######## cp0_m ########
==> cp0_m/met2.png <==
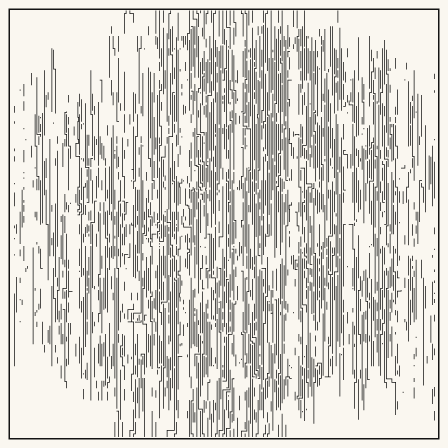

### src/rtl/cp0_m.sv
// Coprocessor-0 for the M stage: SR/Cause/EPC/PRId, mfc0/mtc0/eret decode,
// interrupt/exception arbitration, flush and fetch redirect. Optional timer: CP0_COUNT_EN.
module cp0_m #(
  parameter logic [31:0] HANDLER_PC = 32'h0000_4180,
  parameter logic [31:0] PRID       = 32'h2017_1206
) (
  input  logic        clk,
  input  logic        rst,
  input  logic [31:0] instrM,
  input  logic [31:0] pcM,
  input  logic        validM,
  input  logic        bdM,
  input  logic        excM,
  input  logic [4:0]  excCodeM,
  input  logic [31:0] rtDataM,
  input  logic [5:0]  hwint,
  output logic [31:0] cp0RdataM,
  output logic        DEMWclr,
  output logic        redirect,
  output logic [31:0] redirectPc
);
  logic [5:0]  r_im, r_ip;
  logic        r_exl, r_ie, r_bd;
  logic [4:0]  r_excCode;
  logic [31:0] r_epc;

  logic        w_cop0, w_mfc0, w_mtc0, w_eret;
  logic [4:0]  w_idx;
  logic        w_intReq, w_excTake, w_take, w_eretGo, w_wr;
  logic [5:0]  w_ipNext;

  assign w_cop0    = (instrM[31:26] == 6'b010000);
  assign w_mfc0    = w_cop0 && (instrM[25:21] == 5'b00000);
  assign w_mtc0    = w_cop0 && (instrM[25:21] == 5'b00100);
  assign w_eret    = (instrM == 32'h4200_0018);
  assign w_idx     = instrM[15:11];

  assign w_intReq  = (|(r_ip & r_im)) & r_ie & ~r_exl & validM;
  assign w_excTake = excM & validM & ~r_exl;
  assign w_take    = w_intReq | w_excTake;
  assign w_eretGo  = w_eret & validM & ~w_take;
  // A take suppresses the mtc0 in M so the exception's register writes win.
  assign w_wr      = w_mtc0 & validM & ~w_take;

  assign DEMWclr    = w_take | w_eretGo;
  assign redirect   = DEMWclr;
  assign redirectPc = w_eretGo ? r_epc : HANDLER_PC;

`ifdef CP0_COUNT_EN
  logic [31:0] r_count, r_compare;
  logic        r_timer;

  always_ff @(posedge clk) begin
    if (rst) begin
      r_count   <= '0;
      r_compare <= '0;
      r_timer   <= 1'b0;
    end else begin
      r_count <= (w_wr && w_idx == 5'd9) ? rtDataM : r_count + 32'd1;
      if (w_wr && w_idx == 5'd11) begin
        r_compare <= rtDataM;
        r_timer   <= 1'b0;
      end else if (r_count == r_compare) begin
        r_timer <= 1'b1;
      end
    end
  end

  assign w_ipNext = hwint | {r_timer, 5'b0};
`else
  assign w_ipNext = hwint;
`endif

  always_ff @(posedge clk) begin
    if (rst) begin
      r_im      <= '0;
      r_ip      <= '0;
      r_exl     <= 1'b0;
      r_ie      <= 1'b0;
      r_bd      <= 1'b0;
      r_excCode <= '0;
      r_epc     <= '0;
    end else begin
      r_ip <= w_ipNext;
      if (w_take) begin
        r_exl     <= 1'b1;
        r_excCode <= w_intReq ? 5'd0 : excCodeM;
        r_bd      <= bdM;
        r_epc     <= bdM ? pcM - 32'd4 : pcM;
      end else if (w_eretGo) begin
        r_exl <= 1'b0;
      end else if (w_wr) begin
        case (w_idx)
          5'd12: begin
            r_im  <= rtDataM[15:10];
            r_exl <= rtDataM[1];
            r_ie  <= rtDataM[0];
          end
          5'd14:   r_epc <= rtDataM;
          default: ;
        endcase
      end
    end
  end

  always_comb begin
    cp0RdataM = '0;
    if (w_mfc0) begin
      case (w_idx)
        5'd12: cp0RdataM = {16'b0, r_im, 8'b0, r_exl, r_ie};
        5'd13: cp0RdataM = {r_bd, 15'b0, r_ip, 3'b0, r_excCode, 2'b0};
        5'd14: cp0RdataM = r_epc;
        5'd15: cp0RdataM = PRID;
`ifdef CP0_COUNT_EN
        5'd9:  cp0RdataM = r_count;
        5'd11: cp0RdataM = r_compare;
`endif
        default: cp0RdataM = '0;
      endcase
    end
  end
endmodule
### config.mk
export PLATFORM = sky130hd
export DESIGN_NAME = cp0_m
export DESIGN_NICKNAME = d
export VERILOG_FILES = /design/src/rtl/cp0_m.sv
export SDC_FILE = /design/constraint.sdc
export NUM_CORES = 1
export LEC_CHECK = 0
export ABC_AREA = 1
export CORE_MARGIN = 2
export CORE_UTILIZATION = 40
export CTS_BUF_LIST = sky130_fd_sc_hd__clkbuf_4 sky130_fd_sc_hd__clkbuf_8
export DETAILED_ROUTE_END_ITERATION = 7
export GPL_TIMING_DRIVEN = 1
export PLACE_DENSITY = 0.79
export SKIP_CTS_REPAIR_TIMING = 1
export SLEW_MARGIN = 20
export SYNTH_ARGS = -nofsm -noshare
export SYNTH_HDL_FRONTEND = slang
export SYNTH_SLANG_ARGS = --single-unit
### constraint.sdc
create_clock -name clk -period 1.5 [get_ports clk]
set_clock_uncertainty 0.05 [all_clocks]
set_input_delay 0.15 -clock clk [delete_from_list [all_inputs] [get_ports clk]]
set_output_delay 0.15 -clock clk [all_outputs]
set_load 0.01 [all_outputs]
######## status_snapshot_seq ########
File: config.mk
export PLATFORM = sky130hd
export DESIGN_NAME = status_snapshot_seq
export DESIGN_NICKNAME = d
export VERILOG_FILES = /design/src/rtl/status_snapshot_seq.sv
export SDC_FILE = /design/constraint.sdc
export NUM_CORES = 1
export LEC_CHECK = 0
export CAP_MARGIN = 20
export CORE_AREA = 2 2 369 371
export CTS_CLUSTER_DIAMETER = 120
export DETAILED_ROUTE_END_ITERATION = 10
export DIE_AREA = 0 0 371 373
export SLEW_MARGIN = 20
export SYNTH_ARGS = -nofsm -noshare
export SYNTH_HDL_FRONTEND = slang
export SYNTH_SLANG_ARGS = --single-unit
File: constraint.sdc
create_clock -name clk -period 74.1 [get_ports clk]
set_input_delay 14.82 -clock clk [delete_from_list [all_inputs] [get_ports clk]]
set_output_delay 14.82 -clock clk [all_outputs]
set_load 0.03 [all_outputs]
File: src/rtl/status_snapshot_seq.sv
// Coherent status snapshot streamer: captures NUM_REGS words in one cycle and streams them out.
// Optional macro STATUS_SNAPSHOT_CKSUM_EN appends an XOR checksum word at index NUM_REGS.
module status_snapshot_seq #(
    parameter int NUM_REGS = 26
) (
    input  logic                    clk,
    input  logic                    reset,
    input  logic [32*NUM_REGS-1:0]  status_in,
    input  logic                    snap_req,
    input  logic [31:0]             period_cfg,
    output logic [31:0]             out_data,
    output logic [4:0]              out_index,
    output logic                    out_valid,
    output logic                    out_last,
    input  logic                    out_ready,
    output logic                    busy,
    output logic [15:0]             snap_count,
    output logic [15:0]             drop_count
);

`ifdef STATUS_SNAPSHOT_CKSUM_EN
    typedef enum logic [1:0] {IDLE, STREAM, CKSUM} state_t;
`else
    typedef enum logic [1:0] {IDLE, STREAM} state_t;
`endif

    localparam logic [4:0] LAST_WORD = 5'(NUM_REGS - 1);

    state_t                     state, state_nxt;
    logic [NUM_REGS-1:0][31:0]  shadow;
    logic [4:0]                 idx;
    logic                       pending;
    logic [31:0]                tmr;
    logic                       tick, evt;
    logic                       capture, advance, done;

    // A shrunk period_cfg that leaves tmr past the new limit still ticks and reloads.
    always_comb begin
        tick = (period_cfg != 32'd0) && (tmr >= period_cfg - 32'd1);
        evt  = snap_req | tick;
    end

`ifdef STATUS_SNAPSHOT_CKSUM_EN
    logic [31:0] cksum;
    always_comb begin
        cksum = '0;
        for (int k = 0; k < NUM_REGS; k++) cksum = cksum ^ shadow[k];
    end
`endif

    always_ff @(posedge clk) begin
        if (reset) state <= IDLE;
        else       state <= state_nxt;
    end

    always_comb begin
        state_nxt = state;
        capture   = 1'b0;
        advance   = 1'b0;
        done      = 1'b0;
        out_data  = '0;
        out_index = '0;
        out_last  = 1'b0;
        out_valid = (state != IDLE);
        busy      = (state != IDLE);
        case (state)
            IDLE: begin
                if (evt || pending) begin
                    capture   = 1'b1;
                    state_nxt = STREAM;
                end
            end
            STREAM: begin
                out_data  = shadow[idx];
                out_index = idx;
`ifndef STATUS_SNAPSHOT_CKSUM_EN
                out_last  = (idx == LAST_WORD);
`endif
                if (out_ready) begin
                    if (idx == LAST_WORD) begin
`ifdef STATUS_SNAPSHOT_CKSUM_EN
                        state_nxt = CKSUM;
`else
                        state_nxt = IDLE;
                        done      = 1'b1;
`endif
                    end else begin
                        advance = 1'b1;
                    end
                end
            end
`ifdef STATUS_SNAPSHOT_CKSUM_EN
            CKSUM: begin
                out_data  = cksum;
                out_index = 5'(NUM_REGS);
                out_last  = 1'b1;
                if (out_ready) begin
                    state_nxt = IDLE;
                    done      = 1'b1;
                end
            end
`endif
            default: state_nxt = IDLE;
        endcase
    end

    // Shadow bank is only ever loaded at capture, so a snapshot is coherent to one cycle.
    always_ff @(posedge clk) begin
        if (capture) shadow <= status_in;
    end

    always_ff @(posedge clk) begin
        if (reset) begin
            idx        <= '0;
            pending    <= 1'b0;
            tmr        <= '0;
            snap_count <= '0;
            drop_count <= '0;
        end else begin
            if (period_cfg == 32'd0 || tick) tmr <= '0;
            else                             tmr <= tmr + 32'd1;

            if (capture)      idx <= '0;
            else if (advance) idx <= idx + 5'd1;

            // In IDLE an event is consumed by the capture itself.
            if (capture) begin
                pending <= 1'b0;
            end else if (evt && state != IDLE) begin
                if (!pending)                    pending    <= 1'b1;
                else if (drop_count != 16'hFFFF) drop_count <= drop_count + 16'd1;
            end

            if (done) snap_count <= snap_count + 16'd1;
        end
    end

endmodule

######## display_scan_ctrl ########
## config.mk

```make
export PLATFORM = sky130hd
export DESIGN_NAME = display_scan_ctrl
export DESIGN_NICKNAME = d
export VERILOG_FILES = /design/src/rtl/display_pkg.sv /design/src/rtl/refresh_divider.sv /design/src/rtl/display_scan_ctrl.sv
export SDC_FILE = /design/constraint.sdc
export NUM_CORES = 1
export LEC_CHECK = 0
export CORE_ASPECT_RATIO = 0.8
export CORE_MARGIN = 2
export CORE_UTILIZATION = 50
export CTS_CLUSTER_DIAMETER = 200
export DETAILED_ROUTE_END_ITERATION = 8
export HOLD_SLACK_MARGIN = 0.1
export PLACE_DENSITY = 0.75
export SKIP_LAST_GASP = 1
export SYNTH_ARGS = -nofsm -noshare
export SYNTH_HDL_FRONTEND = slang
export SYNTH_HIERARCHICAL = 1
export SYNTH_SLANG_ARGS = --single-unit
```

## constraint.sdc

```tcl
create_clock -name clk -period 2.6 [get_ports clk]
set_clock_uncertainty 0.2 [all_clocks]
set_input_delay 0.52 -clock clk [delete_from_list [all_inputs] [get_ports clk]]
set_output_delay 0.52 -clock clk [all_outputs]
set_load 0.005 [all_outputs]
```

## src/rtl/display_pkg.sv

```systemverilog
// Shared constants for the display scan controller: scan FSM encodings,
// nibble width and the inactive level of the active-low digit enables.
package display_pkg;

  typedef enum logic {
    BLANK = 1'b0,
    DRIVE = 1'b1
  } scan_state_t;

  localparam int   NIBBLE_W = 4;
  localparam logic AN_OFF   = 1'b1;

endpackage

```

## src/rtl/refresh_divider.sv

```systemverilog
// Slot-length counter for the scan controller: counts enabled cycles
// 0..DIV-1 and flags the terminal count; synchronous clear has priority.
module refresh_divider #(
  parameter int DIV = 50000
) (
  input  logic clk,
  input  logic resetn,
  input  logic i_clr,
  input  logic i_en,
  output logic o_tc
);

  localparam int CW = (DIV > 1) ? $clog2(DIV) : 1;

  logic [CW-1:0] r_count;

  assign o_tc = (r_count == CW'(DIV - 1));

  always_ff @(posedge clk or negedge resetn) begin
    if (!resetn) begin
      r_count <= '0;
    end else if (i_clr) begin
      r_count <= '0;
    end else if (i_en) begin
      r_count <= o_tc ? '0 : r_count + 1'b1;
    end
  end

endmodule

```

## src/rtl/display_scan_ctrl.sv

```systemverilog
// Time-multiplexed 7-segment scan controller with frame-synchronous double buffering.
// Optional LEADING_ZERO_BLANK_EN macro suppresses enables of leading zero digits.
module display_scan_ctrl
  import display_pkg::*;
#(
  parameter int NUM_DIGITS  = 4,
  parameter int REFRESH_DIV = 50000
) (
  input  logic                           clk,
  input  logic                           resetn,
  input  logic                           load,
  input  logic [NIBBLE_W*NUM_DIGITS-1:0] digits_in,
  input  logic                           ovf_in,
  output logic [NIBBLE_W-1:0]            bi_digit,
  output logic                           overflow,
  output logic [NUM_DIGITS-1:0]          an,
  output logic                           pending,
  output logic                           frame_done
);

  localparam int IW = (NUM_DIGITS > 1) ? $clog2(NUM_DIGITS) : 1;
  localparam int DW = NIBBLE_W * NUM_DIGITS;

  scan_state_t         r_state, w_state_next;
  logic [IW-1:0]       r_idx, w_idx_next;
  logic [DW-1:0]       r_pend_data, r_disp_data;
  logic                r_pend_ovf, r_disp_ovf, r_pending, r_frame_done;
  logic                w_tc, w_div_clr, w_div_en, w_wrap;
  logic [NIBBLE_W-1:0] w_nib [NUM_DIGITS];
  logic [NUM_DIGITS-1:0] w_lz_blank;

  assign w_div_clr = (r_state == BLANK);
  assign w_div_en  = (r_state == DRIVE);

  refresh_divider #(
    .DIV(REFRESH_DIV)
  ) u_refresh_divider (
    .clk   (clk),
    .resetn(resetn),
    .i_clr (w_div_clr),
    .i_en  (w_div_en),
    .o_tc  (w_tc)
  );

  assign w_wrap = (r_state == DRIVE) && w_tc && (r_idx == IW'(NUM_DIGITS - 1));

  generate
    for (genvar gi = 0; gi < NUM_DIGITS; gi++) begin : g_digit
      assign w_nib[gi] = r_disp_data[gi*NIBBLE_W +: NIBBLE_W];
`ifdef LEADING_ZERO_BLANK_EN
      if (gi == 0) begin : g_first
        assign w_lz_blank[gi] = 1'b0;
      end else begin : g_upper
        // Blank only when this digit and everything above it is zero.
        assign w_lz_blank[gi] = !r_disp_ovf && (r_disp_data[DW-1:gi*NIBBLE_W] == '0);
      end
`else
      assign w_lz_blank[gi] = 1'b0;
`endif
    end
  endgenerate

  always_ff @(posedge clk or negedge resetn) begin
    if (!resetn) begin
      r_state <= BLANK;
      r_idx   <= '0;
    end else begin
      r_state <= w_state_next;
      r_idx   <= w_idx_next;
    end
  end

  always_comb begin
    w_state_next = r_state;
    w_idx_next   = r_idx;
    an           = {NUM_DIGITS{AN_OFF}};
    case (r_state)
      BLANK: w_state_next = DRIVE;
      DRIVE: begin
        if (!w_lz_blank[r_idx]) an[r_idx] = ~AN_OFF;
        if (w_tc) begin
          w_state_next = BLANK;
          w_idx_next   = (r_idx == IW'(NUM_DIGITS - 1)) ? '0 : r_idx + 1'b1;
        end
      end
      default: w_state_next = BLANK;
    endcase
  end

  // A load on the wrap edge lands after the commit, so it stays pending.
  always_ff @(posedge clk or negedge resetn) begin
    if (!resetn) begin
      r_pend_data  <= '0;
      r_pend_ovf   <= 1'b0;
      r_pending    <= 1'b0;
      r_disp_data  <= '0;
      r_disp_ovf   <= 1'b0;
      r_frame_done <= 1'b0;
    end else begin
      r_frame_done <= w_wrap;
      if (w_wrap && r_pending) begin
        r_disp_data <= r_pend_data;
        r_disp_ovf  <= r_pend_ovf;
        r_pending   <= 1'b0;
      end
      if (load) begin
        r_pend_data <= digits_in;
        r_pend_ovf  <= ovf_in;
        r_pending   <= 1'b1;
      end
    end
  end

  assign bi_digit   = w_nib[r_idx];
  assign overflow   = r_disp_ovf;
  assign pending    = r_pending;
  assign frame_done = r_frame_done;

endmodule

```

######## vga_timing_gen ########
`config.mk`:
```
export PLATFORM = sky130hd
export DESIGN_NAME = vga_timing_gen
export DESIGN_NICKNAME = d
export VERILOG_FILES = /design/src/rtl/vga_timing_pkg.sv /design/src/rtl/clk_enable_div.sv /design/src/rtl/vga_timing_gen.sv
export SDC_FILE = /design/constraint.sdc
export NUM_CORES = 1
export LEC_CHECK = 0
export CAP_MARGIN = 0
export CORE_ASPECT_RATIO = 1.5
export CORE_MARGIN = 4
export CORE_UTILIZATION = 50
export CTS_BUF_LIST = sky130_fd_sc_hd__clkbuf_8
export DETAILED_ROUTE_END_ITERATION = 8
export HOLD_SLACK_MARGIN = 0.15
export PLACE_DENSITY_LB_ADDON = 0.12
export SKIP_CTS_REPAIR_TIMING = 1
export SLEW_MARGIN = 20
export SYNTH_ARGS = -nofsm -noshare
export SYNTH_HDL_FRONTEND = slang
export SYNTH_HIERARCHICAL = 1
export SYNTH_SLANG_ARGS = --single-unit
```
`constraint.sdc`:
```
create_clock -name clk -period 4.06 [get_ports clk]
set_input_delay 0.406 -clock clk [delete_from_list [all_inputs] [get_ports clk]]
set_output_delay 0.406 -clock clk [all_outputs]
set_load 0.02 [all_outputs]
```
`src/rtl/vga_timing_pkg.sv`:
```
// rtl/vga_timing_pkg.sv - default 640x480@60 timing constants and window helper
package vga_timing_pkg;

  localparam int DEF_CLK_DIV   = 2;
  localparam int DEF_H_VISIBLE = 640;
  localparam int DEF_H_FRONT   = 16;
  localparam int DEF_H_SYNC    = 96;
  localparam int DEF_H_BACK    = 48;
  localparam int DEF_V_VISIBLE = 480;
  localparam int DEF_V_FRONT   = 10;
  localparam int DEF_V_SYNC    = 2;
  localparam int DEF_V_BACK    = 33;
  localparam int DEF_SYNC_POL  = 0;

  localparam int DEF_H_TOTAL = DEF_H_VISIBLE + DEF_H_FRONT + DEF_H_SYNC + DEF_H_BACK;
  localparam int DEF_V_TOTAL = DEF_V_VISIBLE + DEF_V_FRONT + DEF_V_SYNC + DEF_V_BACK;

  localparam int DEF_H_SYNC_START = DEF_H_VISIBLE + DEF_H_FRONT;
  localparam int DEF_H_SYNC_END   = DEF_H_SYNC_START + DEF_H_SYNC - 1;
  localparam int DEF_V_SYNC_START = DEF_V_VISIBLE + DEF_V_FRONT;
  localparam int DEF_V_SYNC_END   = DEF_V_SYNC_START + DEF_V_SYNC - 1;

  // Inclusive window test used for both sync pulses.
  function automatic logic in_window(input int val, input int lo, input int hi);
    return (val >= lo) && (val <= hi);
  endfunction

endpackage

```
`src/rtl/clk_enable_div.sv`:
```
// rtl/clk_enable_div.sv - divides clk into a one-in-CLK_DIV pixel enable
module clk_enable_div #(
  parameter int CLK_DIV = 2
) (
  input  logic clk,
  input  logic rst_n,
  output logic tick_next,
  output logic pix_tick
);

  localparam int DW = (CLK_DIV > 1) ? $clog2(CLK_DIV) : 1;
  localparam logic [DW-1:0] DIV_LAST = DW'(CLK_DIV - 1);

  logic [DW-1:0] div;

  // tick_next lets the raster counters advance on the same edge pix_tick rises.
  assign tick_next = (div == DIV_LAST);

  always_ff @(posedge clk) begin
    if (!rst_n) begin
      div      <= '0;
      pix_tick <= 1'b0;
    end else begin
      div      <= tick_next ? '0 : div + 1'b1;
      pix_tick <= tick_next;
    end
  end

endmodule

```
`src/rtl/vga_timing_gen.sv`:
```
// rtl/vga_timing_gen.sv - 640x480@60 raster counters, syncs, display window and strobes
module vga_timing_gen
  import vga_timing_pkg::*;
#(
  parameter int CLK_DIV   = DEF_CLK_DIV,
  parameter int H_VISIBLE = DEF_H_VISIBLE,
  parameter int H_FRONT   = DEF_H_FRONT,
  parameter int H_SYNC    = DEF_H_SYNC,
  parameter int H_BACK    = DEF_H_BACK,
  parameter int V_VISIBLE = DEF_V_VISIBLE,
  parameter int V_FRONT   = DEF_V_FRONT,
  parameter int V_SYNC    = DEF_V_SYNC,
  parameter int V_BACK    = DEF_V_BACK,
  parameter int SYNC_POL  = DEF_SYNC_POL
) (
  input  logic        clk,
  input  logic        rst_n,
  output logic        pix_tick,
  output logic [9:0]  CounterX,
  output logic [8:0]  CounterY,
  output logic [9:0]  vcount,
  output logic        display_on,
  output logic        vga_h_sync,
  output logic        vga_v_sync,
  output logic        line_start,
  output logic        frame_start,
  output logic [24:0] anim_cnt
);

  localparam int H_TOTAL      = H_VISIBLE + H_FRONT + H_SYNC + H_BACK;
  localparam int V_TOTAL      = V_VISIBLE + V_FRONT + V_SYNC + V_BACK;
  localparam int H_SYNC_START = H_VISIBLE + H_FRONT;
  localparam int H_SYNC_END   = H_SYNC_START + H_SYNC - 1;
  localparam int V_SYNC_START = V_VISIBLE + V_FRONT;
  localparam int V_SYNC_END   = V_SYNC_START + V_SYNC - 1;

  localparam logic [9:0] H_LAST   = 10'(H_TOTAL - 1);
  localparam logic [9:0] V_LAST   = 10'(V_TOTAL - 1);
  localparam logic       SYNC_ACT = 1'(SYNC_POL);

  logic       tick_next;
  logic [9:0] hcount;
  logic [9:0] h_nxt;
  logic [9:0] v_nxt;

  clk_enable_div #(
    .CLK_DIV (CLK_DIV)
  ) u_div (
    .clk       (clk),
    .rst_n     (rst_n),
    .tick_next (tick_next),
    .pix_tick  (pix_tick)
  );

  always_comb begin
    h_nxt = hcount;
    v_nxt = vcount;
    if (tick_next) begin
      if (hcount == H_LAST) begin
        h_nxt = '0;
        v_nxt = (vcount == V_LAST) ? '0 : vcount + 10'd1;
      end else begin
        h_nxt = hcount + 10'd1;
      end
    end
  end

  // Every decoded output is registered from the next-state counters so it
  // lands in the same cycle as the counter value it describes.
  always_ff @(posedge clk) begin
    if (!rst_n) begin
      hcount      <= H_LAST;
      vcount      <= V_LAST;
      display_on  <= 1'b0;
      vga_h_sync  <= ~SYNC_ACT;
      vga_v_sync  <= ~SYNC_ACT;
      line_start  <= 1'b0;
      frame_start <= 1'b0;
      anim_cnt    <= '0;
    end else begin
      hcount      <= h_nxt;
      vcount      <= v_nxt;
      display_on  <= (int'(h_nxt) < H_VISIBLE) && (int'(v_nxt) < V_VISIBLE);
      vga_h_sync  <= in_window(int'(h_nxt), H_SYNC_START, H_SYNC_END) ? SYNC_ACT : ~SYNC_ACT;
      vga_v_sync  <= in_window(int'(v_nxt), V_SYNC_START, V_SYNC_END) ? SYNC_ACT : ~SYNC_ACT;
      line_start  <= tick_next && (h_nxt == '0);
      frame_start <= tick_next && (h_nxt == '0) && (v_nxt == '0);
      anim_cnt    <= anim_cnt + 25'd1;
    end
  end

  assign CounterX = hcount;
  assign CounterY = vcount[8:0];

endmodule

```
==> status_snapshot_seq/met4.png <==
Supply wires on this layer in gray.
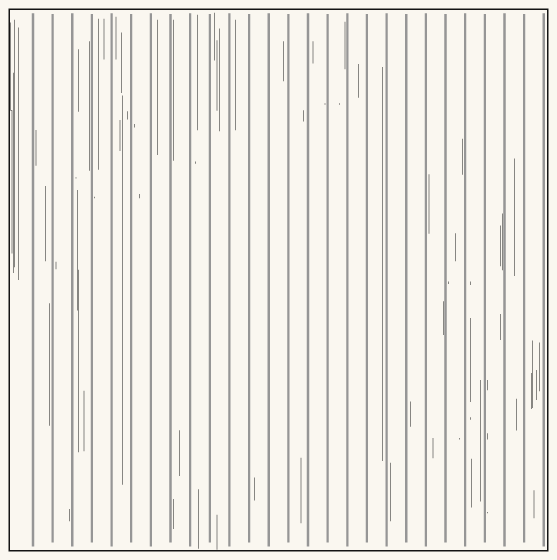
main direction	vertical
longest straight run	272 um
nets with wire on the layer	54
share of all routed wire	2.7%
wire length on this layer	3460 um
routed vias: 22.2k
Post-Route WL: 127 mm

==> flow_summary.json, status_snapshot_seq <==
{
  "p_clk_w": 0.000485,
  "seq_area_um2": 26400,
  "ys_cells": 1943,
  "grt_pass1_wl_mm": 172,
  "drc": 0,
  "grt_pass1_vias": 23100,
  "dieWidth_um": 371,
  "setup_viol": 0,
  "cp-end-kind": "flip-flop",
  "mostFrequentLayoutCell": "clkdlybuf4s50_1",
  "status": "complete, no violations",
  "crit_chain": "clkdlybuf4s50_1, inv_1, ha_1, or4b_4, or3_4, or4_4, or3_1, xor2_1, ha_1, nand4_1, nor4_1, o41a_1, o21ai_2, a21oi_4, buf_12, buf_4, buf_4",
  "ys.flop_type": "edfxtp_1",
  "cts.clk_slew.worst_paths_ns": 0.06,
  "wirelength_met1_mm": 46.4,
  "stdcell_area_um2": 51100,
  "fin_skew_ns": 0.0598,
  "min_from": "tmr[0]$_SDFF_PP0_",
  "warnings": 31,
  "worst_pin_slew_ns": 1.08,
  "dr.pass1.iters": 7,
  "power_frac_clock": 0.402,
  "internal_power_w": 0.000934,
  "grt_overflow": 0,
  "peakVddDrop_mv": 0.0200,
  "final_nets": 3823,
  "vias_per_cell": 4.62,
  "critPathSlowestCell": "buf_4",
  "hold_path.class": "flip-flop to flip-flop",
  "ys_async_sr_fraction": 0,
  "crit_path_end": "shadow[78]$_DFFE_PP_",
  "grt_use_met3": 0.0563,
  "slew_headroom": 0.280,
  "wl_per_cell_um": 26.3,
  "cp_num_buf_inv": 5,
  "numCtsBuffers": 101,
  "post_cts_resized": 0,
  "cp_num_cells": 17
}
-- status_snapshot_seq: worst min path at each step --
stage                   endpoint  depth (start not counted)
6_report       tmr[0]$_SDFF_PP0_                          1
3_3_place_gp   tmr[0]$_SDFF_PP0_                          1
4_1_cts        tmr[0]$_SDFF_PP0_                          1
5_1_grt        tmr[0]$_SDFF_PP0_                          1
2_1_floorplan  tmr[0]$_SDFF_PP0_                          1
3_5_place_dp   tmr[0]$_SDFF_PP0_                          1
-- status_snapshot_seq: through the flow --
stage	cells	utilization	hold slack (ns)
3_5_place_dp	4593	0.355	0.466
2_1_floorplan	1943	-	0.430
4_1_cts	4777	0.379	0.483
3_3_place_gp	4593	0.355	0.454
6_report	4816	0.380	0.481
5_1_grt	4805	0.379	0.505
-- status_snapshot_seq: state kept, by name, indices dropped and copies added (netlist names) --
name / cells
drop_count: 16
idx: 5
pending: 1
shadow: 832
snap_count: 16
state: 1
tmr: 32
-- status_snapshot_seq: layout make-up --
type                    instances  area share
flip-flops and latches        903       0.517
well taps                    1781      0.0436
inverters                      11    0.000808
repair buffers                971       0.190
clock buffers                 124      0.0515
diodes                         37     0.00181
multi-input cells             929       0.185
clock inverters                60      0.0110
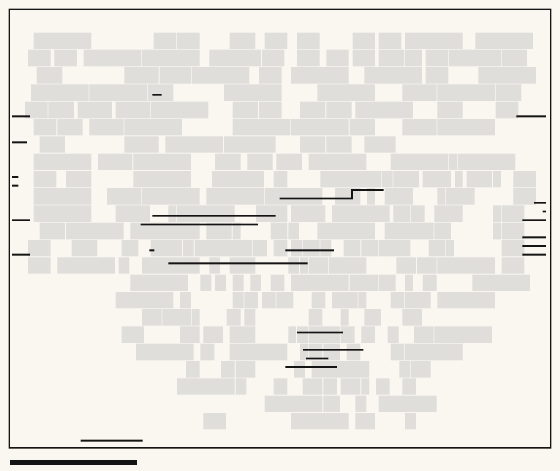
(display_scan_ctrl/met3.png)
Scale bar: 20 um.
longest straight run	21.6 um
wire length on this layer	153 um
nets with wire on the layer	21
main direction	horizontal
routed vias: 1641
met3 Resource Use GR: 0.0321
Post-Route WL: 4.79 mm

==> flow_summary.json, display_scan_ctrl <==
{
  "status": "complete, no violations",
  "seq_area_frac": 0.441,
  "worst_pin_slew_ns": 0.575,
  "tns_ns": 0,
  "reg2regPathDepth": 6,
  "gr-max-usage-layer": "met2",
  "critPathSlowestCell": "dfrtp_2",
  "path_class": "flip-flop to primary output",
  "combGateArea_um2": 1170,
  "drc": 0,
  "crit_path_start": "r_idx[0]$_DFFE_PN0P_",
  "yosysUniqueCellTypes": 41,
  "cts_tree": "done",
  "highest_layer": "met4",
  "ys_async_sr_fraction": 1.00,
  "wirelength_met1_mm": 2.33,
  "synth_nets": 221,
  "powerDensity_nw_per_um2": 489,
  "dp_cells": 289,
  "post-route-util": 0.620,
  "io_pins": 31,
  "routed-wl-met2_mm": 2.25,
  "r2r_slack_ns": 0.21,
  "postCtsHoldBufs": 1,
  "hpwl_mm": 3.47,
  "cts.clk_slew.worst_paths_ns": 0.09,
  "p_seq_w": 0.000894
}
## display_scan_ctrl: synthesized netlist by cell type, drive strengths merged, types with 2 or more instances
| cell type | number | share of area |
|---|---|---|
| xor2 | 3 | 0.010 |
| and3 | 2 | 0.0048 |
| ha | 5 | 0.024 |
| a21o | 2 | 0.0057 |
| dfrtp | 55 | 0.53 |
| nand2 | 10 | 0.014 |
| buf | 7 | 0.023 |
| mux2 | 36 | 0.17 |
| inv | 4 | 0.0057 |
| xnor2 | 5 | 0.017 |
| nor2b | 2 | 0.0048 |
| nor3 | 2 | 0.0038 |
| mux4 | 4 | 0.034 |
| o21ai | 5 | 0.0095 |
| nand3 | 8 | 0.015 |
| or3 | 2 | 0.0048 |
| nor4 | 5 | 0.014 |
| nor2 | 12 | 0.025 |
| nand4 | 6 | 0.020 |
| o41ai | 2 | 0.0095 |
| a21oi | 7 | 0.016 |
## display_scan_ctrl: critical path, delay by kind of cell, from the launching register on
kind | cells | cell delay, ns
buffers and inverters | 2 | 0.65
DFF | 1 | 0.49
adders and majority gates | 1 | 0.27
and+or+nand+nor | 1 | 0.08
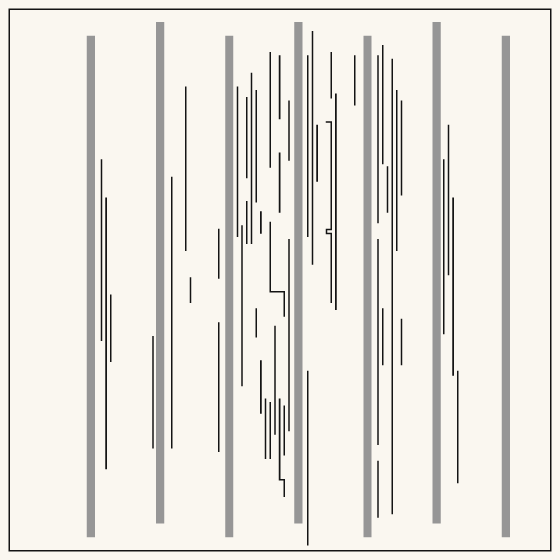
(cp0_m/met4.png)
Supply wires on this layer in gray.
wire length on this layer	1210 um
longest straight run	89.1 um
share of all routed wire	6.0%

About cp0_m/met2.png:
longest straight run	64.6 um
share of all routed wire	47%
main direction	vertical

==> flow_summary.json, cp0_m <==
{
  "grtUsageTotal": 0.287,
  "r2r-end": "r_bd$_SDFFE_PP0N_",
  "cts_tree": "done",
  "logic_family": "simple AND/OR/NAND/NOR gates",
  "place_area_um2": 6980,
  "ant_nets": 0,
  "synth_nets": 844,
  "layout_setup_ws_ns": -0.526,
  "fin_crit_sh": 1.35,
  "power_leakage_nw": 3.61,
  "topCellsByArea": "dfxtp_1 25%, nand2_1 16%, nor2_1 12%",
  "path_class": "flip-flop to primary output",
  "clock_latency_ns": 0.32,
  "core-area_um2": 10200,
  "dp_cells": 1144,
  "via_count": 6258,
  "routed-wl-met2_mm": 9.63,
  "syn_area_um2": 4160,
  "setup_viol": 105,
  "grt_max_degree": 25,
  "cts_root_buf": "clkbuf_8",
  "fp_util": 0.408,
  "buf_share": 0.366,
  "ys_sh_mux": 0,
  "slew_headroom": 0.743,
  "max_stage_delay_ns": 0.34,
  "status": "complete, but fails checks",
  "failed_checks": "negative setup slack",
  "layout-drive-gt1-share": 0.375,
  "vias_per_cell": 5.34,
  "combGateArea_um2": 3080,
  "rows": 37,
  "max_freq_mhz": 494,
  "min_from": "hwint[5]"
}
[cp0_m: where the power goes]
part	internal [W]	switching, W
Clock	0.000524	0.000531
Combinational	0.000634	0.000616
Sequential	0.00146	0.0000605
Total	0.00262	0.00121
[cp0_m: worst register-to-register path, cell delays in order, from the launching register on]
cell and delay (ns):
dfxtp_2 0.34, nand2_1 0.08, nand2_1 0.08, nor2_1 0.13, nand2_2 0.09, nand2_2 0.10, nand2_4 0.08, buf_4 0.21
buf_12 0.18, o21ai_0 0.30, a21oi_1 0.10
[cp0_m: flip-flops by register name, indices dropped and copies added (netlist names)]
name and count:
r_excCode 5, r_epc 32, r_ip 6, r_exl 1, r_bd 1, r_im 6, r_ie 1
[cp0_m: placed cells by master (no fill, tap or decap), types with 7 or more instances in the layout]
cell             instances
nand2_1                149
buf_4                  118
inv_1                  107
nor2_1                  96
clkdlybuf4s50_1         89
buf_2                   54
dfxtp_1                 49
nand3_1                 39
nor2_2                  38
a21oi_1                 29
o21ai_0                 21
buf_6                   19
nand2_2                 18
dlymetal6s2s_1          18
nor3_2                  17
nand4_1                 17
a21oi_2                 16
nor2_4                  13
o21ai_2                 12
inv_2                   11
buf_12                  11
nand3_2                 10
o21ai_1                  7
==> vga_timing_gen/final_clocks.png <==
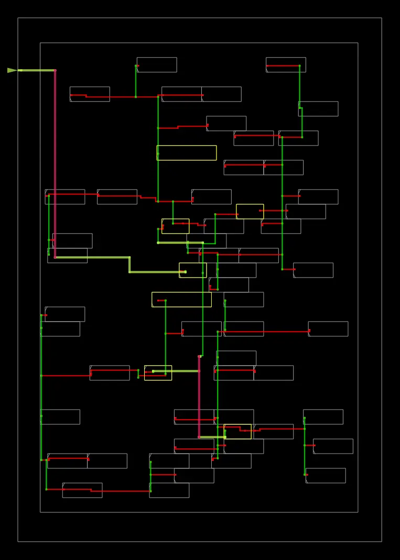
clock sinks: 52
Max Clock Skew: 0.00312 ns

==> flow_summary.json, vga_timing_gen <==
{
  "seq_area_frac": 0.312,
  "grt_max_degree": 31,
  "reg2regPathDepth": 7,
  "routed_wl_mm": 6.00,
  "grt_setup_unrepaired": "no",
  "clkbuf_count": 5,
  "core-area_um2": 5120,
  "r2r_slack_ns": 1.44,
  "synth.most_common_cell": "dfxtp_1",
  "dr.pass1.iters": 5,
  "status": "complete, no violations",
  "yosys-stat-area_um2": 2650,
  "hpwl_mm": 4.44,
  "flops": 52,
  "fp.dieH_um": 97.1,
  "grtUsageMet2": 0.324,
  "r2r-start": "CounterX[1]$_SDFF_PN1_",
  "n_antenna_cell": 0,
  "max_freq_mhz": 381,
  "top_register": "anim_cnt",
  "slew_headroom": 0.495,
  "power_leakage_nw": 1.19,
  "hold_violations": 0,
  "top_cell_area_share": 0.393,
  "final_nets": 368,
  "htreeDepth": 2,
  "comb_area_frac": 0.423,
  "yosys_warnings": 6,
  "hold_path.class": "flip-flop to flip-flop",
  "clock_area_frac": 0.0386,
  "ys_sh_aoi": 0.114,
  "combGateArea_um2": 1410,
  "synthCells": 318,
  "topCellsByArea": "dfxtp_1 39%, xor2_1 6.3%, nor2_1 5.0%",
  "taps": 68,
  "ys_cells": 318,
  "wl_met3_um": 273,
  "largest_register_ffs": 25
}
[vga_timing_gen: stage by stage]
stage               area (um2)   util  worst slack (ns)  std cells
floorplan                 2650      -              1.79        318
finish                    3340  0.652              1.44        430
CTS                       3340  0.652              1.44        430
global route              3340  0.652              1.07        430
detailed placement        3210  0.626              1.46        423
global placement          3210  0.626              1.62        423
[vga_timing_gen: power groups by stage]
stage | clock (W) | combinational [W] | sequential [W]
after floorplan | 0 | 0.000225 | 0.000615
final | 0.000405 | 0.000347 | 0.000592
after global placement | 0 | 0.000340 | 0.000602
after CTS | 0.000415 | 0.000347 | 0.000592
after detailed placement | 0 | 0.000345 | 0.000603
after global routing | 0.000434 | 0.000381 | 0.000600
[vga_timing_gen: cell usage in the layout, fill, tap and decap left out, types with 11 or more instances in the layout]
master | Yosys | final
nand2_1 | 19 | 19
nor2_1 | 35 | 35
xnor2_1 | 11 | 11
inv_1 | 13 | 13
nand3_1 | 22 | 22
dfxtp_1 | 52 | 52
o21ai_0 | 14 | 14
a21oi_1 | 18 | 18
clkdlybuf4s50_1 | 0 | 61
nand4_1 | 12 | 12
xor2_1 | 19 | 19

######## mem_access_sequencer ########
==> mem_access_sequencer/met2.png <==
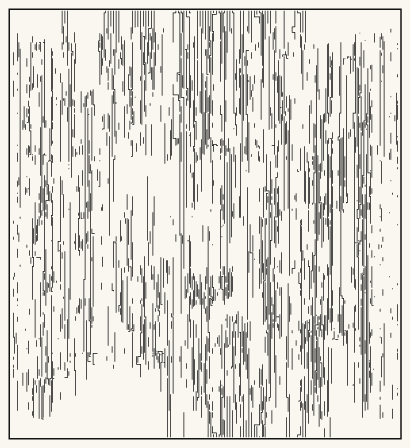

`config.mk`:
```
export PLATFORM = sky130hd
export DESIGN_NAME = mem_access_sequencer
export DESIGN_NICKNAME = d
export VERILOG_FILES = /design/src/rtl/mem_access_sequencer.sv
export SDC_FILE = /design/constraint.sdc
export NUM_CORES = 1
export LEC_CHECK = 0
export CELL_PAD_IN_SITES_DETAIL_PLACEMENT = 0
export CELL_PAD_IN_SITES_GLOBAL_PLACEMENT = 1
export CORE_ASPECT_RATIO = 1.1
export CORE_MARGIN = 2
export CORE_UTILIZATION = 33
export CTS_CLUSTER_DIAMETER = 120
export DETAILED_ROUTE_END_ITERATION = 7
export GPL_TIMING_DRIVEN = 0
export PLACE_DENSITY_LB_ADDON = 0.15
export RECOVER_POWER = 100
export REMOVE_ABC_BUFFERS = 1
export SYNTH_ARGS = -nofsm -noshare
export SYNTH_HDL_FRONTEND = slang
export SYNTH_SLANG_ARGS = --single-unit
```
`constraint.sdc`:
```
create_clock -name clk -period 5.2 [get_ports clk]
set_input_delay 1.04 -clock clk [delete_from_list [all_inputs] [get_ports clk]]
set_output_delay 1.04 -clock clk [all_outputs]
set_load 0.02 [all_outputs]
```
`src/rtl/mem_access_sequencer.sv`:
```
// mem_access_sequencer: arbitrates fetch and load/store onto one single-port word memory, byte/half stores as RMW
module mem_access_sequencer #(
  parameter int ADDR_WIDTH  = 32,
  parameter int MEM_LATENCY = 1
) (
  input  logic                  clk,
  input  logic                  rst_n,
  input  logic                  if_req,
  input  logic [ADDR_WIDTH-1:0] if_addr,
  output logic                  if_ready,
  output logic [31:0]           if_rdata,
  input  logic                  ls_req,
  input  logic                  ls_wr,
  input  logic [ADDR_WIDTH-1:0] ls_addr,
  input  logic [31:0]           ls_wdata,
  input  logic                  ls_b_e,
  input  logic                  ls_h_e,
  input  logic                  ls_w_e,
  output logic                  ls_ready,
  output logic [31:0]           ls_rdata,
  output logic                  misalign_err,
  output logic [ADDR_WIDTH-3:0] mem_addr,
  output logic                  mem_re,
  output logic                  mem_we,
  output logic [31:0]           mem_wdata,
  input  logic [31:0]           mem_rdata
);
  typedef enum logic [1:0] {IDLE, RD_WAIT, MERGE_WR, ACK} state_t;
  state_t                r_state;
  logic [ADDR_WIDTH-1:0] r_addr;
  logic [15:0]           r_wdata;
  logic [31:0]           r_word;
  logic [2:0]            r_cnt;
  logic                  r_b, r_h, r_wr, r_is_ls, r_last_ls, r_err;
  logic                  w_run, w_gnt_ls, w_gnt_if, w_oh, w_ill, w_wst, w_rd_wait, w_merge_st, w_last, w_ls_load;
  logic [31:0]           w_sh_b, w_sh_h, w_load, w_mask, w_ins, w_merge;

  // Grants are only decided in IDLE; ls wins a tie unless it won the previous grant.
  assign w_run      = rst_n && r_state == IDLE;
  assign w_gnt_ls   = w_run & ls_req & (~if_req | ~r_last_ls);
  assign w_gnt_if   = w_run & if_req & ~w_gnt_ls;
  assign w_oh       = (ls_b_e & ~ls_h_e & ~ls_w_e) | (~ls_b_e & ls_h_e & ~ls_w_e) | (~ls_b_e & ~ls_h_e & ls_w_e);
  assign w_ill      = ~w_oh | (ls_h_e & ls_addr[0]) | (ls_w_e & |ls_addr[1:0]);
  assign w_wst      = ls_wr & ls_w_e & ~w_ill;
  assign w_rd_wait  = r_state == RD_WAIT;
  assign w_merge_st = r_state == MERGE_WR;
  assign w_last     = w_rd_wait && r_cnt == 3'(MEM_LATENCY - 1);
  assign w_ls_load  = w_last & r_is_ls & ~r_wr;

  // Lane extraction for loads and lane replacement for the RMW write.
  assign w_sh_b  = mem_rdata >> {r_addr[1:0], 3'b0};
  assign w_sh_h  = mem_rdata >> {r_addr[1], 4'b0};
  assign w_load  = r_b ? {24'b0, w_sh_b[7:0]} : r_h ? {16'b0, w_sh_h[15:0]} : mem_rdata;
  assign w_mask  = r_b ? 32'hFF << {r_addr[1:0], 3'b0} : 32'hFFFF << {r_addr[1], 4'b0};
  assign w_ins   = r_b ? {4{r_wdata[7:0]}} : {2{r_wdata}};
  assign w_merge = (r_word & ~w_mask) | (w_ins & w_mask);

  assign mem_re       = w_gnt_if | (w_gnt_ls & ~w_ill & ~w_wst);
  assign mem_we       = (w_gnt_ls & w_wst) | w_merge_st;
  assign mem_wdata    = (w_gnt_ls & w_wst) ? ls_wdata : w_merge_st ? w_merge : '0;
  assign mem_addr     = w_gnt_ls ? ls_addr[ADDR_WIDTH-1:2] : w_gnt_if ? if_addr[ADDR_WIDTH-1:2] :
                        (w_rd_wait | w_merge_st) ? r_addr[ADDR_WIDTH-1:2] : '0;
  assign if_ready     = w_last & ~r_is_ls;
  assign if_rdata     = if_ready ? mem_rdata : '0;
  assign ls_ready     = w_ls_load | r_state == ACK;
  assign ls_rdata     = w_ls_load ? w_load : '0;
  assign misalign_err = r_state == ACK && r_err;

  // Sequencer: capture on grant, count read latency, merge and acknowledge.
  always_ff @(posedge clk or negedge rst_n) begin
    if (!rst_n) begin
      r_state   <= IDLE;
      r_addr    <= '0;
      r_wdata   <= '0;
      r_word    <= '0;
      r_cnt     <= '0;
      r_b       <= 1'b0;
      r_h       <= 1'b0;
      r_wr      <= 1'b0;
      r_is_ls   <= 1'b0;
      r_last_ls <= 1'b0;
      r_err     <= 1'b0;
    end else begin
      case (r_state)
        IDLE: if (w_gnt_ls | w_gnt_if) begin
          r_addr    <= w_gnt_ls ? ls_addr : if_addr;
          r_wdata   <= ls_wdata[15:0];
          r_b       <= ls_b_e;
          r_h       <= ls_h_e;
          r_wr      <= w_gnt_ls & ls_wr;
          r_is_ls   <= w_gnt_ls;
          r_last_ls <= w_gnt_ls;
          r_err     <= w_gnt_ls & w_ill;
          r_cnt     <= '0;
          r_state   <= (w_gnt_ls & (w_ill | w_wst)) ? ACK : RD_WAIT;
        end
        RD_WAIT: if (w_last) begin
          r_word  <= mem_rdata;
          r_state <= (r_is_ls & r_wr) ? MERGE_WR : IDLE;
        end else r_cnt <= r_cnt + 3'd1;
        MERGE_WR: r_state <= ACK;
        default:  r_state <= IDLE;
      endcase
    end
  end
endmodule

```
######## ram_arbiter ########
## src/rtl/ram_arbiter_pkg.sv

```systemverilog
// Shared encodings for the two-port LED frame RAM arbiter: FSM states,
// port identifiers and the burst counter width.
package ram_arbiter_pkg;

  typedef enum logic [1:0] {
    ST_IDLE  = 2'd0,
    ST_OWN_A = 2'd1,
    ST_OWN_B = 2'd2
  } arb_state_t;

  localparam logic PORT_A = 1'b0;
  localparam logic PORT_B = 1'b1;

  // Wide enough for MAX_BURST up to 255.
  localparam int CNT_W = 8;

endpackage

```

## src/rtl/ram_rd_tag_pipe.sv

```systemverilog
// Two-stage read tag shift register: follows each issued read through the
// RAM's registered address and read stages and steers rvalid to its issuer.
module ram_rd_tag_pipe
  import ram_arbiter_pkg::*;
(
  input  logic clock,
  input  logic reset,
  input  logic i_vld,
  input  logic i_port,
  output logic o_a_rvalid,
  output logic o_b_rvalid
);

  logic r_vld_p0;
  logic r_port_p0;
  logic r_vld_p1;
  logic r_port_p1;

  // p0: address registered toward the RAM; p1: RAM read executed, data on dat_o
  always_ff @(posedge clock) begin
    if (reset) begin
      r_vld_p0 <= 1'b0;
      r_vld_p1 <= 1'b0;
    end else begin
      r_vld_p0 <= i_vld;
      r_vld_p1 <= r_vld_p0;
    end
    r_port_p0 <= i_port;
    r_port_p1 <= r_port_p0;
  end

  assign o_a_rvalid = r_vld_p1 && (r_port_p1 == PORT_A);
  assign o_b_rvalid = r_vld_p1 && (r_port_p1 == PORT_B);

endmodule

```

## src/rtl/ram_arbiter.sv

```systemverilog
// Round-robin arbiter sharing one single-port synchronous frame RAM between
// the frame loader (A) and the LED refresh scanner (B), with bounded lock bursts.
module ram_arbiter
  import ram_arbiter_pkg::*;
#(
  parameter int ADDR_WIDTH = 4,
  parameter int DATA_WIDTH = 64,
  parameter int MAX_BURST  = 8
) (
  input  logic                  clock,
  input  logic                  reset,
  input  logic                  a_req,
  input  logic                  a_we,
  input  logic                  a_lock,
  input  logic [ADDR_WIDTH-1:0] a_adr,
  input  logic [DATA_WIDTH-1:0] a_wdat,
  output logic                  a_ack,
  output logic                  a_rvalid,
  output logic [DATA_WIDTH-1:0] a_rdat,
  input  logic                  b_req,
  input  logic                  b_we,
  input  logic                  b_lock,
  input  logic [ADDR_WIDTH-1:0] b_adr,
  input  logic [DATA_WIDTH-1:0] b_wdat,
  output logic                  b_ack,
  output logic                  b_rvalid,
  output logic [DATA_WIDTH-1:0] b_rdat,
  output logic                  ram_sel,
  output logic                  ram_we,
  output logic [ADDR_WIDTH-1:0] ram_adr,
  output logic [DATA_WIDTH-1:0] ram_dat_w,
  input  logic [DATA_WIDTH-1:0] ram_dat_r
);

  localparam logic [CNT_W-1:0] MAX_B = CNT_W'(MAX_BURST);

  arb_state_t       r_state;
  logic             r_rr_b;
  logic [CNT_W-1:0] r_cnt;

  logic w_grant_a;
  logic w_grant_b;
  logic w_keep;
  logic w_pref_b;
  logic w_both;
  logic w_win_we;

  always_comb begin
    w_grant_a = 1'b0;
    w_grant_b = 1'b0;
    w_keep    = 1'b0;
    w_pref_b  = r_rr_b;
    w_both    = a_req && b_req;
    case (r_state)
      ST_OWN_A:
        if (a_req && a_lock && (r_cnt < MAX_B)) begin
          w_grant_a = 1'b1;
          w_keep    = 1'b1;
        end else begin
          w_pref_b = 1'b1;
        end
      ST_OWN_B:
        if (b_req && b_lock && (r_cnt < MAX_B)) begin
          w_grant_b = 1'b1;
          w_keep    = 1'b1;
        end else begin
          w_pref_b = 1'b0;
        end
      default: ;
    endcase
    // A released owner falls through to the idle rules in the same cycle.
    if (!w_keep) begin
      if (w_both) begin
        w_grant_a = !w_pref_b;
        w_grant_b = w_pref_b;
      end else begin
        w_grant_a = a_req;
        w_grant_b = b_req;
      end
    end
    w_win_we = w_grant_b ? b_we : a_we;
  end

  assign a_ack  = w_grant_a && !reset;
  assign b_ack  = w_grant_b && !reset;
  assign a_rdat = ram_dat_r;
  assign b_rdat = ram_dat_r;

  always_ff @(posedge clock) begin
    if (reset) begin
      r_state <= ST_IDLE;
      r_rr_b  <= PORT_A;
      r_cnt   <= '0;
    end else if (w_keep) begin
      r_cnt <= r_cnt + 1'b1;
    end else begin
      r_rr_b <= w_both ? !w_pref_b : w_pref_b;
      if (w_grant_a && a_lock) begin
        r_state <= ST_OWN_A;
        r_cnt   <= CNT_W'(1);
      end else if (w_grant_b && b_lock) begin
        r_state <= ST_OWN_B;
        r_cnt   <= CNT_W'(1);
      end else begin
        r_state <= ST_IDLE;
        r_cnt   <= '0;
      end
    end
  end

  // RAM strobes: registered from the winner of the current cycle
  always_ff @(posedge clock) begin
    if (reset) begin
      ram_sel   <= 1'b0;
      ram_we    <= 1'b0;
      ram_adr   <= '0;
      ram_dat_w <= '0;
    end else if (w_grant_a || w_grant_b) begin
      ram_sel   <= 1'b1;
      ram_we    <= w_win_we;
      ram_adr   <= w_grant_b ? b_adr : a_adr;
      ram_dat_w <= w_grant_b ? b_wdat : a_wdat;
    end else begin
      ram_sel <= 1'b0;
      ram_we  <= 1'b0;
    end
  end

  ram_rd_tag_pipe u_tag (
    .clock      (clock),
    .reset      (reset),
    .i_vld      ((a_ack || b_ack) && !w_win_we),
    .i_port     (w_grant_b),
    .o_a_rvalid (a_rvalid),
    .o_b_rvalid (b_rvalid)
  );

endmodule

```

## config.mk

```make
export PLATFORM = sky130hd
export DESIGN_NAME = ram_arbiter
export DESIGN_NICKNAME = d
export VERILOG_FILES = /design/src/rtl/ram_arbiter_pkg.sv /design/src/rtl/ram_rd_tag_pipe.sv /design/src/rtl/ram_arbiter.sv
export SDC_FILE = /design/constraint.sdc
export NUM_CORES = 1
export LEC_CHECK = 0
export CAP_MARGIN = 25
export CORE_AREA = 2 2 161 163
export CTS_CLUSTER_SIZE = 30
export DETAILED_ROUTE_END_ITERATION = 6
export DIE_AREA = 0 0 163 165
export HOLD_SLACK_MARGIN = 0.15
export PLACE_DENSITY = 0.55
export RECOVER_POWER = 50
export SYNTH_ARGS = -nofsm -noshare
export SYNTH_HDL_FRONTEND = slang
export SYNTH_HIERARCHICAL = 1
export SYNTH_SLANG_ARGS = --single-unit
```

## constraint.sdc

```tcl
create_clock -name clock -period 3.8 [get_ports clock]
set_clock_uncertainty 0.15 [all_clocks]
set_input_delay 0.38 -clock clock [delete_from_list [all_inputs] [get_ports clock]]
set_output_delay 0.38 -clock clock [all_outputs]
set_load 0.02 [all_outputs]
```

######## exe_vec_seq ########
$ cat src/rtl/vec_pkg.sv
// Shared definitions for the vector execute stage: opcodes, operand-B
// source selects, FSM state encoding and default geometry.
package vec_pkg;

    localparam int EW_DEF    = 8;
    localparam int LANES_DEF = 4;

    localparam logic [3:0] OP_ADD = 4'd0;
    localparam logic [3:0] OP_SUB = 4'd1;
    localparam logic [3:0] OP_AND = 4'd2;
    localparam logic [3:0] OP_OR  = 4'd3;
    localparam logic [3:0] OP_XOR = 4'd4;
    localparam logic [3:0] OP_SHL = 4'd5;
    localparam logic [3:0] OP_SHR = 4'd6;
    localparam logic [3:0] OP_MOV = 4'd7;
    localparam logic [3:0] OP_MAX = 4'd8;
    localparam logic [3:0] OP_MIN = 4'd9;

    localparam logic [1:0] SRC_VEC2 = 2'd0;
    localparam logic [1:0] SRC_SCA  = 2'd1;
    localparam logic [1:0] SRC_IMM  = 2'd2;

    typedef enum logic [1:0] {
        ST_IDLE = 2'd0,
        ST_RUN  = 2'd1,
        ST_DONE = 2'd2
    } state_t;

endpackage

$ cat src/rtl/vec_lane_alu.sv
// One-lane combinational ALU used by the element-serial execute stage.
// Build option: define EXE_VEC_SAT_EN to make ADD/SUB saturate (unsigned)
// instead of wrapping.
module vec_lane_alu
    import vec_pkg::*;
#(
    parameter int EW = EW_DEF
) (
    input  logic [EW-1:0] a,
    input  logic [EW-1:0] b,
    input  logic [2:0]    shamt,
    input  logic [3:0]    opcode,
    output logic [EW-1:0] y
);

`ifdef EXE_VEC_SAT_EN
    logic [EW:0] sum;
    assign sum = {1'b0, a} + {1'b0, b};
`endif

    // Lane operation select; unused opcodes yield zero.
    always_comb begin
        y = '0;
        case (opcode)
`ifdef EXE_VEC_SAT_EN
            OP_ADD: y = sum[EW] ? '1 : sum[EW-1:0];
            OP_SUB: y = (a < b) ? '0 : (a - b);
`else
            OP_ADD: y = a + b;
            OP_SUB: y = a - b;
`endif
            OP_AND: y = a & b;
            OP_OR:  y = a | b;
            OP_XOR: y = a ^ b;
            OP_SHL: y = a << shamt;
            OP_SHR: y = a >> shamt;
            OP_MOV: y = b;
            OP_MAX: y = (a > b) ? a : b;
            OP_MIN: y = (a < b) ? a : b;
            default: y = '0;
        endcase
    end

endmodule

$ cat src/rtl/exe_vec_seq.sv
// Execute stage: accepts one decoded vector op, processes one lane per
// clock, then presents the assembled result to EXE/MEM until taken.
// Build option: EXE_VEC_SAT_EN (saturating ADD/SUB in vec_lane_alu).
module exe_vec_seq
    import vec_pkg::*;
#(
    parameter int LANES = LANES_DEF,
    parameter int EW    = EW_DEF
) (
    input  logic                clk,
    input  logic                rst_n,
    input  logic                in_valid,
    output logic                in_ready,
    input  logic                flush,
    input  logic [3:0]          opcode_in,
    input  logic [1:0]          sel_vec_in,
    input  logic [LANES*EW-1:0] VEC1_in,
    input  logic [LANES*EW-1:0] VEC2_in,
    input  logic [EW-1:0]       sca1_in,
    input  logic [EW-1:0]       inmediato_in,
    input  logic [EW-1:0]       shift_in,
    input  logic [2:0]          dir_dest_in,
    input  logic [7:0]          ctrl_in,
    output logic                out_valid,
    input  logic                out_ready,
    output logic [LANES*EW-1:0] result_out,
    output logic [2:0]          dir_dest_out,
    output logic [7:0]          ctrl_out
);

    localparam int LW = (LANES > 1) ? $clog2(LANES) : 1;
    localparam logic [LW-1:0] LANE_LAST = LW'(LANES - 1);

    state_t              state_q, state_d;
    logic [LW-1:0]       lane_q;
    logic [3:0]          opcode_q;
    logic [1:0]          sel_q;
    logic [LANES*EW-1:0] vec1_q;
    logic [LANES*EW-1:0] vec2_q;
    logic [EW-1:0]       sca_q;
    logic [EW-1:0]       imm_q;
    logic [2:0]          shamt_q;
    logic [LANES*EW-1:0] result_q;
    logic [2:0]          dest_q;
    logic [7:0]          ctrl_q;

    logic                accept;
    logic [EW-1:0]       a_lane;
    logic [EW-1:0]       b_lane;
    logic [EW-1:0]       y_lane;

    // Only the low three shift bits select a shift amount.
    logic unused_shift_hi;
    assign unused_shift_hi = ^shift_in[EW-1:3];

    // Flush blocks acceptance; DONE accepts only when the result drains.
    assign in_ready  = !flush && ((state_q == ST_IDLE) ||
                                  ((state_q == ST_DONE) && out_ready));
    assign accept    = in_valid && in_ready;
    assign out_valid = (state_q == ST_DONE) && !flush;

    assign result_out   = result_q;
    assign dir_dest_out = dest_q;
    assign ctrl_out     = ctrl_q;

    // Operand-B source for the current lane; reserved select gives zero.
    always_comb begin
        a_lane = vec1_q[lane_q*EW +: EW];
        b_lane = '0;
        case (sel_q)
            SRC_VEC2: b_lane = vec2_q[lane_q*EW +: EW];
            SRC_SCA:  b_lane = sca_q;
            SRC_IMM:  b_lane = imm_q;
            default:  b_lane = '0;
        endcase
    end

    vec_lane_alu #(.EW(EW)) u_alu (
        .a      (a_lane),
        .b      (b_lane),
        .shamt  (shamt_q),
        .opcode (opcode_q),
        .y      (y_lane)
    );

    // FSM state register.
    always_ff @(posedge clk or negedge rst_n) begin
        if (!rst_n) state_q <= ST_IDLE;
        else        state_q <= state_d;
    end

    // Next-state logic; flush overrides everything.
    always_comb begin
        state_d = state_q;
        if (flush) begin
            state_d = ST_IDLE;
        end else begin
            case (state_q)
                ST_IDLE: if (accept) state_d = ST_RUN;
                ST_RUN:  if (lane_q == LANE_LAST) state_d = ST_DONE;
                ST_DONE: if (out_ready) state_d = accept ? ST_RUN : ST_IDLE;
                default: state_d = ST_IDLE;
            endcase
        end
    end

    // Operand latch, lane counter and per-lane result write-back.
    always_ff @(posedge clk or negedge rst_n) begin
        if (!rst_n) begin
            lane_q   <= '0;
            opcode_q <= '0;
            sel_q    <= '0;
            vec1_q   <= '0;
            vec2_q   <= '0;
            sca_q    <= '0;
            imm_q    <= '0;
            shamt_q  <= '0;
            result_q <= '0;
            dest_q   <= '0;
            ctrl_q   <= '0;
        end else if (flush) begin
            lane_q <= '0;
        end else if (accept) begin
            lane_q   <= '0;
            opcode_q <= opcode_in;
            sel_q    <= sel_vec_in;
            vec1_q   <= VEC1_in;
            vec2_q   <= VEC2_in;
            sca_q    <= sca1_in;
            imm_q    <= inmediato_in;
            shamt_q  <= shift_in[2:0];
            result_q <= '0;
            dest_q   <= dir_dest_in;
            ctrl_q   <= ctrl_in;
        end else if (state_q == ST_RUN) begin
            result_q[lane_q*EW +: EW] <= y_lane;
            lane_q <= lane_q + LW'(1);
        end
    end

endmodule

$ cat config.mk
export PLATFORM = sky130hd
export DESIGN_NAME = exe_vec_seq
export DESIGN_NICKNAME = d
export VERILOG_FILES = /design/src/rtl/vec_pkg.sv /design/src/rtl/vec_lane_alu.sv /design/src/rtl/exe_vec_seq.sv
export SDC_FILE = /design/constraint.sdc
export NUM_CORES = 1
export LEC_CHECK = 0
export CAP_MARGIN = 20
export CORE_MARGIN = 3
export CORE_UTILIZATION = 50
export CTS_CLUSTER_SIZE = 24
export DETAILED_ROUTE_END_ITERATION = 10
export PLACE_DENSITY_LB_ADDON = 0.08
export SYNTH_ARGS = -nofsm -noshare
export SYNTH_HDL_FRONTEND = slang
export SYNTH_SLANG_ARGS = --single-unit
$ cat constraint.sdc
create_clock -name clk -period 5.8 [get_ports clk]
set_input_delay 0.58 -clock clk [delete_from_list [all_inputs] [get_ports clk]]
set_output_delay 0.58 -clock clk [all_outputs]
set_load 0.05 [all_outputs]
######## cdc_handshake_tx ########
===== src/rtl/cdc_handshake_tx.sv =====
// -----------------------------------------------------------------------------
// cdc_handshake_tx
//   Source-domain half of a 4-phase REQ/ACK handshake that carries one
//   WIDTH-bit word per transfer into a foreign clock domain.
//
//   Handshake: a transfer is accepted when SEND is high in IDLE. DATA_OUT and
//   REQ rise together. DATA_OUT is held until the next accepted SEND. The
//   receiver raises ACK_ASYNC after it has captured DATA_OUT. REQ then drops,
//   and the receiver drops ACK_ASYNC. DONE pulses once ACK is seen low again.
//   SEND is ignored while BUSY is high.
//
//   Optional feature (macro CDC_TX_TIMEOUT_EN): if the FSM spends
//   TIMEOUT_CYCLES cycles in WAIT_HI, it drops REQ and pulses ERR. It then
//   waits in ABORT until ACK is low before it returns to IDLE.
//   In the default build ERR is tied to 0.
//
// Ports
//   CLK        in   source-domain clock, rising edge
//   RST_N      in   asynchronous active-low reset
//   SEND       in   transfer request strobe
//   DATA_IN    in   [WIDTH] word captured on the accepting edge
//   ACK_ASYNC  in   receiver acknowledge, asynchronous to CLK
//   REQ        out  registered request to the receiver
//   DATA_OUT   out  [WIDTH] registered word
//   BUSY       out  transfer in progress
//   DONE       out  one-cycle pulse on completion
//   ERR        out  one-cycle pulse on timeout abort
//   STATE_DBG  out  [2] FSM state (0 IDLE, 1 WAIT_HI, 2 WAIT_LO, 3 ABORT)
// -----------------------------------------------------------------------------
module cdc_handshake_tx #(
  parameter int WIDTH          = 16,
  parameter int SYNC_STAGES    = 3,
  parameter int TIMEOUT_CYCLES = 1023
) (
  input  logic             CLK,
  input  logic             RST_N,
  input  logic             SEND,
  input  logic [WIDTH-1:0] DATA_IN,
  input  logic             ACK_ASYNC,
  output logic             REQ,
  output logic [WIDTH-1:0] DATA_OUT,
  output logic             BUSY,
  output logic             DONE,
  output logic             ERR,
  output logic [1:0]       STATE_DBG
);

  if (SYNC_STAGES < 2 || SYNC_STAGES > 4 || TIMEOUT_CYCLES < 1) begin : g_param_check
    $error("cdc_handshake_tx: SYNC_STAGES must be 2..4 and TIMEOUT_CYCLES >= 1");
  end

`ifdef CDC_TX_TIMEOUT_EN
  typedef enum logic [1:0] {
    IDLE    = 2'd0,
    WAIT_HI = 2'd1,
    WAIT_LO = 2'd2,
    ABORT   = 2'd3
  } state_t;

  localparam int             CW      = $clog2(TIMEOUT_CYCLES + 1);
  // The abort edge is the TIMEOUT_CYCLES-th edge spent in WAIT_HI.
  localparam logic [CW-1:0]  TO_LAST = CW'(TIMEOUT_CYCLES - 1);

  logic [CW-1:0] to_cnt;
  logic          err_q;
`else
  typedef enum logic [1:0] {
    IDLE    = 2'd0,
    WAIT_HI = 2'd1,
    WAIT_LO = 2'd2
  } state_t;
`endif

  state_t                 state;
  logic [SYNC_STAGES-1:0] ack_sync;
  logic                   ack_s;

  // ACK synchronizer. Only the last stage is allowed to reach the FSM.
  always_ff @(posedge CLK or negedge RST_N) begin
    if (!RST_N) begin
      ack_sync <= '0;
    end else begin
      ack_sync <= {ack_sync[SYNC_STAGES-2:0], ACK_ASYNC};
    end
  end

  assign ack_s = ack_sync[SYNC_STAGES-1];

  always_ff @(posedge CLK or negedge RST_N) begin
    if (!RST_N) begin
      state    <= IDLE;
      REQ      <= 1'b0;
      DATA_OUT <= '0;
      BUSY     <= 1'b0;
      DONE     <= 1'b0;
`ifdef CDC_TX_TIMEOUT_EN
      err_q    <= 1'b0;
      to_cnt   <= '0;
`endif
    end else begin
      DONE  <= 1'b0;
`ifdef CDC_TX_TIMEOUT_EN
      err_q <= 1'b0;
`endif
      case (state)
        IDLE: begin
          if (SEND) begin
            DATA_OUT <= DATA_IN;
            REQ      <= 1'b1;
            BUSY     <= 1'b1;
            state    <= WAIT_HI;
`ifdef CDC_TX_TIMEOUT_EN
            to_cnt   <= '0;
`endif
          end
        end
        WAIT_HI: begin
          // A real ACK wins over a timeout on the same edge.
          if (ack_s) begin
            REQ   <= 1'b0;
            state <= WAIT_LO;
          end
`ifdef CDC_TX_TIMEOUT_EN
          else if (to_cnt == TO_LAST) begin
            REQ   <= 1'b0;
            err_q <= 1'b1;
            state <= ABORT;
          end else begin
            to_cnt <= to_cnt + 1'b1;
          end
`endif
        end
        WAIT_LO: begin
          if (!ack_s) begin
            BUSY  <= 1'b0;
            DONE  <= 1'b1;
            state <= IDLE;
          end
        end
`ifdef CDC_TX_TIMEOUT_EN
        ABORT: begin
          // A late ACK may still arrive. Wait until it is low so the next
          // transfer starts from a clean 4-phase state.
          if (!ack_s) begin
            BUSY  <= 1'b0;
            state <= IDLE;
          end
        end
`endif
        default: begin
          state <= IDLE;
        end
      endcase
    end
  end

`ifdef CDC_TX_TIMEOUT_EN
  assign ERR = err_q;
`else
  assign ERR = 1'b0;
`endif

  assign STATE_DBG = state;

endmodule


===== config.mk =====
export PLATFORM = sky130hd
export DESIGN_NAME = cdc_handshake_tx
export DESIGN_NICKNAME = d
export VERILOG_FILES = /design/src/rtl/cdc_handshake_tx.sv
export SDC_FILE = /design/constraint.sdc
export NUM_CORES = 1
export LEC_CHECK = 0
export CAP_MARGIN = 20
export CORE_ASPECT_RATIO = 0.8
export CORE_UTILIZATION = 30
export DETAILED_ROUTE_END_ITERATION = 7
export SLEW_MARGIN = 10
export SYNTH_ARGS = -nofsm -noshare
export SYNTH_HDL_FRONTEND = slang
export SYNTH_SLANG_ARGS = --single-unit

===== constraint.sdc =====
create_clock -name CLK -period 1.7 [get_ports CLK]
set_clock_uncertainty 0.1 [all_clocks]
set_input_delay 0.34 -clock CLK [delete_from_list [all_inputs] [get_ports CLK]]
set_output_delay 0.34 -clock CLK [all_outputs]
set_load 0.01 [all_outputs]

==> mem_access_sequencer/met1.png <==
Scale bar: 50 um. Supply wires on this layer in gray.
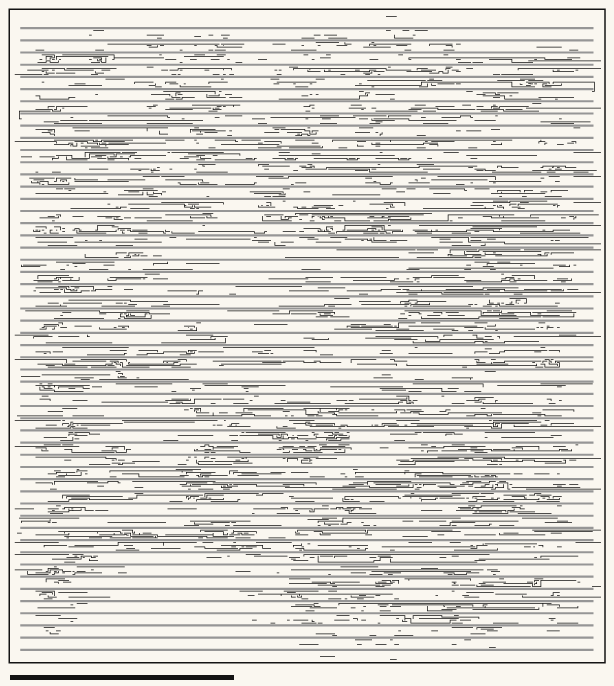
nets with wire on the layer	844
share of all routed wire	41%
wire length on this layer	8650 um
longest straight run	47.4 um
main direction	horizontal

About mem_access_sequencer/met2.png:
wire length on this layer	10100 um
nets with wire on the layer	844
share of all routed wire	48%
main direction	vertical

==> flow_summary.json, mem_access_sequencer <==
{
  "status": "complete, but fails checks",
  "failed_checks": "max-capacitance violations, max-slew violations",
  "highest_layer": "met5",
  "comb_power_share": 0.579,
  "grt_use_met3": 0.0718,
  "wl_met3_mm": 2.03,
  "ys_sh_simple": 0.172,
  "numCtsBuffers": 9,
  "synth_flop_count": 90,
  "slew_viol_final": 52,
  "tns_ns": 0,
  "hold_path.class": "flip-flop to flip-flop",
  "r2r-end": "r_cnt[1]$_DFFE_PN0P_",
  "ys_sh_mux": 0.242,
  "clockBufferDepth": 2,
  "largest_area_cell": "dfrtp_1",
  "syn_area_um2": 6010,
  "cts_root_buf": "clkbuf_16",
  "drt_iter0_drc": 324,
  "syn2layout_area_growth_pct": 53.0,
  "internal_power_w": 0.00284,
  "maxCapViolations": 1
}
[mem_access_sequencer: layout make-up]
type / instances / area [um2]
Timing Repair Buffer: 275 / 2770
Fill cell: 1701 / 8550
Tap cell: 238 / 298
Clock inverter: 5 / 77.6
Multi-Input combinational cell: 490 / 3520
Inverter: 9 / 33.8
Sequential cell: 90 / 2250
Clock buffer: 11 / 243
[mem_access_sequencer: power by group through the flow]
stage / Clock (W) / Combinational, W / Sequential, W
after CTS: 0.000734 / 0.00283 / 0.00132
after global placement: 0 / 0.00275 / 0.00130
after floorplan: 0 / 0.00170 / 0.00123
after global routing: 0.000763 / 0.00301 / 0.00137
final: 0.000712 / 0.00280 / 0.00132
after detailed placement: 0 / 0.00281 / 0.00133
[mem_access_sequencer: sequential cells by signal, summed over array words and instances (netlist names)]
signal	count
r_state	2
r_word	32
r_err	1
r_wr	1
r_wdata	16
r_addr	32
r_last_ls	1
r_h	1
r_cnt	3
r_b	1
[mem_access_sequencer: critical path, cell delays in order]
cell and delay [ns]:
clkdlybuf4s50_1 0.48, a21boi_1 0.64, and4_2 0.63, buf_12 0.29
nand2_1 0.09, o31ai_1 0.08, clkdlybuf4s50_1 0.73
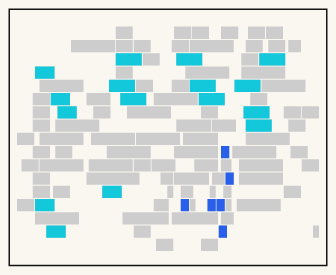
(cdc_handshake_tx/gate_families.png)
color	family	cells	most used
blue	inverting AOI/OAI gates	6	o21ai_0
cyan	multiplexers	16	mux2_4

==> cdc_handshake_tx/met3.png <==
Scale bar: 20 um.
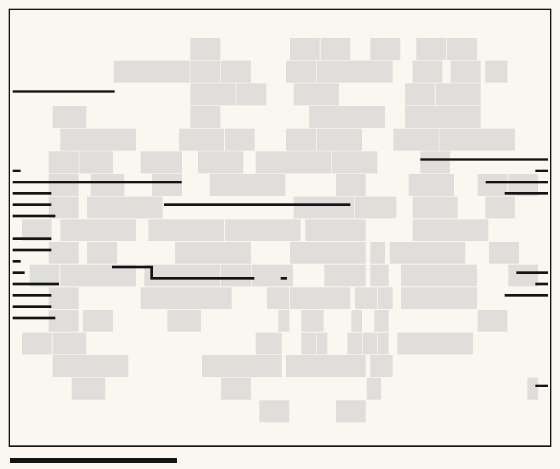
main direction	horizontal
longest straight run	22.1 um
share of all routed wire	8.3%
met3 Resource Use GR: 0.0587
routed vias: 620

==> flow_summary.json, cdc_handshake_tx <==
{
  "reg2regPathDepth": 5,
  "htreeDepth": 1,
  "post-route-util": 0.529,
  "seq_area_frac": 0.397,
  "syn_avg_cell_area_um2": 16.4,
  "grt_overflow": 0,
  "maxCapViolations": 0,
  "status": "complete, no violations",
  "powerDensity_nw_per_um2": 1860,
  "seq_area_um2": 603,
  "yosysUniqueCellTypes": 16,
  "ys_cells": 58,
  "post-route-min-period_ns": 1.63,
  "worstHoldEndpoint": "ack_sync[2]$_DFF_PN0_",
  "syn_area_um2": 948,
  "layout-drive-gt1-share": 0.290,
  "cts_root_buf": "clkbuf_8",
  "fin_cells": 145,
  "cp_num_buf_inv": 1,
  "clock_area_frac": 0.0469,
  "r2r-end": "DATA_OUT[5]$_DFFE_PN0P_",
  "grt_pass1_wl_mm": 2.83,
  "cp-start-kind": "flip-flop",
  "rows": 17,
  "hold_depth": 0,
  "arrival_ns": 1.19,
  "clkbuf_count": 3,
  "postCtsHoldBufs": 0,
  "comb_area_frac": 0.206,
  "crit_family": "buffers and inverters"
}
[cdc_handshake_tx: routing by layer]
layer / GRT usage / vias up / routed length [um]
met3: 0.0587 / 4 / 155
met2: 0.182 / 25 / 893
met1: 0.141 / 300 / 782
met4: 0.0667 / 0 / 29
met5: 0 / - / 0
li1: - / 291 / -
[cdc_handshake_tx: where the power goes]
| group | total [W] | internal (W) | switching, W |
|---|---|---|---|
| registers | 0.000960 | 0.000823 | 0.000137 |
| clock network | 0.000491 | 0.000315 | 0.000176 |
| logic | 0.00138 | 0.000901 | 0.000476 |
| total | 0.00283 | 0.00204 | 0.000789 |
[cdc_handshake_tx: cell usage after synthesis (all sizes together)]
library cell,count
dfrtp,24
nor2,2
nand2,1
nand2b,1
o21ai,4
buf,2
nor3,1
nor2b,1
mux2,16
a21oi,2
inv,2
xnor2,1
conb,1
[cdc_handshake_tx: registers in the layout (all words and copies together), names as in the netlist]
register   count
BUSY           1
DATA_OUT      16
DONE           1
REQ            1
STATE_DBG      2
ack_sync       3
[cdc_handshake_tx: worst reg2reg max path: stages, from the launching register on]
cell and delay (ns):
dfrtp_2 0.41, buf_4 0.16, nand2b_4 0.16, nor2_8 0.12
buf_12 0.15, mux2_4 0.30
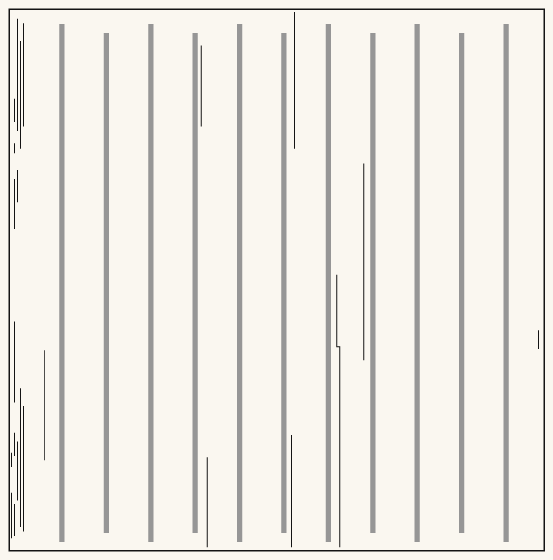
(ram_arbiter/met4.png)
Supply wires on this layer in gray.
wire length on this layer	598 um
longest straight run	61.1 um

==> flow_summary.json, ram_arbiter <==
{
  "post-route-min-period_ns": 3.37,
  "switching_share": 0.300,
  "cp-start-kind": "flip-flop",
  "crit_chain": "inv_1, ha_1, nand2b_1, a2111o_1, a21oi_2, nor2_4, clkdlybuf4s50_1",
  "grt_pass1_vias": 4724,
  "status": "complete, but fails checks",
  "combGateArea_um2": 2500,
  "slew_viol_final": 44,
  "grt_use_met3": 0.0377,
  "cts_tree": "done",
  "ys_async_sr_fraction": 0,
  "fp_util": 0.216,
  "failed_checks": "max-capacitance violations, max-slew violations",
  "comb_area_frac": 0.342,
  "maxCapViolations": 1,
  "crit_required_ns": 3.27,
  "post-route-util": 0.291
}
[ram_arbiter: cells in the mapped netlist, drive strengths merged (2+ instances only)]
library cell  count  share of area
dfxtp            85           0.31
nand2b           71          0.082
nor4             69          0.080
nand3             4         0.0037
and2              3         0.0035
clkbuf           55          0.038
nor2              4         0.0028
or4               2         0.0028
o211ai            3         0.0042
nor3b            68          0.094
o311ai            2         0.0032
inv               6         0.0042
and2b             2         0.0032
nor3              4         0.0037
buf             136           0.19
a221o            68           0.13
nand2             7         0.0049
ha                3         0.0069
a2111o            2         0.0042
a21oi             5         0.0053
[ram_arbiter: flip-flops by register name, indices dropped and copies added (netlist names), 2 cells and up]
register   cells
ram_dat_w     64
r_cnt          8
r_state        2
ram_adr        4
[ram_arbiter: cell families after synthesis]
kind of cell | after synthesis | synth area share
mux | 1 | 0.00185
flops | 85 | 0.314
buf+inv | 197 | 0.231
simple gates | 238 | 0.286
other cells | 1 | 0.000693
fa+ha+maj | 3 | 0.00694
compound gates | 87 | 0.155
xor+xnor | 2 | 0.00324
==> exe_vec_seq/met3.png <==
Scale bar: 50 um.
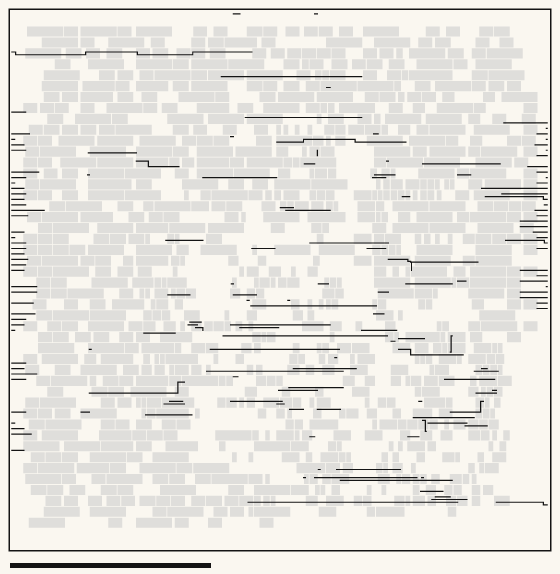
main direction	horizontal
longest straight run	52.2 um
nets with wire on the layer	132

==> exe_vec_seq/met2.png <==
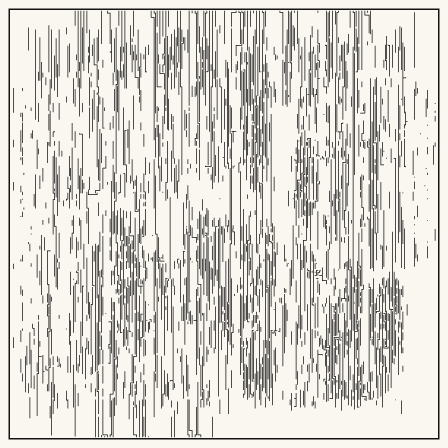
main direction	vertical
nets with wire on the layer	893

==> flow_summary.json, exe_vec_seq <==
{
  "status": "complete, no violations",
  "numCtsBuffers": 17,
  "crit_path_end": "result_out[27]$_DFFE_PN0P_",
  "crit_chain": "buf_4, mux4_2, inv_1, ha_1, inv_1, fa_1, nor3b_1, a211oi_4, o211ai_2, mux2_4, a32oi_1, nand4_1, a22o_1",
  "taps": 216,
  "antenna_found_initial": 0,
  "synth_flop_count": 136,
  "layout-drive-gt1-share": 0.208,
  "htreeDepth": 4,
  "cp_num_buf_inv": 3,
  "clkbuf_count": 17,
  "top_cell_area_share": 0.412,
  "via_count": 6687,
  "ys_sh_simple": 0.117,
  "crit_required_ns": 6.09,
  "numPortBuffers": 149,
  "path_class": "flip-flop to flip-flop",
  "grtUsageTotal": 0.263,
  "combGateArea_um2": 4530,
  "cts_tree": "done",
  "dp_cells": 1075,
  "grt_setup_unrepaired": "no",
  "fin_cells": 1107,
  "ys_sh_aoi": 0.127,
  "hpwl_mm": 17.7,
  "yosysUniqueCellTypes": 68,
  "core-area_um2": 16100,
  "cts_root_buf": "clkbuf_16"
}
## exe_vec_seq: synth_stat cells, types with 9 or more instances
master	n
mux2i_1	34
o21ai_1	14
a22o_1	21
inv_1	32
nand2b_1	9
nor3_1	9
a21oi_1	21
mux2_2	104
clkbuf_1	26
nor2b_1	12
nand4_1	11
nor2_1	24
nand3_1	18
buf_2	9
ha_1	30
o21ai_0	27
mux4_2	22
dfrtp_1	136
nand2_1	53
## exe_vec_seq: power breakdown
part / leakage, nW / switching [W] / internal [W]
clock: 0.298 / 0.000456 / 0.000653
sequential: 1.68 / 0.000160 / 0.00110
combinational: 2.33 / 0.000901 / 0.000664
## exe_vec_seq: routing by layer
layer  GRT usage  vias to the layer above  routed length [um]
met5           0                        -                   0
met4      0.0814                        0                 513
met3      0.0510                       37                1210
met2       0.423                      223               11300
met1       0.363                     3371               10400
li1            -                     3056                   -
## exe_vec_seq: state kept, by name (all words and copies together) (netlist names), 3 cells and up
| signal | flops |
|---|---|
| result_out | 32 |
| vec1_q | 32 |
| vec2_q | 32 |
| ctrl_out | 8 |
| imm_q | 8 |
| sca_q | 8 |
| opcode_q | 4 |
| dir_dest_out | 3 |
| shamt_q | 3 |

==> layout pictures side by side <==
Clock routing.
Plate I
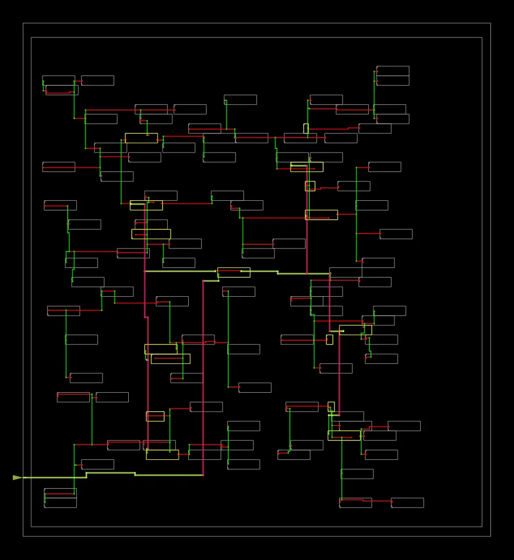
Plate II
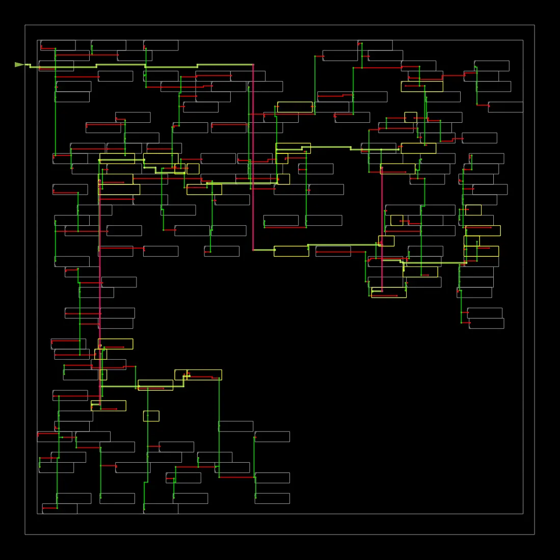
Plate III
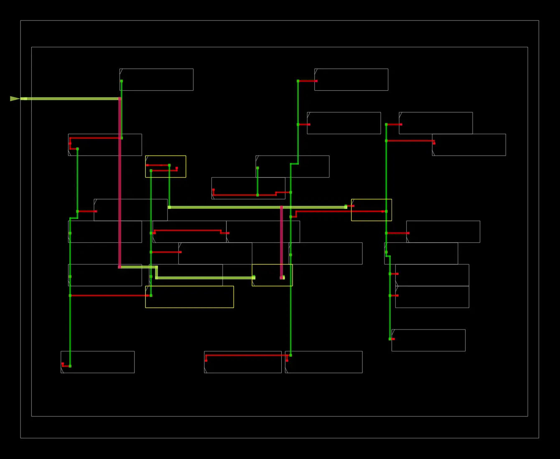
Plate IV
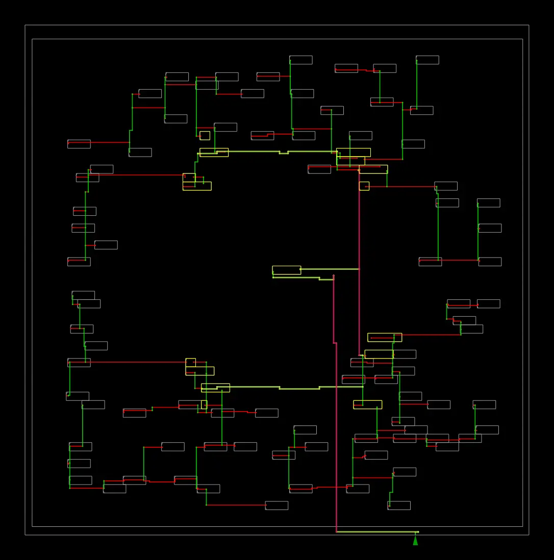
Of these, most clock buffers: Plate II
Of these, fewest sequential cells: Plate III
For ram_arbiter, see Plate IV.
For cdc_handshake_tx, see Plate III.
For mem_access_sequencer, see Plate I.
For exe_vec_seq, see Plate II.


######## data_mem ########
==> data_mem/met2.png <==
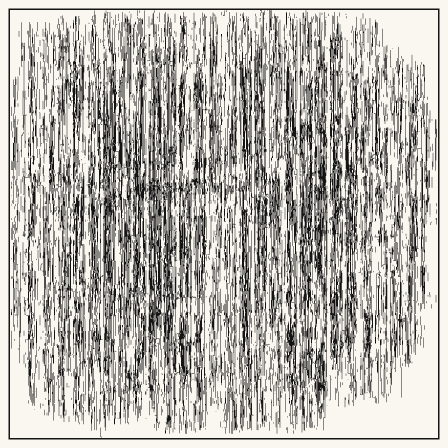

### src/rtl/data_mem.sv
// ---------------------------------------------------------------------------
// data_mem : byte-wide data memory that answers the core datapath.
//
// Purpose
//   The datapath presents a store strobe, store data and a byte address on
//   dmem_in. This block returns load data combinationally on dmem_out.
//   After reset, a fill sequencer writes zero to every location, one location
//   per cycle. Stores are accepted only once ready is high.
//
// Ports
//   clk       in   1        rising-edge clock
//   rst_n     in   1        asynchronous active-low reset, synchronous release
//   dmem_in   in   struct   .en store strobe, .in store data, .addr byte address
//   dmem_out  out  DATA_W   load data for dmem_in.addr (zero while filling)
//   ready     out  1        fill sequence complete; stores are accepted
//   clr_addr  out  ADDR_W   current fill pointer (debug / observation)
// ---------------------------------------------------------------------------
package data_mem_pkg;
   localparam int DMEM_ADDR_W = 8;
   localparam int DMEM_DATA_W = 8;

   typedef struct packed {
      logic                   en;
      logic [DMEM_DATA_W-1:0] in;
      logic [DMEM_ADDR_W-1:0] addr;
   } dmem_in_t;
endpackage

module data_mem
   import data_mem_pkg::*;
#(
   parameter int ADDR_W         = DMEM_ADDR_W,
   parameter int DATA_W         = DMEM_DATA_W,
   parameter int DEPTH          = 256,
   parameter int CLEAR_ON_RESET = 1
) (
   input  logic              clk,
   input  logic              rst_n,
   input  dmem_in_t          dmem_in,
   output logic [DATA_W-1:0] dmem_out,
   output logic              ready,
   output logic [ADDR_W-1:0] clr_addr
);

   localparam logic [0:0]        ST_INIT   = 1'b0;
   localparam logic [0:0]        ST_READY  = 1'b1;
   localparam logic [ADDR_W-1:0] LAST_ADDR = ADDR_W'(DEPTH - 1);
   localparam logic [ADDR_W:0]   DEPTH_C   = (ADDR_W + 1)'(DEPTH);
   localparam logic [ADDR_W-1:0] ADDR_ONE  = {{(ADDR_W-1){1'b0}}, 1'b1};
   localparam logic [ADDR_W-1:0] ADDR_ZERO = {ADDR_W{1'b0}};
   localparam logic [DATA_W-1:0] DATA_ZERO = {DATA_W{1'b0}};

   // Without the clear sequence the block comes out of reset already usable.
   localparam logic [0:0] RST_STATE = (CLEAR_ON_RESET != 0) ? ST_INIT : ST_READY;
   localparam logic       RST_READY = (CLEAR_ON_RESET != 0) ? 1'b0 : 1'b1;

   logic [DATA_W-1:0] mem_r [DEPTH];
   logic [0:0]        state_r;
   logic [0:0]        state_nxt_s;
   logic              ready_r;
   logic              ready_nxt_s;
   logic [ADDR_W-1:0] clr_addr_r;
   logic [ADDR_W-1:0] clr_addr_nxt_s;
   logic [ADDR_W-1:0] addr_s;
   logic              in_range_s;
   logic              wr_en_s;
   logic [ADDR_W-1:0] wr_addr_s;
   logic [DATA_W-1:0] wr_data_s;

   assign addr_s     = dmem_in.addr;
   // Unsigned compare with one extra bit so DEPTH == 2**ADDR_W still works.
   assign in_range_s = ({1'b0, addr_s} < DEPTH_C);
   assign ready      = ready_r;
   assign clr_addr   = clr_addr_r;

   // Next-state logic of the fill sequencer: INIT walks clr_addr up, READY is terminal.
   always_comb begin
      state_nxt_s    = state_r;
      ready_nxt_s    = ready_r;
      clr_addr_nxt_s = clr_addr_r;
      case (state_r)
         ST_INIT: begin
            if (clr_addr_r == LAST_ADDR) begin
               // Last location is cleared on this edge; pointer parks at DEPTH-1.
               state_nxt_s = ST_READY;
               ready_nxt_s = 1'b1;
            end else begin
               clr_addr_nxt_s = clr_addr_r + ADDR_ONE;
            end
         end
         ST_READY: begin
            ready_nxt_s = 1'b1;
         end
         default: begin
            state_nxt_s    = ST_INIT;
            ready_nxt_s    = 1'b0;
            clr_addr_nxt_s = ADDR_ZERO;
         end
      endcase
   end

   // Sequencer state, ready flag and fill pointer registers.
   always_ff @(posedge clk or negedge rst_n) begin
      if (!rst_n) begin
         state_r    <= RST_STATE;
         ready_r    <= RST_READY;
         clr_addr_r <= ADDR_ZERO;
      end else begin
         state_r    <= state_nxt_s;
         ready_r    <= ready_nxt_s;
         clr_addr_r <= clr_addr_nxt_s;
      end
   end

   // Write-port select: the fill sequencer owns the port during INIT.
   // Datapath stores go through only in READY with an in-range address.
   // Nothing is written while reset is held, so a store racing reset is lost.
   always_comb begin
      wr_en_s   = 1'b0;
      wr_addr_s = addr_s;
      wr_data_s = dmem_in.in;
      if (!rst_n) begin
         wr_en_s = 1'b0;
      end else if (state_r == ST_INIT) begin
         wr_en_s   = 1'b1;
         wr_addr_s = clr_addr_r;
         wr_data_s = DATA_ZERO;
      end else if (dmem_in.en && in_range_s) begin
         wr_en_s = 1'b1;
      end else begin
         wr_en_s = 1'b0;
      end
   end

   // Storage array; no reset, contents are established by the fill sequence.
   always_ff @(posedge clk) begin
      if (wr_en_s) begin
         mem_r[wr_addr_s] <= wr_data_s;
      end
   end

   // Zero-latency load path: old data is visible until the writing edge.
   always_comb begin
      if ((state_r == ST_READY) && in_range_s) begin
         dmem_out = mem_r[addr_s];
      end else begin
         dmem_out = DATA_ZERO;
      end
   end

endmodule
### config.mk
export PLATFORM = sky130hd
export DESIGN_NAME = data_mem
export DESIGN_NICKNAME = d
export VERILOG_FILES = /design/src/rtl/data_mem.sv
export SDC_FILE = /design/constraint.sdc
export NUM_CORES = 2
export LEC_CHECK = 0
export CAP_MARGIN = 20
export CORE_UTILIZATION = 55
export DETAILED_ROUTE_END_ITERATION = 7
export PLACE_DENSITY_LB_ADDON = 0.1
export SYNTH_ARGS = -nofsm -noshare
export SYNTH_HDL_FRONTEND = slang
export SYNTH_SLANG_ARGS = --single-unit
### constraint.sdc
create_clock -name clk -period 16.3 [get_ports clk]
set_clock_uncertainty 0.2 [all_clocks]
set_input_delay 3.26 -clock clk [delete_from_list [all_inputs] [get_ports clk]]
set_output_delay 3.26 -clock clk [all_outputs]
set_load 0.01 [all_outputs]
######## i2c_rx_bit_counter_n ########
## config.mk

```make
export PLATFORM = sky130hd
export DESIGN_NAME = i2c_rx_bit_counter_n
export DESIGN_NICKNAME = d
export VERILOG_FILES = /design/src/rtl/i2c_rx_bit_counter_n.sv
export SDC_FILE = /design/constraint.sdc
export NUM_CORES = 1
export LEC_CHECK = 0
export CAP_MARGIN = 10
export CORE_UTILIZATION = 35
export DETAILED_ROUTE_END_ITERATION = 12
export GPL_TIMING_DRIVEN = 1
export PLACE_DENSITY = 0.64
export SETUP_SLACK_MARGIN = 0.5
export SLEW_MARGIN = 15
export SYNTH_ARGS = -nofsm -noshare
export SYNTH_HDL_FRONTEND = slang
export SYNTH_SLANG_ARGS = --single-unit
```

## constraint.sdc

```tcl
create_clock -name SCL -period 6.55 [get_ports SCL]
set_clock_uncertainty 0.15 [all_clocks]
set_input_delay 0.655 -clock SCL [delete_from_list [all_inputs] [get_ports SCL]]
set_output_delay 0.655 -clock SCL [all_outputs]
set_load 0.02 [all_outputs]
```

## src/rtl/i2c_rx_bit_counter_n.sv

```systemverilog
// I2C receive-side bit counter and shift register.
// A transfer is started with Start. The block then assembles bytes from SDA,
// which is sampled on each DecCount edge. It counts completed bytes up to the
// target that was captured at Start, and flags a sticky Overrun when a sample
// arrives while no byte is being shifted.
module i2c_rx_bit_counter_n #(
  parameter int DATA_BITS = 8,
  parameter int MAX_BYTES = 16,
  parameter int MSB_FIRST = 1,
  localparam int CW = $clog2(DATA_BITS),
  localparam int BW = $clog2(MAX_BYTES + 1)
) (
  input  logic                 SCL,
  input  logic                 Reset,
  input  logic                 Start,
  input  logic [BW-1:0]        ByteTarget,
  input  logic                 LoadBitCount,
  input  logic                 DecCount,
  input  logic                 SDA,
  output logic [CW-1:0]        RxBitCount,
  output logic [DATA_BITS-1:0] RxData,
  output logic                 DataValid,
  output logic [BW-1:0]        ByteCount,
  output logic                 Busy,
  output logic                 Done,
  output logic                 Overrun
);

  typedef enum logic [1:0] {IDLE, SHIFT, ACK, DONE} stateT;

  localparam logic [CW-1:0] BIT_TOP  = CW'(DATA_BITS - 1);
  localparam logic [BW-1:0] MAX_TGT  = BW'(MAX_BYTES);

  stateT                state, nextState;
  logic [DATA_BITS-1:0] shiftReg, nextShift, shifted;
  logic [CW-1:0]        nextBitCount;
  logic [DATA_BITS-1:0] nextData;
  logic                 nextValid;
  logic [BW-1:0]        target, nextTarget;
  logic [BW-1:0]        nextByteCount, byteCountInc;
  logic                 nextOverrun;
  logic                 nextBusy, nextDone;

  // State register; reset always parks the FSM in IDLE
  always_ff @(posedge SCL or negedge Reset) begin
    if (!Reset) state <= IDLE;
    else        state <= nextState;
  end

  // Next-state and datapath decode; Start overrides everything else
  always_comb begin
    nextState     = state;
    nextShift     = shiftReg;
    nextBitCount  = RxBitCount;
    nextData      = RxData;
    nextValid     = 1'b0;
    nextTarget    = target;
    nextByteCount = ByteCount;
    nextOverrun   = Overrun;
    byteCountInc  = ByteCount + BW'(1);
    if (MSB_FIRST != 0) shifted = {shiftReg[DATA_BITS-2:0], SDA};
    else                shifted = {SDA, shiftReg[DATA_BITS-1:1]};

    if (Start) begin
      nextTarget    = (ByteTarget > MAX_TGT) ? MAX_TGT : ByteTarget;
      nextByteCount = '0;
      nextOverrun   = 1'b0;
      nextShift     = '0;
      nextBitCount  = BIT_TOP;
      nextState     = (ByteTarget == '0) ? DONE : SHIFT;
    end else begin
      case (state)
        SHIFT: begin
          if (LoadBitCount) begin
            nextShift    = '0;
            nextBitCount = BIT_TOP;
          end else if (DecCount) begin
            nextShift = shifted;
            if (RxBitCount != '0) begin
              nextBitCount = RxBitCount - CW'(1);
            end else begin
              nextData      = shifted;
              nextValid     = 1'b1;
              nextByteCount = byteCountInc;
              nextState     = (byteCountInc == target) ? DONE : ACK;
            end
          end
        end
        ACK: begin
          if (LoadBitCount) begin
            nextShift    = '0;
            nextBitCount = BIT_TOP;
            nextState    = SHIFT;
          end else if (DecCount) begin
            nextOverrun = 1'b1;
          end
        end
        DONE: begin
          if (DecCount && !LoadBitCount) nextOverrun = 1'b1;
        end
        default: ;
      endcase
    end

    nextBusy = (nextState == SHIFT) || (nextState == ACK);
    nextDone = (nextState == DONE);
  end

  // Datapath and status registers, all updated on SCL rising edge
  always_ff @(posedge SCL or negedge Reset) begin
    if (!Reset) begin
      shiftReg   <= '0;
      RxBitCount <= BIT_TOP;
      RxData     <= '0;
      DataValid  <= 1'b0;
      target     <= '0;
      ByteCount  <= '0;
      Overrun    <= 1'b0;
      Busy       <= 1'b0;
      Done       <= 1'b0;
    end else begin
      shiftReg   <= nextShift;
      RxBitCount <= nextBitCount;
      RxData     <= nextData;
      DataValid  <= nextValid;
      target     <= nextTarget;
      ByteCount  <= nextByteCount;
      Overrun    <= nextOverrun;
      Busy       <= nextBusy;
      Done       <= nextDone;
    end
  end

endmodule

```

######## axi_stream_demux_4_flat ########
==> src/rtl/axi_stream_demux_4_pkg.sv <==
// Shared types for the four-way AXI-stream demultiplexer.
// The route index selects one of the N_OUTPUTS streams and is held for a whole packet.
package axis_demux_pkg;

    localparam int N_OUTPUTS = 4;

    typedef logic [1:0] route_t;

    typedef enum logic {
        IDLE,
        LOCKED
    } route_state_t;

endpackage

==> src/rtl/axi_stream_demux_4_if.sv <==
// AXI-stream bundle used on both sides of the demultiplexer.
// Master drives payload and valid. Slave drives ready.
interface axi_stream #(
    parameter int DATA_WIDTH = 32,
    parameter int DEST_WIDTH = 8,
    parameter int USER_WIDTH = 32
);
    logic [DATA_WIDTH-1:0] data;
    logic [DEST_WIDTH-1:0] dest;
    logic [USER_WIDTH-1:0] user;
    logic                  tlast;
    logic                  valid;
    logic                  ready;

    modport master (
        output data,
        output dest,
        output user,
        output tlast,
        output valid,
        input  ready
    );

    modport slave (
        input  data,
        input  dest,
        input  user,
        input  tlast,
        input  valid,
        output ready
    );
endinterface

==> src/rtl/axi_stream_demux_4_skid_buffer.sv <==
// Two-entry register slice: an output register backed by one skid register.
// in_ready depends only on this slice's own skid state, so each output stalls independently.
module axi_stream_skid_buffer #(
    parameter int WIDTH = 1
) (
    input  logic             clock,
    input  logic             reset,
    input  logic             in_valid,
    input  logic [WIDTH-1:0] in_payload,
    output logic             in_ready,
    output logic             out_valid,
    output logic [WIDTH-1:0] out_payload,
    input  logic             out_ready
);

    logic             out_valid_q, out_valid_d;
    logic [WIDTH-1:0] out_payload_q, out_payload_d;
    logic             skid_full_q, skid_full_d;
    logic [WIDTH-1:0] skid_payload_q, skid_payload_d;
    logic             push;
    logic             drain;

    always_ff @(posedge clock) begin
        if (reset) begin
            out_valid_q    <= 1'b0;
            out_payload_q  <= '0;
            skid_full_q    <= 1'b0;
            skid_payload_q <= '0;
        end else begin
            out_valid_q    <= out_valid_d;
            out_payload_q  <= out_payload_d;
            skid_full_q    <= skid_full_d;
            skid_payload_q <= skid_payload_d;
        end
    end

    // The skid register is only filled while the output register is full and stalled,
    // so a full skid always has priority when the output register frees up.
    always_comb begin
        out_valid_d    = out_valid_q;
        out_payload_d  = out_payload_q;
        skid_full_d    = skid_full_q;
        skid_payload_d = skid_payload_q;
        push           = in_valid && !skid_full_q;
        drain          = out_valid_q && out_ready;

        if (drain || !out_valid_q) begin
            if (skid_full_q) begin
                out_valid_d   = 1'b1;
                out_payload_d = skid_payload_q;
                skid_full_d   = 1'b0;
            end else if (push) begin
                out_valid_d   = 1'b1;
                out_payload_d = in_payload;
            end else begin
                out_valid_d   = 1'b0;
            end
        end else if (push) begin
            skid_full_d    = 1'b1;
            skid_payload_d = in_payload;
        end
    end

    assign in_ready    = !skid_full_q;
    assign out_valid   = out_valid_q;
    assign out_payload = out_payload_q;

endmodule

==> src/rtl/axi_stream_demux_4.sv <==
// Four-way AXI-stream demultiplexer with per-packet route locking.
// Each output sits behind its own skid buffer, giving one cycle of latency.
module axi_stream_demux_4
    import axis_demux_pkg::*;
#(
    parameter int DATA_WIDTH    = 32,
    parameter int DEST_WIDTH    = 8,
    parameter int USER_WIDTH    = 32,
    parameter int ROUTE_BY_DEST = 0,
    parameter int DEST_SHIFT    = 0
) (
    input  logic       clock,
    input  logic       reset,
    input  logic [1:0] address,
    axi_stream.slave   stream_in,
    axi_stream.master  stream_out_1,
    axi_stream.master  stream_out_2,
    axi_stream.master  stream_out_3,
    axi_stream.master  stream_out_4
);

    localparam int PW = DATA_WIDTH + DEST_WIDTH + USER_WIDTH + 1;

    route_state_t   state_q, state_d;
    route_t         route_q, route_d;
    route_t         route_sel;
    logic           in_ready;
    logic           accept;
    logic [PW-1:0]  in_payload;
    logic [N_OUTPUTS-1:0] push;
    logic [N_OUTPUTS-1:0] skid_ready;
    logic [N_OUTPUTS-1:0] out_valid;
    logic [N_OUTPUTS-1:0] out_ready;
    logic [PW-1:0]  out_payload [N_OUTPUTS];

    always_ff @(posedge clock) begin
        if (reset) begin
            state_q <= IDLE;
            route_q <= '0;
        end else begin
            state_q <= state_d;
            route_q <= route_d;
        end
    end

    // A packet's route is captured on its first beat and released by its tlast beat.
    always_comb begin
        state_d = state_q;
        route_d = route_q;
        case (state_q)
            IDLE: begin
                if (accept && !stream_in.tlast) begin
                    state_d = LOCKED;
                    route_d = route_sel;
                end
            end
            LOCKED: begin
                if (accept && stream_in.tlast) begin
                    state_d = IDLE;
                end
            end
            default: begin
                state_d = IDLE;
            end
        endcase
    end

    always_comb begin
        route_sel = route_q;
        if (state_q == IDLE) begin
            route_sel = (ROUTE_BY_DEST != 0) ? stream_in.dest[DEST_SHIFT+1:DEST_SHIFT] : address;
        end
        in_ready = !reset && skid_ready[route_sel];
        accept   = stream_in.valid && in_ready;
        push     = '0;
        for (int i = 0; i < N_OUTPUTS; i++) begin
            push[i] = accept && (route_sel == route_t'(i));
        end
    end

    assign stream_in.ready = in_ready;
    assign in_payload = {stream_in.data, stream_in.dest, stream_in.user, stream_in.tlast};

    for (genvar g = 0; g < N_OUTPUTS; g++) begin : g_out
        axi_stream_skid_buffer #(
            .WIDTH (PW)
        ) u_skid (
            .clock       (clock),
            .reset       (reset),
            .in_valid    (push[g]),
            .in_payload  (in_payload),
            .in_ready    (skid_ready[g]),
            .out_valid   (out_valid[g]),
            .out_payload (out_payload[g]),
            .out_ready   (out_ready[g])
        );
    end

    assign out_ready = {stream_out_4.ready, stream_out_3.ready, stream_out_2.ready, stream_out_1.ready};

    assign stream_out_1.valid = out_valid[0];
    assign stream_out_2.valid = out_valid[1];
    assign stream_out_3.valid = out_valid[2];
    assign stream_out_4.valid = out_valid[3];

    assign {stream_out_1.data, stream_out_1.dest, stream_out_1.user, stream_out_1.tlast} = out_payload[0];
    assign {stream_out_2.data, stream_out_2.dest, stream_out_2.user, stream_out_2.tlast} = out_payload[1];
    assign {stream_out_3.data, stream_out_3.dest, stream_out_3.user, stream_out_3.tlast} = out_payload[2];
    assign {stream_out_4.data, stream_out_4.dest, stream_out_4.user, stream_out_4.tlast} = out_payload[3];

endmodule
==> src/flat_wrapper.sv <==
// flat-port wrapper written by rule: the top's interface ports become plain ports
module axi_stream_demux_4_flat import axis_demux_pkg::*;
#(
    parameter int DATA_WIDTH    = 32,
    parameter int DEST_WIDTH    = 8,
    parameter int USER_WIDTH    = 32,
    parameter int ROUTE_BY_DEST = 0,
    parameter int DEST_SHIFT    = 0
)
  (clock, reset, address, stream_in_data, stream_in_dest, stream_in_user, stream_in_tlast, stream_in_valid, stream_in_ready, stream_out_1_data, stream_out_1_dest, stream_out_1_user, stream_out_1_tlast, stream_out_1_valid, stream_out_1_ready, stream_out_2_data, stream_out_2_dest, stream_out_2_user, stream_out_2_tlast, stream_out_2_valid, stream_out_2_ready, stream_out_3_data, stream_out_3_dest, stream_out_3_user, stream_out_3_tlast, stream_out_3_valid, stream_out_3_ready, stream_out_4_data, stream_out_4_dest, stream_out_4_user, stream_out_4_tlast, stream_out_4_valid, stream_out_4_ready);
  axi_stream #(.DATA_WIDTH(DATA_WIDTH), .DEST_WIDTH(DEST_WIDTH), .USER_WIDTH(USER_WIDTH)) stream_in_i ();
  axi_stream #(.DATA_WIDTH(DATA_WIDTH), .DEST_WIDTH(DEST_WIDTH), .USER_WIDTH(USER_WIDTH)) stream_out_1_i ();
  axi_stream #(.DATA_WIDTH(DATA_WIDTH), .DEST_WIDTH(DEST_WIDTH), .USER_WIDTH(USER_WIDTH)) stream_out_2_i ();
  axi_stream #(.DATA_WIDTH(DATA_WIDTH), .DEST_WIDTH(DEST_WIDTH), .USER_WIDTH(USER_WIDTH)) stream_out_3_i ();
  axi_stream #(.DATA_WIDTH(DATA_WIDTH), .DEST_WIDTH(DEST_WIDTH), .USER_WIDTH(USER_WIDTH)) stream_out_4_i ();
  input  logic clock;
  input  logic reset;
  input  logic [1:0] address;
  input wire logic [$bits(stream_in_i.data)-1:0] stream_in_data;
  input wire logic [$bits(stream_in_i.dest)-1:0] stream_in_dest;
  input wire logic [$bits(stream_in_i.user)-1:0] stream_in_user;
  input wire logic [$bits(stream_in_i.tlast)-1:0] stream_in_tlast;
  input wire logic [$bits(stream_in_i.valid)-1:0] stream_in_valid;
  output wire logic [$bits(stream_in_i.ready)-1:0] stream_in_ready;
  output wire logic [$bits(stream_out_1_i.data)-1:0] stream_out_1_data;
  output wire logic [$bits(stream_out_1_i.dest)-1:0] stream_out_1_dest;
  output wire logic [$bits(stream_out_1_i.user)-1:0] stream_out_1_user;
  output wire logic [$bits(stream_out_1_i.tlast)-1:0] stream_out_1_tlast;
  output wire logic [$bits(stream_out_1_i.valid)-1:0] stream_out_1_valid;
  input wire logic [$bits(stream_out_1_i.ready)-1:0] stream_out_1_ready;
  output wire logic [$bits(stream_out_2_i.data)-1:0] stream_out_2_data;
  output wire logic [$bits(stream_out_2_i.dest)-1:0] stream_out_2_dest;
  output wire logic [$bits(stream_out_2_i.user)-1:0] stream_out_2_user;
  output wire logic [$bits(stream_out_2_i.tlast)-1:0] stream_out_2_tlast;
  output wire logic [$bits(stream_out_2_i.valid)-1:0] stream_out_2_valid;
  input wire logic [$bits(stream_out_2_i.ready)-1:0] stream_out_2_ready;
  output wire logic [$bits(stream_out_3_i.data)-1:0] stream_out_3_data;
  output wire logic [$bits(stream_out_3_i.dest)-1:0] stream_out_3_dest;
  output wire logic [$bits(stream_out_3_i.user)-1:0] stream_out_3_user;
  output wire logic [$bits(stream_out_3_i.tlast)-1:0] stream_out_3_tlast;
  output wire logic [$bits(stream_out_3_i.valid)-1:0] stream_out_3_valid;
  input wire logic [$bits(stream_out_3_i.ready)-1:0] stream_out_3_ready;
  output wire logic [$bits(stream_out_4_i.data)-1:0] stream_out_4_data;
  output wire logic [$bits(stream_out_4_i.dest)-1:0] stream_out_4_dest;
  output wire logic [$bits(stream_out_4_i.user)-1:0] stream_out_4_user;
  output wire logic [$bits(stream_out_4_i.tlast)-1:0] stream_out_4_tlast;
  output wire logic [$bits(stream_out_4_i.valid)-1:0] stream_out_4_valid;
  input wire logic [$bits(stream_out_4_i.ready)-1:0] stream_out_4_ready;
  assign stream_in_i.data = stream_in_data;
  assign stream_in_i.dest = stream_in_dest;
  assign stream_in_i.user = stream_in_user;
  assign stream_in_i.tlast = stream_in_tlast;
  assign stream_in_i.valid = stream_in_valid;
  assign stream_in_ready = stream_in_i.ready;
  assign stream_out_1_data = stream_out_1_i.data;
  assign stream_out_1_dest = stream_out_1_i.dest;
  assign stream_out_1_user = stream_out_1_i.user;
  assign stream_out_1_tlast = stream_out_1_i.tlast;
  assign stream_out_1_valid = stream_out_1_i.valid;
  assign stream_out_1_i.ready = stream_out_1_ready;
  assign stream_out_2_data = stream_out_2_i.data;
  assign stream_out_2_dest = stream_out_2_i.dest;
  assign stream_out_2_user = stream_out_2_i.user;
  assign stream_out_2_tlast = stream_out_2_i.tlast;
  assign stream_out_2_valid = stream_out_2_i.valid;
  assign stream_out_2_i.ready = stream_out_2_ready;
  assign stream_out_3_data = stream_out_3_i.data;
  assign stream_out_3_dest = stream_out_3_i.dest;
  assign stream_out_3_user = stream_out_3_i.user;
  assign stream_out_3_tlast = stream_out_3_i.tlast;
  assign stream_out_3_valid = stream_out_3_i.valid;
  assign stream_out_3_i.ready = stream_out_3_ready;
  assign stream_out_4_data = stream_out_4_i.data;
  assign stream_out_4_dest = stream_out_4_i.dest;
  assign stream_out_4_user = stream_out_4_i.user;
  assign stream_out_4_tlast = stream_out_4_i.tlast;
  assign stream_out_4_valid = stream_out_4_i.valid;
  assign stream_out_4_i.ready = stream_out_4_ready;
  axi_stream_demux_4 #(.DATA_WIDTH(DATA_WIDTH), .DEST_WIDTH(DEST_WIDTH), .USER_WIDTH(USER_WIDTH), .ROUTE_BY_DEST(ROUTE_BY_DEST), .DEST_SHIFT(DEST_SHIFT)) u_core (.clock(clock), .reset(reset), .address(address), .stream_in(stream_in_i), .stream_out_1(stream_out_1_i), .stream_out_2(stream_out_2_i), .stream_out_3(stream_out_3_i), .stream_out_4(stream_out_4_i));
endmodule
==> config.mk <==
export PLATFORM = sky130hd
export DESIGN_NAME = axi_stream_demux_4_flat
export DESIGN_NICKNAME = d
export VERILOG_FILES = /design/src/rtl/axi_stream_demux_4_pkg.sv /design/src/rtl/axi_stream_demux_4_if.sv /design/src/rtl/axi_stream_demux_4_skid_buffer.sv /design/src/rtl/axi_stream_demux_4.sv /design/src/flat_wrapper.sv
export SDC_FILE = /design/constraint.sdc
export NUM_CORES = 1
export LEC_CHECK = 0
export CAP_MARGIN = 20
export CORE_MARGIN = 2
export CORE_UTILIZATION = 51
export CTS_BUF_LIST = sky130_fd_sc_hd__clkbuf_2 sky130_fd_sc_hd__clkbuf_4 sky130_fd_sc_hd__clkbuf_8
export DETAILED_ROUTE_END_ITERATION = 8
export PLACE_DENSITY_LB_ADDON = 0.15
export SYNTH_ARGS = -nofsm -noshare
export SYNTH_HDL_FRONTEND = slang
export SYNTH_SLANG_ARGS = --single-unit
export TNS_END_PERCENT = 5
==> constraint.sdc <==
create_clock -name clock -period 2 [get_ports clock]
set_input_delay 0.3 -clock clock [delete_from_list [all_inputs] [get_ports clock]]
set_output_delay 0.3 -clock clock [all_outputs]
set_load 0.1 [all_outputs]

==> gallery <==
Clock routing.
panel A
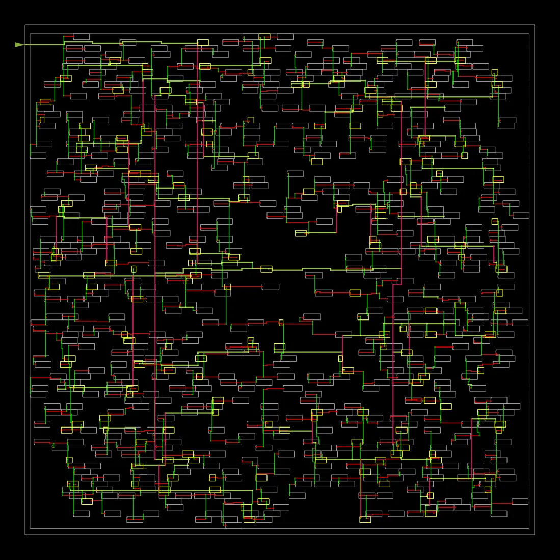
panel B
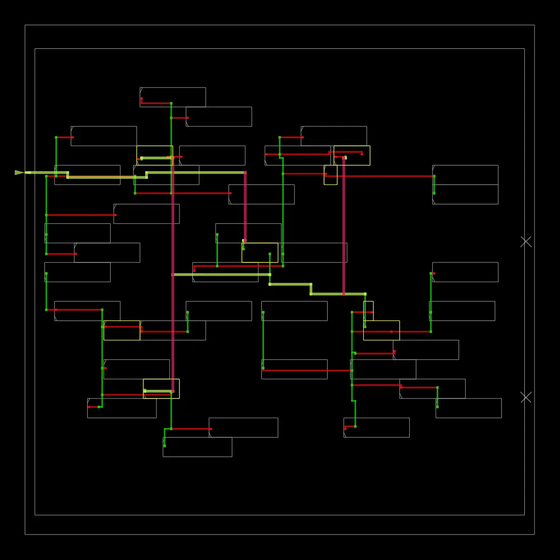
panel C
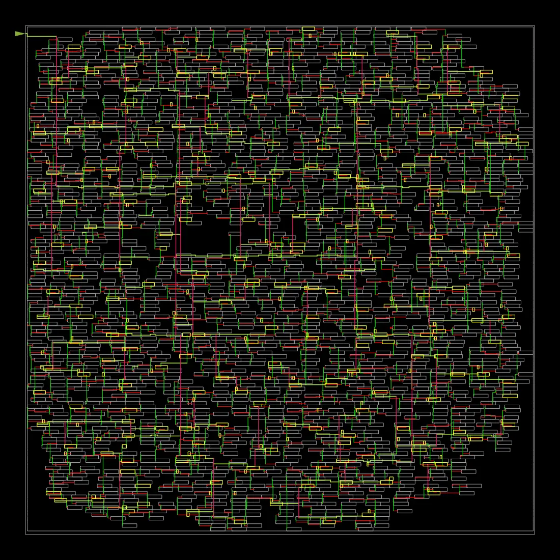
- fewest sequential cells: panel B
- most sequential cells: panel C
Panel C is data_mem.
Panel B is i2c_rx_bit_counter_n.
Panel A is axi_stream_demux_4_flat.

==> data_mem/met3.png <==
Scale bar: 100 um.
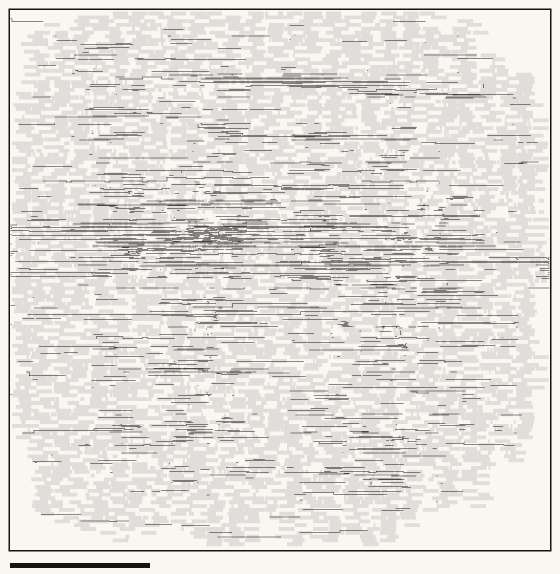
main direction	horizontal
longest straight run	194 um
nets with wire on the layer	451
wire length on this layer	18600 um
met3 Resource Use GR: 0.0584
routed vias: 40.9k
Post-Route WL: 209 mm

==> data_mem/met4.png <==
Supply wires on this layer in gray.
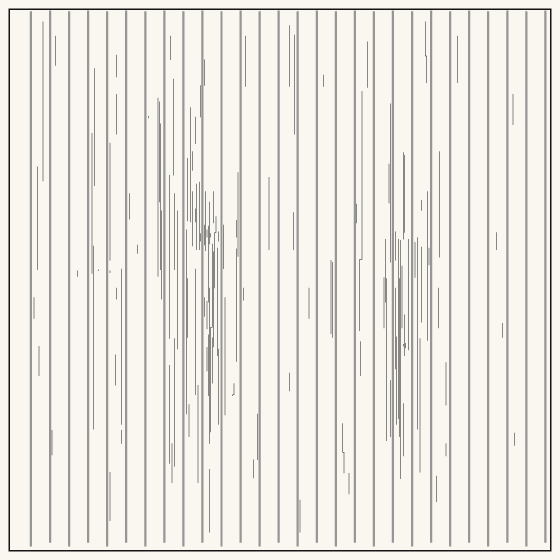
main direction	vertical
share of all routed wire	3.1%
wire length on this layer	6380 um

## Picture notes: data_mem/met2.png
wire length on this layer	99.1 mm
nets with wire on the layer	3644
longest straight run	154 um
share of all routed wire	47%
main direction	vertical
met2 Track Usage GR: 0.444

==> flow_summary.json, data_mem <==
{
  "nNonClkBuffers": 124,
  "seq_area_frac": 0.694,
  "hold_violations": 0,
  "htreeDepth": 4,
  "post_cts_resized": 0,
  "cts_root_buf": "clkbuf_16",
  "p_total_w": 0.0108,
  "largest_class": "flip-flops and latches",
  "worst_pin_slew_ns": 1.19,
  "layout_setup_ws_ns": 4.18,
  "power_frac_clock": 0.416,
  "vias_per_cell": 6.54,
  "antenna_found_initial": 12,
  "syn_avg_cell_area_um2": 19.7,
  "r2r-end": "mem_r[34][6]$_DFFE_PP_",
  "arrival_ns": 8.66,
  "dieWidth_um": 385,
  "dp_cells": 5882,
  "gp_congestion": 0.904,
  "slew_headroom": 0.210,
  "syn2layout_area_growth_pct": 10.6,
  "maxCapViolations": 0,
  "io_pins": 36,
  "status": "complete, no violations",
  "p_clk_w": 0.00450,
  "fp_util": 0.553,
  "nNonClkInverters": 5,
  "p_switching_w": 0.00228,
  "wl_met3_mm": 18.6,
  "clock_area_frac": 0.0710,
  "multi_input_comb_cells": 1780
}
## data_mem: worst max-delay path, stage by stage
cell and delay [ns]:
buf_8 0.65, buf_4 0.68, buf_4 0.63, mux2i_1 0.15, o221ai_1 0.25, o22ai_1 0.17
a2111oi_1 1.05, nand4_1 0.60, o21ai_1 0.44, clkdlybuf4s50_1 0.61
## data_mem: registers in the layout, indices dropped and copies added (netlist names)
signal,flops
clr_addr,8
mem_r,2048
ready,1
state_r,1
## data_mem: cell families after synthesis
logic type	Yosys count	share of synthesized area
muxes	680	0.141
DFF	2058	0.767
adders and majority gates	1	0.000155
buffers and inverters	252	0.0186
and+or+nand+nor	647	0.0350
xor gates and xnor gates	7	0.000761
AOI/OAI and AO/OA	445	0.0380
## data_mem: cells in the mapped netlist, drive strengths merged, types with 40 or more instances
master / n / area share
o21ai: 43 / 0.0027
clkbuf: 94 / 0.0044
buf: 153 / 0.014
edfxtp: 2048 / 0.76
a211oi: 42 / 0.0039
mux4: 361 / 0.10
o221ai: 83 / 0.0090
nand3: 50 / 0.0031
nand2: 171 / 0.0081
mux2i: 318 / 0.040
a22oi: 40 / 0.0037
a21oi: 76 / 0.0047
o22ai: 103 / 0.0080
nor2: 299 / 0.014
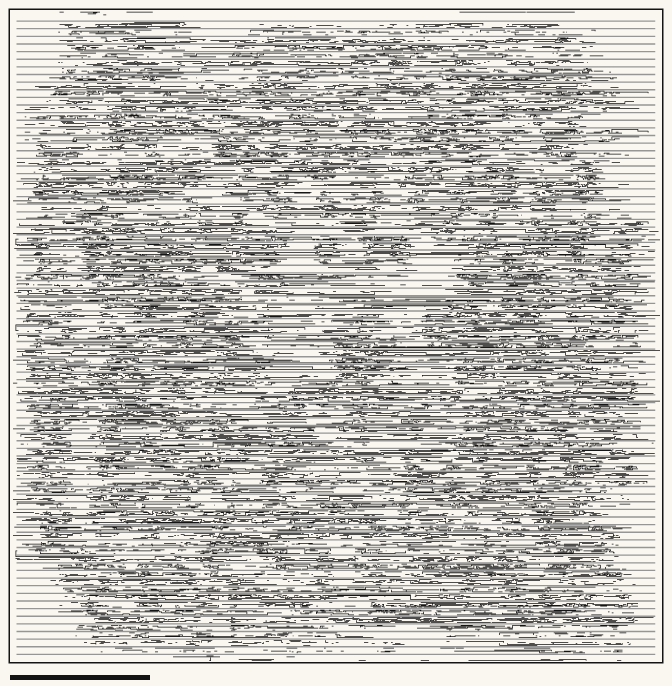
(axi_stream_demux_4_flat/met1.png)
Scale bar: 50 um. Supply wires on this layer in gray.
longest straight run	65.8 um
wire length on this layer	38.6 mm
routed vias: 28.4k
M1 GR Usage: 0.439
Post-Route WL: 98.3 mm

==> axi_stream_demux_4_flat/met3.png <==
Scale bar: 50 um.
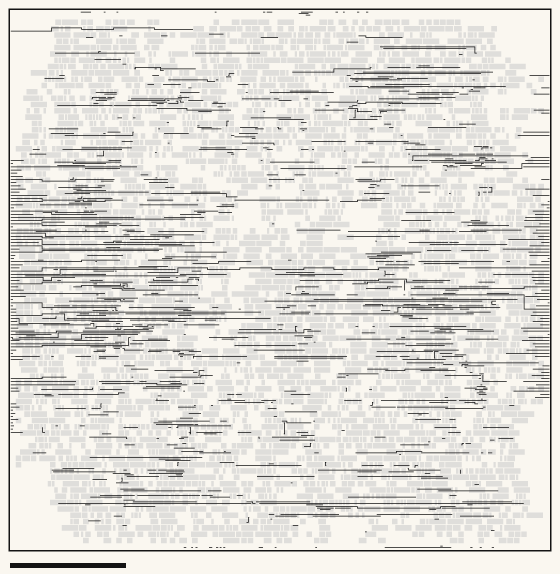
main direction	horizontal
wire length on this layer	10100 um
share of all routed wire	10%
nets with wire on the layer	505
met3 Resource Use GR: 0.0824

==> flow_summary.json, axi_stream_demux_4_flat <==
{
  "rows": 83,
  "wl_per_cell_um": 21.7,
  "status": "complete, but fails checks",
  "syn2layout_area_growth_pct": 27.9,
  "core-area_um2": 51400,
  "warnings": 35,
  "post-place-ws_ns": -0.622,
  "synth.most_common_cell": "nand2_1",
  "drc": 0,
  "fin_cells": 4528,
  "gr-max-usage-layer": "met2",
  "cp-start-kind": "flip-flop",
  "topCellsByArea": "dfxtp_1 45%, nand2_1 12%, a21oi_1 8.0%",
  "stdcell_area_um2": 34000,
  "crit_required_ns": 1.70,
  "post_cts_buffers": 9,
  "crit_family": "buffers and inverters",
  "max_stage_delay_ns": 0.33,
  "setup_viol": 400,
  "gp_congestion": 0.868,
  "layout_setup_ws_ns": -0.503,
  "ys_sh_aoi": 0.285,
  "max_freq_mhz": 400,
  "combGateArea_um2": 13200,
  "place_area_um2": 31400,
  "ys_sh_mux": 0.0287,
  "routed-wl-met2_mm": 45.2,
  "highest_layer": "met5",
  "ys_sh_simple": 0.177,
  "drt_iter0_drc": 3091,
  "fp_util": 0.518,
  "xor_share": 0,
  "slew_viol_final": 0,
  "grt_max_degree": 216,
  "synthCells": 3473,
  "clock_latency_ns": 0.71,
  "edf_count": 0,
  "p_total_w": 0.0295,
  "cp_num_cells": 7,
  "mostFrequentLayoutCell": "nand2_1",
  "io_pins": 379,
  "failed_checks": "negative setup slack"
}
axi_stream_demux_4_flat: worst max path at each step:
stage | endpoint
after global routing | stream_in_ready
after global placement | u_core.route_q[0]$_SDFFE_PP0P_
after CTS | stream_in_ready
after detailed placement | u_core.g_out[0].u_skid.skid_payload_q[60]$_SDFFE_PP0P_
after floorplan | u_core.g_out[0].u_skid.skid_payload_q[10]$_SDFFE_PP0P_
final | stream_in_ready
axi_stream_demux_4_flat: layout make-up:
| class | count | area share |
|---|---|---|
| multi-input combinational | 2463 | 0.389 |
| sequential | 595 | 0.350 |
| timing repair buffer | 609 | 0.173 |
| clock buffer | 166 | 0.0603 |
| tap | 680 | 0.0250 |
| clock inverter | 10 | 0.00162 |
| inverter | 4 | 0.000478 |
| antenna | 1 | 0.0000735 |
axi_stream_demux_4_flat: where the power goes:
part	total, W	internal (W)	switching, W
Clock	0.0114	0.00642	0.00501
Combinational	0.00552	0.00151	0.00402
Sequential	0.0125	0.0122	0.000314
Total	0.0295	0.0201	0.00934
==> i2c_rx_bit_counter_n/met2.png <==
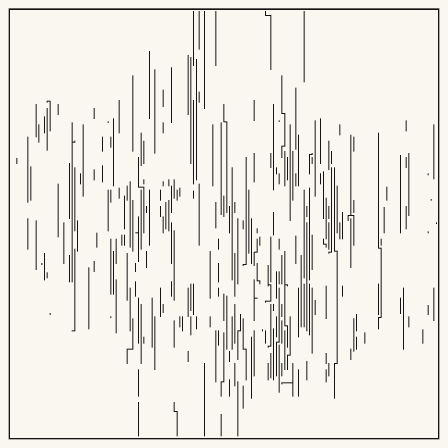
wire length on this layer	1610 um
share of all routed wire	47%

==> flow_summary.json, i2c_rx_bit_counter_n <==
{
  "grt_max_degree": 35,
  "logic_family": "simple AND/OR/NAND/NOR gates",
  "synthCells": 156,
  "dr.pass1.iters": 10,
  "status": "complete, but fails checks",
  "reg2regPathDepth": 7,
  "worstHoldEndpoint": "Overrun$_DFFE_PN0P_",
  "syn_area_um2": 1680,
  "ys_sh_mux": 0.0737,
  "syn_avg_cell_area_um2": 10.8,
  "cts_root_buf": "clkbuf_8",
  "slew_headroom": 0.488,
  "fillCellCount": 415,
  "power_frac_clock": 0.326,
  "arrival_ns": 2.74,
  "antenna_found_initial": 0,
  "lay_top_cells": "31 x dfrtp_1, 30 x clkdlybuf4s50_1, 15 x nor2_1, 11 x mux2_2, 11 x nand2_1",
  "warnings": 29,
  "post_cts_resized": 0,
  "fin_crit_sh": 0.414,
  "largest_area_cell": "dfrtp_1",
  "layout-drive-gt1-share": 0.138,
  "post-route-util": 0.471,
  "fin_cells": 241,
  "dieWidth_um": 71.3,
  "yosysSeqAreaShare": 0.508,
  "seq_area_um2": 855,
  "drc": 2,
  "grt_overflow": 0,
  "r2r_slack_ns": 4.14,
  "die_area_um2": 5090,
  "ant_nets": 0,
  "grtUsageTotal": 0.150,
  "failed_checks": "design-rule violations",
  "wl_per_cell_um": 14.2,
  "timing.hold.ws_ns": 0.357,
  "powerDensity_nw_per_um2": 231,
  "core-area_um2": 4470
}
i2c_rx_bit_counter_n: metal layers:
layer	global-route usage	up-vias	routed length, um
li1	-	611	-
met5	0	-	0
met2	0.231	28	1610
met3	0.0338	7	138
met1	0.202	597	1630
met4	0.0667	0	61
i2c_rx_bit_counter_n: flip-flops by register name (all words and copies together) (netlist names):
register	count
Busy	1
ByteCount	5
DataValid	1
Done	1
Overrun	1
RxBitCount	3
RxData	8
shiftReg	7
state	2
target	5
i2c_rx_bit_counter_n: final cells by class:
class	instances	area share
Multi-Input combinational cell	109	0.361
Clock buffer	7	0.0410
Inverter	7	0.0125
Timing Repair Buffer	31	0.146
Clock inverter	1	0.00238
Tap cell	52	0.0309
Sequential cell	34	0.406
i2c_rx_bit_counter_n: power by group through the flow:
stage | Sequential [W] | Clock, W | Combinational (W)
after detailed placement | 0.000236 | 0 | 0.0000965
final | 0.000232 | 0.000159 | 0.0000968
after global placement | 0.000235 | 0 | 0.0000943
after CTS | 0.000232 | 0.000164 | 0.0000975
after floorplan | 0.000240 | 0 | 0.0000588
after global routing | 0.000233 | 0.000174 | 0.000108

######## sbox_pipe ########
==> sbox_pipe/met2.png <==
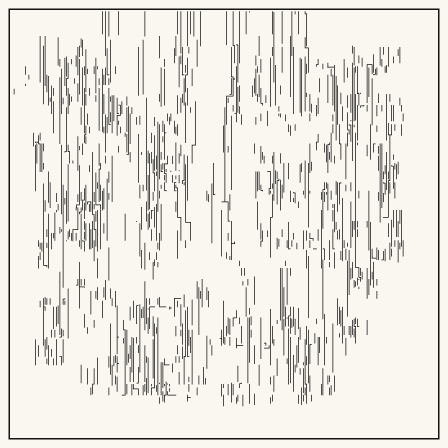

[src/rtl/sbox_pipe.sv]
`default_nettype none
// ============================================================================
// Module   : sbox_pipe (with helper sbox_gf4_mul)
// Brief    : 3-stage AES forward/inverse S-box using composite-field inversion.
// Revision : 1.0
// ============================================================================

module sbox_gf4_mul (
    input  logic [3:0] a,
    input  logic [3:0] b,
    output logic [3:0] p
);
    // GF(2^4) modulo x^4 + x + 1
    logic [3:0] w_x1;
    logic [3:0] w_x2;
    logic [3:0] w_x3;

    assign w_x1 = {a[2:0],    1'b0} ^ {2'b00, a[3],    a[3]};
    assign w_x2 = {w_x1[2:0], 1'b0} ^ {2'b00, w_x1[3], w_x1[3]};
    assign w_x3 = {w_x2[2:0], 1'b0} ^ {2'b00, w_x2[3], w_x2[3]};

    assign p = (a    & {4{b[0]}}) ^ (w_x1 & {4{b[1]}}) ^
               (w_x2 & {4{b[2]}}) ^ (w_x3 & {4{b[3]}});
endmodule

module sbox_pipe (
    input  logic       clk,
    input  logic       rst_n,
    input  logic       in_valid,
    output logic       in_ready,
    input  logic [7:0] in_data,
    input  logic       in_dec,
    output logic       out_valid,
    input  logic       out_ready,
    output logic [7:0] out_data,
    output logic       out_dec,
    output logic [1:0] occupancy
);
    localparam logic [8:0] C_AES_POLY = 9'h11B;

    function automatic logic [3:0] f_gf4_mul(input logic [3:0] a, input logic [3:0] b);
        logic [3:0] acc;
        logic [3:0] sh;
        acc = 4'h0;
        sh  = a;
        for (int i = 0; i < 4; i++) begin
            if (b[i]) acc = acc ^ sh;
            sh = {sh[2:0], 1'b0} ^ {2'b00, sh[3], sh[3]};
        end
        return acc;
    endfunction

    // Smallest lambda making y^2 + y + lambda irreducible over GF(2^4)
    function automatic logic [3:0] f_find_lambda();
        logic [3:0] lam;
        logic       found;
        logic       has_root;
        lam   = 4'h0;
        found = 1'b0;
        for (int l = 1; l < 16; l++) begin
            has_root = 1'b0;
            for (int y = 0; y < 16; y++) begin
                if ((f_gf4_mul(4'(y), 4'(y)) ^ 4'(y) ^ 4'(l)) == 4'h0) has_root = 1'b1;
            end
            if (!has_root && !found) begin
                lam   = 4'(l);
                found = 1'b1;
            end
        end
        return lam;
    endfunction

    function automatic logic [7:0] f_gf8_mul(input logic [7:0] a, input logic [7:0] b,
                                             input logic [3:0] lam);
        logic [3:0] hh;
        hh = f_gf4_mul(a[7:4], b[7:4]);
        return {hh ^ f_gf4_mul(a[7:4], b[3:0]) ^ f_gf4_mul(a[3:0], b[7:4]),
                f_gf4_mul(hh, lam) ^ f_gf4_mul(a[3:0], b[3:0])};
    endfunction

    // Tower-field root of the AES polynomial; its powers form the basis change
    function automatic logic [7:0] f_find_beta(input logic [3:0] lam);
        logic [7:0] beta;
        logic [7:0] pw;
        logic [7:0] acc;
        logic       found;
        beta  = 8'h00;
        found = 1'b0;
        for (int c = 2; c < 256; c++) begin
            pw  = 8'h01;
            acc = 8'h00;
            for (int i = 0; i < 9; i++) begin
                if (C_AES_POLY[i]) acc = acc ^ pw;
                pw = f_gf8_mul(pw, 8'(c), lam);
            end
            if (acc == 8'h00 && !found) begin
                beta  = 8'(c);
                found = 1'b1;
            end
        end
        return beta;
    endfunction

    function automatic logic [63:0] f_tower_cols(input logic [7:0] beta, input logic [3:0] lam);
        logic [63:0] cols;
        logic [7:0]  pw;
        cols = 64'h0;
        pw   = 8'h01;
        for (int i = 0; i < 8; i++) begin
            cols[8*i +: 8] = pw;
            pw = f_gf8_mul(pw, beta, lam);
        end
        return cols;
    endfunction

    function automatic logic [7:0] f_apply(input logic [63:0] cols, input logic [7:0] x);
        logic [7:0] acc;
        acc = 8'h00;
        for (int i = 0; i < 8; i++) begin
            if (x[i]) acc = acc ^ cols[8*i +: 8];
        end
        return acc;
    endfunction

    function automatic logic [63:0] f_inv_cols(input logic [63:0] fwd);
        logic [63:0] cols;
        cols = 64'h0;
        for (int j = 0; j < 8; j++) begin
            for (int b = 0; b < 256; b++) begin
                if (f_apply(fwd, 8'(b)) == (8'h01 << j)) cols[8*j +: 8] = 8'(b);
            end
        end
        return cols;
    endfunction

    function automatic logic [7:0] f_rotl(input logic [7:0] x, input int k);
        return (x << k) | (x >> (8 - k));
    endfunction

    localparam logic [3:0]  C_LAMBDA     = f_find_lambda();
    localparam logic [7:0]  C_BETA       = f_find_beta(C_LAMBDA);
    localparam logic [63:0] C_TO_TOWER   = f_tower_cols(C_BETA, C_LAMBDA);
    localparam logic [63:0] C_FROM_TOWER = f_inv_cols(C_TO_TOWER);

    logic       w_en;
    logic       r_s1_valid;
    logic       r_s2_valid;
    logic [3:0] r_s1_ah;
    logic [3:0] r_s1_sum;
    logic [3:0] r_s1_d;
    logic       r_s1_dec;
    logic [3:0] r_s2_ah;
    logic [3:0] r_s2_sum;
    logic [3:0] r_s2_dinv;
    logic       r_s2_dec;

    assign w_en      = !out_valid || out_ready;
    assign in_ready  = w_en;
    assign occupancy = {1'b0, r_s1_valid} + {1'b0, r_s2_valid} + {1'b0, out_valid};

    // Stage 1: optional inverse affine, basis change, norm d = lambda*ah^2 + al*(ah^al)
    logic [7:0] w_s1_invaff;
    logic [7:0] w_s1_pre;
    logic [7:0] w_s1_tw;
    logic [3:0] w_s1_sum;
    logic [3:0] w_s1_ahsq;
    logic [3:0] w_s1_lsq;
    logic [3:0] w_s1_cross;

    assign w_s1_invaff = f_rotl(in_data, 1) ^ f_rotl(in_data, 3) ^ f_rotl(in_data, 6) ^ 8'h05;
    assign w_s1_pre    = in_dec ? w_s1_invaff : in_data;
    assign w_s1_tw     = f_apply(C_TO_TOWER, w_s1_pre);
    assign w_s1_sum    = w_s1_tw[7:4] ^ w_s1_tw[3:0];

    sbox_gf4_mul u_s1_sq    (.a(w_s1_tw[7:4]), .b(w_s1_tw[7:4]), .p(w_s1_ahsq));
    sbox_gf4_mul u_s1_lsq   (.a(w_s1_ahsq),    .b(C_LAMBDA),     .p(w_s1_lsq));
    sbox_gf4_mul u_s1_cross (.a(w_s1_tw[3:0]), .b(w_s1_sum),     .p(w_s1_cross));

    // Stage 2: d^-1 = d^14 = d^2 * d^4 * d^8, which also maps 0 to 0
    logic [3:0] w_s2_x2;
    logic [3:0] w_s2_x4;
    logic [3:0] w_s2_x8;
    logic [3:0] w_s2_x6;
    logic [3:0] w_s2_x14;

    sbox_gf4_mul u_s2_sq2 (.a(r_s1_d),  .b(r_s1_d),  .p(w_s2_x2));
    sbox_gf4_mul u_s2_sq4 (.a(w_s2_x2), .b(w_s2_x2), .p(w_s2_x4));
    sbox_gf4_mul u_s2_sq8 (.a(w_s2_x4), .b(w_s2_x4), .p(w_s2_x8));
    sbox_gf4_mul u_s2_m6  (.a(w_s2_x2), .b(w_s2_x4), .p(w_s2_x6));
    sbox_gf4_mul u_s2_m14 (.a(w_s2_x6), .b(w_s2_x8), .p(w_s2_x14));

    // Stage 3: inverse = ah*d^-1 : (ah^al)*d^-1, back to polynomial basis
    logic [3:0] w_s3_hi;
    logic [3:0] w_s3_lo;
    logic [7:0] w_s3_poly;
    logic [7:0] w_s3_fwd;
    logic [7:0] w_s3_result;

    sbox_gf4_mul u_s3_hi (.a(r_s2_ah),  .b(r_s2_dinv), .p(w_s3_hi));
    sbox_gf4_mul u_s3_lo (.a(r_s2_sum), .b(r_s2_dinv), .p(w_s3_lo));

    assign w_s3_poly   = f_apply(C_FROM_TOWER, {w_s3_hi, w_s3_lo});
    assign w_s3_fwd    = w_s3_poly ^ f_rotl(w_s3_poly, 1) ^ f_rotl(w_s3_poly, 2) ^
                         f_rotl(w_s3_poly, 3) ^ f_rotl(w_s3_poly, 4) ^ 8'h63;
    assign w_s3_result = r_s2_dec ? w_s3_poly : w_s3_fwd;

    always_ff @(posedge clk) begin
        if (!rst_n) begin
            r_s1_valid <= 1'b0;
            r_s2_valid <= 1'b0;
            out_valid  <= 1'b0;
            out_data   <= 8'h00;
            out_dec    <= 1'b0;
        end else if (w_en) begin
            r_s1_valid <= in_valid;
            r_s2_valid <= r_s1_valid;
            out_valid  <= r_s2_valid;
            if (r_s2_valid) begin
                out_data <= w_s3_result;
                out_dec  <= r_s2_dec;
            end
        end
    end

    // Datapath registers carry no reset; the valid bits gate everything
    always_ff @(posedge clk) begin
        if (w_en && in_valid) begin
            r_s1_ah  <= w_s1_tw[7:4];
            r_s1_sum <= w_s1_sum;
            r_s1_d   <= w_s1_lsq ^ w_s1_cross;
            r_s1_dec <= in_dec;
        end
        if (w_en && r_s1_valid) begin
            r_s2_ah   <= r_s1_ah;
            r_s2_sum  <= r_s1_sum;
            r_s2_dinv <= w_s2_x14;
            r_s2_dec  <= r_s1_dec;
        end
    end
endmodule
`default_nettype wire

[config.mk]
export PLATFORM = sky130hd
export DESIGN_NAME = sbox_pipe
export DESIGN_NICKNAME = d
export VERILOG_FILES = /design/src/rtl/sbox_pipe.sv
export SDC_FILE = /design/constraint.sdc
export NUM_CORES = 1
export LEC_CHECK = 0
export ABC_AREA = 1
export CELL_PAD_IN_SITES_DETAIL_PLACEMENT = 0
export CELL_PAD_IN_SITES_GLOBAL_PLACEMENT = 2
export CORE_MARGIN = 4
export CORE_UTILIZATION = 37
export CTS_BUF_LIST = sky130_fd_sc_hd__clkbuf_2
export CTS_CLUSTER_DIAMETER = 60
export DETAILED_ROUTE_END_ITERATION = 7
export GPL_TIMING_DRIVEN = 1
export HOLD_SLACK_MARGIN = 0.12
export PLACE_DENSITY = 0.87
export SETUP_SLACK_MARGIN = 0.02
export SYNTH_ARGS = -nofsm -noshare
export SYNTH_HDL_FRONTEND = slang
export SYNTH_SLANG_ARGS = --single-unit
export TNS_END_PERCENT = 30
[constraint.sdc]
create_clock -name clk -period 9.54 [get_ports clk]
set_input_delay 0.954 -clock clk [delete_from_list [all_inputs] [get_ports clk]]
set_output_delay 0.954 -clock clk [all_outputs]
set_load 0.01 [all_outputs]
######## byte_load_sequencer ########
File: src/rtl/bamf_mem_pkg.sv
// Shared definitions for the byte/halfword load path: FSM state encodings,
// the default read timeout, and the byte order used to assemble halfwords.
package bamf_mem_pkg;

    localparam logic [1:0] ST_IDLE  = 2'd0;
    localparam logic [1:0] ST_RD_LO = 2'd1;
    localparam logic [1:0] ST_RD_HI = 2'd2;
    localparam logic [1:0] ST_DONE  = 2'd3;

    localparam int WAIT_MAX_DEFAULT = 15;

    // Halfwords are stored with the low byte at the lower address.
    localparam bit LITTLE_ENDIAN = 1'b1;

    // Combine the first-read and second-read bytes into a halfword.
    function automatic logic [15:0] assemble_half(input logic [7:0] first_byte,
                                                  input logic [7:0] second_byte);
        if (LITTLE_ENDIAN)
            return {second_byte, first_byte};
        else
            return {first_byte, second_byte};
    endfunction

endpackage

File: src/rtl/byte_load_sequencer_extender.sv
// byte_extender: widens one byte to 16 bits, either zero- or sign-extended.
// Purely combinational.
module byte_extender (
    input  logic [7:0]  byte_in,
    input  logic        sign_sel,
    output logic [15:0] word_out
);

    // Replicate bit 7 into the upper byte only when sign extension is selected.
    always_comb begin
        word_out = {{8{sign_sel & byte_in[7]}}, byte_in};
    end

endmodule

File: src/rtl/byte_load_sequencer.sv
// byte_load_sequencer: turns a byte or halfword load request into one or two
// 8-bit memory reads, with a per-read timeout.  Outputs depend only on state
// and registers, never directly on inputs.
// Optional feature: define LD_SIGN_EXT_EN to add the ld_signed port and allow
// sign-extended byte loads; without it byte loads are always zero-extended.
module byte_load_sequencer
    import bamf_mem_pkg::*;
#(
    parameter int ADDR_W   = 16,
    parameter int WAIT_MAX = WAIT_MAX_DEFAULT
) (
    input  logic              clk,
    input  logic              rst,
    input  logic              ld_start,
    input  logic              ld_word,
    input  logic [ADDR_W-1:0] ld_addr,
`ifdef LD_SIGN_EXT_EN
    input  logic              ld_signed,
`endif
    output logic              ld_busy,
    output logic              ld_done,
    output logic              ld_err,
    output logic [15:0]       ld_data,
    output logic              mem_req,
    output logic [ADDR_W-1:0] mem_addr,
    input  logic [7:0]        mem_rdata,
    input  logic              mem_ack
);

    localparam logic [7:0] WAIT_LIMIT = 8'(WAIT_MAX);

    logic [1:0]        state;
    logic              word_q;
    logic [ADDR_W-1:0] addr_q;
    logic [7:0]        lo_q;
    logic [7:0]        hi_q;
    logic              err_q;
    logic [7:0]        wait_cnt;
    logic [15:0]       data_hold;
    logic              sign_sel;
    logic [15:0]       ext_out;
    logic [15:0]       done_val;

`ifdef LD_SIGN_EXT_EN
    logic              sign_q;

    // Remember the extension mode of the accepted request.
    always_ff @(posedge clk or posedge rst) begin
        if (rst)
            sign_q <= 1'b0;
        else if (state == ST_IDLE && ld_start)
            sign_q <= ld_signed;
    end

    assign sign_sel = sign_q;
`else
    assign sign_sel = 1'b0;
`endif

    byte_extender u_ext (
        .byte_in  (lo_q),
        .sign_sel (sign_sel),
        .word_out (ext_out)
    );

    // Load sequencing FSM.  A read waits at most WAIT_MAX cycles without an
    // ack; an ack arriving in the cycle the counter sits at the limit still
    // completes normally.
    always_ff @(posedge clk or posedge rst) begin
        if (rst) begin
            state     <= ST_IDLE;
            word_q    <= 1'b0;
            addr_q    <= '0;
            lo_q      <= 8'h00;
            hi_q      <= 8'h00;
            err_q     <= 1'b0;
            wait_cnt  <= 8'h00;
            data_hold <= 16'h0000;
        end else begin
            case (state)
                ST_IDLE: begin
                    if (ld_start) begin
                        word_q   <= ld_word;
                        addr_q   <= ld_addr;
                        err_q    <= 1'b0;
                        wait_cnt <= 8'h00;
                        state    <= ST_RD_LO;
                    end
                end
                ST_RD_LO: begin
                    if (mem_ack) begin
                        lo_q     <= mem_rdata;
                        wait_cnt <= 8'h00;
                        state    <= word_q ? ST_RD_HI : ST_DONE;
                    end else if (wait_cnt == WAIT_LIMIT) begin
                        err_q <= 1'b1;
                        state <= ST_DONE;
                    end else begin
                        wait_cnt <= wait_cnt + 8'd1;
                    end
                end
                ST_RD_HI: begin
                    if (mem_ack) begin
                        hi_q  <= mem_rdata;
                        state <= ST_DONE;
                    end else if (wait_cnt == WAIT_LIMIT) begin
                        err_q <= 1'b1;
                        state <= ST_DONE;
                    end else begin
                        wait_cnt <= wait_cnt + 8'd1;
                    end
                end
                default: begin
                    data_hold <= done_val;
                    state     <= ST_IDLE;
                end
            endcase
        end
    end

    // Result presented during DONE: zero on timeout, else halfword or extended byte.
    always_comb begin
        done_val = 16'h0000;
        if (!err_q)
            done_val = word_q ? assemble_half(lo_q, hi_q) : ext_out;
    end

    // Status and memory-side outputs decoded from state and registers only.
    always_comb begin
        ld_busy  = (state != ST_IDLE);
        ld_done  = (state == ST_DONE);
        ld_err   = (state == ST_DONE) & err_q;
        ld_data  = (state == ST_DONE) ? done_val : data_hold;
        mem_req  = (state == ST_RD_LO) || (state == ST_RD_HI);
        mem_addr = '0;
        if (state == ST_RD_LO)
            mem_addr = addr_q;
        else if (state == ST_RD_HI)
            mem_addr = addr_q + ADDR_W'(1);
    end

endmodule

File: config.mk
export PLATFORM = sky130hd
export DESIGN_NAME = byte_load_sequencer
export DESIGN_NICKNAME = d
export VERILOG_FILES = /design/src/rtl/bamf_mem_pkg.sv /design/src/rtl/byte_load_sequencer_extender.sv /design/src/rtl/byte_load_sequencer.sv
export SDC_FILE = /design/constraint.sdc
export NUM_CORES = 1
export LEC_CHECK = 0
export CORE_ASPECT_RATIO = 1.75
export CORE_MARGIN = 2
export CORE_UTILIZATION = 35
export CTS_BUF_LIST = sky130_fd_sc_hd__clkbuf_16
export CTS_CLUSTER_SIZE = 25
export DETAILED_ROUTE_END_ITERATION = 10
export PLACE_DENSITY_LB_ADDON = 0.15
export SYNTH_ARGS = -nofsm -noshare
export SYNTH_HDL_FRONTEND = slang
export SYNTH_SLANG_ARGS = --single-unit
export TNS_END_PERCENT = 5
File: constraint.sdc
create_clock -name clk -period 7.8 [get_ports clk]
set_clock_uncertainty 0.1 [all_clocks]
set_input_delay 1.95 -clock clk [delete_from_list [all_inputs] [get_ports clk]]
set_output_delay 1.95 -clock clk [all_outputs]
set_load 0.05 [all_outputs]
######## lc3_branch_resolve ########
[src/rtl/lc3_branch_resolve.sv]
// lc3_branch_resolve
//   Resolves LC-3 BR instructions. A BR is held until every condition-code
//   writer issued ahead of it has written the NZP register. It is then
//   evaluated against the registered flags, and a taken branch produces a
//   fetch redirect.
//
// Ports
//   clk, reset              clock; asynchronous active-high reset
//   ir, ir_valid, ir_ready  instruction input handshake from decode
//   pc_inc                  incremented PC belonging to ir
//   n_flag, z_flag, p_flag  registered condition codes
//   cc_wr_issue             pulse: one CC-writing instruction issued
//   cc_wr_done              pulse: the CC register is written at this edge
//   resolve_valid/_taken    one-cycle resolution pulse and its result
//   redirect_valid/_ready   fetch redirect handshake
//   redirect_pc             redirect target; holds its last value when idle
//   cc_err                  sticky outstanding-writer counter under/overflow
//
// Handshakes: a transfer happens on a rising edge where valid and ready are
// both 1. A producer holds valid and its payload stable until that edge.
// Ready never depends on valid. Every output here is a flop or a decode of
// the state register.

module lc3_branch_resolve (
  input  logic        clk,
  input  logic        reset,
  input  logic [15:0] ir,
  input  logic        ir_valid,
  output logic        ir_ready,
  input  logic [15:0] pc_inc,
  input  logic        n_flag,
  input  logic        z_flag,
  input  logic        p_flag,
  input  logic        cc_wr_issue,
  input  logic        cc_wr_done,
  output logic        resolve_valid,
  output logic        resolve_taken,
  output logic        redirect_valid,
  input  logic        redirect_ready,
  output logic [15:0] redirect_pc,
  output logic        cc_err
);

  typedef enum logic [1:0] {
    ST_IDLE     = 2'd0,
    ST_WAIT     = 2'd1,
    ST_RESOLVE  = 2'd2,
    ST_REDIRECT = 2'd3
  } state_t;

  state_t      state_q, state_d;
  logic [1:0]  pend_q, pend_d;
  logic [1:0]  wait_cnt_q, wait_cnt_d;
  logic [2:0]  nzp_q, nzp_d;
  logic [15:0] target_q, target_d;
  logic [15:0] redirect_pc_q, redirect_pc_d;
  logic        taken_q, taken_d;
  logic        cc_err_q, cc_err_d;

  logic        br_xfer;
  logic [2:0]  br_nzp;
  logic [15:0] br_target;
  logic [2:0]  wait_sum;
  logic [1:0]  wait_init;

  function automatic logic eval_taken(input logic [2:0] nzp,
                                      input logic n, input logic z,
                                      input logic p);
    return (nzp[2] & n) | (nzp[1] & z) | (nzp[0] & p);
  endfunction

  assign br_nzp    = ir[11:9];
  assign br_target = pc_inc + {{7{ir[8]}}, ir[8:0]};
  assign br_xfer   = ir_valid && (state_q == ST_IDLE) && (ir[15:12] == 4'b0000);

  // Writers still outstanding once this edge completes. An issue in the
  // same cycle as the BR is older than the BR, so it must be waited for.
  always_comb begin
    wait_sum = {1'b0, pend_q} + {2'b00, cc_wr_issue};
    if (cc_wr_done && (wait_sum != 3'd0)) begin
      wait_sum = wait_sum - 3'd1;
    end
    wait_init = (wait_sum > 3'd3) ? 2'd3 : wait_sum[1:0];
  end

  // Outstanding CC-writer counter. It saturates at both ends and flags the
  // event, because a lost pulse means the interlock can no longer be trusted.
  always_comb begin
    pend_d   = pend_q;
    cc_err_d = cc_err_q;
    if (cc_wr_issue && !cc_wr_done) begin
      if (pend_q == 2'd3) cc_err_d = 1'b1;
      else                pend_d   = pend_q + 2'd1;
    end else if (!cc_wr_issue && cc_wr_done) begin
      if (pend_q == 2'd0) cc_err_d = 1'b1;
      else                pend_d   = pend_q - 2'd1;
    end
  end

  always_comb begin
    state_d       = state_q;
    wait_cnt_d    = wait_cnt_q;
    nzp_d         = nzp_q;
    target_d      = target_q;
    taken_d       = taken_q;
    redirect_pc_d = redirect_pc_q;
    case (state_q)
      ST_IDLE: begin
        // A non-BR that is accepted is simply dropped here.
        if (br_xfer) begin
          target_d   = br_target;
          nzp_d      = br_nzp;
          wait_cnt_d = wait_init;
          if (wait_init == 2'd0) begin
            state_d = ST_RESOLVE;
            taken_d = eval_taken(br_nzp, n_flag, z_flag, p_flag);
          end else begin
            state_d = ST_WAIT;
          end
        end
      end
      ST_WAIT: begin
        // Only writers older than the branch count down. Newer issues
        // change pend but never this count.
        if (wait_cnt_q == 2'd0) begin
          state_d = ST_RESOLVE;
          taken_d = eval_taken(nzp_q, n_flag, z_flag, p_flag);
        end else if (cc_wr_done) begin
          wait_cnt_d = wait_cnt_q - 2'd1;
        end
      end
      ST_RESOLVE: begin
        if (taken_q) begin
          state_d       = ST_REDIRECT;
          redirect_pc_d = target_q;
        end else begin
          state_d = ST_IDLE;
        end
      end
      ST_REDIRECT: begin
        if (redirect_ready) state_d = ST_IDLE;
      end
      default: state_d = ST_IDLE;
    endcase
  end

  always_ff @(posedge clk or posedge reset) begin
    if (reset) begin
      state_q       <= ST_IDLE;
      pend_q        <= 2'd0;
      wait_cnt_q    <= 2'd0;
      nzp_q         <= 3'b000;
      target_q      <= 16'h0000;
      redirect_pc_q <= 16'h0000;
      taken_q       <= 1'b0;
      cc_err_q      <= 1'b0;
    end else begin
      state_q       <= state_d;
      pend_q        <= pend_d;
      wait_cnt_q    <= wait_cnt_d;
      nzp_q         <= nzp_d;
      target_q      <= target_d;
      redirect_pc_q <= redirect_pc_d;
      taken_q       <= taken_d;
      cc_err_q      <= cc_err_d;
    end
  end

  assign ir_ready       = (state_q == ST_IDLE);
  assign resolve_valid  = (state_q == ST_RESOLVE);
  // taken_q is left over after a resolution, so it is gated to RESOLVE.
  assign resolve_taken  = (state_q == ST_RESOLVE) & taken_q;
  assign redirect_valid = (state_q == ST_REDIRECT);
  assign redirect_pc    = redirect_pc_q;
  assign cc_err         = cc_err_q;

endmodule

[config.mk]
export PLATFORM = sky130hd
export DESIGN_NAME = lc3_branch_resolve
export DESIGN_NICKNAME = d
export VERILOG_FILES = /design/src/rtl/lc3_branch_resolve.sv
export SDC_FILE = /design/constraint.sdc
export NUM_CORES = 1
export LEC_CHECK = 0
export CAP_MARGIN = 20
export CORE_AREA = 2 2 77 79
export DETAILED_ROUTE_END_ITERATION = 6
export DIE_AREA = 0 0 79 81
export HOLD_SLACK_MARGIN = 0.03
export PLACE_DENSITY_LB_ADDON = 0.25
export SYNTH_ARGS = -nofsm -noshare
export SYNTH_HDL_FRONTEND = slang
export SYNTH_SLANG_ARGS = --single-unit
[constraint.sdc]
create_clock -name clk -period 2.36 [get_ports clk]
set_input_delay 0.59 -clock clk [delete_from_list [all_inputs] [get_ports clk]]
set_output_delay 0.59 -clock clk [all_outputs]
set_load 0.01 [all_outputs]
######## cordic_div_sched ########
## src/rtl/cordic_div_sched.sv

```systemverilog
// Round-robin scheduler sharing one iterative CORDIC divider among NREQ requesters.
// Optional RUN watchdog with err_o output: define CORDIC_DIV_SCHED_TIMEOUT_EN.
module cordic_div_sched #(
    parameter int NREQ      = 4,
    parameter int DWIDTH    = 16,
    parameter int ACCURANCY = 8,
    parameter int TIMEOUT   = 64,
    localparam int TW       = (NREQ > 1) ? $clog2(NREQ) : 1
) (
    input  logic                     clk,
    input  logic                     rst_n,
    input  logic [NREQ-1:0]          req_i,
    input  logic [NREQ*DWIDTH-1:0]   x_i,
    input  logic [NREQ*DWIDTH-1:0]   y_i,
    output logic [NREQ-1:0]          ack_o,
    output logic [ACCURANCY-1:0]     res_o,
    output logic [TW-1:0]            res_tag_o,
    output logic                     res_vld_o,
    output logic                     busy_o,
    output logic [DWIDTH-1:0]        div_x_o,
    output logic [DWIDTH-1:0]        div_y_o,
    output logic                     div_req_o,
    input  logic [ACCURANCY-1:0]     div_res_i,
    input  logic                     div_rdy_i
`ifdef CORDIC_DIV_SCHED_TIMEOUT_EN
    ,
    output logic                     err_o
`endif
);

    typedef enum logic [2:0] {
        IDLE = 3'd0,
        LOAD = 3'd1,
        RUN  = 3'd2,
        DONE = 3'd3,
        GAP  = 3'd4
    } state_t;

    state_t                state_reg, state_next;
    logic [TW-1:0]         ptr_reg, ptr_next;
    logic [TW-1:0]         tag_reg, tag_next;
    logic [NREQ-1:0]       ack_reg, ack_next;
    logic [ACCURANCY-1:0]  res_reg, res_next;
    logic                  vld_reg, vld_next;
    logic [DWIDTH-1:0]     x_reg, x_next;
    logic [DWIDTH-1:0]     y_reg, y_next;
    logic                  dreq_reg, dreq_next;

    logic [DWIDTH-1:0]     x_arr [NREQ];
    logic [DWIDTH-1:0]     y_arr [NREQ];
    logic [TW:0]           cand_sum [NREQ];
    logic [TW-1:0]         cand_idx [NREQ];
    logic [NREQ-1:0]       cand_hit;
    logic [TW-1:0]         grant_idx;
    logic                  any_req;
    logic [TW:0]           tag_plus;
    logic [TW-1:0]         ptr_wrap;

    // Candidate gi is the requester gi positions after the pointer, modulo NREQ.
    genvar gi;
    generate
        for (gi = 0; gi < NREQ; gi++) begin : g_slot
            assign x_arr[gi]    = x_i[gi*DWIDTH +: DWIDTH];
            assign y_arr[gi]    = y_i[gi*DWIDTH +: DWIDTH];
            assign cand_sum[gi] = {1'b0, ptr_reg} + (TW+1)'(gi);
            assign cand_idx[gi] = (cand_sum[gi] >= (TW+1)'(NREQ))
                                ? TW'(cand_sum[gi] - (TW+1)'(NREQ))
                                : cand_sum[gi][TW-1:0];
            assign cand_hit[gi] = req_i[cand_idx[gi]];
        end
    endgenerate

    always_comb begin
        grant_idx = '0;
        for (int i = NREQ - 1; i >= 0; i--) begin
            if (cand_hit[i]) begin
                grant_idx = cand_idx[i];
            end
        end
    end

    assign any_req  = |req_i;
    assign tag_plus = {1'b0, tag_reg} + (TW+1)'(1);
    assign ptr_wrap = (tag_plus >= (TW+1)'(NREQ)) ? '0 : tag_plus[TW-1:0];

`ifdef CORDIC_DIV_SCHED_TIMEOUT_EN
    localparam int CW = $clog2(TIMEOUT + 1);
    logic [CW-1:0] cnt_reg, cnt_next;
    logic          err_reg, err_next;
`endif

    always_comb begin
        state_next = state_reg;
        ptr_next   = ptr_reg;
        tag_next   = tag_reg;
        ack_next   = '0;
        res_next   = res_reg;
        vld_next   = 1'b0;
        x_next     = x_reg;
        y_next     = y_reg;
        dreq_next  = dreq_reg;
`ifdef CORDIC_DIV_SCHED_TIMEOUT_EN
        cnt_next   = cnt_reg;
        err_next   = 1'b0;
`endif
        case (state_reg)
            IDLE: begin
                if (any_req) begin
                    tag_next   = grant_idx;
                    ack_next   = NREQ'(1) << grant_idx;
                    x_next     = x_arr[grant_idx];
                    y_next     = y_arr[grant_idx];
                    state_next = LOAD;
                end
            end
            LOAD: begin
                dreq_next  = 1'b1;
                state_next = RUN;
`ifdef CORDIC_DIV_SCHED_TIMEOUT_EN
                cnt_next   = '0;
`endif
            end
            RUN: begin
                if (div_rdy_i) begin
                    res_next   = div_res_i;
                    vld_next   = 1'b1;
                    dreq_next  = 1'b0;
                    state_next = DONE;
                end
`ifdef CORDIC_DIV_SCHED_TIMEOUT_EN
                else if (cnt_reg == CW'(TIMEOUT - 1)) begin
                    res_next   = '0;
                    vld_next   = 1'b1;
                    err_next   = 1'b1;
                    dreq_next  = 1'b0;
                    state_next = DONE;
                end else begin
                    cnt_next = cnt_reg + CW'(1);
                end
`endif
            end
            DONE: begin
                ptr_next   = ptr_wrap;
                state_next = GAP;
            end
            GAP: begin
                state_next = IDLE;
            end
            default: begin
                state_next = IDLE;
            end
        endcase
    end

    always_ff @(posedge clk or negedge rst_n) begin
        if (!rst_n) begin
            state_reg <= IDLE;
            ptr_reg   <= '0;
            tag_reg   <= '0;
            ack_reg   <= '0;
            res_reg   <= '0;
            vld_reg   <= 1'b0;
            x_reg     <= '0;
            y_reg     <= '0;
            dreq_reg  <= 1'b0;
        end else begin
            state_reg <= state_next;
            ptr_reg   <= ptr_next;
            tag_reg   <= tag_next;
            ack_reg   <= ack_next;
            res_reg   <= res_next;
            vld_reg   <= vld_next;
            x_reg     <= x_next;
            y_reg     <= y_next;
            dreq_reg  <= dreq_next;
        end
    end

`ifdef CORDIC_DIV_SCHED_TIMEOUT_EN
    always_ff @(posedge clk or negedge rst_n) begin
        if (!rst_n) begin
            cnt_reg <= '0;
            err_reg <= 1'b0;
        end else begin
            cnt_reg <= cnt_next;
            err_reg <= err_next;
        end
    end

    assign err_o = err_reg;
`endif

    assign ack_o     = ack_reg;
    assign res_o     = res_reg;
    assign res_tag_o = tag_reg;
    assign res_vld_o = vld_reg;
    assign busy_o    = (state_reg != IDLE);
    assign div_x_o   = x_reg;
    assign div_y_o   = y_reg;
    assign div_req_o = dreq_reg;

endmodule

```

## config.mk

```make
export PLATFORM = sky130hd
export DESIGN_NAME = cordic_div_sched
export DESIGN_NICKNAME = d
export VERILOG_FILES = /design/src/rtl/cordic_div_sched.sv
export SDC_FILE = /design/constraint.sdc
export NUM_CORES = 1
export LEC_CHECK = 0
export CELL_PAD_IN_SITES_DETAIL_PLACEMENT = 0
export CELL_PAD_IN_SITES_GLOBAL_PLACEMENT = 2
export CORE_MARGIN = 2
export CORE_UTILIZATION = 21
export CTS_BUF_LIST = sky130_fd_sc_hd__clkbuf_2
export DETAILED_ROUTE_END_ITERATION = 16
export PLACE_DENSITY = 0.91
export SKIP_LAST_GASP = 1
export SLEW_MARGIN = 30
export SYNTH_ARGS = -nofsm -noshare
export SYNTH_HDL_FRONTEND = slang
export SYNTH_SLANG_ARGS = --single-unit
```

## constraint.sdc

```tcl
create_clock -name clk -period 4.9 [get_ports clk]
set_input_delay 0.98 -clock clk [delete_from_list [all_inputs] [get_ports clk]]
set_output_delay 0.98 -clock clk [all_outputs]
set_load 0.01 [all_outputs]
```

==> sbox_pipe/final_clocks.png <==
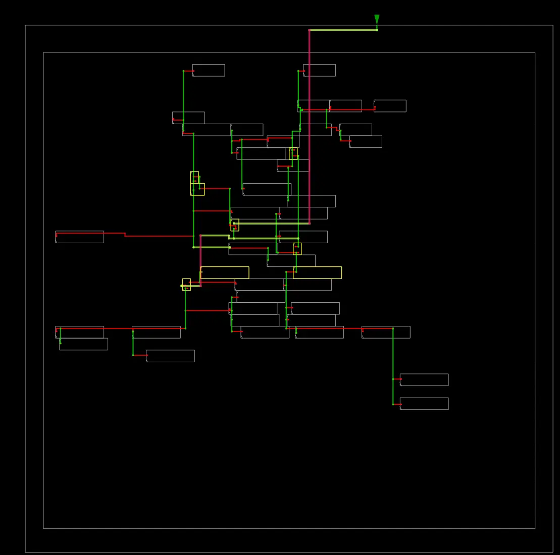
Late-Pin Clk Latency: 0.40 ns
clock sinks: 38
total CTS buffers: 5

## Picture notes: sbox_pipe/met2.png
longest straight run	37.9 um
main direction	vertical
met2 Track Usage GR: 0.238
routed vias: 4361

==> flow_summary.json, sbox_pipe <==
{
  "gp_congestion": 0.828,
  "grt_setup_unrepaired": "no",
  "grtUsageTotal": 0.146,
  "rows": 40,
  "status": "complete, no violations",
  "crit_path_end": "r_s1_d[3]$_DFFE_PP_",
  "fin_crit_sh": 0.420,
  "crit_family": "buffers and inverters",
  "grt_overflow": 0,
  "synth_nets": 770,
  "hold_violations": 0,
  "fillCellCount": 1320,
  "postCtsHoldBufs": 0,
  "post_cts_resized": 0,
  "multi_input_comb_cells": 597,
  "worstHoldEndpoint": "r_s2_sum[0]$_DFFE_PP_",
  "slew_viol_final": 0,
  "r2r-end": "r_s2_dinv[3]$_DFFE_PP_",
  "maxCapViolations": 0,
  "nNonClkBuffers": 25,
  "fin_skew_ns": 0.0171,
  "grt_use_met1": 0.211,
  "hpwl_mm": 8.70,
  "xor_share": 0.136
}
==> sbox_pipe: cell usage in the layout (no fill, tap or decap), drive strengths merged, types with 12 or more instances in the layout <==
master | Yosys | routed
nand2 | 316 | 316
nand3 | 97 | 97
inv | 96 | 96
nor2 | 48 | 48
xor2 | 32 | 32
xnor2 | 29 | 29
edfxtp | 26 | 26
o21ai | 26 | 26
clkdlybuf4s50 | 0 | 25
ha | 16 | 16
a21oi | 14 | 14
dfxtp | 12 | 12
==> sbox_pipe: sequential cells by signal, indices dropped and copies added (netlist names) <==
signal / count
r_s2_dinv: 4
r_s1_d: 4
r_s2_sum: 4
r_s1_ah: 4
r_s1_valid: 1
r_s2_dec: 1
out_dec: 1
r_s1_dec: 1
out_data: 8
out_valid: 1
r_s1_sum: 4
r_s2_ah: 4
r_s2_valid: 1
==> cordic_div_sched/met1.png <==
Scale bar: 20 um. Supply wires on this layer in gray.
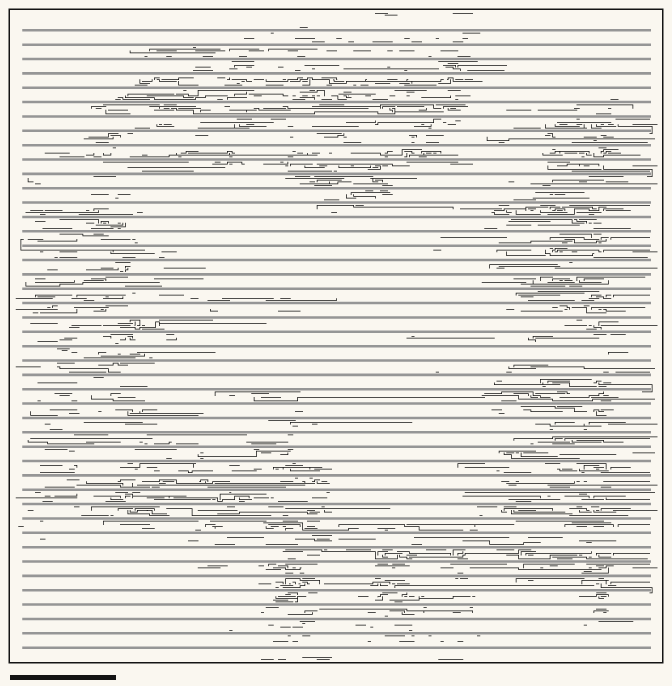
main direction	horizontal
wire length on this layer	4780 um
share of all routed wire	42%
nets with wire on the layer	576

==> flow_summary.json, cordic_div_sched <==
{
  "grtUsageTotal": 0.145,
  "yosys-stat-area_um2": 3000,
  "fillCellCount": 1418,
  "clkSinkCount": 53,
  "final_nets": 672,
  "routed_wl_mm": 11.4,
  "syn_avg_cell_area_um2": 8.60,
  "setup_viol": 0,
  "ys_async_sr_fraction": 1.00,
  "post_cts_buffers": 0,
  "antenna_found_initial": 1,
  "ys_sh_simple": 0.198,
  "dr.pass1.iters": 4,
  "top_cell_area_share": 0.442,
  "gr-max-usage-layer": "met2",
  "status": "complete, no violations"
}
cordic_div_sched: worst max path at each step:
| stage | cells past startpoint | end | slack, ns |
|---|---|---|---|
| after CTS | 7 | div_y_o[12]$_DFFE_PN0P_ | 1.76 |
| after floorplan | 7 | div_y_o[11]$_DFFE_PN0P_ | 2.52 |
| after global routing | 7 | div_y_o[9]$_DFFE_PN0P_ | 1.59 |
| after detailed placement | 7 | div_y_o[12]$_DFFE_PN0P_ | 1.19 |
| after global placement | 7 | div_y_o[12]$_DFFE_PN0P_ | 1.22 |
| final | 7 | div_y_o[7]$_DFFE_PN0P_ | 1.81 |
cordic_div_sched: cell families after synthesis:
logic type               Yosys count
AND-OR/OR-AND                    107
XOR/XNOR                           1
adder cells (fa/ha/maj)            1
buffers and inverters             28
flip-flops                        53
multiplexers                      10
AND/OR/NAND/NOR                  149
==> lc3_branch_resolve/met3.png <==
Scale bar: 20 um.
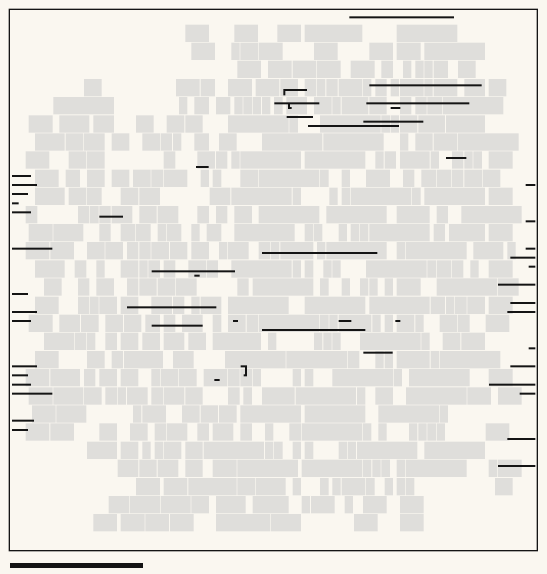
nets with wire on the layer	45
longest straight run	17.0 um
wire length on this layer	253 um
share of all routed wire	3.9%

==> flow_summary.json, lc3_branch_resolve <==
{
  "min_from": "target_q[14]$_DFFE_PP0P_",
  "clockBufferDepth": 2,
  "worstHoldEndpoint": "redirect_pc[14]$_DFFE_PP0P_",
  "setup_viol": 0,
  "dr.pass1.iters": 4,
  "status": "complete, no violations",
  "n_antenna_cell": 0,
  "worst_pin_slew_ns": 0.518,
  "clkbuf_count": 6,
  "r2r-start": "pend_q[0]$_DFFE_PP0P_",
  "slew_viol_final": 0,
  "synthCells": 322,
  "layout-drive-gt1-share": 0.196,
  "final_nets": 490,
  "comb_area_frac": 0.417,
  "cp-end-kind": "flip-flop",
  "arrival_ns": 2.51,
  "edf_count": 0,
  "routed_wl_mm": 6.48,
  "grt_setup_unrepaired": "yes",
  "flops": 43,
  "core-area_um2": 5680,
  "grtUsageMet2": 0.369,
  "rows": 28,
  "fillCellCount": 445,
  "fp_util": 0.485,
  "r2r-end": "taken_q$_DFFE_PP0P_",
  "cp-start-kind": "input pin",
  "seq_area_um2": 1080,
  "topCellsByArea": "dfrtp_1 39%, nand2_1 13%, ha_1 9.5%",
  "gp_congestion": 0.886,
  "lay_top_cells": "93 x nand2_1, 56 x clkdlybuf4s50_1, 50 x buf_4, 43 x dfrtp_1, 20 x a21oi_1",
  "wl_met3_um": 252,
  "highest_layer": "met4",
  "dieWidth_um": 79,
  "syn_avg_cell_area_um2": 8.55,
  "routed-wl-met2_mm": 3.22,
  "clock_latency_ns": 0.29,
  "wirelength_met1_mm": 2.90,
  "synth_nets": 385
}
-- lc3_branch_resolve: stage by stage --
stage / hold WS (ns) / TNS (ns) / instances / worst slack, ns
finish: 0.468 / 0 / 503 / 0.0706
global route: 0.499 / -0.0447 / 503 / -0.0447
CTS: 0.467 / -0.0533 / 502 / -0.0533
detailed placement: 0.451 / -5.41 / 493 / -0.603
global placement: 0.450 / -4.72 / 493 / -0.513
floorplan: 0.435 / 0 / 322 / 0.0345
-- lc3_branch_resolve: sequential cells by signal, summed over array words and instances (netlist names) --
name,flops
cc_err,1
taken_q,1
state_q,2
pend_q,2
nzp_q,3
redirect_pc,16
target_q,16
wait_cnt_q,2
-- lc3_branch_resolve: cell families after synthesis --
logic type      after synthesis  synth area share
xor+xnor                     10            0.0318
fa+ha+maj                    22             0.103
buf+inv                      27            0.0491
simple gates                140             0.235
mux                           5            0.0186
flops                        43             0.391
compound gates               75             0.172
==> byte_load_sequencer/met3.png <==
Scale bar: 20 um.
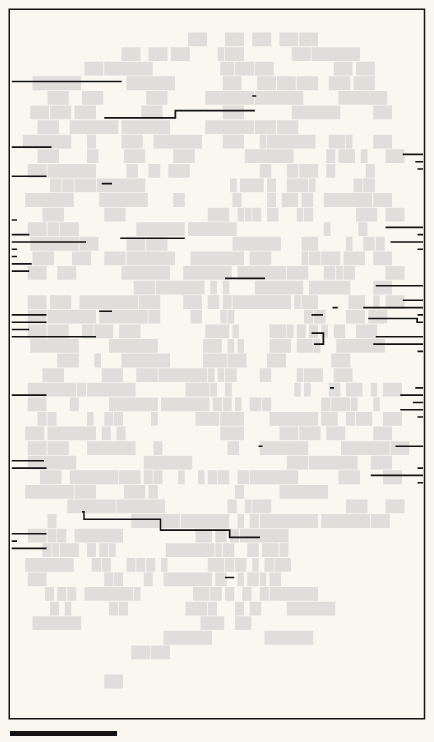
longest straight run	20.2 um
main direction	horizontal
share of all routed wire	4.1%
nets with wire on the layer	48
Post-Route WL: 7.80 mm
met3 Resource Use GR: 0.0363
routed vias: 2581

==> flow_summary.json, byte_load_sequencer <==
{
  "status": "complete, no violations",
  "synth_nets": 352,
  "wl_met3_um": 318,
  "layout_setup_ws_ns": 2.32,
  "lay_top_cells": "64 x clkdlybuf4s50_1, 60 x dfrtp_1, 52 x mux2_2, 30 x o21ai_0, 25 x nand3_1",
  "yosysUniqueCellTypes": 37,
  "gp_congestion": 0.855,
  "grt_max_degree": 61,
  "setup_viol": 0,
  "drc": 0,
  "path_class": "flip-flop to primary output",
  "crit_path_start": "state[1]$_DFFE_PP0P_",
  "layout-drive-gt1-share": 0.184,
  "clockBufferDepth": 2,
  "highest_layer": "met4",
  "cp-end-kind": "primary output",
  "cp-start-kind": "flip-flop",
  "post_cts_buffers": 0,
  "r2r-start": "state[1]$_DFFE_PP0P_",
  "grtUsageMet2": 0.283,
  "tns_ns": 0,
  "syn_area_um2": 3280,
  "crit_family": "simple AND/OR/NAND/NOR gates",
  "routed-wl-met2_mm": 4.17,
  "synthCells": 315,
  "rows": 46,
  "dieWidth_um": 77.1
}
byte_load_sequencer: cell usage after synthesis (6+ instances only):
cell type / instances / area (um2)
ha_1: 8 / 100
nor4_1: 6 / 37.5
mux2_2: 52 / 586
o21ai_0: 30 / 150
a22o_1: 6 / 52.6
dfrtp_1: 60 / 1500
nor2b_1: 12 / 75.1
nand2_1: 12 / 45.0
inv_1: 15 / 56.3
clkbuf_1: 13 / 48.8
nor2_1: 22 / 82.6
nand3_1: 25 / 125
byte_load_sequencer: stage by stage:
step           utilization  hold WS, ns
6_report             0.478        0.399
5_1_grt              0.478        0.413
4_1_cts              0.478        0.400
3_5_place_dp         0.441        0.388
3_3_place_gp         0.441        0.381
2_1_floorplan            -        0.371
byte_load_sequencer: area by class of cell:
type	count	area, um2	area share
clock buffer	9	225	0.0519
clock inverter	7	106	0.0245
inverter	15	56.3	0.0130
multi-input combinational	224	1660	0.381
sequential	60	1500	0.346
tap	120	150	0.0346
timing repair buffer	65	648	0.149

######## dyn_branch_predictor ########
==> dyn_branch_predictor/met1.png <==
Scale bar: 50 um. Supply wires on this layer in gray.
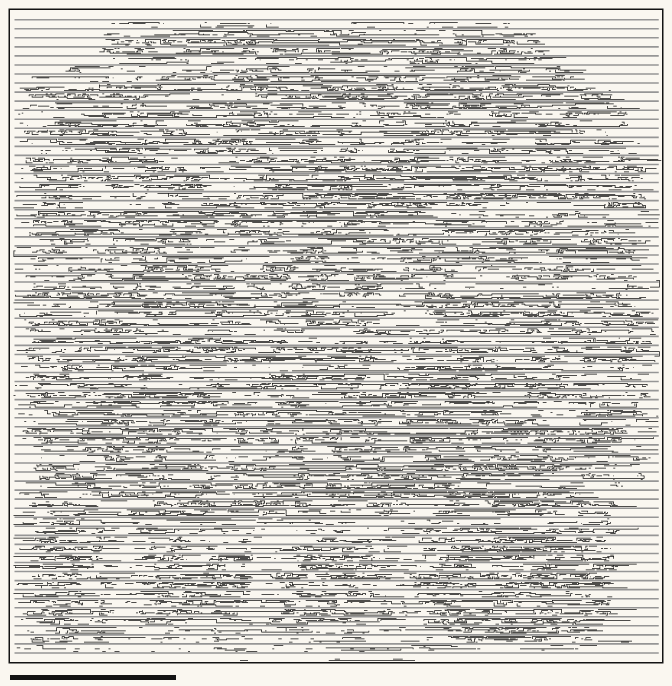

[src/rtl/dbp_pkg.sv]
// Shared types for the dynamic branch predictor.
// 2-bit saturating counter encoding and its next-state helper.
package dbp_pkg;

  typedef enum logic [1:0] {
    STRONG_NT = 2'b00,
    WEAK_NT   = 2'b01,
    WEAK_T    = 2'b10,
    STRONG_T  = 2'b11
  } cnt2_t;

  function automatic cnt2_t sat_next(
    input cnt2_t c,
    input logic  taken
  );
    cnt2_t n;
    n = c;
    unique case (1'b1)
      (taken && (c != STRONG_T)):
        n = cnt2_t'(c + 2'b01);
      (!taken && (c != STRONG_NT)):
        n = cnt2_t'(c - 2'b01);
      default:
        n = c;
    endcase
    return n;
  endfunction

endpackage

[src/rtl/dbp_table.sv]
// Flat storage array: whole contents exposed for combinational read,
// one synchronous write port, synchronous clear.
module dbp_table #(
  parameter int DEPTH_W = 4,
  parameter int W       = 2
) (
  input  logic                               clk,
  input  logic                               rst,
  input  logic                               wr_en,
  input  logic [DEPTH_W-1:0]                 wr_idx,
  input  logic [W-1:0]                       wr_data,
  output logic [(2**DEPTH_W)-1:0][W-1:0]     q
);

  always_ff @(posedge clk) begin
    if (rst) begin
      q <= '0;
    end else if (wr_en) begin
      q[wr_idx] <= wr_data;
    end
  end

endmodule

[src/rtl/dyn_branch_predictor.sv]
// Bimodal BHT + direct-mapped BTB predictor with statistics.
// Define DBP_GSHARE_EN to XOR a global history register into the BHT index.
module dyn_branch_predictor
  import dbp_pkg::*;
#(
  parameter int PC_W  = 16,
  parameter int IDX_W = 4,
  parameter int TAG_W = 4,
  parameter int CNT_W = 16
) (
  input  logic             clk,
  input  logic             rst,
  input  logic             enable,
  input  logic [PC_W-1:0]  PC_curr,
  output logic [1:0]       prediction,
  output logic [PC_W-1:0]  predicted_target,
  output logic             btb_hit,
  output logic [IDX_W-1:0] lookup_idx,
  input  logic             update_valid,
  input  logic [IDX_W-1:0] update_idx,
  input  logic [TAG_W-1:0] update_tag,
  input  logic             update_taken,
  input  logic [PC_W-1:0]  update_target,
  input  logic             update_pred_taken,
  output logic [CNT_W-1:0] lookup_count,
  output logic [CNT_W-1:0] branch_count,
  output logic [CNT_W-1:0] mispredict_count
);

  localparam int BTB_W = 1 + TAG_W + PC_W;
  localparam int DEPTH = 2 ** IDX_W;
  localparam logic [CNT_W-1:0] ONE = 1;

  logic [IDX_W-1:0] pc_idx;
  logic [TAG_W-1:0] pc_tag;
  logic [IDX_W-1:0] bht_idx;
  logic [IDX_W-1:0] btb_wr_idx;
  logic [DEPTH-1:0][1:0]       bht_q;
  logic [DEPTH-1:0][BTB_W-1:0] btb_q;
  logic [BTB_W-1:0] btb_rd;
  logic [1:0]       bht_wr;
  logic             unused_pc;

  assign pc_idx    = PC_curr[IDX_W:1];
  assign pc_tag    = PC_curr[IDX_W+TAG_W:IDX_W+1];
  assign unused_pc = ^PC_curr;

`ifdef DBP_GSHARE_EN
  logic [IDX_W-1:0] ghr;

  always_ff @(posedge clk) begin
    if (rst) begin
      ghr <= '0;
    end else if (update_valid) begin
      ghr <= {ghr[IDX_W-2:0], update_taken};
    end
  end

  // BTB stays PC-indexed; undo the history hash on the returned index
  assign bht_idx    = pc_idx ^ ghr;
  assign btb_wr_idx = update_idx ^ ghr;
`else
  assign bht_idx    = pc_idx;
  assign btb_wr_idx = update_idx;
`endif

  assign bht_wr = sat_next(cnt2_t'(bht_q[update_idx]), update_taken);

  dbp_table #(.DEPTH_W(IDX_W), .W(2)) u_bht (
    .clk     (clk),
    .rst     (rst),
    .wr_en   (update_valid),
    .wr_idx  (update_idx),
    .wr_data (bht_wr),
    .q       (bht_q)
  );

  dbp_table #(.DEPTH_W(IDX_W), .W(BTB_W)) u_btb (
    .clk     (clk),
    .rst     (rst),
    .wr_en   (update_valid && update_taken),
    .wr_idx  (btb_wr_idx),
    .wr_data ({1'b1, update_tag, update_target}),
    .q       (btb_q)
  );

  assign btb_rd     = btb_q[pc_idx];
  assign btb_hit    = btb_rd[BTB_W-1] &&
                      (btb_rd[PC_W +: TAG_W] == pc_tag);
  assign predicted_target = btb_hit ? btb_rd[PC_W-1:0] : '0;
  assign prediction = bht_q[bht_idx];
  assign lookup_idx = bht_idx;

  always_ff @(posedge clk) begin
    if (rst) begin
      lookup_count     <= '0;
      branch_count     <= '0;
      mispredict_count <= '0;
    end else begin
      if (enable && (lookup_count != '1))
        lookup_count <= lookup_count + ONE;
      if (update_valid && (branch_count != '1))
        branch_count <= branch_count + ONE;
      if (update_valid && (update_pred_taken != update_taken) &&
          (mispredict_count != '1))
        mispredict_count <= mispredict_count + ONE;
    end
  end

endmodule

[config.mk]
export PLATFORM = sky130hd
export DESIGN_NAME = dyn_branch_predictor
export DESIGN_NICKNAME = d
export VERILOG_FILES = /design/src/rtl/dbp_pkg.sv /design/src/rtl/dbp_table.sv /design/src/rtl/dyn_branch_predictor.sv
export SDC_FILE = /design/constraint.sdc
export NUM_CORES = 1
export LEC_CHECK = 0
export ABC_AREA = 1
export CAP_MARGIN = 30
export CORE_UTILIZATION = 55
export CTS_CLUSTER_SIZE = 8
export DETAILED_ROUTE_END_ITERATION = 12
export PLACE_DENSITY_LB_ADDON = 0.05
export SLEW_MARGIN = 30
export SYNTH_ARGS = -nofsm -noshare
export SYNTH_HDL_FRONTEND = slang
export SYNTH_HIERARCHICAL = 1
export SYNTH_SLANG_ARGS = --single-unit
export TNS_END_PERCENT = 10
[constraint.sdc]
create_clock -name clk -period 6.6 [get_ports clk]
set_input_delay 0.99 -clock clk [delete_from_list [all_inputs] [get_ports clk]]
set_output_delay 0.99 -clock clk [all_outputs]
set_load 0.01 [all_outputs]
######## sine_phase_gen ########
## config.mk

```make
export PLATFORM = sky130hd
export DESIGN_NAME = sine_phase_gen
export DESIGN_NICKNAME = d
export VERILOG_FILES = /design/src/rtl/sine_pkg.sv /design/src/rtl/sine_phase_acc.sv /design/src/rtl/sine_phase_gen.sv
export SDC_FILE = /design/constraint.sdc
export NUM_CORES = 1
export LEC_CHECK = 0
export CAP_MARGIN = 40
export CORE_MARGIN = 4
export CORE_UTILIZATION = 50
export DETAILED_ROUTE_END_ITERATION = 16
export PLACE_DENSITY = 0.74
export SLEW_MARGIN = 25
export SYNTH_ARGS = -nofsm -noshare
export SYNTH_HDL_FRONTEND = slang
export SYNTH_HIERARCHICAL = 1
export SYNTH_SLANG_ARGS = --single-unit
```

## constraint.sdc

```tcl
create_clock -name clk -period 2.68 [get_ports clk]
set_input_delay 0.804 -clock clk [delete_from_list [all_inputs] [get_ports clk]]
set_output_delay 0.804 -clock clk [all_outputs]
set_load 0.005 [all_outputs]
```

## src/rtl/sine_pkg.sv

```systemverilog
// Shared types and default widths for the sine ROM address generator.
//   state_t : controller state encoding (IDLE / RUN / FIN)
//   ADDR_W  : default ROM address width
//   ACC_W   : default phase accumulator width
//   CNT_W   : default burst length counter width
package sine_pkg;

   typedef enum logic [1:0] {
      IDLE = 2'd0,
      RUN  = 2'd1,
      FIN  = 2'd2
   } state_t;

   localparam int ADDR_W = 8;
   localparam int ACC_W  = 16;
   localparam int CNT_W  = 16;

endpackage

```

## src/rtl/sine_phase_acc.sv

```systemverilog
// Phase accumulator register with clear / load / add / hold, plus extraction
// of the top ADDRESS_WIDTH bits used as the ROM phase address.
// Ports:
//   clk, rst_n : clock, asynchronous active-low reset
//   clr        : acc <= 0 (highest priority)
//   load       : acc <= load_val
//   add        : acc <= acc + incr (wraps modulo 2^ACC_WIDTH)
//   acc        : current accumulator value
//   phase      : acc[ACC_WIDTH-1 -: ADDRESS_WIDTH]
module sine_phase_acc
   import sine_pkg::*;
#(
   parameter int ACC_WIDTH     = ACC_W,
   parameter int ADDRESS_WIDTH = ADDR_W
) (
   input  logic                     clk,
   input  logic                     rst_n,
   input  logic                     clr,
   input  logic                     load,
   input  logic [ACC_WIDTH-1:0]     load_val,
   input  logic                     add,
   input  logic [ACC_WIDTH-1:0]     incr,
   output logic [ACC_WIDTH-1:0]     acc,
   output logic [ADDRESS_WIDTH-1:0] phase
);

   always_ff @(posedge clk or negedge rst_n) begin
      if (!rst_n) begin
         acc <= '0;
      end else if (clr) begin
         acc <= '0;
      end else if (load) begin
         acc <= load_val;
      end else if (add) begin
         acc <= acc + incr;
      end
   end

   assign phase = acc[ACC_WIDTH-1 -: ADDRESS_WIDTH];

endmodule

```

## src/rtl/sine_phase_gen.sv

```systemverilog
// Address generator for the dual-port sine ROM. A phase accumulator advances
// by a tuning word on each enabled cycle; port 1 gets the top address bits,
// port 2 the same address plus a phase offset. Runs a fixed-length burst or
// continuously (burst_len == 0) until stopped.
//
// Optional build macro SINE_PHASE_LOAD_EN adds phase_load / phase_init to
// preset the accumulator at start and to reload it mid-run.
//
// Ports:
//   clk, rst_n        : clock, asynchronous active-low reset
//   start             : begin a run (IDLE only)
//   stop              : abort a run (RUN only, beats en)
//   en                : advance enable, low pauses the run
//   incr              : tuning word, latched at start
//   offset            : port-2 phase offset, latched at start
//   burst_len         : sample count, 0 = continuous, latched at start
//   phase_load        : (optional) load phase_init instead of accumulating
//   phase_init        : (optional) accumulator preset value
//   addr1, addr2      : ROM port addresses, hold when addr_valid is low
//   addr_valid        : addr1/addr2 carry a new sample
//   rom_valid         : addr_valid delayed one cycle, aligned with ROM data
//   busy              : state is not IDLE
//   done              : one-cycle pulse after the last burst sample
//
// state | meaning
// IDLE  | waiting for start, accumulator parked
// RUN   | issuing samples on enabled cycles
// FIN   | burst complete, pulse done
module sine_phase_gen
   import sine_pkg::*;
#(
   parameter int ADDRESS_WIDTH = ADDR_W,
   parameter int ACC_WIDTH     = ACC_W,
   parameter int CNT_WIDTH     = CNT_W
) (
   input  logic                     clk,
   input  logic                     rst_n,
   input  logic                     start,
   input  logic                     stop,
   input  logic                     en,
   input  logic [ACC_WIDTH-1:0]     incr,
   input  logic [ADDRESS_WIDTH-1:0] offset,
   input  logic [CNT_WIDTH-1:0]     burst_len,
`ifdef SINE_PHASE_LOAD_EN
   input  logic                     phase_load,
   input  logic [ACC_WIDTH-1:0]     phase_init,
`endif
   output logic [ADDRESS_WIDTH-1:0] addr1,
   output logic [ADDRESS_WIDTH-1:0] addr2,
   output logic                     addr_valid,
   output logic                     rom_valid,
   output logic                     busy,
   output logic                     done
);

   localparam logic [CNT_WIDTH-1:0] CNT_ONE = CNT_WIDTH'(1);

   state_t                     state;
   state_t                     state_nxt;
   logic [ACC_WIDTH-1:0]       incr_q;
   logic [ADDRESS_WIDTH-1:0]   offset_q;
   logic [CNT_WIDTH-1:0]       cnt;

   logic                       take_start;
   logic                       step;
   logic                       acc_clr;
   logic                       acc_load;
   logic                       acc_add;
   logic [ACC_WIDTH-1:0]       acc_load_val;
   logic [ACC_WIDTH-1:0]       acc;
   logic [ADDRESS_WIDTH-1:0]   phase;

   assign take_start = (state == IDLE) && start;
   assign step       = (state == RUN) && !stop && en;

   always_ff @(posedge clk or negedge rst_n) begin
      if (!rst_n) begin
         state <= IDLE;
      end else begin
         state <= state_nxt;
      end
   end

   // cnt == 0 at the top of a run never reaches the terminal count, so a
   // continuous run only leaves RUN through stop.
   always_comb begin
      state_nxt = state;
      case (state)
         IDLE: if (start) state_nxt = RUN;
         RUN: begin
            if (stop) begin
               state_nxt = IDLE;
            end else if (en && (cnt == CNT_ONE)) begin
               state_nxt = FIN;
            end
         end
         FIN:     state_nxt = IDLE;
         default: state_nxt = IDLE;
      endcase
   end

   always_comb begin
      acc_clr      = 1'b0;
      acc_load     = 1'b0;
      acc_add      = 1'b0;
      acc_load_val = '0;
`ifdef SINE_PHASE_LOAD_EN
      acc_load_val = phase_init;
      acc_clr      = take_start && !phase_load;
      acc_load     = (take_start || step) && phase_load;
      acc_add      = step && !phase_load;
`else
      acc_clr      = take_start;
      acc_add      = step;
`endif
   end

   sine_phase_acc #(
      .ACC_WIDTH     (ACC_WIDTH),
      .ADDRESS_WIDTH (ADDRESS_WIDTH)
   ) u_acc (
      .clk      (clk),
      .rst_n    (rst_n),
      .clr      (acc_clr),
      .load     (acc_load),
      .load_val (acc_load_val),
      .add      (acc_add),
      .incr     (incr_q),
      .acc      (acc),
      .phase    (phase)
   );

   always_ff @(posedge clk or negedge rst_n) begin
      if (!rst_n) begin
         incr_q     <= '0;
         offset_q   <= '0;
         cnt        <= '0;
         addr1      <= '0;
         addr2      <= '0;
         addr_valid <= 1'b0;
         rom_valid  <= 1'b0;
         done       <= 1'b0;
      end else begin
         rom_valid  <= addr_valid;
         addr_valid <= 1'b0;
         done       <= 1'b0;
         if (take_start) begin
            incr_q   <= incr;
            offset_q <= offset;
            cnt      <= burst_len;
         end
         if (step) begin
            addr1      <= phase;
            addr2      <= phase + offset_q;
            addr_valid <= 1'b1;
            if (cnt != '0) begin
               cnt <= cnt - CNT_ONE;
            end
         end
         if (state == FIN) begin
            done <= 1'b1;
         end
      end
   end

   assign busy = (state != IDLE);

endmodule

```

######## snow64_bfloat16_add_sub_lanes ########
### config.mk
export PLATFORM = sky130hd
export DESIGN_NAME = snow64_bfloat16_add_sub_lanes
export DESIGN_NICKNAME = d
export VERILOG_FILES = /design/src/rtl/snow64_bfloat16_add_sub_lanes.sv
export SDC_FILE = /design/constraint.sdc
export NUM_CORES = 2
export LEC_CHECK = 0
export CAP_MARGIN = 20
export CORE_ASPECT_RATIO = 0.75
export CORE_MARGIN = 1
export CORE_UTILIZATION = 35
export DETAILED_ROUTE_END_ITERATION = 8
export GPL_ROUTABILITY_DRIVEN = 0
export HOLD_SLACK_MARGIN = 0.15
export SKIP_CTS_REPAIR_TIMING = 1
export SYNTH_ARGS = -nofsm -noshare
export SYNTH_HDL_FRONTEND = slang
export SYNTH_SLANG_ARGS = --single-unit
### constraint.sdc
create_clock -name clk -period 6.3 [get_ports clk]
set_input_delay 1.26 -clock clk [delete_from_list [all_inputs] [get_ports clk]]
set_output_delay 1.26 -clock clk [all_outputs]
set_load 0.02 [all_outputs]
### src/rtl/snow64_bfloat16_add_sub_lanes.sv
// snow64_bfloat16_add_sub_lanes: NUM_LANES-wide BFloat16 add/sub on a 4-state FSM (idle, align, sum, norm).
// Define SNOW64_BFLOAT16_ADD_SUB_ROUND_NEAREST_EN to round to nearest even; by default the buffer bits are truncated.
module snow64_bfloat16_add_sub_lanes #(
    parameter int NUM_LANES   = 4,
    parameter int BUFFER_BITS = 3
) (
    input  logic                      clk,
    input  logic                      rst,
    input  logic                      in_start,
    input  logic                      in_sub,
    input  logic [16*NUM_LANES-1:0]   in_a,
    input  logic [16*NUM_LANES-1:0]   in_b,
    output logic [16*NUM_LANES-1:0]   out_data,
    output logic                      out_data_valid,
    output logic                      out_can_accept_cmd
);
    localparam int HB = 7 + BUFFER_BITS;
    typedef enum logic [1:0] {StIdle, StAlign, StSum, StNorm} state_t;
    state_t                  state_q, state_d;
    logic [16*NUM_LANES-1:0] a_q, a_d, b_q, b_d, out_data_q, out_data_d, res;
    logic                    sub_q, sub_d, valid_q, valid_d, accept;

    assign accept             = state_q == StIdle && in_start;
    assign out_data           = out_data_q;
    assign out_data_valid     = valid_q;
    assign out_can_accept_cmd = state_q == StIdle;

    // FSM sequencing, command capture and result register
    always_comb begin
        state_d    = state_q == StIdle ? (in_start ? StAlign : StIdle)
                   : state_q == StAlign ? StSum : state_q == StSum ? StNorm : StIdle;
        a_d        = accept ? in_a : a_q;
        b_d        = accept ? in_b : b_q;
        sub_d      = accept ? in_sub : sub_q;
        out_data_d = state_q == StNorm ? res : out_data_q;
        valid_d    = state_q == StNorm ? 1'b1 : accept ? 1'b0 : valid_q;
    end

    // state, command and result registers; reset aborts any command in flight
    always_ff @(posedge clk) begin
        if (rst) begin
            state_q    <= StIdle;
            a_q        <= '0;
            b_q        <= '0;
            sub_q      <= 1'b0;
            out_data_q <= '0;
            valid_q    <= 1'b0;
        end else begin
            state_q    <= state_d;
            a_q        <= a_d;
            b_q        <= b_d;
            sub_q      <= sub_d;
            out_data_q <= out_data_d;
            valid_q    <= valid_d;
        end
    end

    for (genvar i = 0; i < NUM_LANES; i++) begin : g_lane
        logic [8:0]  d_q, d_d, exp_q, exp_d;
        logic [15:0] sig_a_q, sig_a_d, sig_b_q, sig_b_d, sum_q, sum_d;
        logic        sign_q, sign_d;
        logic [7:0]  ia, ib, ea, eb, rm;
        logic [15:0] fa, fb, sm, sh, al, nm;
        logic [16:0] df;
        logic [3:0]  msb, sft;
        logic [9:0]  ne, re;
        logic        a_big, sa, sb, carry, uflow, up, unused_bits;

        assign ia    = in_a[16*i+14 -: 8];
        assign ib    = in_b[16*i+14 -: 8];
        assign ea    = a_q[16*i+14 -: 8];
        assign eb    = b_q[16*i+14 -: 8];
        // a zero exponent means the operand is zero whatever its mantissa holds
        assign fa    = ea == 8'd0 ? 16'd0 : 16'({1'b1, a_q[16*i+6 -: 7]}) << BUFFER_BITS;
        assign fb    = eb == 8'd0 ? 16'd0 : 16'({1'b1, b_q[16*i+6 -: 7]}) << BUFFER_BITS;
        assign a_big = ea >= eb;
        assign sm    = a_big ? fb : fa;
        assign sh    = sm >> d_q[3:0];
        assign al    = d_q >= 9'd16 ? {15'd0, |sm} : sh | {15'd0, (sh << d_q[3:0]) != sm};
        assign sa    = a_q[16*i+15];
        assign sb    = b_q[16*i+15] ^ sub_q;
        assign df    = {1'b0, sig_a_q} - {1'b0, sig_b_q};

        // per-lane stage work, selected by the shared FSM state
        always_comb begin
            d_d     = accept ? (ia >= ib ? {1'b0, ia - ib} : {1'b0, ib - ia}) : d_q;
            exp_d   = accept ? {1'b0, (ia >= ib ? ia : ib)} : exp_q;
            sig_a_d = state_q == StAlign ? (a_big ? fa : al) : sig_a_q;
            sig_b_d = state_q == StAlign ? (a_big ? al : fb) : sig_b_q;
            sum_d   = state_q != StSum ? sum_q
                    : sa == sb ? sig_a_q + sig_b_q : df[16] ? 16'(-df) : df[15:0];
            sign_d  = state_q != StSum ? sign_q : (sa == sb || !df[16]) ? sa : sb;
        end

        // position of the leading one at or below the hidden-bit slot
        always_comb begin
            msb = 4'd0;
            for (int k = 0; k <= HB; k++) msb = sum_q[k] ? 4'(k) : msb;
        end

        assign carry = sum_q[HB+1];
        assign sft   = 4'(HB) - msb;
        assign nm    = carry ? (sum_q >> 1) | {15'd0, sum_q[0]} : sum_q << sft;
        assign ne    = carry ? {1'b0, exp_q} + 10'd1 : {1'b0, exp_q} - {6'd0, sft};
        assign uflow = !carry && {1'b0, exp_q} <= {6'd0, sft};
`ifdef SNOW64_BFLOAT16_ADD_SUB_ROUND_NEAREST_EN
        assign up    = nm[BUFFER_BITS-1] & (nm[BUFFER_BITS-2] | (|nm[BUFFER_BITS-3:0]) | nm[BUFFER_BITS]);
`else
        assign up    = 1'b0;
`endif
        // rm[7] is the mantissa overflow from rounding, folded into the exponent
        assign rm    = {1'b0, nm[HB-1:BUFFER_BITS]} + {7'd0, up};
        assign re    = ne + {9'd0, rm[7]};
        assign res[16*i+15 -: 16] = (sum_q == 16'd0 || uflow) ? 16'd0
                                  : re >= 10'h0FF ? {sign_q, 8'hFE, 7'h7F} : {sign_q, re[7:0], rm[6:0]};
        assign unused_bits = ^{nm[15:HB], nm[BUFFER_BITS-1:0]};

        // lane pipeline registers
        always_ff @(posedge clk) begin
            if (rst) begin
                d_q     <= '0;
                exp_q   <= '0;
                sig_a_q <= '0;
                sig_b_q <= '0;
                sum_q   <= '0;
                sign_q  <= 1'b0;
            end else begin
                d_q     <= d_d;
                exp_q   <= exp_d;
                sig_a_q <= sig_a_d;
                sig_b_q <= sig_b_d;
                sum_q   <= sum_d;
                sign_q  <= sign_d;
            end
        end
    end
endmodule

######## ram_burst_master ########
**src/rtl/ram_burst_pkg.sv**
```systemverilog
// ram_burst_pkg: shared FSM encoding, command encodings and default geometry for ram_burst_master
package ram_burst_pkg;
  localparam int RAM_ADDR_W = 3;
  localparam int RAM_DATA_W = 32;
  localparam int DEPTH      = 2 ** RAM_ADDR_W;
  localparam logic CMD_RD = 1'b0;
  localparam logic CMD_WR = 1'b1;
  typedef enum logic [2:0] {
    IDLE    = 3'd0,
    WR      = 3'd1,
    RD_ADDR = 3'd2,
    RD_CAP  = 3'd3,
    RD_RESP = 3'd4
  } state_t;
endpackage

```
**src/rtl/ram_burst_addr_gen.sv**
```systemverilog
// ram_burst_addr_gen: burst address/beat counter with wrap and last-beat flag
// Ports: clk, rst (async, active-high); i_load latches i_addr/i_len; i_step advances one beat;
//        o_addr current RAM address; o_last high while on the final beat.
module ram_burst_addr_gen #(
  parameter int ADDR_W = 3
) (
  input  logic              clk,
  input  logic              rst,
  input  logic              i_load,
  input  logic              i_step,
  input  logic [ADDR_W-1:0] i_addr,
  input  logic [ADDR_W-1:0] i_len,
  output logic [ADDR_W-1:0] o_addr,
  output logic              o_last
);
  logic [ADDR_W-1:0] r_cur, r_beats, r_len;
  always_ff @(posedge clk or posedge rst) begin
    if (rst) begin
      r_cur   <= '0;
      r_beats <= '0;
      r_len   <= '0;
    end else if (i_load) begin
      r_cur   <= i_addr;
      r_beats <= '0;
      r_len   <= i_len;
    end else if (i_step) begin
      r_cur   <= r_cur + 1'b1;
      r_beats <= r_beats + 1'b1;
    end
  end
  assign o_addr = r_cur;
  assign o_last = r_beats == r_len;
endmodule

```
**src/rtl/ram_burst_master.sv**
```systemverilog
// ram_burst_master: burst initiator for a single-port RAM with registered read data
// Ports: clk, rst (async, active-high); cmd_* burst command channel (valid/ready, cmd_len = beats-1);
//        wr_* write beat stream in; rd_* read beat stream out; busy; ram_* RAM port.
// Build option RAM_WRAP_CHK_EN: commands whose burst would cross the top address are
//        consumed but dropped with a one-cycle cmd_err pulse; otherwise addresses wrap and cmd_err is 0.
module ram_burst_master
  import ram_burst_pkg::*;
#(
  parameter int ADDR_W = RAM_ADDR_W,
  parameter int DATA_W = RAM_DATA_W
) (
  input  logic              clk,
  input  logic              rst,
  input  logic              cmd_valid,
  output logic              cmd_ready,
  input  logic              cmd_write,
  input  logic [ADDR_W-1:0] cmd_addr,
  input  logic [ADDR_W-1:0] cmd_len,
  output logic              cmd_err,
  input  logic              wr_valid,
  output logic              wr_ready,
  input  logic [DATA_W-1:0] wr_data,
  output logic              rd_valid,
  input  logic              rd_ready,
  output logic [DATA_W-1:0] rd_data,
  output logic              busy,
  output logic [ADDR_W-1:0] ram_addr,
  output logic              ram_wenable,
  output logic [DATA_W-1:0] ram_din,
  input  logic [DATA_W-1:0] ram_dout
);
  state_t r_state, w_state_nx;
  logic w_idle_rdy, w_load, w_step, w_cap, w_last, w_wrap_err;
  logic [DATA_W-1:0] r_rd_data;
  ram_burst_addr_gen #(.ADDR_W(ADDR_W)) u_addr_gen (
    .clk    (clk),
    .rst    (rst),
    .i_load (w_load),
    .i_step (w_step),
    .i_addr (cmd_addr),
    .i_len  (cmd_len),
    .o_addr (ram_addr),
    .o_last (w_last)
  );
`ifdef RAM_WRAP_CHK_EN
  logic [ADDR_W:0] w_end;
  logic r_cmd_err;
  // a carry out of the start+len sum means the burst would pass the top address
  assign w_end      = {1'b0, cmd_addr} + {1'b0, cmd_len};
  assign w_wrap_err = w_end[ADDR_W];
  always_ff @(posedge clk or posedge rst) begin
    if (rst) r_cmd_err <= 1'b0;
    else     r_cmd_err <= w_load & w_wrap_err;
  end
  assign cmd_err = r_cmd_err;
`else
  assign w_wrap_err = 1'b0;
  assign cmd_err    = 1'b0;
`endif
  always_ff @(posedge clk or posedge rst) begin
    if (rst) begin
      r_state   <= IDLE;
      r_rd_data <= '0;
    end else begin
      r_state <= w_state_nx;
      if (w_cap) r_rd_data <= ram_dout;
    end
  end
  always_comb begin
    w_state_nx  = r_state;
    w_idle_rdy  = 1'b0;
    w_load      = 1'b0;
    w_step      = 1'b0;
    w_cap       = 1'b0;
    wr_ready    = 1'b0;
    rd_valid    = 1'b0;
    ram_wenable = 1'b0;
    ram_din     = '0;
    case (r_state)
      IDLE: begin
        w_idle_rdy = 1'b1;
        w_load     = cmd_valid;
        if (cmd_valid && !w_wrap_err) w_state_nx = (cmd_write == CMD_WR) ? WR : RD_ADDR;
      end
      WR: begin
        wr_ready    = 1'b1;
        ram_din     = wr_data;
        ram_wenable = wr_valid;
        w_step      = wr_valid;
        if (wr_valid && w_last) w_state_nx = IDLE;
      end
      RD_ADDR: w_state_nx = RD_CAP;
      RD_CAP: begin
        w_cap      = 1'b1;
        w_state_nx = RD_RESP;
      end
      RD_RESP: begin
        rd_valid = 1'b1;
        w_step   = rd_ready & ~w_last;
        if (rd_ready) w_state_nx = w_last ? IDLE : RD_ADDR;
      end
      default: w_state_nx = IDLE;
    endcase
  end
  // ready is withheld while reset is asserted so no command is seen as taken during reset
  assign cmd_ready = w_idle_rdy & ~rst;
  assign busy      = r_state != IDLE;
  assign rd_data   = r_rd_data;
endmodule

```
**config.mk**
```make
export PLATFORM = sky130hd
export DESIGN_NAME = ram_burst_master
export DESIGN_NICKNAME = d
export VERILOG_FILES = /design/src/rtl/ram_burst_pkg.sv /design/src/rtl/ram_burst_addr_gen.sv /design/src/rtl/ram_burst_master.sv
export SDC_FILE = /design/constraint.sdc
export NUM_CORES = 1
export LEC_CHECK = 0
export ABC_AREA = 0
export CAP_MARGIN = 10
export CORE_MARGIN = 5
export CORE_UTILIZATION = 30
export CTS_BUF_LIST = sky130_fd_sc_hd__clkbuf_8
export CTS_CLUSTER_DIAMETER = 40
export CTS_CLUSTER_SIZE = 30
export DETAILED_ROUTE_END_ITERATION = 6
export PLACE_DENSITY = 0.76
export RECOVER_POWER = 25
export SLEW_MARGIN = 20
export SYNTH_ARGS = -nofsm -noshare
export SYNTH_HDL_FRONTEND = slang
export SYNTH_SLANG_ARGS = --single-unit
```
**constraint.sdc**
```tcl
create_clock -name clk -period 2.15 [get_ports clk]
set_clock_uncertainty 0.15 [all_clocks]
set_input_delay 0.43 -clock clk [delete_from_list [all_inputs] [get_ports clk]]
set_output_delay 0.43 -clock clk [all_outputs]
set_load 0.02 [all_outputs]
```
==> ram_burst_master/final_clocks.png <==
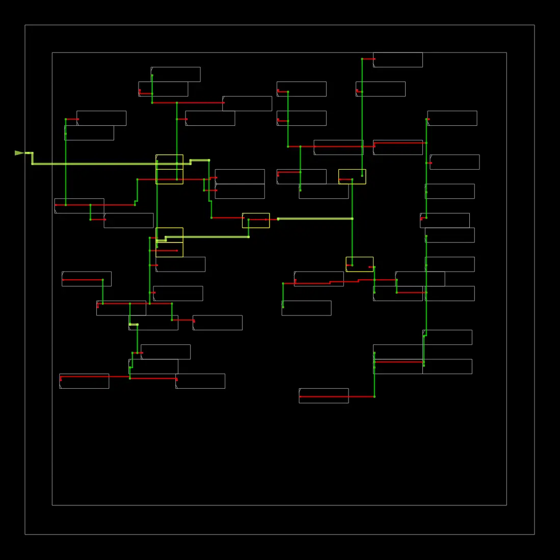
clock sinks: 44
clock network power: 0.000542 W
Late-Pin Clk Latency: 0.28 ns

==> flow_summary.json, ram_burst_master <==
{
  "cp_num_cells": 3,
  "largest_area_cell": "dfrtp_1",
  "edf_count": 0,
  "grt_max_degree": 45,
  "crit_path_end": "wr_ready",
  "max_freq_mhz": 484,
  "dr.pass1.iters": 4,
  "r2r_slack_ns": 0.33,
  "rows": 31,
  "ys_async_sr_fraction": 1.00,
  "postCtsHoldBufs": 0,
  "grt_pass1_vias": 1813,
  "htreeDepth": 2,
  "yosysSeqAreaShare": 0.509,
  "grt_use_met1": 0.175,
  "hpwl_mm": 4.98,
  "grt_use_met3": 0.0327,
  "grtUsageMet2": 0.221,
  "slew_viol_final": 0,
  "r2r-end": "u_addr_gen.o_addr[1]$_DFFE_PP0P_",
  "cp_num_buf_inv": 2,
  "vias_per_cell": 4.28,
  "hold_violations": 0,
  "n_antenna_cell": 0,
  "synth.most_common_cell": "dfrtp_1",
  "critPathSlowestCell": "dfrtp_1",
  "ys_cells": 183,
  "grt_overflow": 0,
  "comb_power_share": 0.618,
  "layout_setup_ws_ns": 0.0846,
  "worst_pin_slew_ns": 1.08,
  "timing.hold.ws_ns": 0.352,
  "status": "complete, no violations",
  "synth_nets": 261,
  "hold_depth": 2,
  "clockBufferDepth": 2,
  "max_stage_delay_ns": 0.40,
  "post-route-min-period_ns": 2.07,
  "hold_path.class": "flip-flop to flip-flop"
}
[ram_burst_master: per-stage QoR]
stage          setup TNS [ns]  utilization
2_1_floorplan               0            -
3_3_place_gp           -0.731        0.532
3_5_place_dp            -1.07        0.532
4_1_cts                     0        0.539
5_1_grt                     0        0.519
6_report                    0        0.519
[ram_burst_master: cell families after synthesis]
logic type	synth area share
simple gates	0.191
flops	0.509
mux	0.190
compound gates	0.0469
buf+inv	0.0370
xor+xnor	0.0122
fa+ha+maj	0.0116
other cells	0.00173
[ram_burst_master: flip-flops by register name (all words and copies together) (netlist names)]
signal,cells
r_state,3
u_addr_gen.o_addr,3
u_addr_gen.r_beats,3
rd_data,32
u_addr_gen.r_len,3
[ram_burst_master: final cells by class]
| cell class | instances | area (um2) | share of cell area |
|---|---|---|---|
| Clock buffer | 7 | 96.3 | 0.0260 |
| Inverter | 3 | 11.3 | 0.00304 |
| Multi-Input combinational cell | 125 | 981 | 0.265 |
| Sequential cell | 44 | 1100 | 0.297 |
| Tap cell | 99 | 124 | 0.0334 |
| Timing Repair Buffer | 158 | 1390 | 0.375 |
[ram_burst_master: worst min-delay path, cell delays in order (launching register included)]
cell and delay, ns:
dfrtp_1 0.36, nand2_1 0.06, nand2_1 0.05
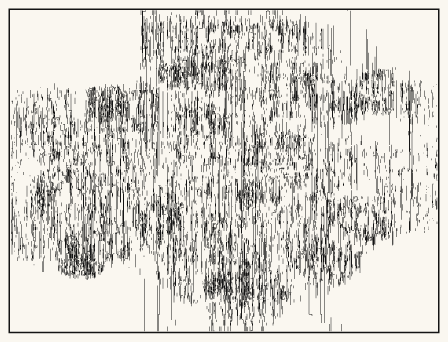
(snow64_bfloat16_add_sub_lanes/met2.png)
wire length on this layer	33.8 mm
main direction	vertical
share of all routed wire	36%
routed vias: 28.5k
Post-Route WL: 95.1 mm
met2 Track Usage GR: 0.260

==> flow_summary.json, snow64_bfloat16_add_sub_lanes <==
{
  "status": "complete, but fails checks",
  "failed_checks": "design-rule violations",
  "drc": 2,
  "flops": 416,
  "ys.flop_type": "dfxtp_1",
  "powerDensity_nw_per_um2": 249,
  "fin_crit_sh": 0.761,
  "numCtsBuffers": 47,
  "nNonClkBuffers": 238,
  "p_total_w": 0.00858,
  "post-route-min-period_ns": 4.80,
  "syn2layout_area_growth_pct": 14.8,
  "comb_power_share": 0.321,
  "crit_path_start": "in_a[8]",
  "p_seq_w": 0.00295,
  "cp-end-kind": "flip-flop",
  "timing.hold.ws_ns": 0.440,
  "stdcell_area_um2": 34400,
  "rows": 92,
  "power.group.top": "registers",
  "grt_overflow": 0,
  "ys_sh_simple": 0.185,
  "crit_path_end": "g_lane[0].d_q[7]$_SDFFE_PP0P_",
  "pg_comb_w": 0.00276,
  "combGateArea_um2": 19800,
  "dp_cells": 5028
}
==> snow64_bfloat16_add_sub_lanes: tightest hold or removal path, delay by kind of cell, from the launching register on <==
family | cells | cell delay, ns
flops | 1 | 0.31
simple gates | 2 | 0.09
==> snow64_bfloat16_add_sub_lanes: routing by layer <==
| layer | GRT usage | share of wire |
|---|---|---|
| met1 | 0.355 | 0.54 |
| met2 | 0.260 | 0.36 |
| met3 | 0.0439 | 0.086 |
| met4 | 0.0354 | 0.013 |
| met5 | 0 | 0.00075 |
==> snow64_bfloat16_add_sub_lanes: cell usage in the layout, fill, tap and decap left out, types with 14 or more instances in the layout <==
master and n:
a211o_1 14, a211oi_1 97, a21o_1 30, a21oi_1 401, a222oi_1 50, a22o_1 32, a22oi_1 45, a31oi_1 24
and2_1 36, and3_1 21, buf_4 37, clkbuf_16 47, clkdlybuf4s50_1 196, dfxtp_1 416, fa_1 20, ha_1 208
inv_1 273, mux2_2 26, mux2i_1 107, mux4_2 19, nand2_1 514, nand2b_1 38, nand3_1 59, nor2_1 359
nor3_1 75, nor4_1 47, o211ai_1 23, o21a_1 15, o21ai_0 166, o21ai_1 37, o21bai_1 25, o311ai_0 16
o31ai_1 21, or3_1 18, xnor2_1 89, xor2_1 65
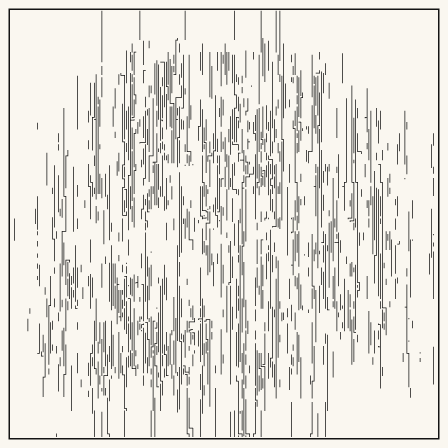
(sine_phase_gen/met2.png)
share of all routed wire	48%
nets with wire on the layer	553
main direction	vertical
wire length on this layer	5230 um

==> flow_summary.json, sine_phase_gen <==
{
  "antenna_found_initial": 0,
  "p_switching_w": 0.00140,
  "p_seq_w": 0.00165,
  "cts_root_buf": "clkbuf_8",
  "wl_per_cell_um": 15.0,
  "grt_setup_unrepaired": "no",
  "crit_path_end": "u_acc/acc[6]$_DFFE_PN0P_",
  "xor_share": 0.0305,
  "synthCells": 528,
  "postCtsHoldBufs": 0,
  "logic_family": "simple AND/OR/NAND/NOR gates",
  "lay_top_cells": "130 x nand2_1, 77 x dfrtp_1, 63 x clkdlybuf4s50_1, 43 x nor2_1, 31 x o21ai_0",
  "tns_ns": 0,
  "grtUsageTotal": 0.203,
  "fa_ha_area_frac": 0.0767,
  "status": "complete, no violations",
  "crit_path_start": "incr_q[0]$_DFFE_PN0P_",
  "r2r_slack_ns": 0.32,
  "drc": 0,
  "switching_share": 0.354,
  "mostFrequentLayoutCell": "nand2_1",
  "min_from": "addr_valid$_DFF_PN0_",
  "maxCapViolations": 0
}
sine_phase_gen: area by class of cell:
class                           instances  area [um2]
Timing Repair Buffer                   77         761
Tap cell                              108         135
Multi-Input combinational cell        424        2530
Sequential cell                        77        1930
Clock inverter                          6        63.8
Fill cell                             756        3250
Clock buffer                           10         128
Inverter                               15        56.3
sine_phase_gen: metal layers:
metal,global-route usage,share of wire
met5,0,0
met4,0.0864,0.016
met3,0.0310,0.043
met2,0.327,0.48
met1,0.273,0.46
sine_phase_gen: stage by stage:
stage | setup slack [ns] | area (um2) | total power (W) | std cells
after detailed placement | 0.0708 | 5410 | 0.00310 | 701
after CTS | 0.315 | 5600 | 0.00396 | 717
final | 0.318 | 5600 | 0.00395 | 717
after floorplan | 0.0887 | 4670 | 0.00259 | 547
after global routing | 0.166 | 5600 | 0.00423 | 717
after global placement | 0.116 | 5410 | 0.00305 | 701
sine_phase_gen: worst max-delay path, stage by stage, from the launching register on:
cell	delay [ns]
dfrtp_1	0.39
ha_1	0.26
fa_1	0.46
a211oi_2	0.29
buf_4	0.17
nor2_1	0.06
o21ai_0	0.19
mux2i_1	0.12
a211oi_1	0.24
nor3_1	0.08
==> dyn_branch_predictor/met2.png <==
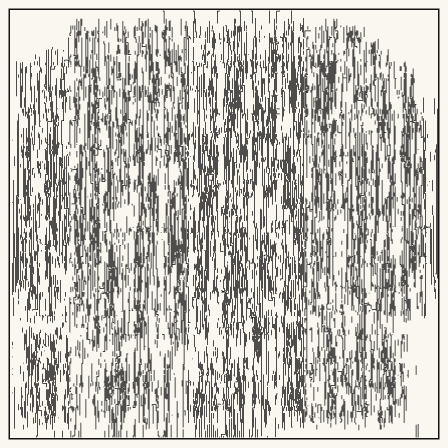
wire length on this layer	28.2 mm
share of all routed wire	47%
main direction	vertical
longest straight run	77.7 um
nets with wire on the layer	2343

About dyn_branch_predictor/met1.png:
wire length on this layer	26.4 mm
nets with wire on the layer	3169
share of all routed wire	44%
longest straight run	65.8 um
M1 GR Usage: 0.405
Post-Route WL: 60.2 mm
routed vias: 20.5k

==> flow_summary.json, dyn_branch_predictor <==
{
  "fa_ha_area_frac": 0.00278,
  "cts_root_buf": "clkbuf_16",
  "grt_overflow": 0,
  "grt_pass1_vias": 19100,
  "gp_congestion": 0.849,
  "status": "complete, no violations",
  "syn_area_um2": 20700,
  "yosysUniqueCellTypes": 43,
  "wl_per_cell_um": 15.7,
  "max_stage_delay_ns": 0.69,
  "post-place-ws_ns": 1.26,
  "pg_comb_w": 0.000528,
  "cp-end-kind": "primary output",
  "grt_max_degree": 186,
  "topCellsByArea": "dfxtp_1 40%, nand2_1 20%, nor2_1 15%",
  "stdcell_area_um2": 23300,
  "grt_use_met3": 0.0426,
  "dieWidth_um": 196,
  "crit_path_end": "predicted_target[8]",
  "ys_async_sr_fraction": 0,
  "p_seq_w": 0.00257,
  "final_nets": 3373,
  "core-area_um2": 36900,
  "layout-drive-gt1-share": 0.0409,
  "seq_power_share": 0.456,
  "tns_ns": 0,
  "ant_nets": 0,
  "ys_sh_aoi": 0.0752,
  "synth_flop_count": 416,
  "yosys_warnings": 6,
  "io_pins": 117,
  "grt_pass1_wl_mm": 97.7,
  "fp.dieH_um": 196,
  "path_class": "input pin to primary output",
  "clock_latency_ns": 0.60,
  "reg2regPathDepth": 9
}
dyn_branch_predictor: metrics by stage:
| stage | utilization | power, W |
|---|---|---|
| after floorplan | - | 0.00298 |
| after global placement | 0.589 | 0.00313 |
| after detailed placement | 0.593 | 0.00314 |
| after CTS | 0.632 | 0.00566 |
| after global routing | 0.632 | 0.00584 |
| final | 0.632 | 0.00564 |
dyn_branch_predictor: cell type report:
cell class	instances	area (um2)	area share
timing repair buffer	143	1460	0.0624
clock inverter	2	17.5	0.000751
clock buffer	57	1430	0.0612
multi-input combinational	2520	10700	0.461
antenna	1	2.50	0.000107
inverter	186	716	0.0307
sequential	416	8330	0.357
tap	504	631	0.0270
dyn_branch_predictor: worst max-delay path: cells and delay by family:
family,cells,cell delay (ns)
and+or+nand+nor,2,0.29
buffers and inverters,4,2.41
AOI/OAI and AO/OA,3,0.61
dyn_branch_predictor: state kept, by name, indices dropped and copies added, names as in the netlist:
name / flops
branch_count: 16
u_btb/q: 336
mispredict_count: 16
u_bht/q: 32
lookup_count: 16

==> notes/layouts.md <==
Pictures saved along the way, in no particular order.

Signal wires on met3.
shot_01.png
Scale bar: 20 um.
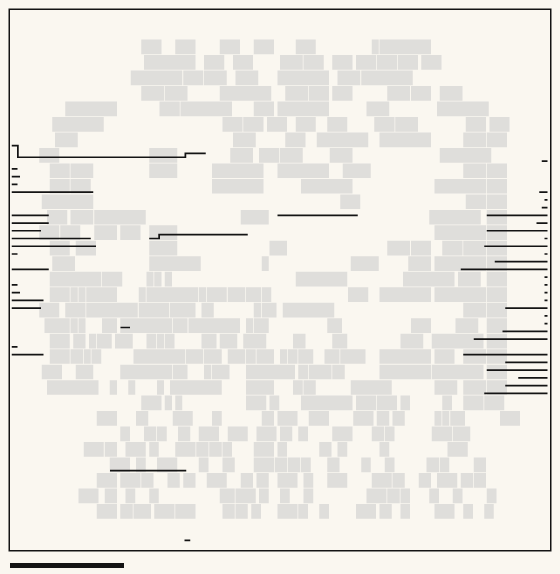
shot_02.png
Scale bar: 20 um.
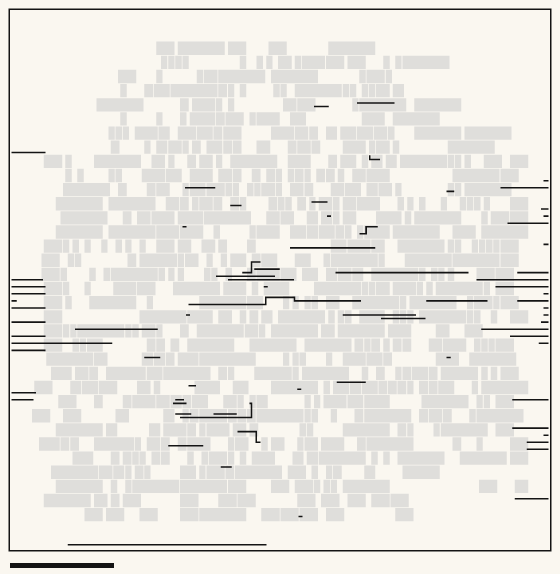
shot_03.png
Scale bar: 50 um.
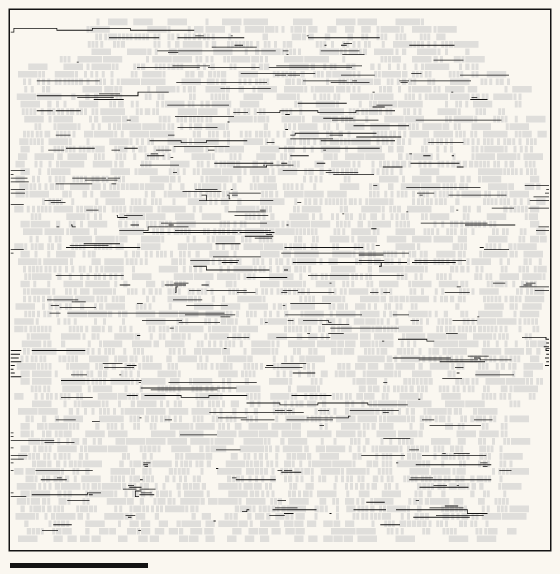
shot_04.png
Scale bar: 100 um.
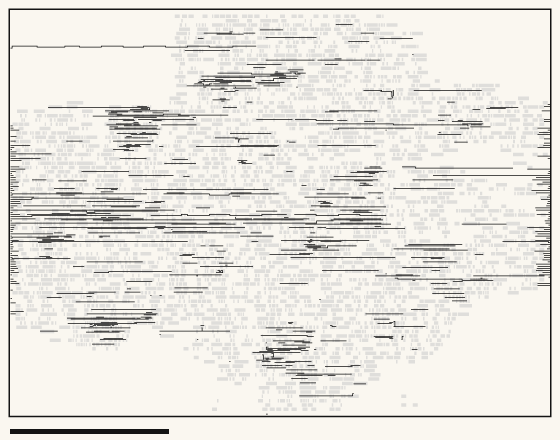
shot_02.png comes from sine_phase_gen.
shot_04.png comes from snow64_bfloat16_add_sub_lanes.
shot_03.png comes from dyn_branch_predictor.
shot_01.png comes from ram_burst_master.

Key to shot_02.png:
longest straight run	38.0 um
main direction	horizontal
wire length on this layer	462 um


######## inlet_dose_sequencer ########
==> inlet_dose_sequencer/met4.png <==
Supply wires on this layer in gray.
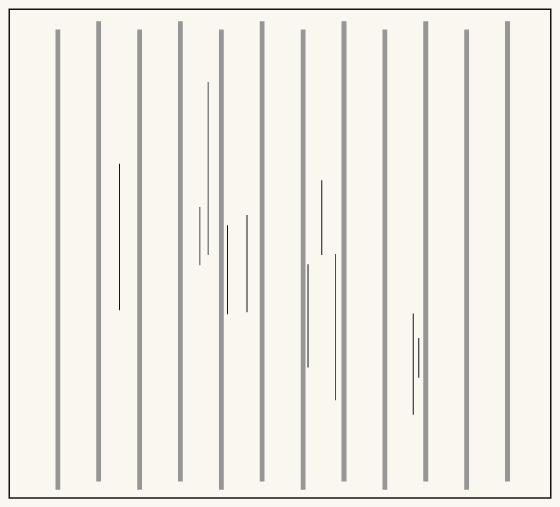

### config.mk
export PLATFORM = sky130hd
export DESIGN_NAME = inlet_dose_sequencer
export DESIGN_NICKNAME = d
export VERILOG_FILES = /design/src/rtl/inlet_dose_pkg.sv /design/src/rtl/peristaltic_stepper.sv /design/src/rtl/inlet_dose_sequencer.sv
export SDC_FILE = /design/constraint.sdc
export NUM_CORES = 1
export LEC_CHECK = 0
export CAP_MARGIN = 20
export CELL_PAD_IN_SITES_DETAIL_PLACEMENT = 0
export CELL_PAD_IN_SITES_GLOBAL_PLACEMENT = 1
export CORE_ASPECT_RATIO = 0.9
export CORE_MARGIN = 2
export CORE_UTILIZATION = 25
export DETAILED_ROUTE_END_ITERATION = 16
export GPL_TIMING_DRIVEN = 0
export PLACE_DENSITY_LB_ADDON = 0.3
export SLEW_MARGIN = 20
export SYNTH_ARGS = -nofsm -noshare
export SYNTH_HDL_FRONTEND = slang
export SYNTH_HIERARCHICAL = 1
export SYNTH_SLANG_ARGS = --single-unit
### constraint.sdc
create_clock -name clk -period 4.2 [get_ports clk]
set_input_delay 0.84 -clock clk [delete_from_list [all_inputs] [get_ports clk]]
set_output_delay 0.84 -clock clk [all_outputs]
set_load 0.03 [all_outputs]
### src/rtl/inlet_dose_pkg.sv
// Shared types and constants for the inlet dose sequencer and its pump stepper.
package inlet_dose_pkg;

  localparam int unsigned NUM_INLETS = 3;
  localparam int unsigned PUMP_W     = 3;
  localparam int unsigned NUM_PHASES = 6;
  localparam int unsigned PHASE_W    = 3;

  typedef enum logic [2:0] {
    IDLE,
    DOSE1,
    SETTLE1,
    DOSE2,
    SETTLE2,
    DOSE3,
    DONE
  } state_t;

  // Phase-valve drive pattern; index 0 is the first step of every dose.
  localparam logic [NUM_PHASES-1:0][PUMP_W-1:0] PUMP_PAT =
    {3'b101, 3'b001, 3'b011, 3'b010, 3'b110, 3'b100};

  function automatic logic [PHASE_W-1:0] next_phase(input logic [PHASE_W-1:0] p);
    return (p == PHASE_W'(NUM_PHASES - 1)) ? '0 : p + PHASE_W'(1);
  endfunction

endpackage

### src/rtl/peristaltic_stepper.sv
// Step-rate divider and 6-phase pump pattern stepper for the peristaltic pump.
module peristaltic_stepper
  import inlet_dose_pkg::*;
#(
  parameter int unsigned DIV_W = 12
) (
  input  logic              clk,
  input  logic              rst_n,
  input  logic              enable,
  input  logic              restart,
  input  logic [DIV_W-1:0]  step_div,
  output logic              tick,
  output logic [PUMP_W-1:0] pump
);

  logic [DIV_W-1:0]   div_cnt;
  logic [PHASE_W-1:0] phase;

  assign tick = enable && (div_cnt == step_div);

  // Restart wins so every new segment begins with a full step period at phase 0.
  always_ff @(posedge clk or negedge rst_n) begin
    if (!rst_n) begin
      div_cnt <= '0;
      phase   <= '0;
      pump    <= PUMP_PAT[0];
    end else if (restart) begin
      div_cnt <= '0;
      phase   <= '0;
      pump    <= PUMP_PAT[0];
    end else if (tick) begin
      div_cnt <= '0;
      phase   <= next_phase(phase);
      pump    <= PUMP_PAT[next_phase(phase)];
    end else if (enable) begin
      div_cnt <= div_cnt + DIV_W'(1);
    end
  end

endmodule

### src/rtl/inlet_dose_sequencer.sv
// Three-inlet dosing sequencer: opens one inlet at a time and runs the pump a
// programmed number of steps per inlet, with optional pump-off settle gaps.
module inlet_dose_sequencer
  import inlet_dose_pkg::*;
#(
  parameter int unsigned CNT_W = 16,
  parameter int unsigned DIV_W = 12
) (
  input  logic                  clk,
  input  logic                  rst_n,
  input  logic                  start,
  input  logic                  abort,
  input  logic [DIV_W-1:0]      step_div,
  input  logic [CNT_W-1:0]      dose1,
  input  logic [CNT_W-1:0]      dose2,
  input  logic [CNT_W-1:0]      dose3,
  input  logic [CNT_W-1:0]      settle,
  output logic                  ready,
  output logic [NUM_INLETS-1:0] valve,
  output logic [PUMP_W-1:0]     pump,
  output logic                  done,
  output logic                  aborted
);

  state_t state, state_n;
  state_t after1, after2;

  logic                           hold, hold_n;
  logic [CNT_W-1:0]               cnt, cnt_n;
  logic [DIV_W-1:0]               div_q;
  logic [NUM_INLETS-1:0][CNT_W-1:0] dose_q;
  logic [CNT_W-1:0]               settle_q;
  logic [CNT_W-1:0]               cur_len;
  logic                           seg_end;
  logic                           latch;
  logic                           pump_on, pump_on_n;
  logic [NUM_INLETS-1:0]          valve_n;
  logic                           ready_n, done_n, aborted_n;
  logic                           tick, step_en, step_restart;
  logic [PUMP_W-1:0]              step_pump;

  peristaltic_stepper #(.DIV_W(DIV_W)) u_stepper (
    .clk      (clk),
    .rst_n    (rst_n),
    .enable   (step_en),
    .restart  (step_restart),
    .step_div (div_q),
    .tick     (tick),
    .pump     (step_pump)
  );

  // Pump drive is gated by a registered enable so abort/reset force it off.
  assign pump = pump_on ? step_pump : '0;

  always_ff @(posedge clk or negedge rst_n) begin
    if (!rst_n) begin
      state    <= IDLE;
      hold     <= 1'b0;
      cnt      <= '0;
      div_q    <= '0;
      dose_q   <= '0;
      settle_q <= '0;
      valve    <= '0;
      pump_on  <= 1'b0;
      ready    <= 1'b1;
      done     <= 1'b0;
      aborted  <= 1'b0;
    end else begin
      state   <= state_n;
      hold    <= hold_n;
      cnt     <= cnt_n;
      valve   <= valve_n;
      pump_on <= pump_on_n;
      ready   <= ready_n;
      done    <= done_n;
      aborted <= aborted_n;
      if (latch) begin
        div_q    <= step_div;
        dose_q   <= {dose3, dose2, dose1};
        settle_q <= settle;
      end
    end
  end

  always_comb begin
    state_n      = state;
    hold_n       = 1'b0;
    cnt_n        = cnt;
    latch        = 1'b0;
    aborted_n    = 1'b0;
    valve_n      = '0;
    pump_on_n    = 1'b0;
    cur_len      = '0;
    step_restart = 1'b0;

    // Zero-length doses are skipped by jumping straight to the next non-empty one.
    after1 = (dose_q[1] != '0) ? DOSE2 : ((dose_q[2] != '0) ? DOSE3 : DONE);
    after2 = (dose_q[2] != '0) ? DOSE3 : DONE;

    case (state)
      DOSE1:            cur_len = dose_q[0];
      DOSE2:            cur_len = dose_q[1];
      DOSE3:            cur_len = dose_q[2];
      SETTLE1, SETTLE2: cur_len = settle_q;
      default:          cur_len = '0;
    endcase

    step_en = (state != IDLE) && (state != DONE) && !hold;
    seg_end = (cur_len == '0) || (tick && (cnt == cur_len - CNT_W'(1)));

    case (state)
      IDLE: begin
        if (start) begin
          latch   = 1'b1;
          state_n = DOSE1;
        end
      end
      DOSE1: begin
        if (seg_end) begin
          if (after1 == DONE) begin
            state_n = DONE;
          end else if ((dose_q[0] != '0) && (settle_q != '0)) begin
            state_n = SETTLE1;
          end else begin
            // Direct inlet change: insert one closed-valve cycle first.
            state_n = after1;
            hold_n  = (dose_q[0] != '0);
          end
        end
      end
      SETTLE1: if (seg_end) state_n = after1;
      DOSE2: begin
        if (seg_end) begin
          if (after2 == DONE) begin
            state_n = DONE;
          end else if (settle_q != '0) begin
            state_n = SETTLE2;
          end else begin
            state_n = after2;
            hold_n  = 1'b1;
          end
        end
      end
      SETTLE2: if (seg_end) state_n = after2;
      DOSE3:   if (seg_end) state_n = DONE;
      DONE:    state_n = IDLE;
      default: state_n = IDLE;
    endcase

    if (abort && (state != IDLE)) begin
      state_n   = IDLE;
      hold_n    = 1'b0;
      aborted_n = 1'b1;
    end

    step_restart = (state_n != state);

    if ((state_n != state) || hold) begin
      cnt_n = '0;
    end else if (tick) begin
      cnt_n = cnt + CNT_W'(1);
    end

    // Outputs are registered from the state being entered.
    case (state_n)
      DOSE1: begin
        if (latch ? (dose1 != '0) : (dose_q[0] != '0)) begin
          valve_n   = 3'b001;
          pump_on_n = 1'b1;
        end
      end
      DOSE2: begin
        if (!hold_n) begin
          valve_n   = 3'b010;
          pump_on_n = 1'b1;
        end
      end
      DOSE3: begin
        if (!hold_n) begin
          valve_n   = 3'b100;
          pump_on_n = 1'b1;
        end
      end
      default: begin
        valve_n   = '0;
        pump_on_n = 1'b0;
      end
    endcase

    ready_n = (state_n == IDLE);
    done_n  = (state_n == DONE);
  end

endmodule
######## ws2812_scroll_fader ########
`config.mk`:
```
export PLATFORM = sky130hd
export DESIGN_NAME = ws2812_scroll_fader
export DESIGN_NICKNAME = d
export VERILOG_FILES = /design/src/rtl/ws2812_scroll_fader.sv
export SDC_FILE = /design/constraint.sdc
export NUM_CORES = 1
export LEC_CHECK = 0
export ABC_AREA = 1
export ABC_CLOCK_PERIOD_IN_PS = 22000
export CORE_MARGIN = 5
export CORE_UTILIZATION = 55
export CTS_CLUSTER_DIAMETER = 60
export DETAILED_ROUTE_END_ITERATION = 8
export DONT_BUFFER_PORTS = 1
export PLACE_DENSITY = 0.7
export SLEW_MARGIN = 20
export SYNTH_ARGS = -nofsm -noshare
export SYNTH_HDL_FRONTEND = slang
export SYNTH_SLANG_ARGS = --single-unit
```
`constraint.sdc`:
```
create_clock -name clk -period 22 [get_ports clk]
set_input_delay 5.5 -clock clk [delete_from_list [all_inputs] [get_ports clk]]
set_output_delay 5.5 -clock clk [all_outputs]
set_load 0.01 [all_outputs]
```
`src/rtl/ws2812_scroll_fader.sv`:
```
`default_nettype none
// ============================================================================
// Module   : ws2812_scroll_fader
// Purpose  : Scrolling gradient generator for a WS2812 strip. A small store
//            of random "milestone" colours is interpolated across the strip.
//            The pattern advances one LED per frame and a new random colour
//            fades in at the source end. One 8-bit channel value is supplied
//            per accepted serialiser request.
// Ports    : clk          - clock
//            rst          - synchronous active-high reset
//            random       - random source, channel c in bits [8c+7:8c]
//            data_request - serialiser consumed color_now this cycle
//            dir          - scroll direction (sampled at frame end)
//            freeze       - hold pattern at frame end (sampled at frame end)
//            trigger      - high while holdoff is zero (frame may be sent)
//            color_now    - current channel byte, combinational from state
//            frame_done   - one-cycle pulse after the last byte of a frame
// Config   : define WS2812_SCROLL_FADER_GAMMA_EN to apply (v*v)>>8 gamma.
// Revision : 1.0 - initial release
// ============================================================================
module ws2812_scroll_fader #(
  parameter int LEDS        = 32,
  parameter int CHANNELS    = 3,
  parameter int INTERP_LOG2 = 3,
  parameter int HOLDOFF_MAX = 1200000
) (
  input  logic                  clk,
  input  logic                  rst,
  input  logic [8*CHANNELS-1:0] random,
  input  logic                  data_request,
  input  logic                  dir,
  input  logic                  freeze,
  output logic                  trigger,
  output logic [7:0]            color_now,
  output logic                  frame_done
);

  localparam int N     = 1 << INTERP_LOG2;
  localparam int MS    = ((LEDS + N - 2) >> INTERP_LOG2) + 2;
  localparam int LED_W = $clog2(LEDS);
  localparam int CH_W  = (CHANNELS > 1) ? $clog2(CHANNELS) : 1;
  localparam int K_W   = $clog2(MS);
  // Largest s = (LEDS-1) + (N-1), so s needs clog2(LEDS+N-1) bits.
  localparam int S_W   = $clog2(LEDS + N - 1);
  localparam int HO_W  = (HOLDOFF_MAX > 0) ? $clog2(HOLDOFF_MAX + 1) : 1;
  localparam int M_W   = 8 * CHANNELS;
  localparam int P_W   = INTERP_LOG2 + 9;

  // --------------------------------------------------------------------------
  // State
  // --------------------------------------------------------------------------
  logic [LED_W-1:0]       led_q;
  logic [CH_W-1:0]        ch_q;
  logic [HO_W-1:0]        ho_q;
  logic [INTERP_LOG2-1:0] ph_q;
  logic                   dir_q;
  logic                   frame_done_q;
  logic [M_W-1:0]         m_q [MS];

  // --------------------------------------------------------------------------
  // Request acceptance and frame-end detection
  // --------------------------------------------------------------------------
  logic accept_d;
  logic last_ch_d;
  logic last_led_d;
  logic frame_end_d;

  assign accept_d    = data_request && (ho_q == '0);
  assign last_ch_d   = (ch_q == CH_W'(CHANNELS - 1));
  assign last_led_d  = (led_q == LED_W'(LEDS - 1));
  assign frame_end_d = accept_d && last_ch_d && last_led_d;

  // --------------------------------------------------------------------------
  // Interpolation datapath
  // --------------------------------------------------------------------------
  logic [S_W-1:0]         pos_d;
  logic [S_W-1:0]         sum_d;
  logic [K_W-1:0]         k_d;
  logic [K_W-1:0]         k1_d;
  logic [INTERP_LOG2-1:0] f_d;
  logic [INTERP_LOG2:0]   wt_hi_d;
  logic [INTERP_LOG2:0]   wt_lo_d;
  logic [M_W-1:0]         m_lo_d;
  logic [M_W-1:0]         m_hi_d;
  logic [7:0]             a_d;
  logic [7:0]             b_d;
  logic [P_W-1:0]         mix_d;
  logic [7:0]             v_d;

  // Physical slot is mirrored when scrolling toward lower LED index.
  assign pos_d   = dir_q ? (S_W'(LEDS - 1) - S_W'(led_q)) : S_W'(led_q);
  assign sum_d   = pos_d + S_W'(ph_q);
  assign k_d     = K_W'(sum_d >> INTERP_LOG2);
  assign k1_d    = k_d + K_W'(1);
  assign f_d     = sum_d[INTERP_LOG2-1:0];
  assign wt_hi_d = {1'b0, f_d};
  assign wt_lo_d = (INTERP_LOG2 + 1)'(N) - wt_hi_d;
  assign m_lo_d  = m_q[k_d];
  assign m_hi_d  = m_q[k1_d];

  // Channel byte select with constant slices only.
  always_comb begin
    a_d = '0;
    b_d = '0;
    for (int c = 0; c < CHANNELS; c++) begin
      if (ch_q == CH_W'(c)) begin
        a_d = m_lo_d[8*c +: 8];
        b_d = m_hi_d[8*c +: 8];
      end
    end
  end

  // Weighted sum is held at full width (max 255*N) before the shift so the
  // fractional bits are discarded only once.
  assign mix_d = (P_W'(a_d) * P_W'(wt_lo_d)) + (P_W'(b_d) * P_W'(wt_hi_d));
  assign v_d   = 8'(mix_d >> INTERP_LOG2);

`ifdef WS2812_SCROLL_FADER_GAMMA_EN
  // Approximate square-law gamma: (v*v)>>8.
  assign color_now = 8'((16'(v_d) * 16'(v_d)) >> 8);
`else
  assign color_now = v_d;
`endif

  assign trigger    = (ho_q == '0);
  assign frame_done = frame_done_q;

  // --------------------------------------------------------------------------
  // Sequential update
  // --------------------------------------------------------------------------
  always_ff @(posedge clk) begin
    if (rst) begin
      led_q        <= '0;
      ch_q         <= '0;
      ho_q         <= '0;
      ph_q         <= '0;
      dir_q        <= 1'b0;
      frame_done_q <= 1'b0;
      for (int i = 0; i < MS; i++) begin
        m_q[i] <= '0;
      end
    end else begin
      frame_done_q <= frame_end_d;
      if (frame_end_d) begin
        led_q <= '0;
        ch_q  <= '0;
        ho_q  <= HO_W'(HOLDOFF_MAX);
        dir_q <= dir;
        if (!freeze) begin
          if (ph_q != '0) begin
            ph_q <= ph_q - 1'b1;
          end else begin
            // Phase wrapped: shift milestones one slot away from the source
            // end and insert a fresh random colour there.
            ph_q <= '1;
            for (int i = MS - 1; i > 0; i--) begin
              m_q[i] <= m_q[i-1];
            end
            m_q[0] <= random;
          end
        end
      end else begin
        if (accept_d) begin
          if (!last_ch_d) begin
            ch_q <= ch_q + 1'b1;
          end else begin
            ch_q  <= '0;
            led_q <= led_q + 1'b1;
          end
        end
        if (ho_q != '0) begin
          ho_q <= ho_q - 1'b1;
        end
      end
    end
  end

endmodule
`default_nettype wire

```
######## accum_delta_decoder ########
$ cat src/rtl/accum_delta_decoder_pkg.sv
// Shared definitions for the delta decoder and its skid buffer.
//   - skid_state_t : occupancy of the 2-entry output buffer (2-bit encoding)
//   - DEF_WIDTH    : default datapath width, common with the accumulator
//   - DEF_CNT_W    : default width of the accepted-sample counter
package accum_delta_decoder_pkg;

    localparam int DEF_WIDTH = 32;
    localparam int DEF_CNT_W = 16;

    typedef enum logic [1:0] {
        SKID_EMPTY = 2'd0,
        SKID_ONE   = 2'd1,
        SKID_TWO   = 2'd2
    } skid_state_t;

endpackage

$ cat src/rtl/accum_delta_decoder_skid_buf.sv
// delta_skid_buf: 2-entry FIFO-ordered valid/ready buffer.
//
// Handshake: a push happens on a cycle where push_valid is high and the
// buffer is not full (state != TWO); a pop happens where pop_valid and
// pop_ready are both high. pop_valid/pop_data come straight from
// registered state, and the full/not-full decision also depends only on
// the state register, so no combinational path crosses the buffer.
//
// Ports:
//   clk, rst_n   clock, asynchronous active-low reset
//   flush        synchronous flush; drops all entries, a same-cycle push
//                becomes the only entry
//   push_valid   producer offers push_data
//   push_data    PAYLOAD_W payload
//   pop_valid    head entry valid
//   pop_ready    consumer takes the head
//   pop_data     head entry payload
//   state        current occupancy (EMPTY/ONE/TWO), exported for the
//                parent's ready logic and for observation
module delta_skid_buf
    import accum_delta_decoder_pkg::*;
#(
    parameter int PAYLOAD_W = DEF_WIDTH + 1
) (
    input  logic                 clk,
    input  logic                 rst_n,
    input  logic                 flush,
    input  logic                 push_valid,
    input  logic [PAYLOAD_W-1:0] push_data,
    output logic                 pop_valid,
    input  logic                 pop_ready,
    output logic [PAYLOAD_W-1:0] pop_data,
    output logic [1:0]           state
);

    skid_state_t          state_q;
    skid_state_t          state_d;
    logic [PAYLOAD_W-1:0] head_q;
    logic [PAYLOAD_W-1:0] tail_q;
    logic                 push;
    logic                 pop;
    logic                 load_head;
    logic                 load_tail;
    logic                 head_from_tail;

    assign push      = push_valid && (state_q != SKID_TWO);
    assign pop_valid = (state_q != SKID_EMPTY);
    assign pop       = pop_valid && pop_ready;
    assign pop_data  = head_q;
    assign state     = state_q;

    // Next-state and data-move decode. A flush overrides the normal
    // transitions; the pop in that cycle still completes because the
    // consumer sampled the old head before the edge.
    always_comb begin
        state_d        = state_q;
        load_head      = 1'b0;
        load_tail      = 1'b0;
        head_from_tail = 1'b0;
        if (flush) begin
            if (push) begin
                state_d   = SKID_ONE;
                load_head = 1'b1;
            end else begin
                state_d = SKID_EMPTY;
            end
        end else begin
            case (state_q)
                SKID_EMPTY: begin
                    if (push) begin
                        state_d   = SKID_ONE;
                        load_head = 1'b1;
                    end
                end
                SKID_ONE: begin
                    if (push && pop) begin
                        // Head leaves and the new entry replaces it.
                        load_head = 1'b1;
                    end else if (push) begin
                        state_d   = SKID_TWO;
                        load_tail = 1'b1;
                    end else if (pop) begin
                        state_d = SKID_EMPTY;
                    end
                end
                SKID_TWO: begin
                    if (pop) begin
                        state_d        = SKID_ONE;
                        head_from_tail = 1'b1;
                    end
                end
                default: state_d = SKID_EMPTY;
            endcase
        end
    end

    always_ff @(posedge clk or negedge rst_n) begin
        if (!rst_n) begin
            state_q <= SKID_EMPTY;
        end else begin
            state_q <= state_d;
        end
    end

    always_ff @(posedge clk or negedge rst_n) begin
        if (!rst_n) begin
            head_q <= '0;
            tail_q <= '0;
        end else begin
            if (load_head) begin
                head_q <= push_data;
            end else if (head_from_tail) begin
                head_q <= tail_q;
            end
            if (load_tail) begin
                tail_q <= push_data;
            end
        end
    end

endmodule

$ cat src/rtl/accum_delta_decoder.sv
// accum_delta_decoder: inverse of the running-sum accumulator.
// Emits out[n] = in[n] - in[n-1] (mod 2^WIDTH) with in[-1] = 0, through a
// 2-entry skid buffer so in_ready depends only on registered state.
//
// Handshake: input transfer when in_valid && in_ready; output transfer
// when out_valid && out_ready. out_data/out_first hold steady while
// out_valid && !out_ready.
//
// Ports:
//   clk, rst_n   clock, asynchronous active-low reset
//   clr          synchronous stream restart (prev=0, buffer flushed,
//                counter zeroed); a same-cycle push is delta'd against 0
//   in_valid     producer has a sample
//   in_ready     block can take a sample
//   in_data      accumulated value
//   out_valid    head of the buffer is valid
//   out_ready    consumer takes the head
//   out_data     difference value
//   out_first    head is the first delta since reset or clr
//   sample_cnt   samples accepted since reset or clr (wraps)
module accum_delta_decoder
    import accum_delta_decoder_pkg::*;
#(
    parameter int WIDTH = DEF_WIDTH,
    parameter int CNT_W = DEF_CNT_W
) (
    input  logic             clk,
    input  logic             rst_n,
    input  logic             clr,
    input  logic             in_valid,
    output logic             in_ready,
    input  logic [WIDTH-1:0] in_data,
    output logic             out_valid,
    input  logic             out_ready,
    output logic [WIDTH-1:0] out_data,
    output logic             out_first,
    output logic [CNT_W-1:0] sample_cnt
);

    logic [WIDTH-1:0] prev_q;
    logic [CNT_W-1:0] cnt_q;
    logic             first_pending_q;
    logic [1:0]       skid_state;
    logic             push;
    logic [WIDTH-1:0] base;
    logic [WIDTH-1:0] delta;
    logic             first_flag;
    logic [WIDTH:0]   head_payload;

    assign in_ready = (skid_state != SKID_TWO);
    assign push     = in_valid && in_ready;

    // A clr cycle restarts the stream, so its sample is measured from 0
    // and is always the first of the new stream.
    assign base       = clr ? '0 : prev_q;
    assign delta      = in_data - base;
    assign first_flag = clr ? 1'b1 : first_pending_q;

    always_ff @(posedge clk or negedge rst_n) begin
        if (!rst_n) begin
            prev_q          <= '0;
            cnt_q           <= '0;
            first_pending_q <= 1'b1;
        end else if (push) begin
            prev_q          <= in_data;
            cnt_q           <= clr ? CNT_W'(1) : cnt_q + CNT_W'(1);
            first_pending_q <= 1'b0;
        end else if (clr) begin
            prev_q          <= '0;
            cnt_q           <= '0;
            first_pending_q <= 1'b1;
        end
    end

    delta_skid_buf #(
        .PAYLOAD_W (WIDTH + 1)
    ) u_skid (
        .clk        (clk),
        .rst_n      (rst_n),
        .flush      (clr),
        .push_valid (in_valid),
        .push_data  ({first_flag, delta}),
        .pop_valid  (out_valid),
        .pop_ready  (out_ready),
        .pop_data   (head_payload),
        .state      (skid_state)
    );

    assign out_first  = head_payload[WIDTH];
    assign out_data   = head_payload[WIDTH-1:0];
    assign sample_cnt = cnt_q;

endmodule

$ cat config.mk
export PLATFORM = sky130hd
export DESIGN_NAME = accum_delta_decoder
export DESIGN_NICKNAME = d
export VERILOG_FILES = /design/src/rtl/accum_delta_decoder_pkg.sv /design/src/rtl/accum_delta_decoder_skid_buf.sv /design/src/rtl/accum_delta_decoder.sv
export SDC_FILE = /design/constraint.sdc
export NUM_CORES = 1
export LEC_CHECK = 0
export CORE_MARGIN = 2
export CORE_UTILIZATION = 60
export DETAILED_ROUTE_END_ITERATION = 7
export PLACE_DENSITY = 0.85
export REMOVE_ABC_BUFFERS = 1
export SLEW_MARGIN = 20
export SYNTH_ARGS = -nofsm -noshare
export SYNTH_HDL_FRONTEND = slang
export SYNTH_HIERARCHICAL = 1
export SYNTH_SLANG_ARGS = --single-unit
$ cat constraint.sdc
create_clock -name clk -period 5.8 [get_ports clk]
set_input_delay 0.58 -clock clk [delete_from_list [all_inputs] [get_ports clk]]
set_output_delay 0.58 -clock clk [all_outputs]
set_load 0.05 [all_outputs]

==> gallery <==
Met1 routing.
picture 1
Scale bar: 50 um. Supply wires on this layer in gray.
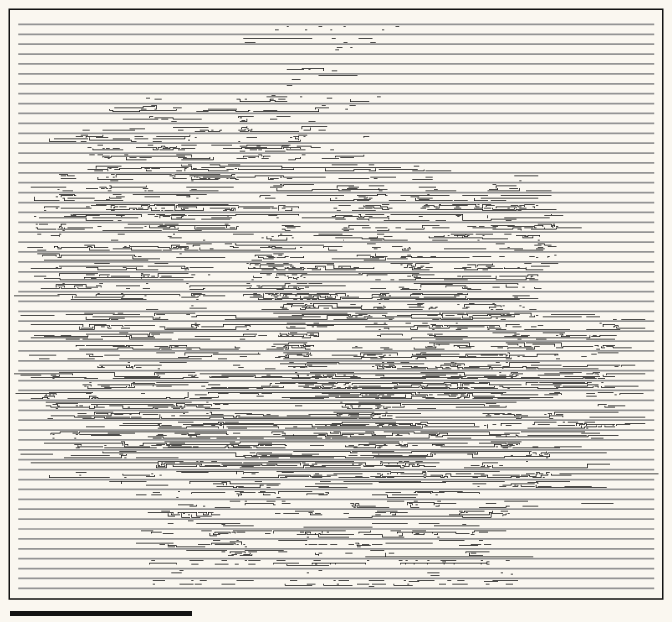
picture 2
Scale bar: 50 um. Supply wires on this layer in gray.
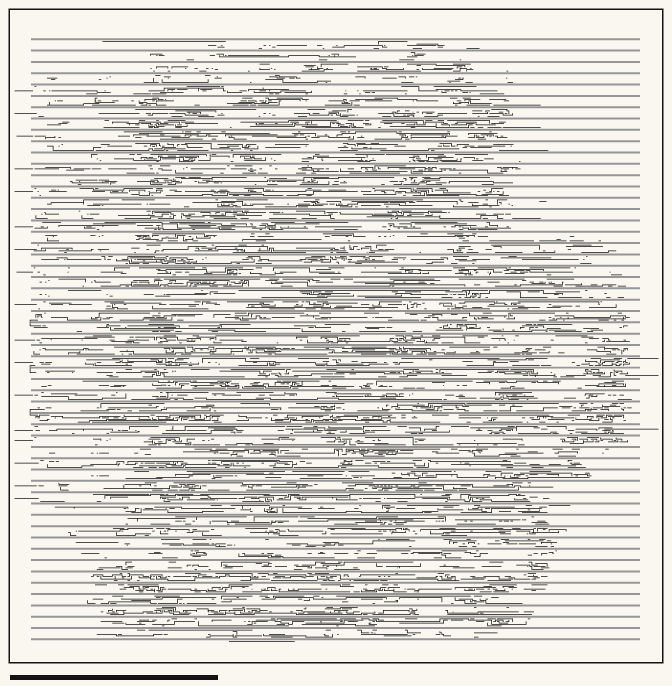
picture 3
Scale bar: 20 um. Supply wires on this layer in gray.
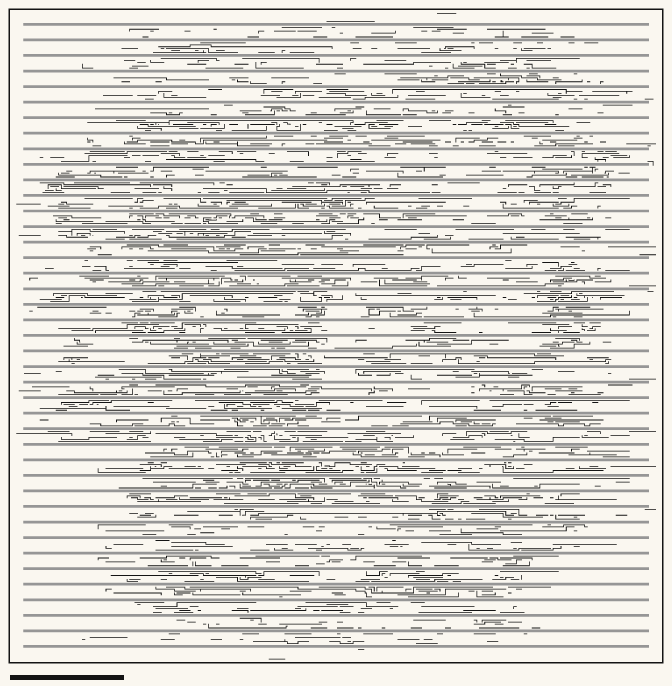
Picture 2 is ws2812_scroll_fader.
Picture 3 is accum_delta_decoder.
Picture 1 is inlet_dose_sequencer.
- largest die: picture 1

==> ws2812_scroll_fader/met3.png <==
Scale bar: 50 um.
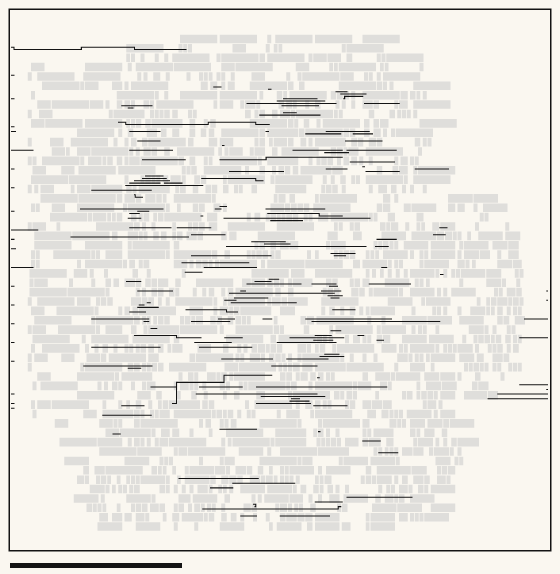
longest straight run	42.3 um
share of all routed wire	6.7%

==> flow_summary.json, ws2812_scroll_fader <==
{
  "clockBufferDepth": 2,
  "synth_nets": 1480,
  "slew_viol_final": 0,
  "comb_area_frac": 0.444,
  "io_pins": 39,
  "crit_path_start": "dir_q$_SDFFE_PP0P_",
  "slew_headroom": 0.286,
  "worst_pin_slew_ns": 1.07,
  "topCellsByArea": "edfxtp_1 37%, inv_1 7.4%, nor2_1 7.2%",
  "warnings": 28,
  "grt_overflow": 0,
  "setup_viol": 0,
  "multi_input_comb_cells": 905,
  "max_freq_mhz": 71.7,
  "r2r-end": "m_q[4][5]$_SDFFCE_PN0P_",
  "htreeDepth": 4,
  "vias_per_cell": 5.52,
  "hold_depth": 2,
  "gp_congestion": 0.884,
  "fillCellCount": 1875,
  "hpwl_mm": 17.9,
  "min_from": "ho_q[1]$_SDFFE_PP0N_",
  "crit_path_end": "color_now[7]",
  "hold_violations": 0,
  "antenna_found_initial": 1,
  "taps": 275,
  "cp-start-kind": "flip-flop",
  "maxCapViolations": 0,
  "via_count": 9046,
  "combGateArea_um2": 5530,
  "grt_pass1_vias": 8505,
  "cts.clk_slew.worst_paths_ns": 0.07,
  "fp_util": 0.561,
  "powerDensity_nw_per_um2": 75.4,
  "ys_cells": 1389,
  "numCtsBuffers": 17,
  "core-area_um2": 21100,
  "peakVddDrop_mv": 0.0570,
  "status": "complete, no violations"
}
-- ws2812_scroll_fader: through the flow --
stage                     total power (W)  hold WS, ns  instances  cell area [um2]
final                            0.000938        0.487       1640            12400
after global routing             0.000988        0.503       1640            12400
after CTS                        0.000939        0.482       1640            12400
after detailed placement         0.000638        0.465       1608            11800
after global placement           0.000632        0.468       1608            11800
after floorplan                  0.000585        0.453       1389            11800
-- ws2812_scroll_fader: cells by family after synthesis --
logic type,Yosys count,share of synthesized area
flip-flops,177,0.421
adder cells (fa/ha/maj),62,0.0865
buffers and inverters,307,0.113
AND-OR/OR-AND,283,0.135
XOR/XNOR,26,0.0227
AND/OR/NAND/NOR,534,0.222
-- ws2812_scroll_fader: metal layers --
metal,vias to the layer above,share of wire,GRT usage
li1,4460,-,-
met1,4216,0.46,0.329
met2,334,0.46,0.348
met3,34,0.067,0.0337
met4,2,0.016,0.0533
met5,-,0.00068,0
-- ws2812_scroll_fader: power by group --
part,internal (W),switching [W]
logic,0.0000720,0.000148
clock network,0.000172,0.000134
registers,0.000391,0.0000218
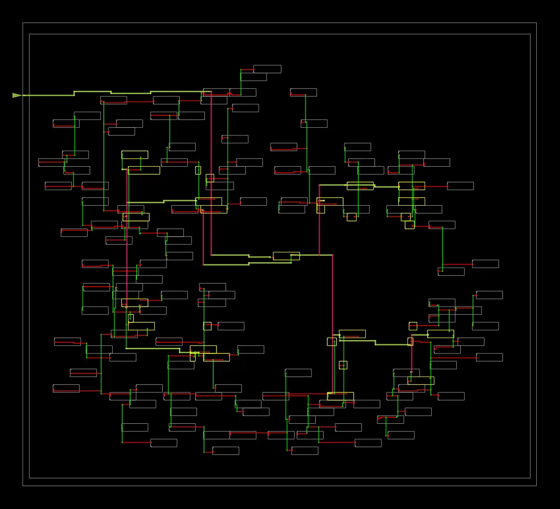
(inlet_dose_sequencer/final_clocks.png)
seq_cells: 121
Max Clock Skew: 0.0194 ns
clock network power: 0.00140 W
Late-Pin Clk Latency: 0.43 ns
clock buffer count: 17

## Picture notes: inlet_dose_sequencer/met4.png
main direction	vertical
nets with wire on the layer	6
wire length on this layer	339 um
longest straight run	57.1 um
routed vias: 6176
Post-Route WL: 22.1 mm

==> flow_summary.json, inlet_dose_sequencer <==
{
  "wl_per_cell_um": 17.0,
  "largest_area_cell": "dfrtp_1",
  "top_cell_area_share": 0.431,
  "vias_per_cell": 4.75,
  "xor_share": 0.0782,
  "cts_root_buf": "clkbuf_16",
  "ys.flop_type": "dfrtp_1",
  "tns_ns": 0,
  "ant_nets": 0,
  "layout-drive-gt1-share": 0.144,
  "r2r-end": "u_stepper/div_cnt[10]$_DFFE_PN0P_",
  "wirelength_met1_mm": 11.2,
  "final_nets": 1018,
  "dr.pass1.iters": 4,
  "status": "complete, no violations",
  "post_cts_buffers": 17,
  "warnings": 27
}
## inlet_dose_sequencer: layout make-up
cell class                 count  share of cell area
multi-input combinational    630               0.414
clock inverter                14              0.0130
inverter                      10             0.00453
timing repair buffer         117               0.124
sequential                   121               0.323
tap                          354              0.0471
clock buffer                  17              0.0453
buffer                        38              0.0298
## inlet_dose_sequencer: worst max-delay path: stages, from the launching register on
cell       delay [ns]
dfrtp_2          0.43
buf_8            0.15
buf_12           0.13
buf_12           0.13
mux2i_1          0.33
nor2_1           0.15
a221oi_2         0.26
nand4_1          0.19
or3_4            0.43
a2111oi_4        0.41
nand4b_1         0.22
o211ai_1         0.23
a221o_1          0.25
buf_12           0.14
o2111ai_4        0.14
nor3_2           0.21
xnor2_1          0.14
nor2_1           0.06
## inlet_dose_sequencer: power by group through the flow
stage / clock network [W] / registers [W] / logic [W]
2_1_floorplan: 0 / 0.00187 / 0.00182
3_3_place_gp: 0 / 0.00199 / 0.00258
3_5_place_dp: 0 / 0.00199 / 0.00259
4_1_cts: 0.00142 / 0.00198 / 0.00288
5_1_grt: 0.00149 / 0.00204 / 0.00344
6_report: 0.00140 / 0.00199 / 0.00313
==> accum_delta_decoder/met4.png <==
Supply wires on this layer in gray.
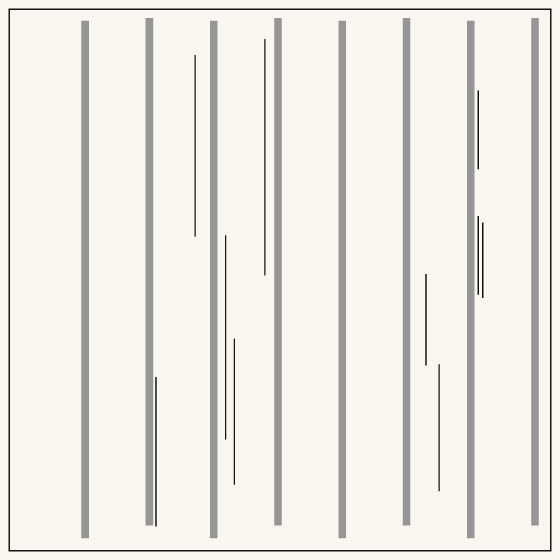
share of all routed wire	1.7%
nets with wire on the layer	7
Post-Route WL: 16.8 mm
routed vias: 5441

==> accum_delta_decoder/met3.png <==
Scale bar: 20 um.
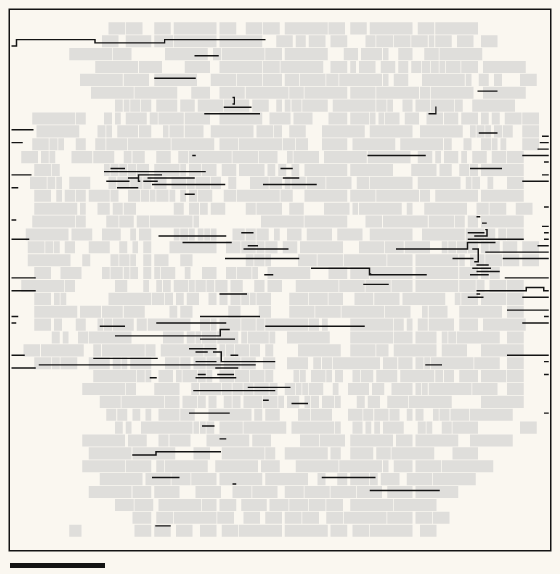
share of all routed wire	4.7%
nets with wire on the layer	95
wire length on this layer	787 um
longest straight run	45.5 um
met3 Resource Use GR: 0.0526

==> flow_summary.json, accum_delta_decoder <==
{
  "core-area_um2": 11900,
  "grt_overflow": 0,
  "internal_power_w": 0.00230,
  "layout_setup_ws_ns": 1.83,
  "ys_sh_mux": 0.192,
  "arrival_ns": 4.27,
  "peakVddDrop_mv": 0.223,
  "max_stage_delay_ns": 0.92,
  "status": "complete, no violations",
  "lay_top_cells": "116 x dfrtp_1, 86 x clkdlybuf4s50_1, 60 x mux2_4, 52 x nand2_1, 49 x o21ai_0",
  "tns_ns": 0,
  "crit_path_end": "u_skid/pop_data[27]$_DFFE_PN0P_",
  "grt_use_met1": 0.354,
  "yosysUniqueCellTypes": 62,
  "post-place-ws_ns": 1.47,
  "yosys_warnings": 6,
  "switching_share": 0.339,
  "wl_met3_um": 787,
  "ys_sh_aoi": 0.134,
  "syn_avg_cell_area_um2": 10.9,
  "grt_setup_unrepaired": "no",
  "ys_cells": 668,
  "synthCells": 668,
  "io_pins": 88,
  "yosys-stat-area_um2": 7260,
  "fp_util": 0.610,
  "post-route-util": 0.734,
  "mostFrequentLayoutCell": "dfrtp_1",
  "crit_family": "AND-OR/OR-AND gates",
  "cts_tree": "done",
  "fa_ha_area_frac": 0.0648,
  "cts_root_buf": "clkbuf_16",
  "syn2layout_area_growth_pct": 20.3,
  "grt_pass1_vias": 5495,
  "dr.pass1.iters": 5,
  "warnings": 29,
  "grtUsageMet2": 0.440,
  "worst_pin_slew_ns": 0.975
}
[accum_delta_decoder: cells in the mapped netlist (5+ instances only)]
cell type  count
dfrtp_1      116
mux2_4        60
nand2_1       53
o21ai_0       49
mux2_2        41
ha_1          36
nand2b_1      33
nor2_1        30
a21oi_1       27
xnor2_1       26
a21o_1        19
clkbuf_1      19
inv_1         14
xor2_1        14
nand3_1       12
buf_2          8
nand4_1        7
nor2b_1        7
a211oi_1       5
a31oi_1        5
or3_1          5
[accum_delta_decoder: power groups by stage]
stage	clock network, W	logic [W]	registers [W]
2_1_floorplan	0	0.000618	0.00144
3_3_place_gp	0	0.00124	0.00115
3_5_place_dp	0	0.00127	0.00117
4_1_cts	0.00104	0.00128	0.00116
5_1_grt	0.00108	0.00135	0.00119
6_report	0.00103	0.00129	0.00116
[accum_delta_decoder: area by class of cell]
cell class / instances / area (um2) / share of cell area
multi-input cells: 501 / 4080 / 0.467
flip-flops and latches: 117 / 2930 / 0.335
well taps: 147 / 184 / 0.0210
inverters: 16 / 60.1 / 0.00687
repair buffers: 91 / 898 / 0.103
clock buffers: 23 / 488 / 0.0558
clock inverters: 9 / 101 / 0.0116

######## fetch_stage ########
==> fetch_stage/met4.png <==
Supply wires on this layer in gray.
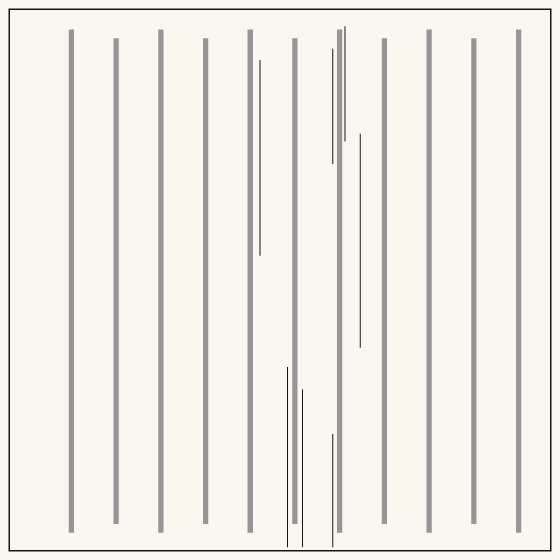
--- src/rtl/fetch_stage.sv ---
// Instruction-fetch stage: owns the PC, drives the word-addressed instruction
// memory, and registers the returned instruction into IF/ID for decode.
// Handles stall, redirect, and a sticky fault on misaligned or out-of-range
// fetch addresses that freezes the stage until reset.
module fetch_stage #(
  parameter logic [31:0] RESET_PC   = 32'h0000_0000,
  parameter int          IMEM_DEPTH = 64,
  parameter logic [31:0] NOP_INSTR  = 32'h0000_0013
) (
  input  logic        clk,
  input  logic        rst,
  input  logic        stall,
  input  logic        pc_src,
  input  logic [31:0] pc_target,
  output logic [31:0] imem_addr,
  input  logic [31:0] imem_rdata,
  output logic [31:0] if_id_instr,
  output logic [31:0] if_id_pc,
  output logic [31:0] if_id_pc_plus4,
  output logic        if_id_valid,
  output logic        fault,
  output logic [31:0] fault_pc,
  output logic [31:0] fetch_count
);

  // First byte address past the end of instruction memory.
  localparam logic [31:0] PC_LIMIT = 32'(IMEM_DEPTH) << 2;

  typedef enum logic [1:0] {
    BOOT = 2'd0,
    RUN  = 2'd1,
    HALT = 2'd2
  } state_t;

  // What the datapath does on the coming edge; resolved once by priority.
  typedef enum logic [2:0] {
    ACT_HOLD      = 3'd0,
    ACT_FAULT_TGT = 3'd1,
    ACT_REDIRECT  = 3'd2,
    ACT_FAULT_SEQ = 3'd3,
    ACT_FETCH     = 3'd4
  } action_t;

  state_t      state;
  state_t      state_next;
  action_t     action;
  logic [31:0] pc_q;
  logic        target_bad;
  logic        pc_run_off;

  // The fetch address is the registered PC, so it has no path from inputs.
  assign imem_addr = pc_q;

  assign target_bad = (pc_target[1:0] != 2'b00) || (pc_target >= PC_LIMIT);
  assign pc_run_off = (pc_q >= PC_LIMIT);

  // State register: BOOT on reset, then advance to the computed next state.
  always_ff @(posedge clk or posedge rst) begin
    if (rst) begin
      state <= BOOT;
    end else begin
      // NOTE: every clocked register uses <= so all flops sample the same
      // pre-edge values; a blocking = here would create ordering races.
      state <= state_next;
    end
  end

  // Next-state logic: BOOT is a single cycle, any fault in RUN parks in HALT.
  always_comb begin
    // NOTE: the default assignment first guarantees state_next is driven on
    // every path, so no latch is inferred.
    state_next = state;
    unique case (state)
      BOOT:    state_next = RUN;
      RUN:     if (action == ACT_FAULT_TGT || action == ACT_FAULT_SEQ) state_next = HALT;
      HALT:    state_next = HALT;
      default: state_next = BOOT;
    endcase
  end

  // Action decode: only RUN acts on inputs; redirect beats stall, stall beats
  // the sequential range check, and a normal fetch is the fallback.
  always_comb begin
    action = ACT_HOLD;
    if (state == RUN) begin
      if (pc_src && target_bad)  action = ACT_FAULT_TGT;
      else if (pc_src)           action = ACT_REDIRECT;
      else if (stall)            action = ACT_HOLD;
      else if (pc_run_off)       action = ACT_FAULT_SEQ;
      else                       action = ACT_FETCH;
    end
  end

  // PC, IF/ID pipeline register, fault capture and issue counter.
  always_ff @(posedge clk or posedge rst) begin
    if (rst) begin
      pc_q           <= RESET_PC;
      if_id_instr    <= NOP_INSTR;
      if_id_pc       <= '0;
      if_id_pc_plus4 <= '0;
      if_id_valid    <= 1'b0;
      fault          <= 1'b0;
      fault_pc       <= '0;
      fetch_count    <= '0;
    end else begin
      unique case (action)
        ACT_FAULT_TGT: begin
          fault          <= 1'b1;
          fault_pc       <= pc_target;
          if_id_instr    <= NOP_INSTR;
          if_id_pc       <= '0;
          if_id_pc_plus4 <= '0;
          if_id_valid    <= 1'b0;
        end
        ACT_REDIRECT: begin
          // The instruction fetched this cycle is wrong-path: flush to a bubble.
          pc_q           <= pc_target;
          if_id_instr    <= NOP_INSTR;
          if_id_pc       <= '0;
          if_id_pc_plus4 <= '0;
          if_id_valid    <= 1'b0;
        end
        ACT_FAULT_SEQ: begin
          fault          <= 1'b1;
          fault_pc       <= pc_q;
          if_id_instr    <= NOP_INSTR;
          if_id_pc       <= '0;
          if_id_pc_plus4 <= '0;
          if_id_valid    <= 1'b0;
        end
        ACT_FETCH: begin
          if_id_instr    <= imem_rdata;
          if_id_pc       <= pc_q;
          if_id_pc_plus4 <= pc_q + 32'd4;
          if_id_valid    <= 1'b1;
          pc_q           <= pc_q + 32'd4;
          fetch_count    <= fetch_count + 32'd1;
        end
        default: begin
          // Hold: BOOT, HALT, or a stalled RUN cycle keeps everything.
        end
      endcase
    end
  end

endmodule

--- config.mk ---
export PLATFORM = sky130hd
export DESIGN_NAME = fetch_stage
export DESIGN_NICKNAME = d
export VERILOG_FILES = /design/src/rtl/fetch_stage.sv
export SDC_FILE = /design/constraint.sdc
export NUM_CORES = 1
export LEC_CHECK = 0
export ABC_CLOCK_PERIOD_IN_PS = 6150
export CAP_MARGIN = 0
export CELL_PAD_IN_SITES_DETAIL_PLACEMENT = 0
export CELL_PAD_IN_SITES_GLOBAL_PLACEMENT = 1
export CORE_MARGIN = 5
export CORE_UTILIZATION = 32
export DETAILED_ROUTE_END_ITERATION = 16
export PLACE_DENSITY_LB_ADDON = 0.1
export SLEW_MARGIN = 5
export SYNTH_ARGS = -nofsm -noshare
export SYNTH_HDL_FRONTEND = slang
export SYNTH_SLANG_ARGS = --single-unit
export TNS_END_PERCENT = 50
--- constraint.sdc ---
create_clock -name clk -period 6.15 [get_ports clk]
set_input_delay 0.615 -clock clk [delete_from_list [all_inputs] [get_ports clk]]
set_output_delay 0.615 -clock clk [all_outputs]
set_load 0.05 [all_outputs]
==> flow_summary.json <==
{
  "gp_congestion": 0.798,
  "syn_avg_cell_area_um2": 12.2,
  "xor_share": 0.0416,
  "maxCapViolations": 0,
  "post-route-util": 0.477,
  "clock_latency_ns": 0.43,
  "clock_area_frac": 0.0572,
  "numCtsBuffers": 17,
  "synth.most_common_cell": "dfrtp_1",
  "timing.hold.ws_ns": 0.470,
  "critical_path.max_fanout": 32,
  "hold_violations": 0,
  "topCellsByArea": "dfrtp_1 63%, and2_1 6.0%, a22o_1 4.3%",
  "cp-start-kind": "input pin",
  "yosys-stat-area_um2": 7580,
  "grtUsageTotal": 0.165,
  "top_cell_area_share": 0.631,
  "worst_pin_slew_ns": 1.14,
  "routed_wl_mm": 21.9,
  "crit_family": "simple AND/OR/NAND/NOR gates",
  "hold_path.class": "flip-flop to flip-flop",
  "seq_area_frac": 0.435,
  "fa_ha_area_frac": 0.00826,
  "seq_area_um2": 4860,
  "lay_top_cells": "261 x clkdlybuf4s50_1, 191 x dfrtp_1, 73 x and2_1, 46 x nor2_1, 37 x a22o_1",
  "max_freq_mhz": 293,
  "grt_overflow": 0,
  "ys_sh_aoi": 0.0898,
  "p_total_w": 0.00483,
  "yosys-top-cells-count": "191 x dfrtp_1, 73 x and2_1, 46 x nor2_1",
  "max_stage_delay_ns": 0.99,
  "cp_num_cells": 7,
  "ys.flop_type": "dfrtp_1",
  "synth_flop_count": 194,
  "vias_per_cell": 4.67,
  "post-route-min-period_ns": 3.41,
  "wl_per_cell_um": 18.2,
  "status": "complete, no violations",
  "hold_depth": 1,
  "reg2regPathDepth": 6,
  "nNonClkInverters": 10,
  "warnings": 31,
  "drt_iter0_drc": 287
}
Notes on fetch_stage/met4.png above:
longest straight run	64.6 um
nets with wire on the layer	7
main direction	vertical

worst paths after layout:
path	end	slack, ns	startpoint
max	fault_pc[10]$_DFFE_PP0P_	2.74	pc_target[0]
min	fetch_count[31]$_DFFE_PP0P_	0.47	fetch_count[31]$_DFFE_PP0P_
max reg2reg	fault_pc[10]$_DFFE_PP0P_	2.97	imem_addr[8]$_DFFE_PP0P_
min reg2reg	fetch_count[31]$_DFFE_PP0P_	0.47	fetch_count[31]$_DFFE_PP0P_
max in group asynchronous	if_id_instr[3]$_DFFE_PP0P_	3.90	rst
min in group asynchronous	if_id_pc[27]$_DFFE_PP0P_	0.71	rst
routing by layer:
layer	share of wire	global-route usage
met3	0.090	0.0612
met1	0.44	0.223
met2	0.45	0.250
met5	0	0
met4	0.015	0.0461
power by group:
part           internal [W]  switching, W  leakage [nW]
combinational      0.000638       0.00131          2.02
clock              0.000595      0.000571         0.307
sequential          0.00154      0.000178          2.55
total               0.00277       0.00206          4.88
cell families after synthesis:
logic type	Yosys count
adders and majority gates	5
buffers and inverters	44
and+or+nand+nor	212
muxes	32
xor gates and xnor gates	36
AOI/OAI and AO/OA	98
DFF	194


==> layout pictures side by side <==
Gate-type map.
image #1
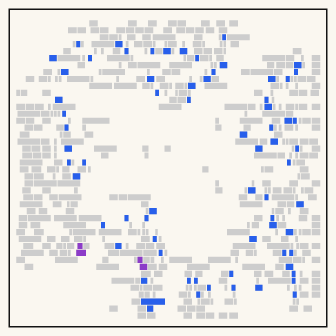
image #2
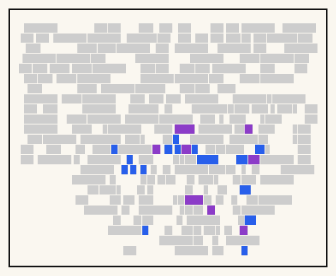
image #3
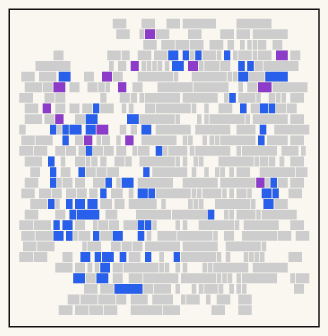
image #4
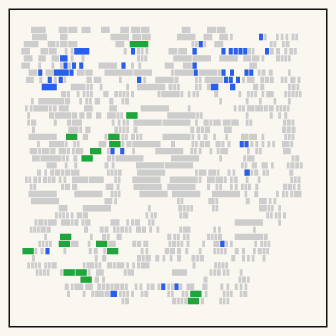
image #5
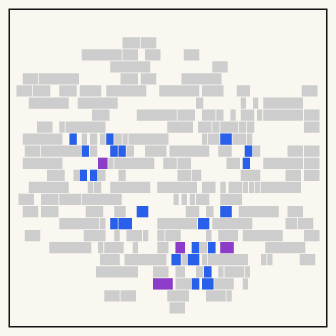
image #6
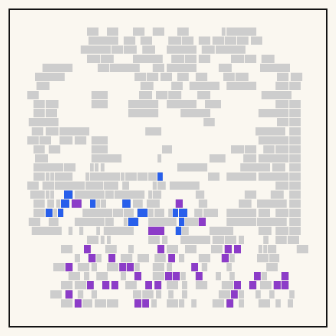
The one with the most cells is image #4.
The one with the fewest cells is image #5.
For cordic_div_sched, see image #1.
For ram_burst_master, see image #6.
For sbox_pipe, see image #4.
For lc3_branch_resolve, see image #3.
For i2c_rx_bit_counter_n, see image #5.
For display_scan_ctrl, see image #2.


==> notes/layouts.md <==
Pictures saved along the way, in no particular order.

Met1 routing.
(a)
Scale bar: 20 um. Supply wires on this layer in gray.
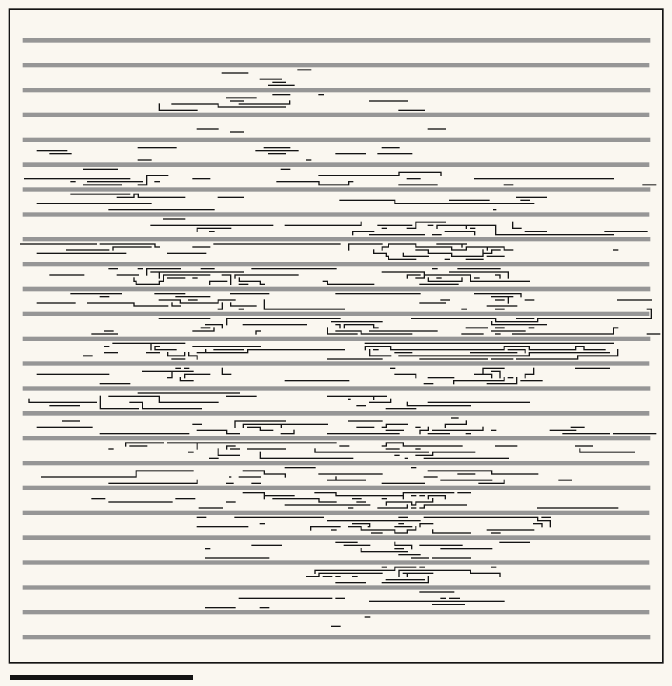
(b)
Scale bar: 20 um. Supply wires on this layer in gray.
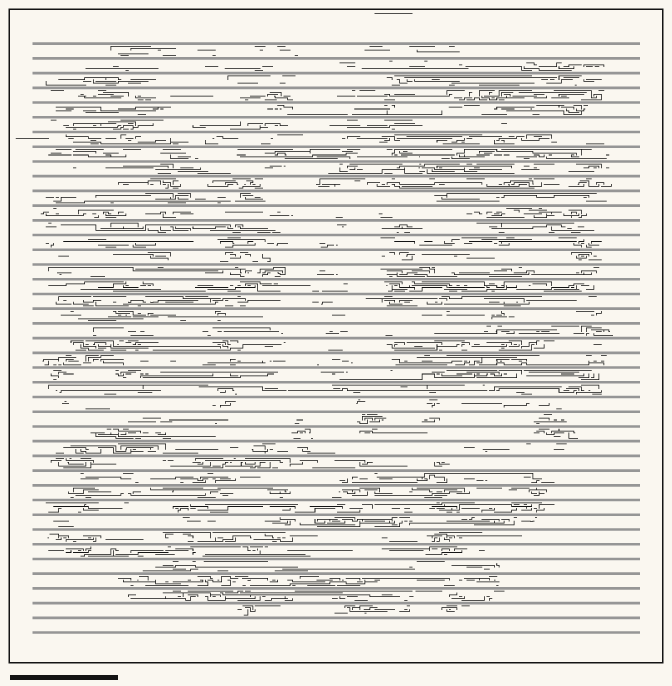
(c)
Scale bar: 20 um. Supply wires on this layer in gray.
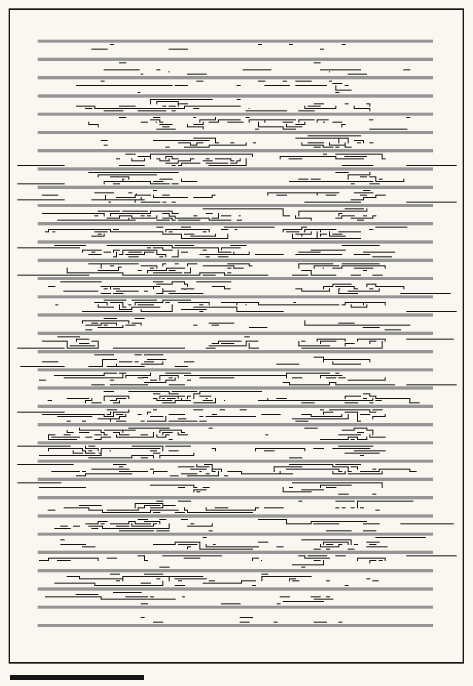
(d)
Scale bar: 20 um. Supply wires on this layer in gray.
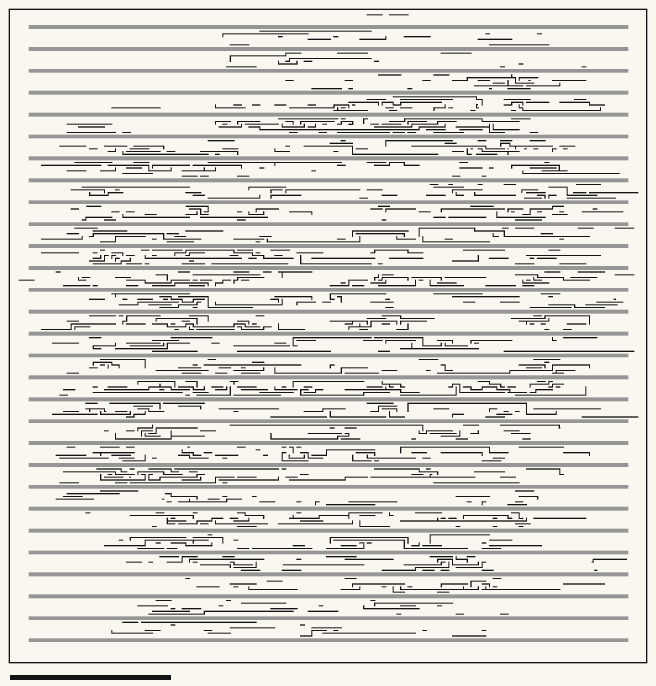
(e)
Scale bar: 20 um. Supply wires on this layer in gray.
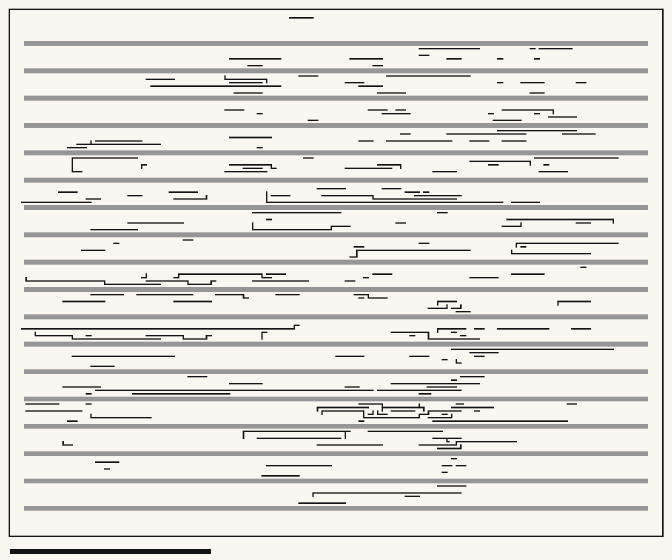
(f)
Scale bar: 50 um. Supply wires on this layer in gray.
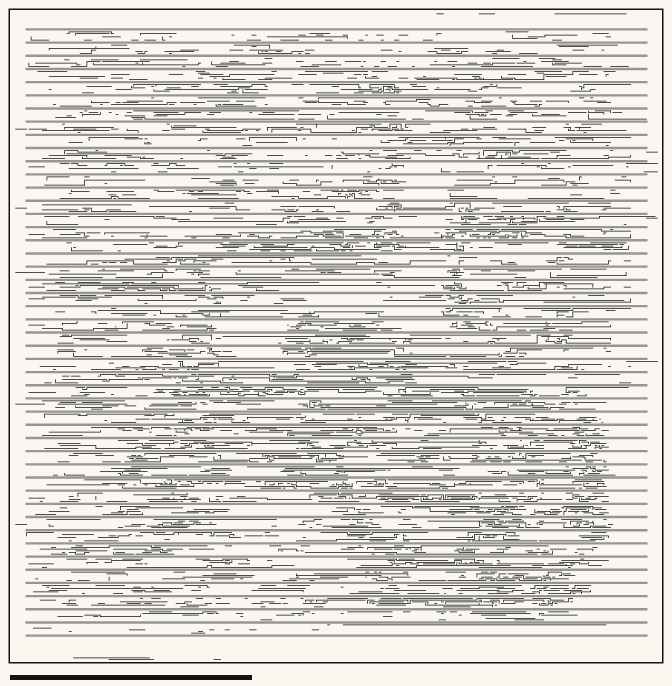
For exe_vec_seq, see (f).
For cdc_handshake_tx, see (e).
For vga_timing_gen, see (c).
For sbox_pipe, see (b).
For i2c_rx_bit_counter_n, see (a).
For lc3_branch_resolve, see (d).
The one with the largest die is (f).

Power and IR drop assume default switching activity.
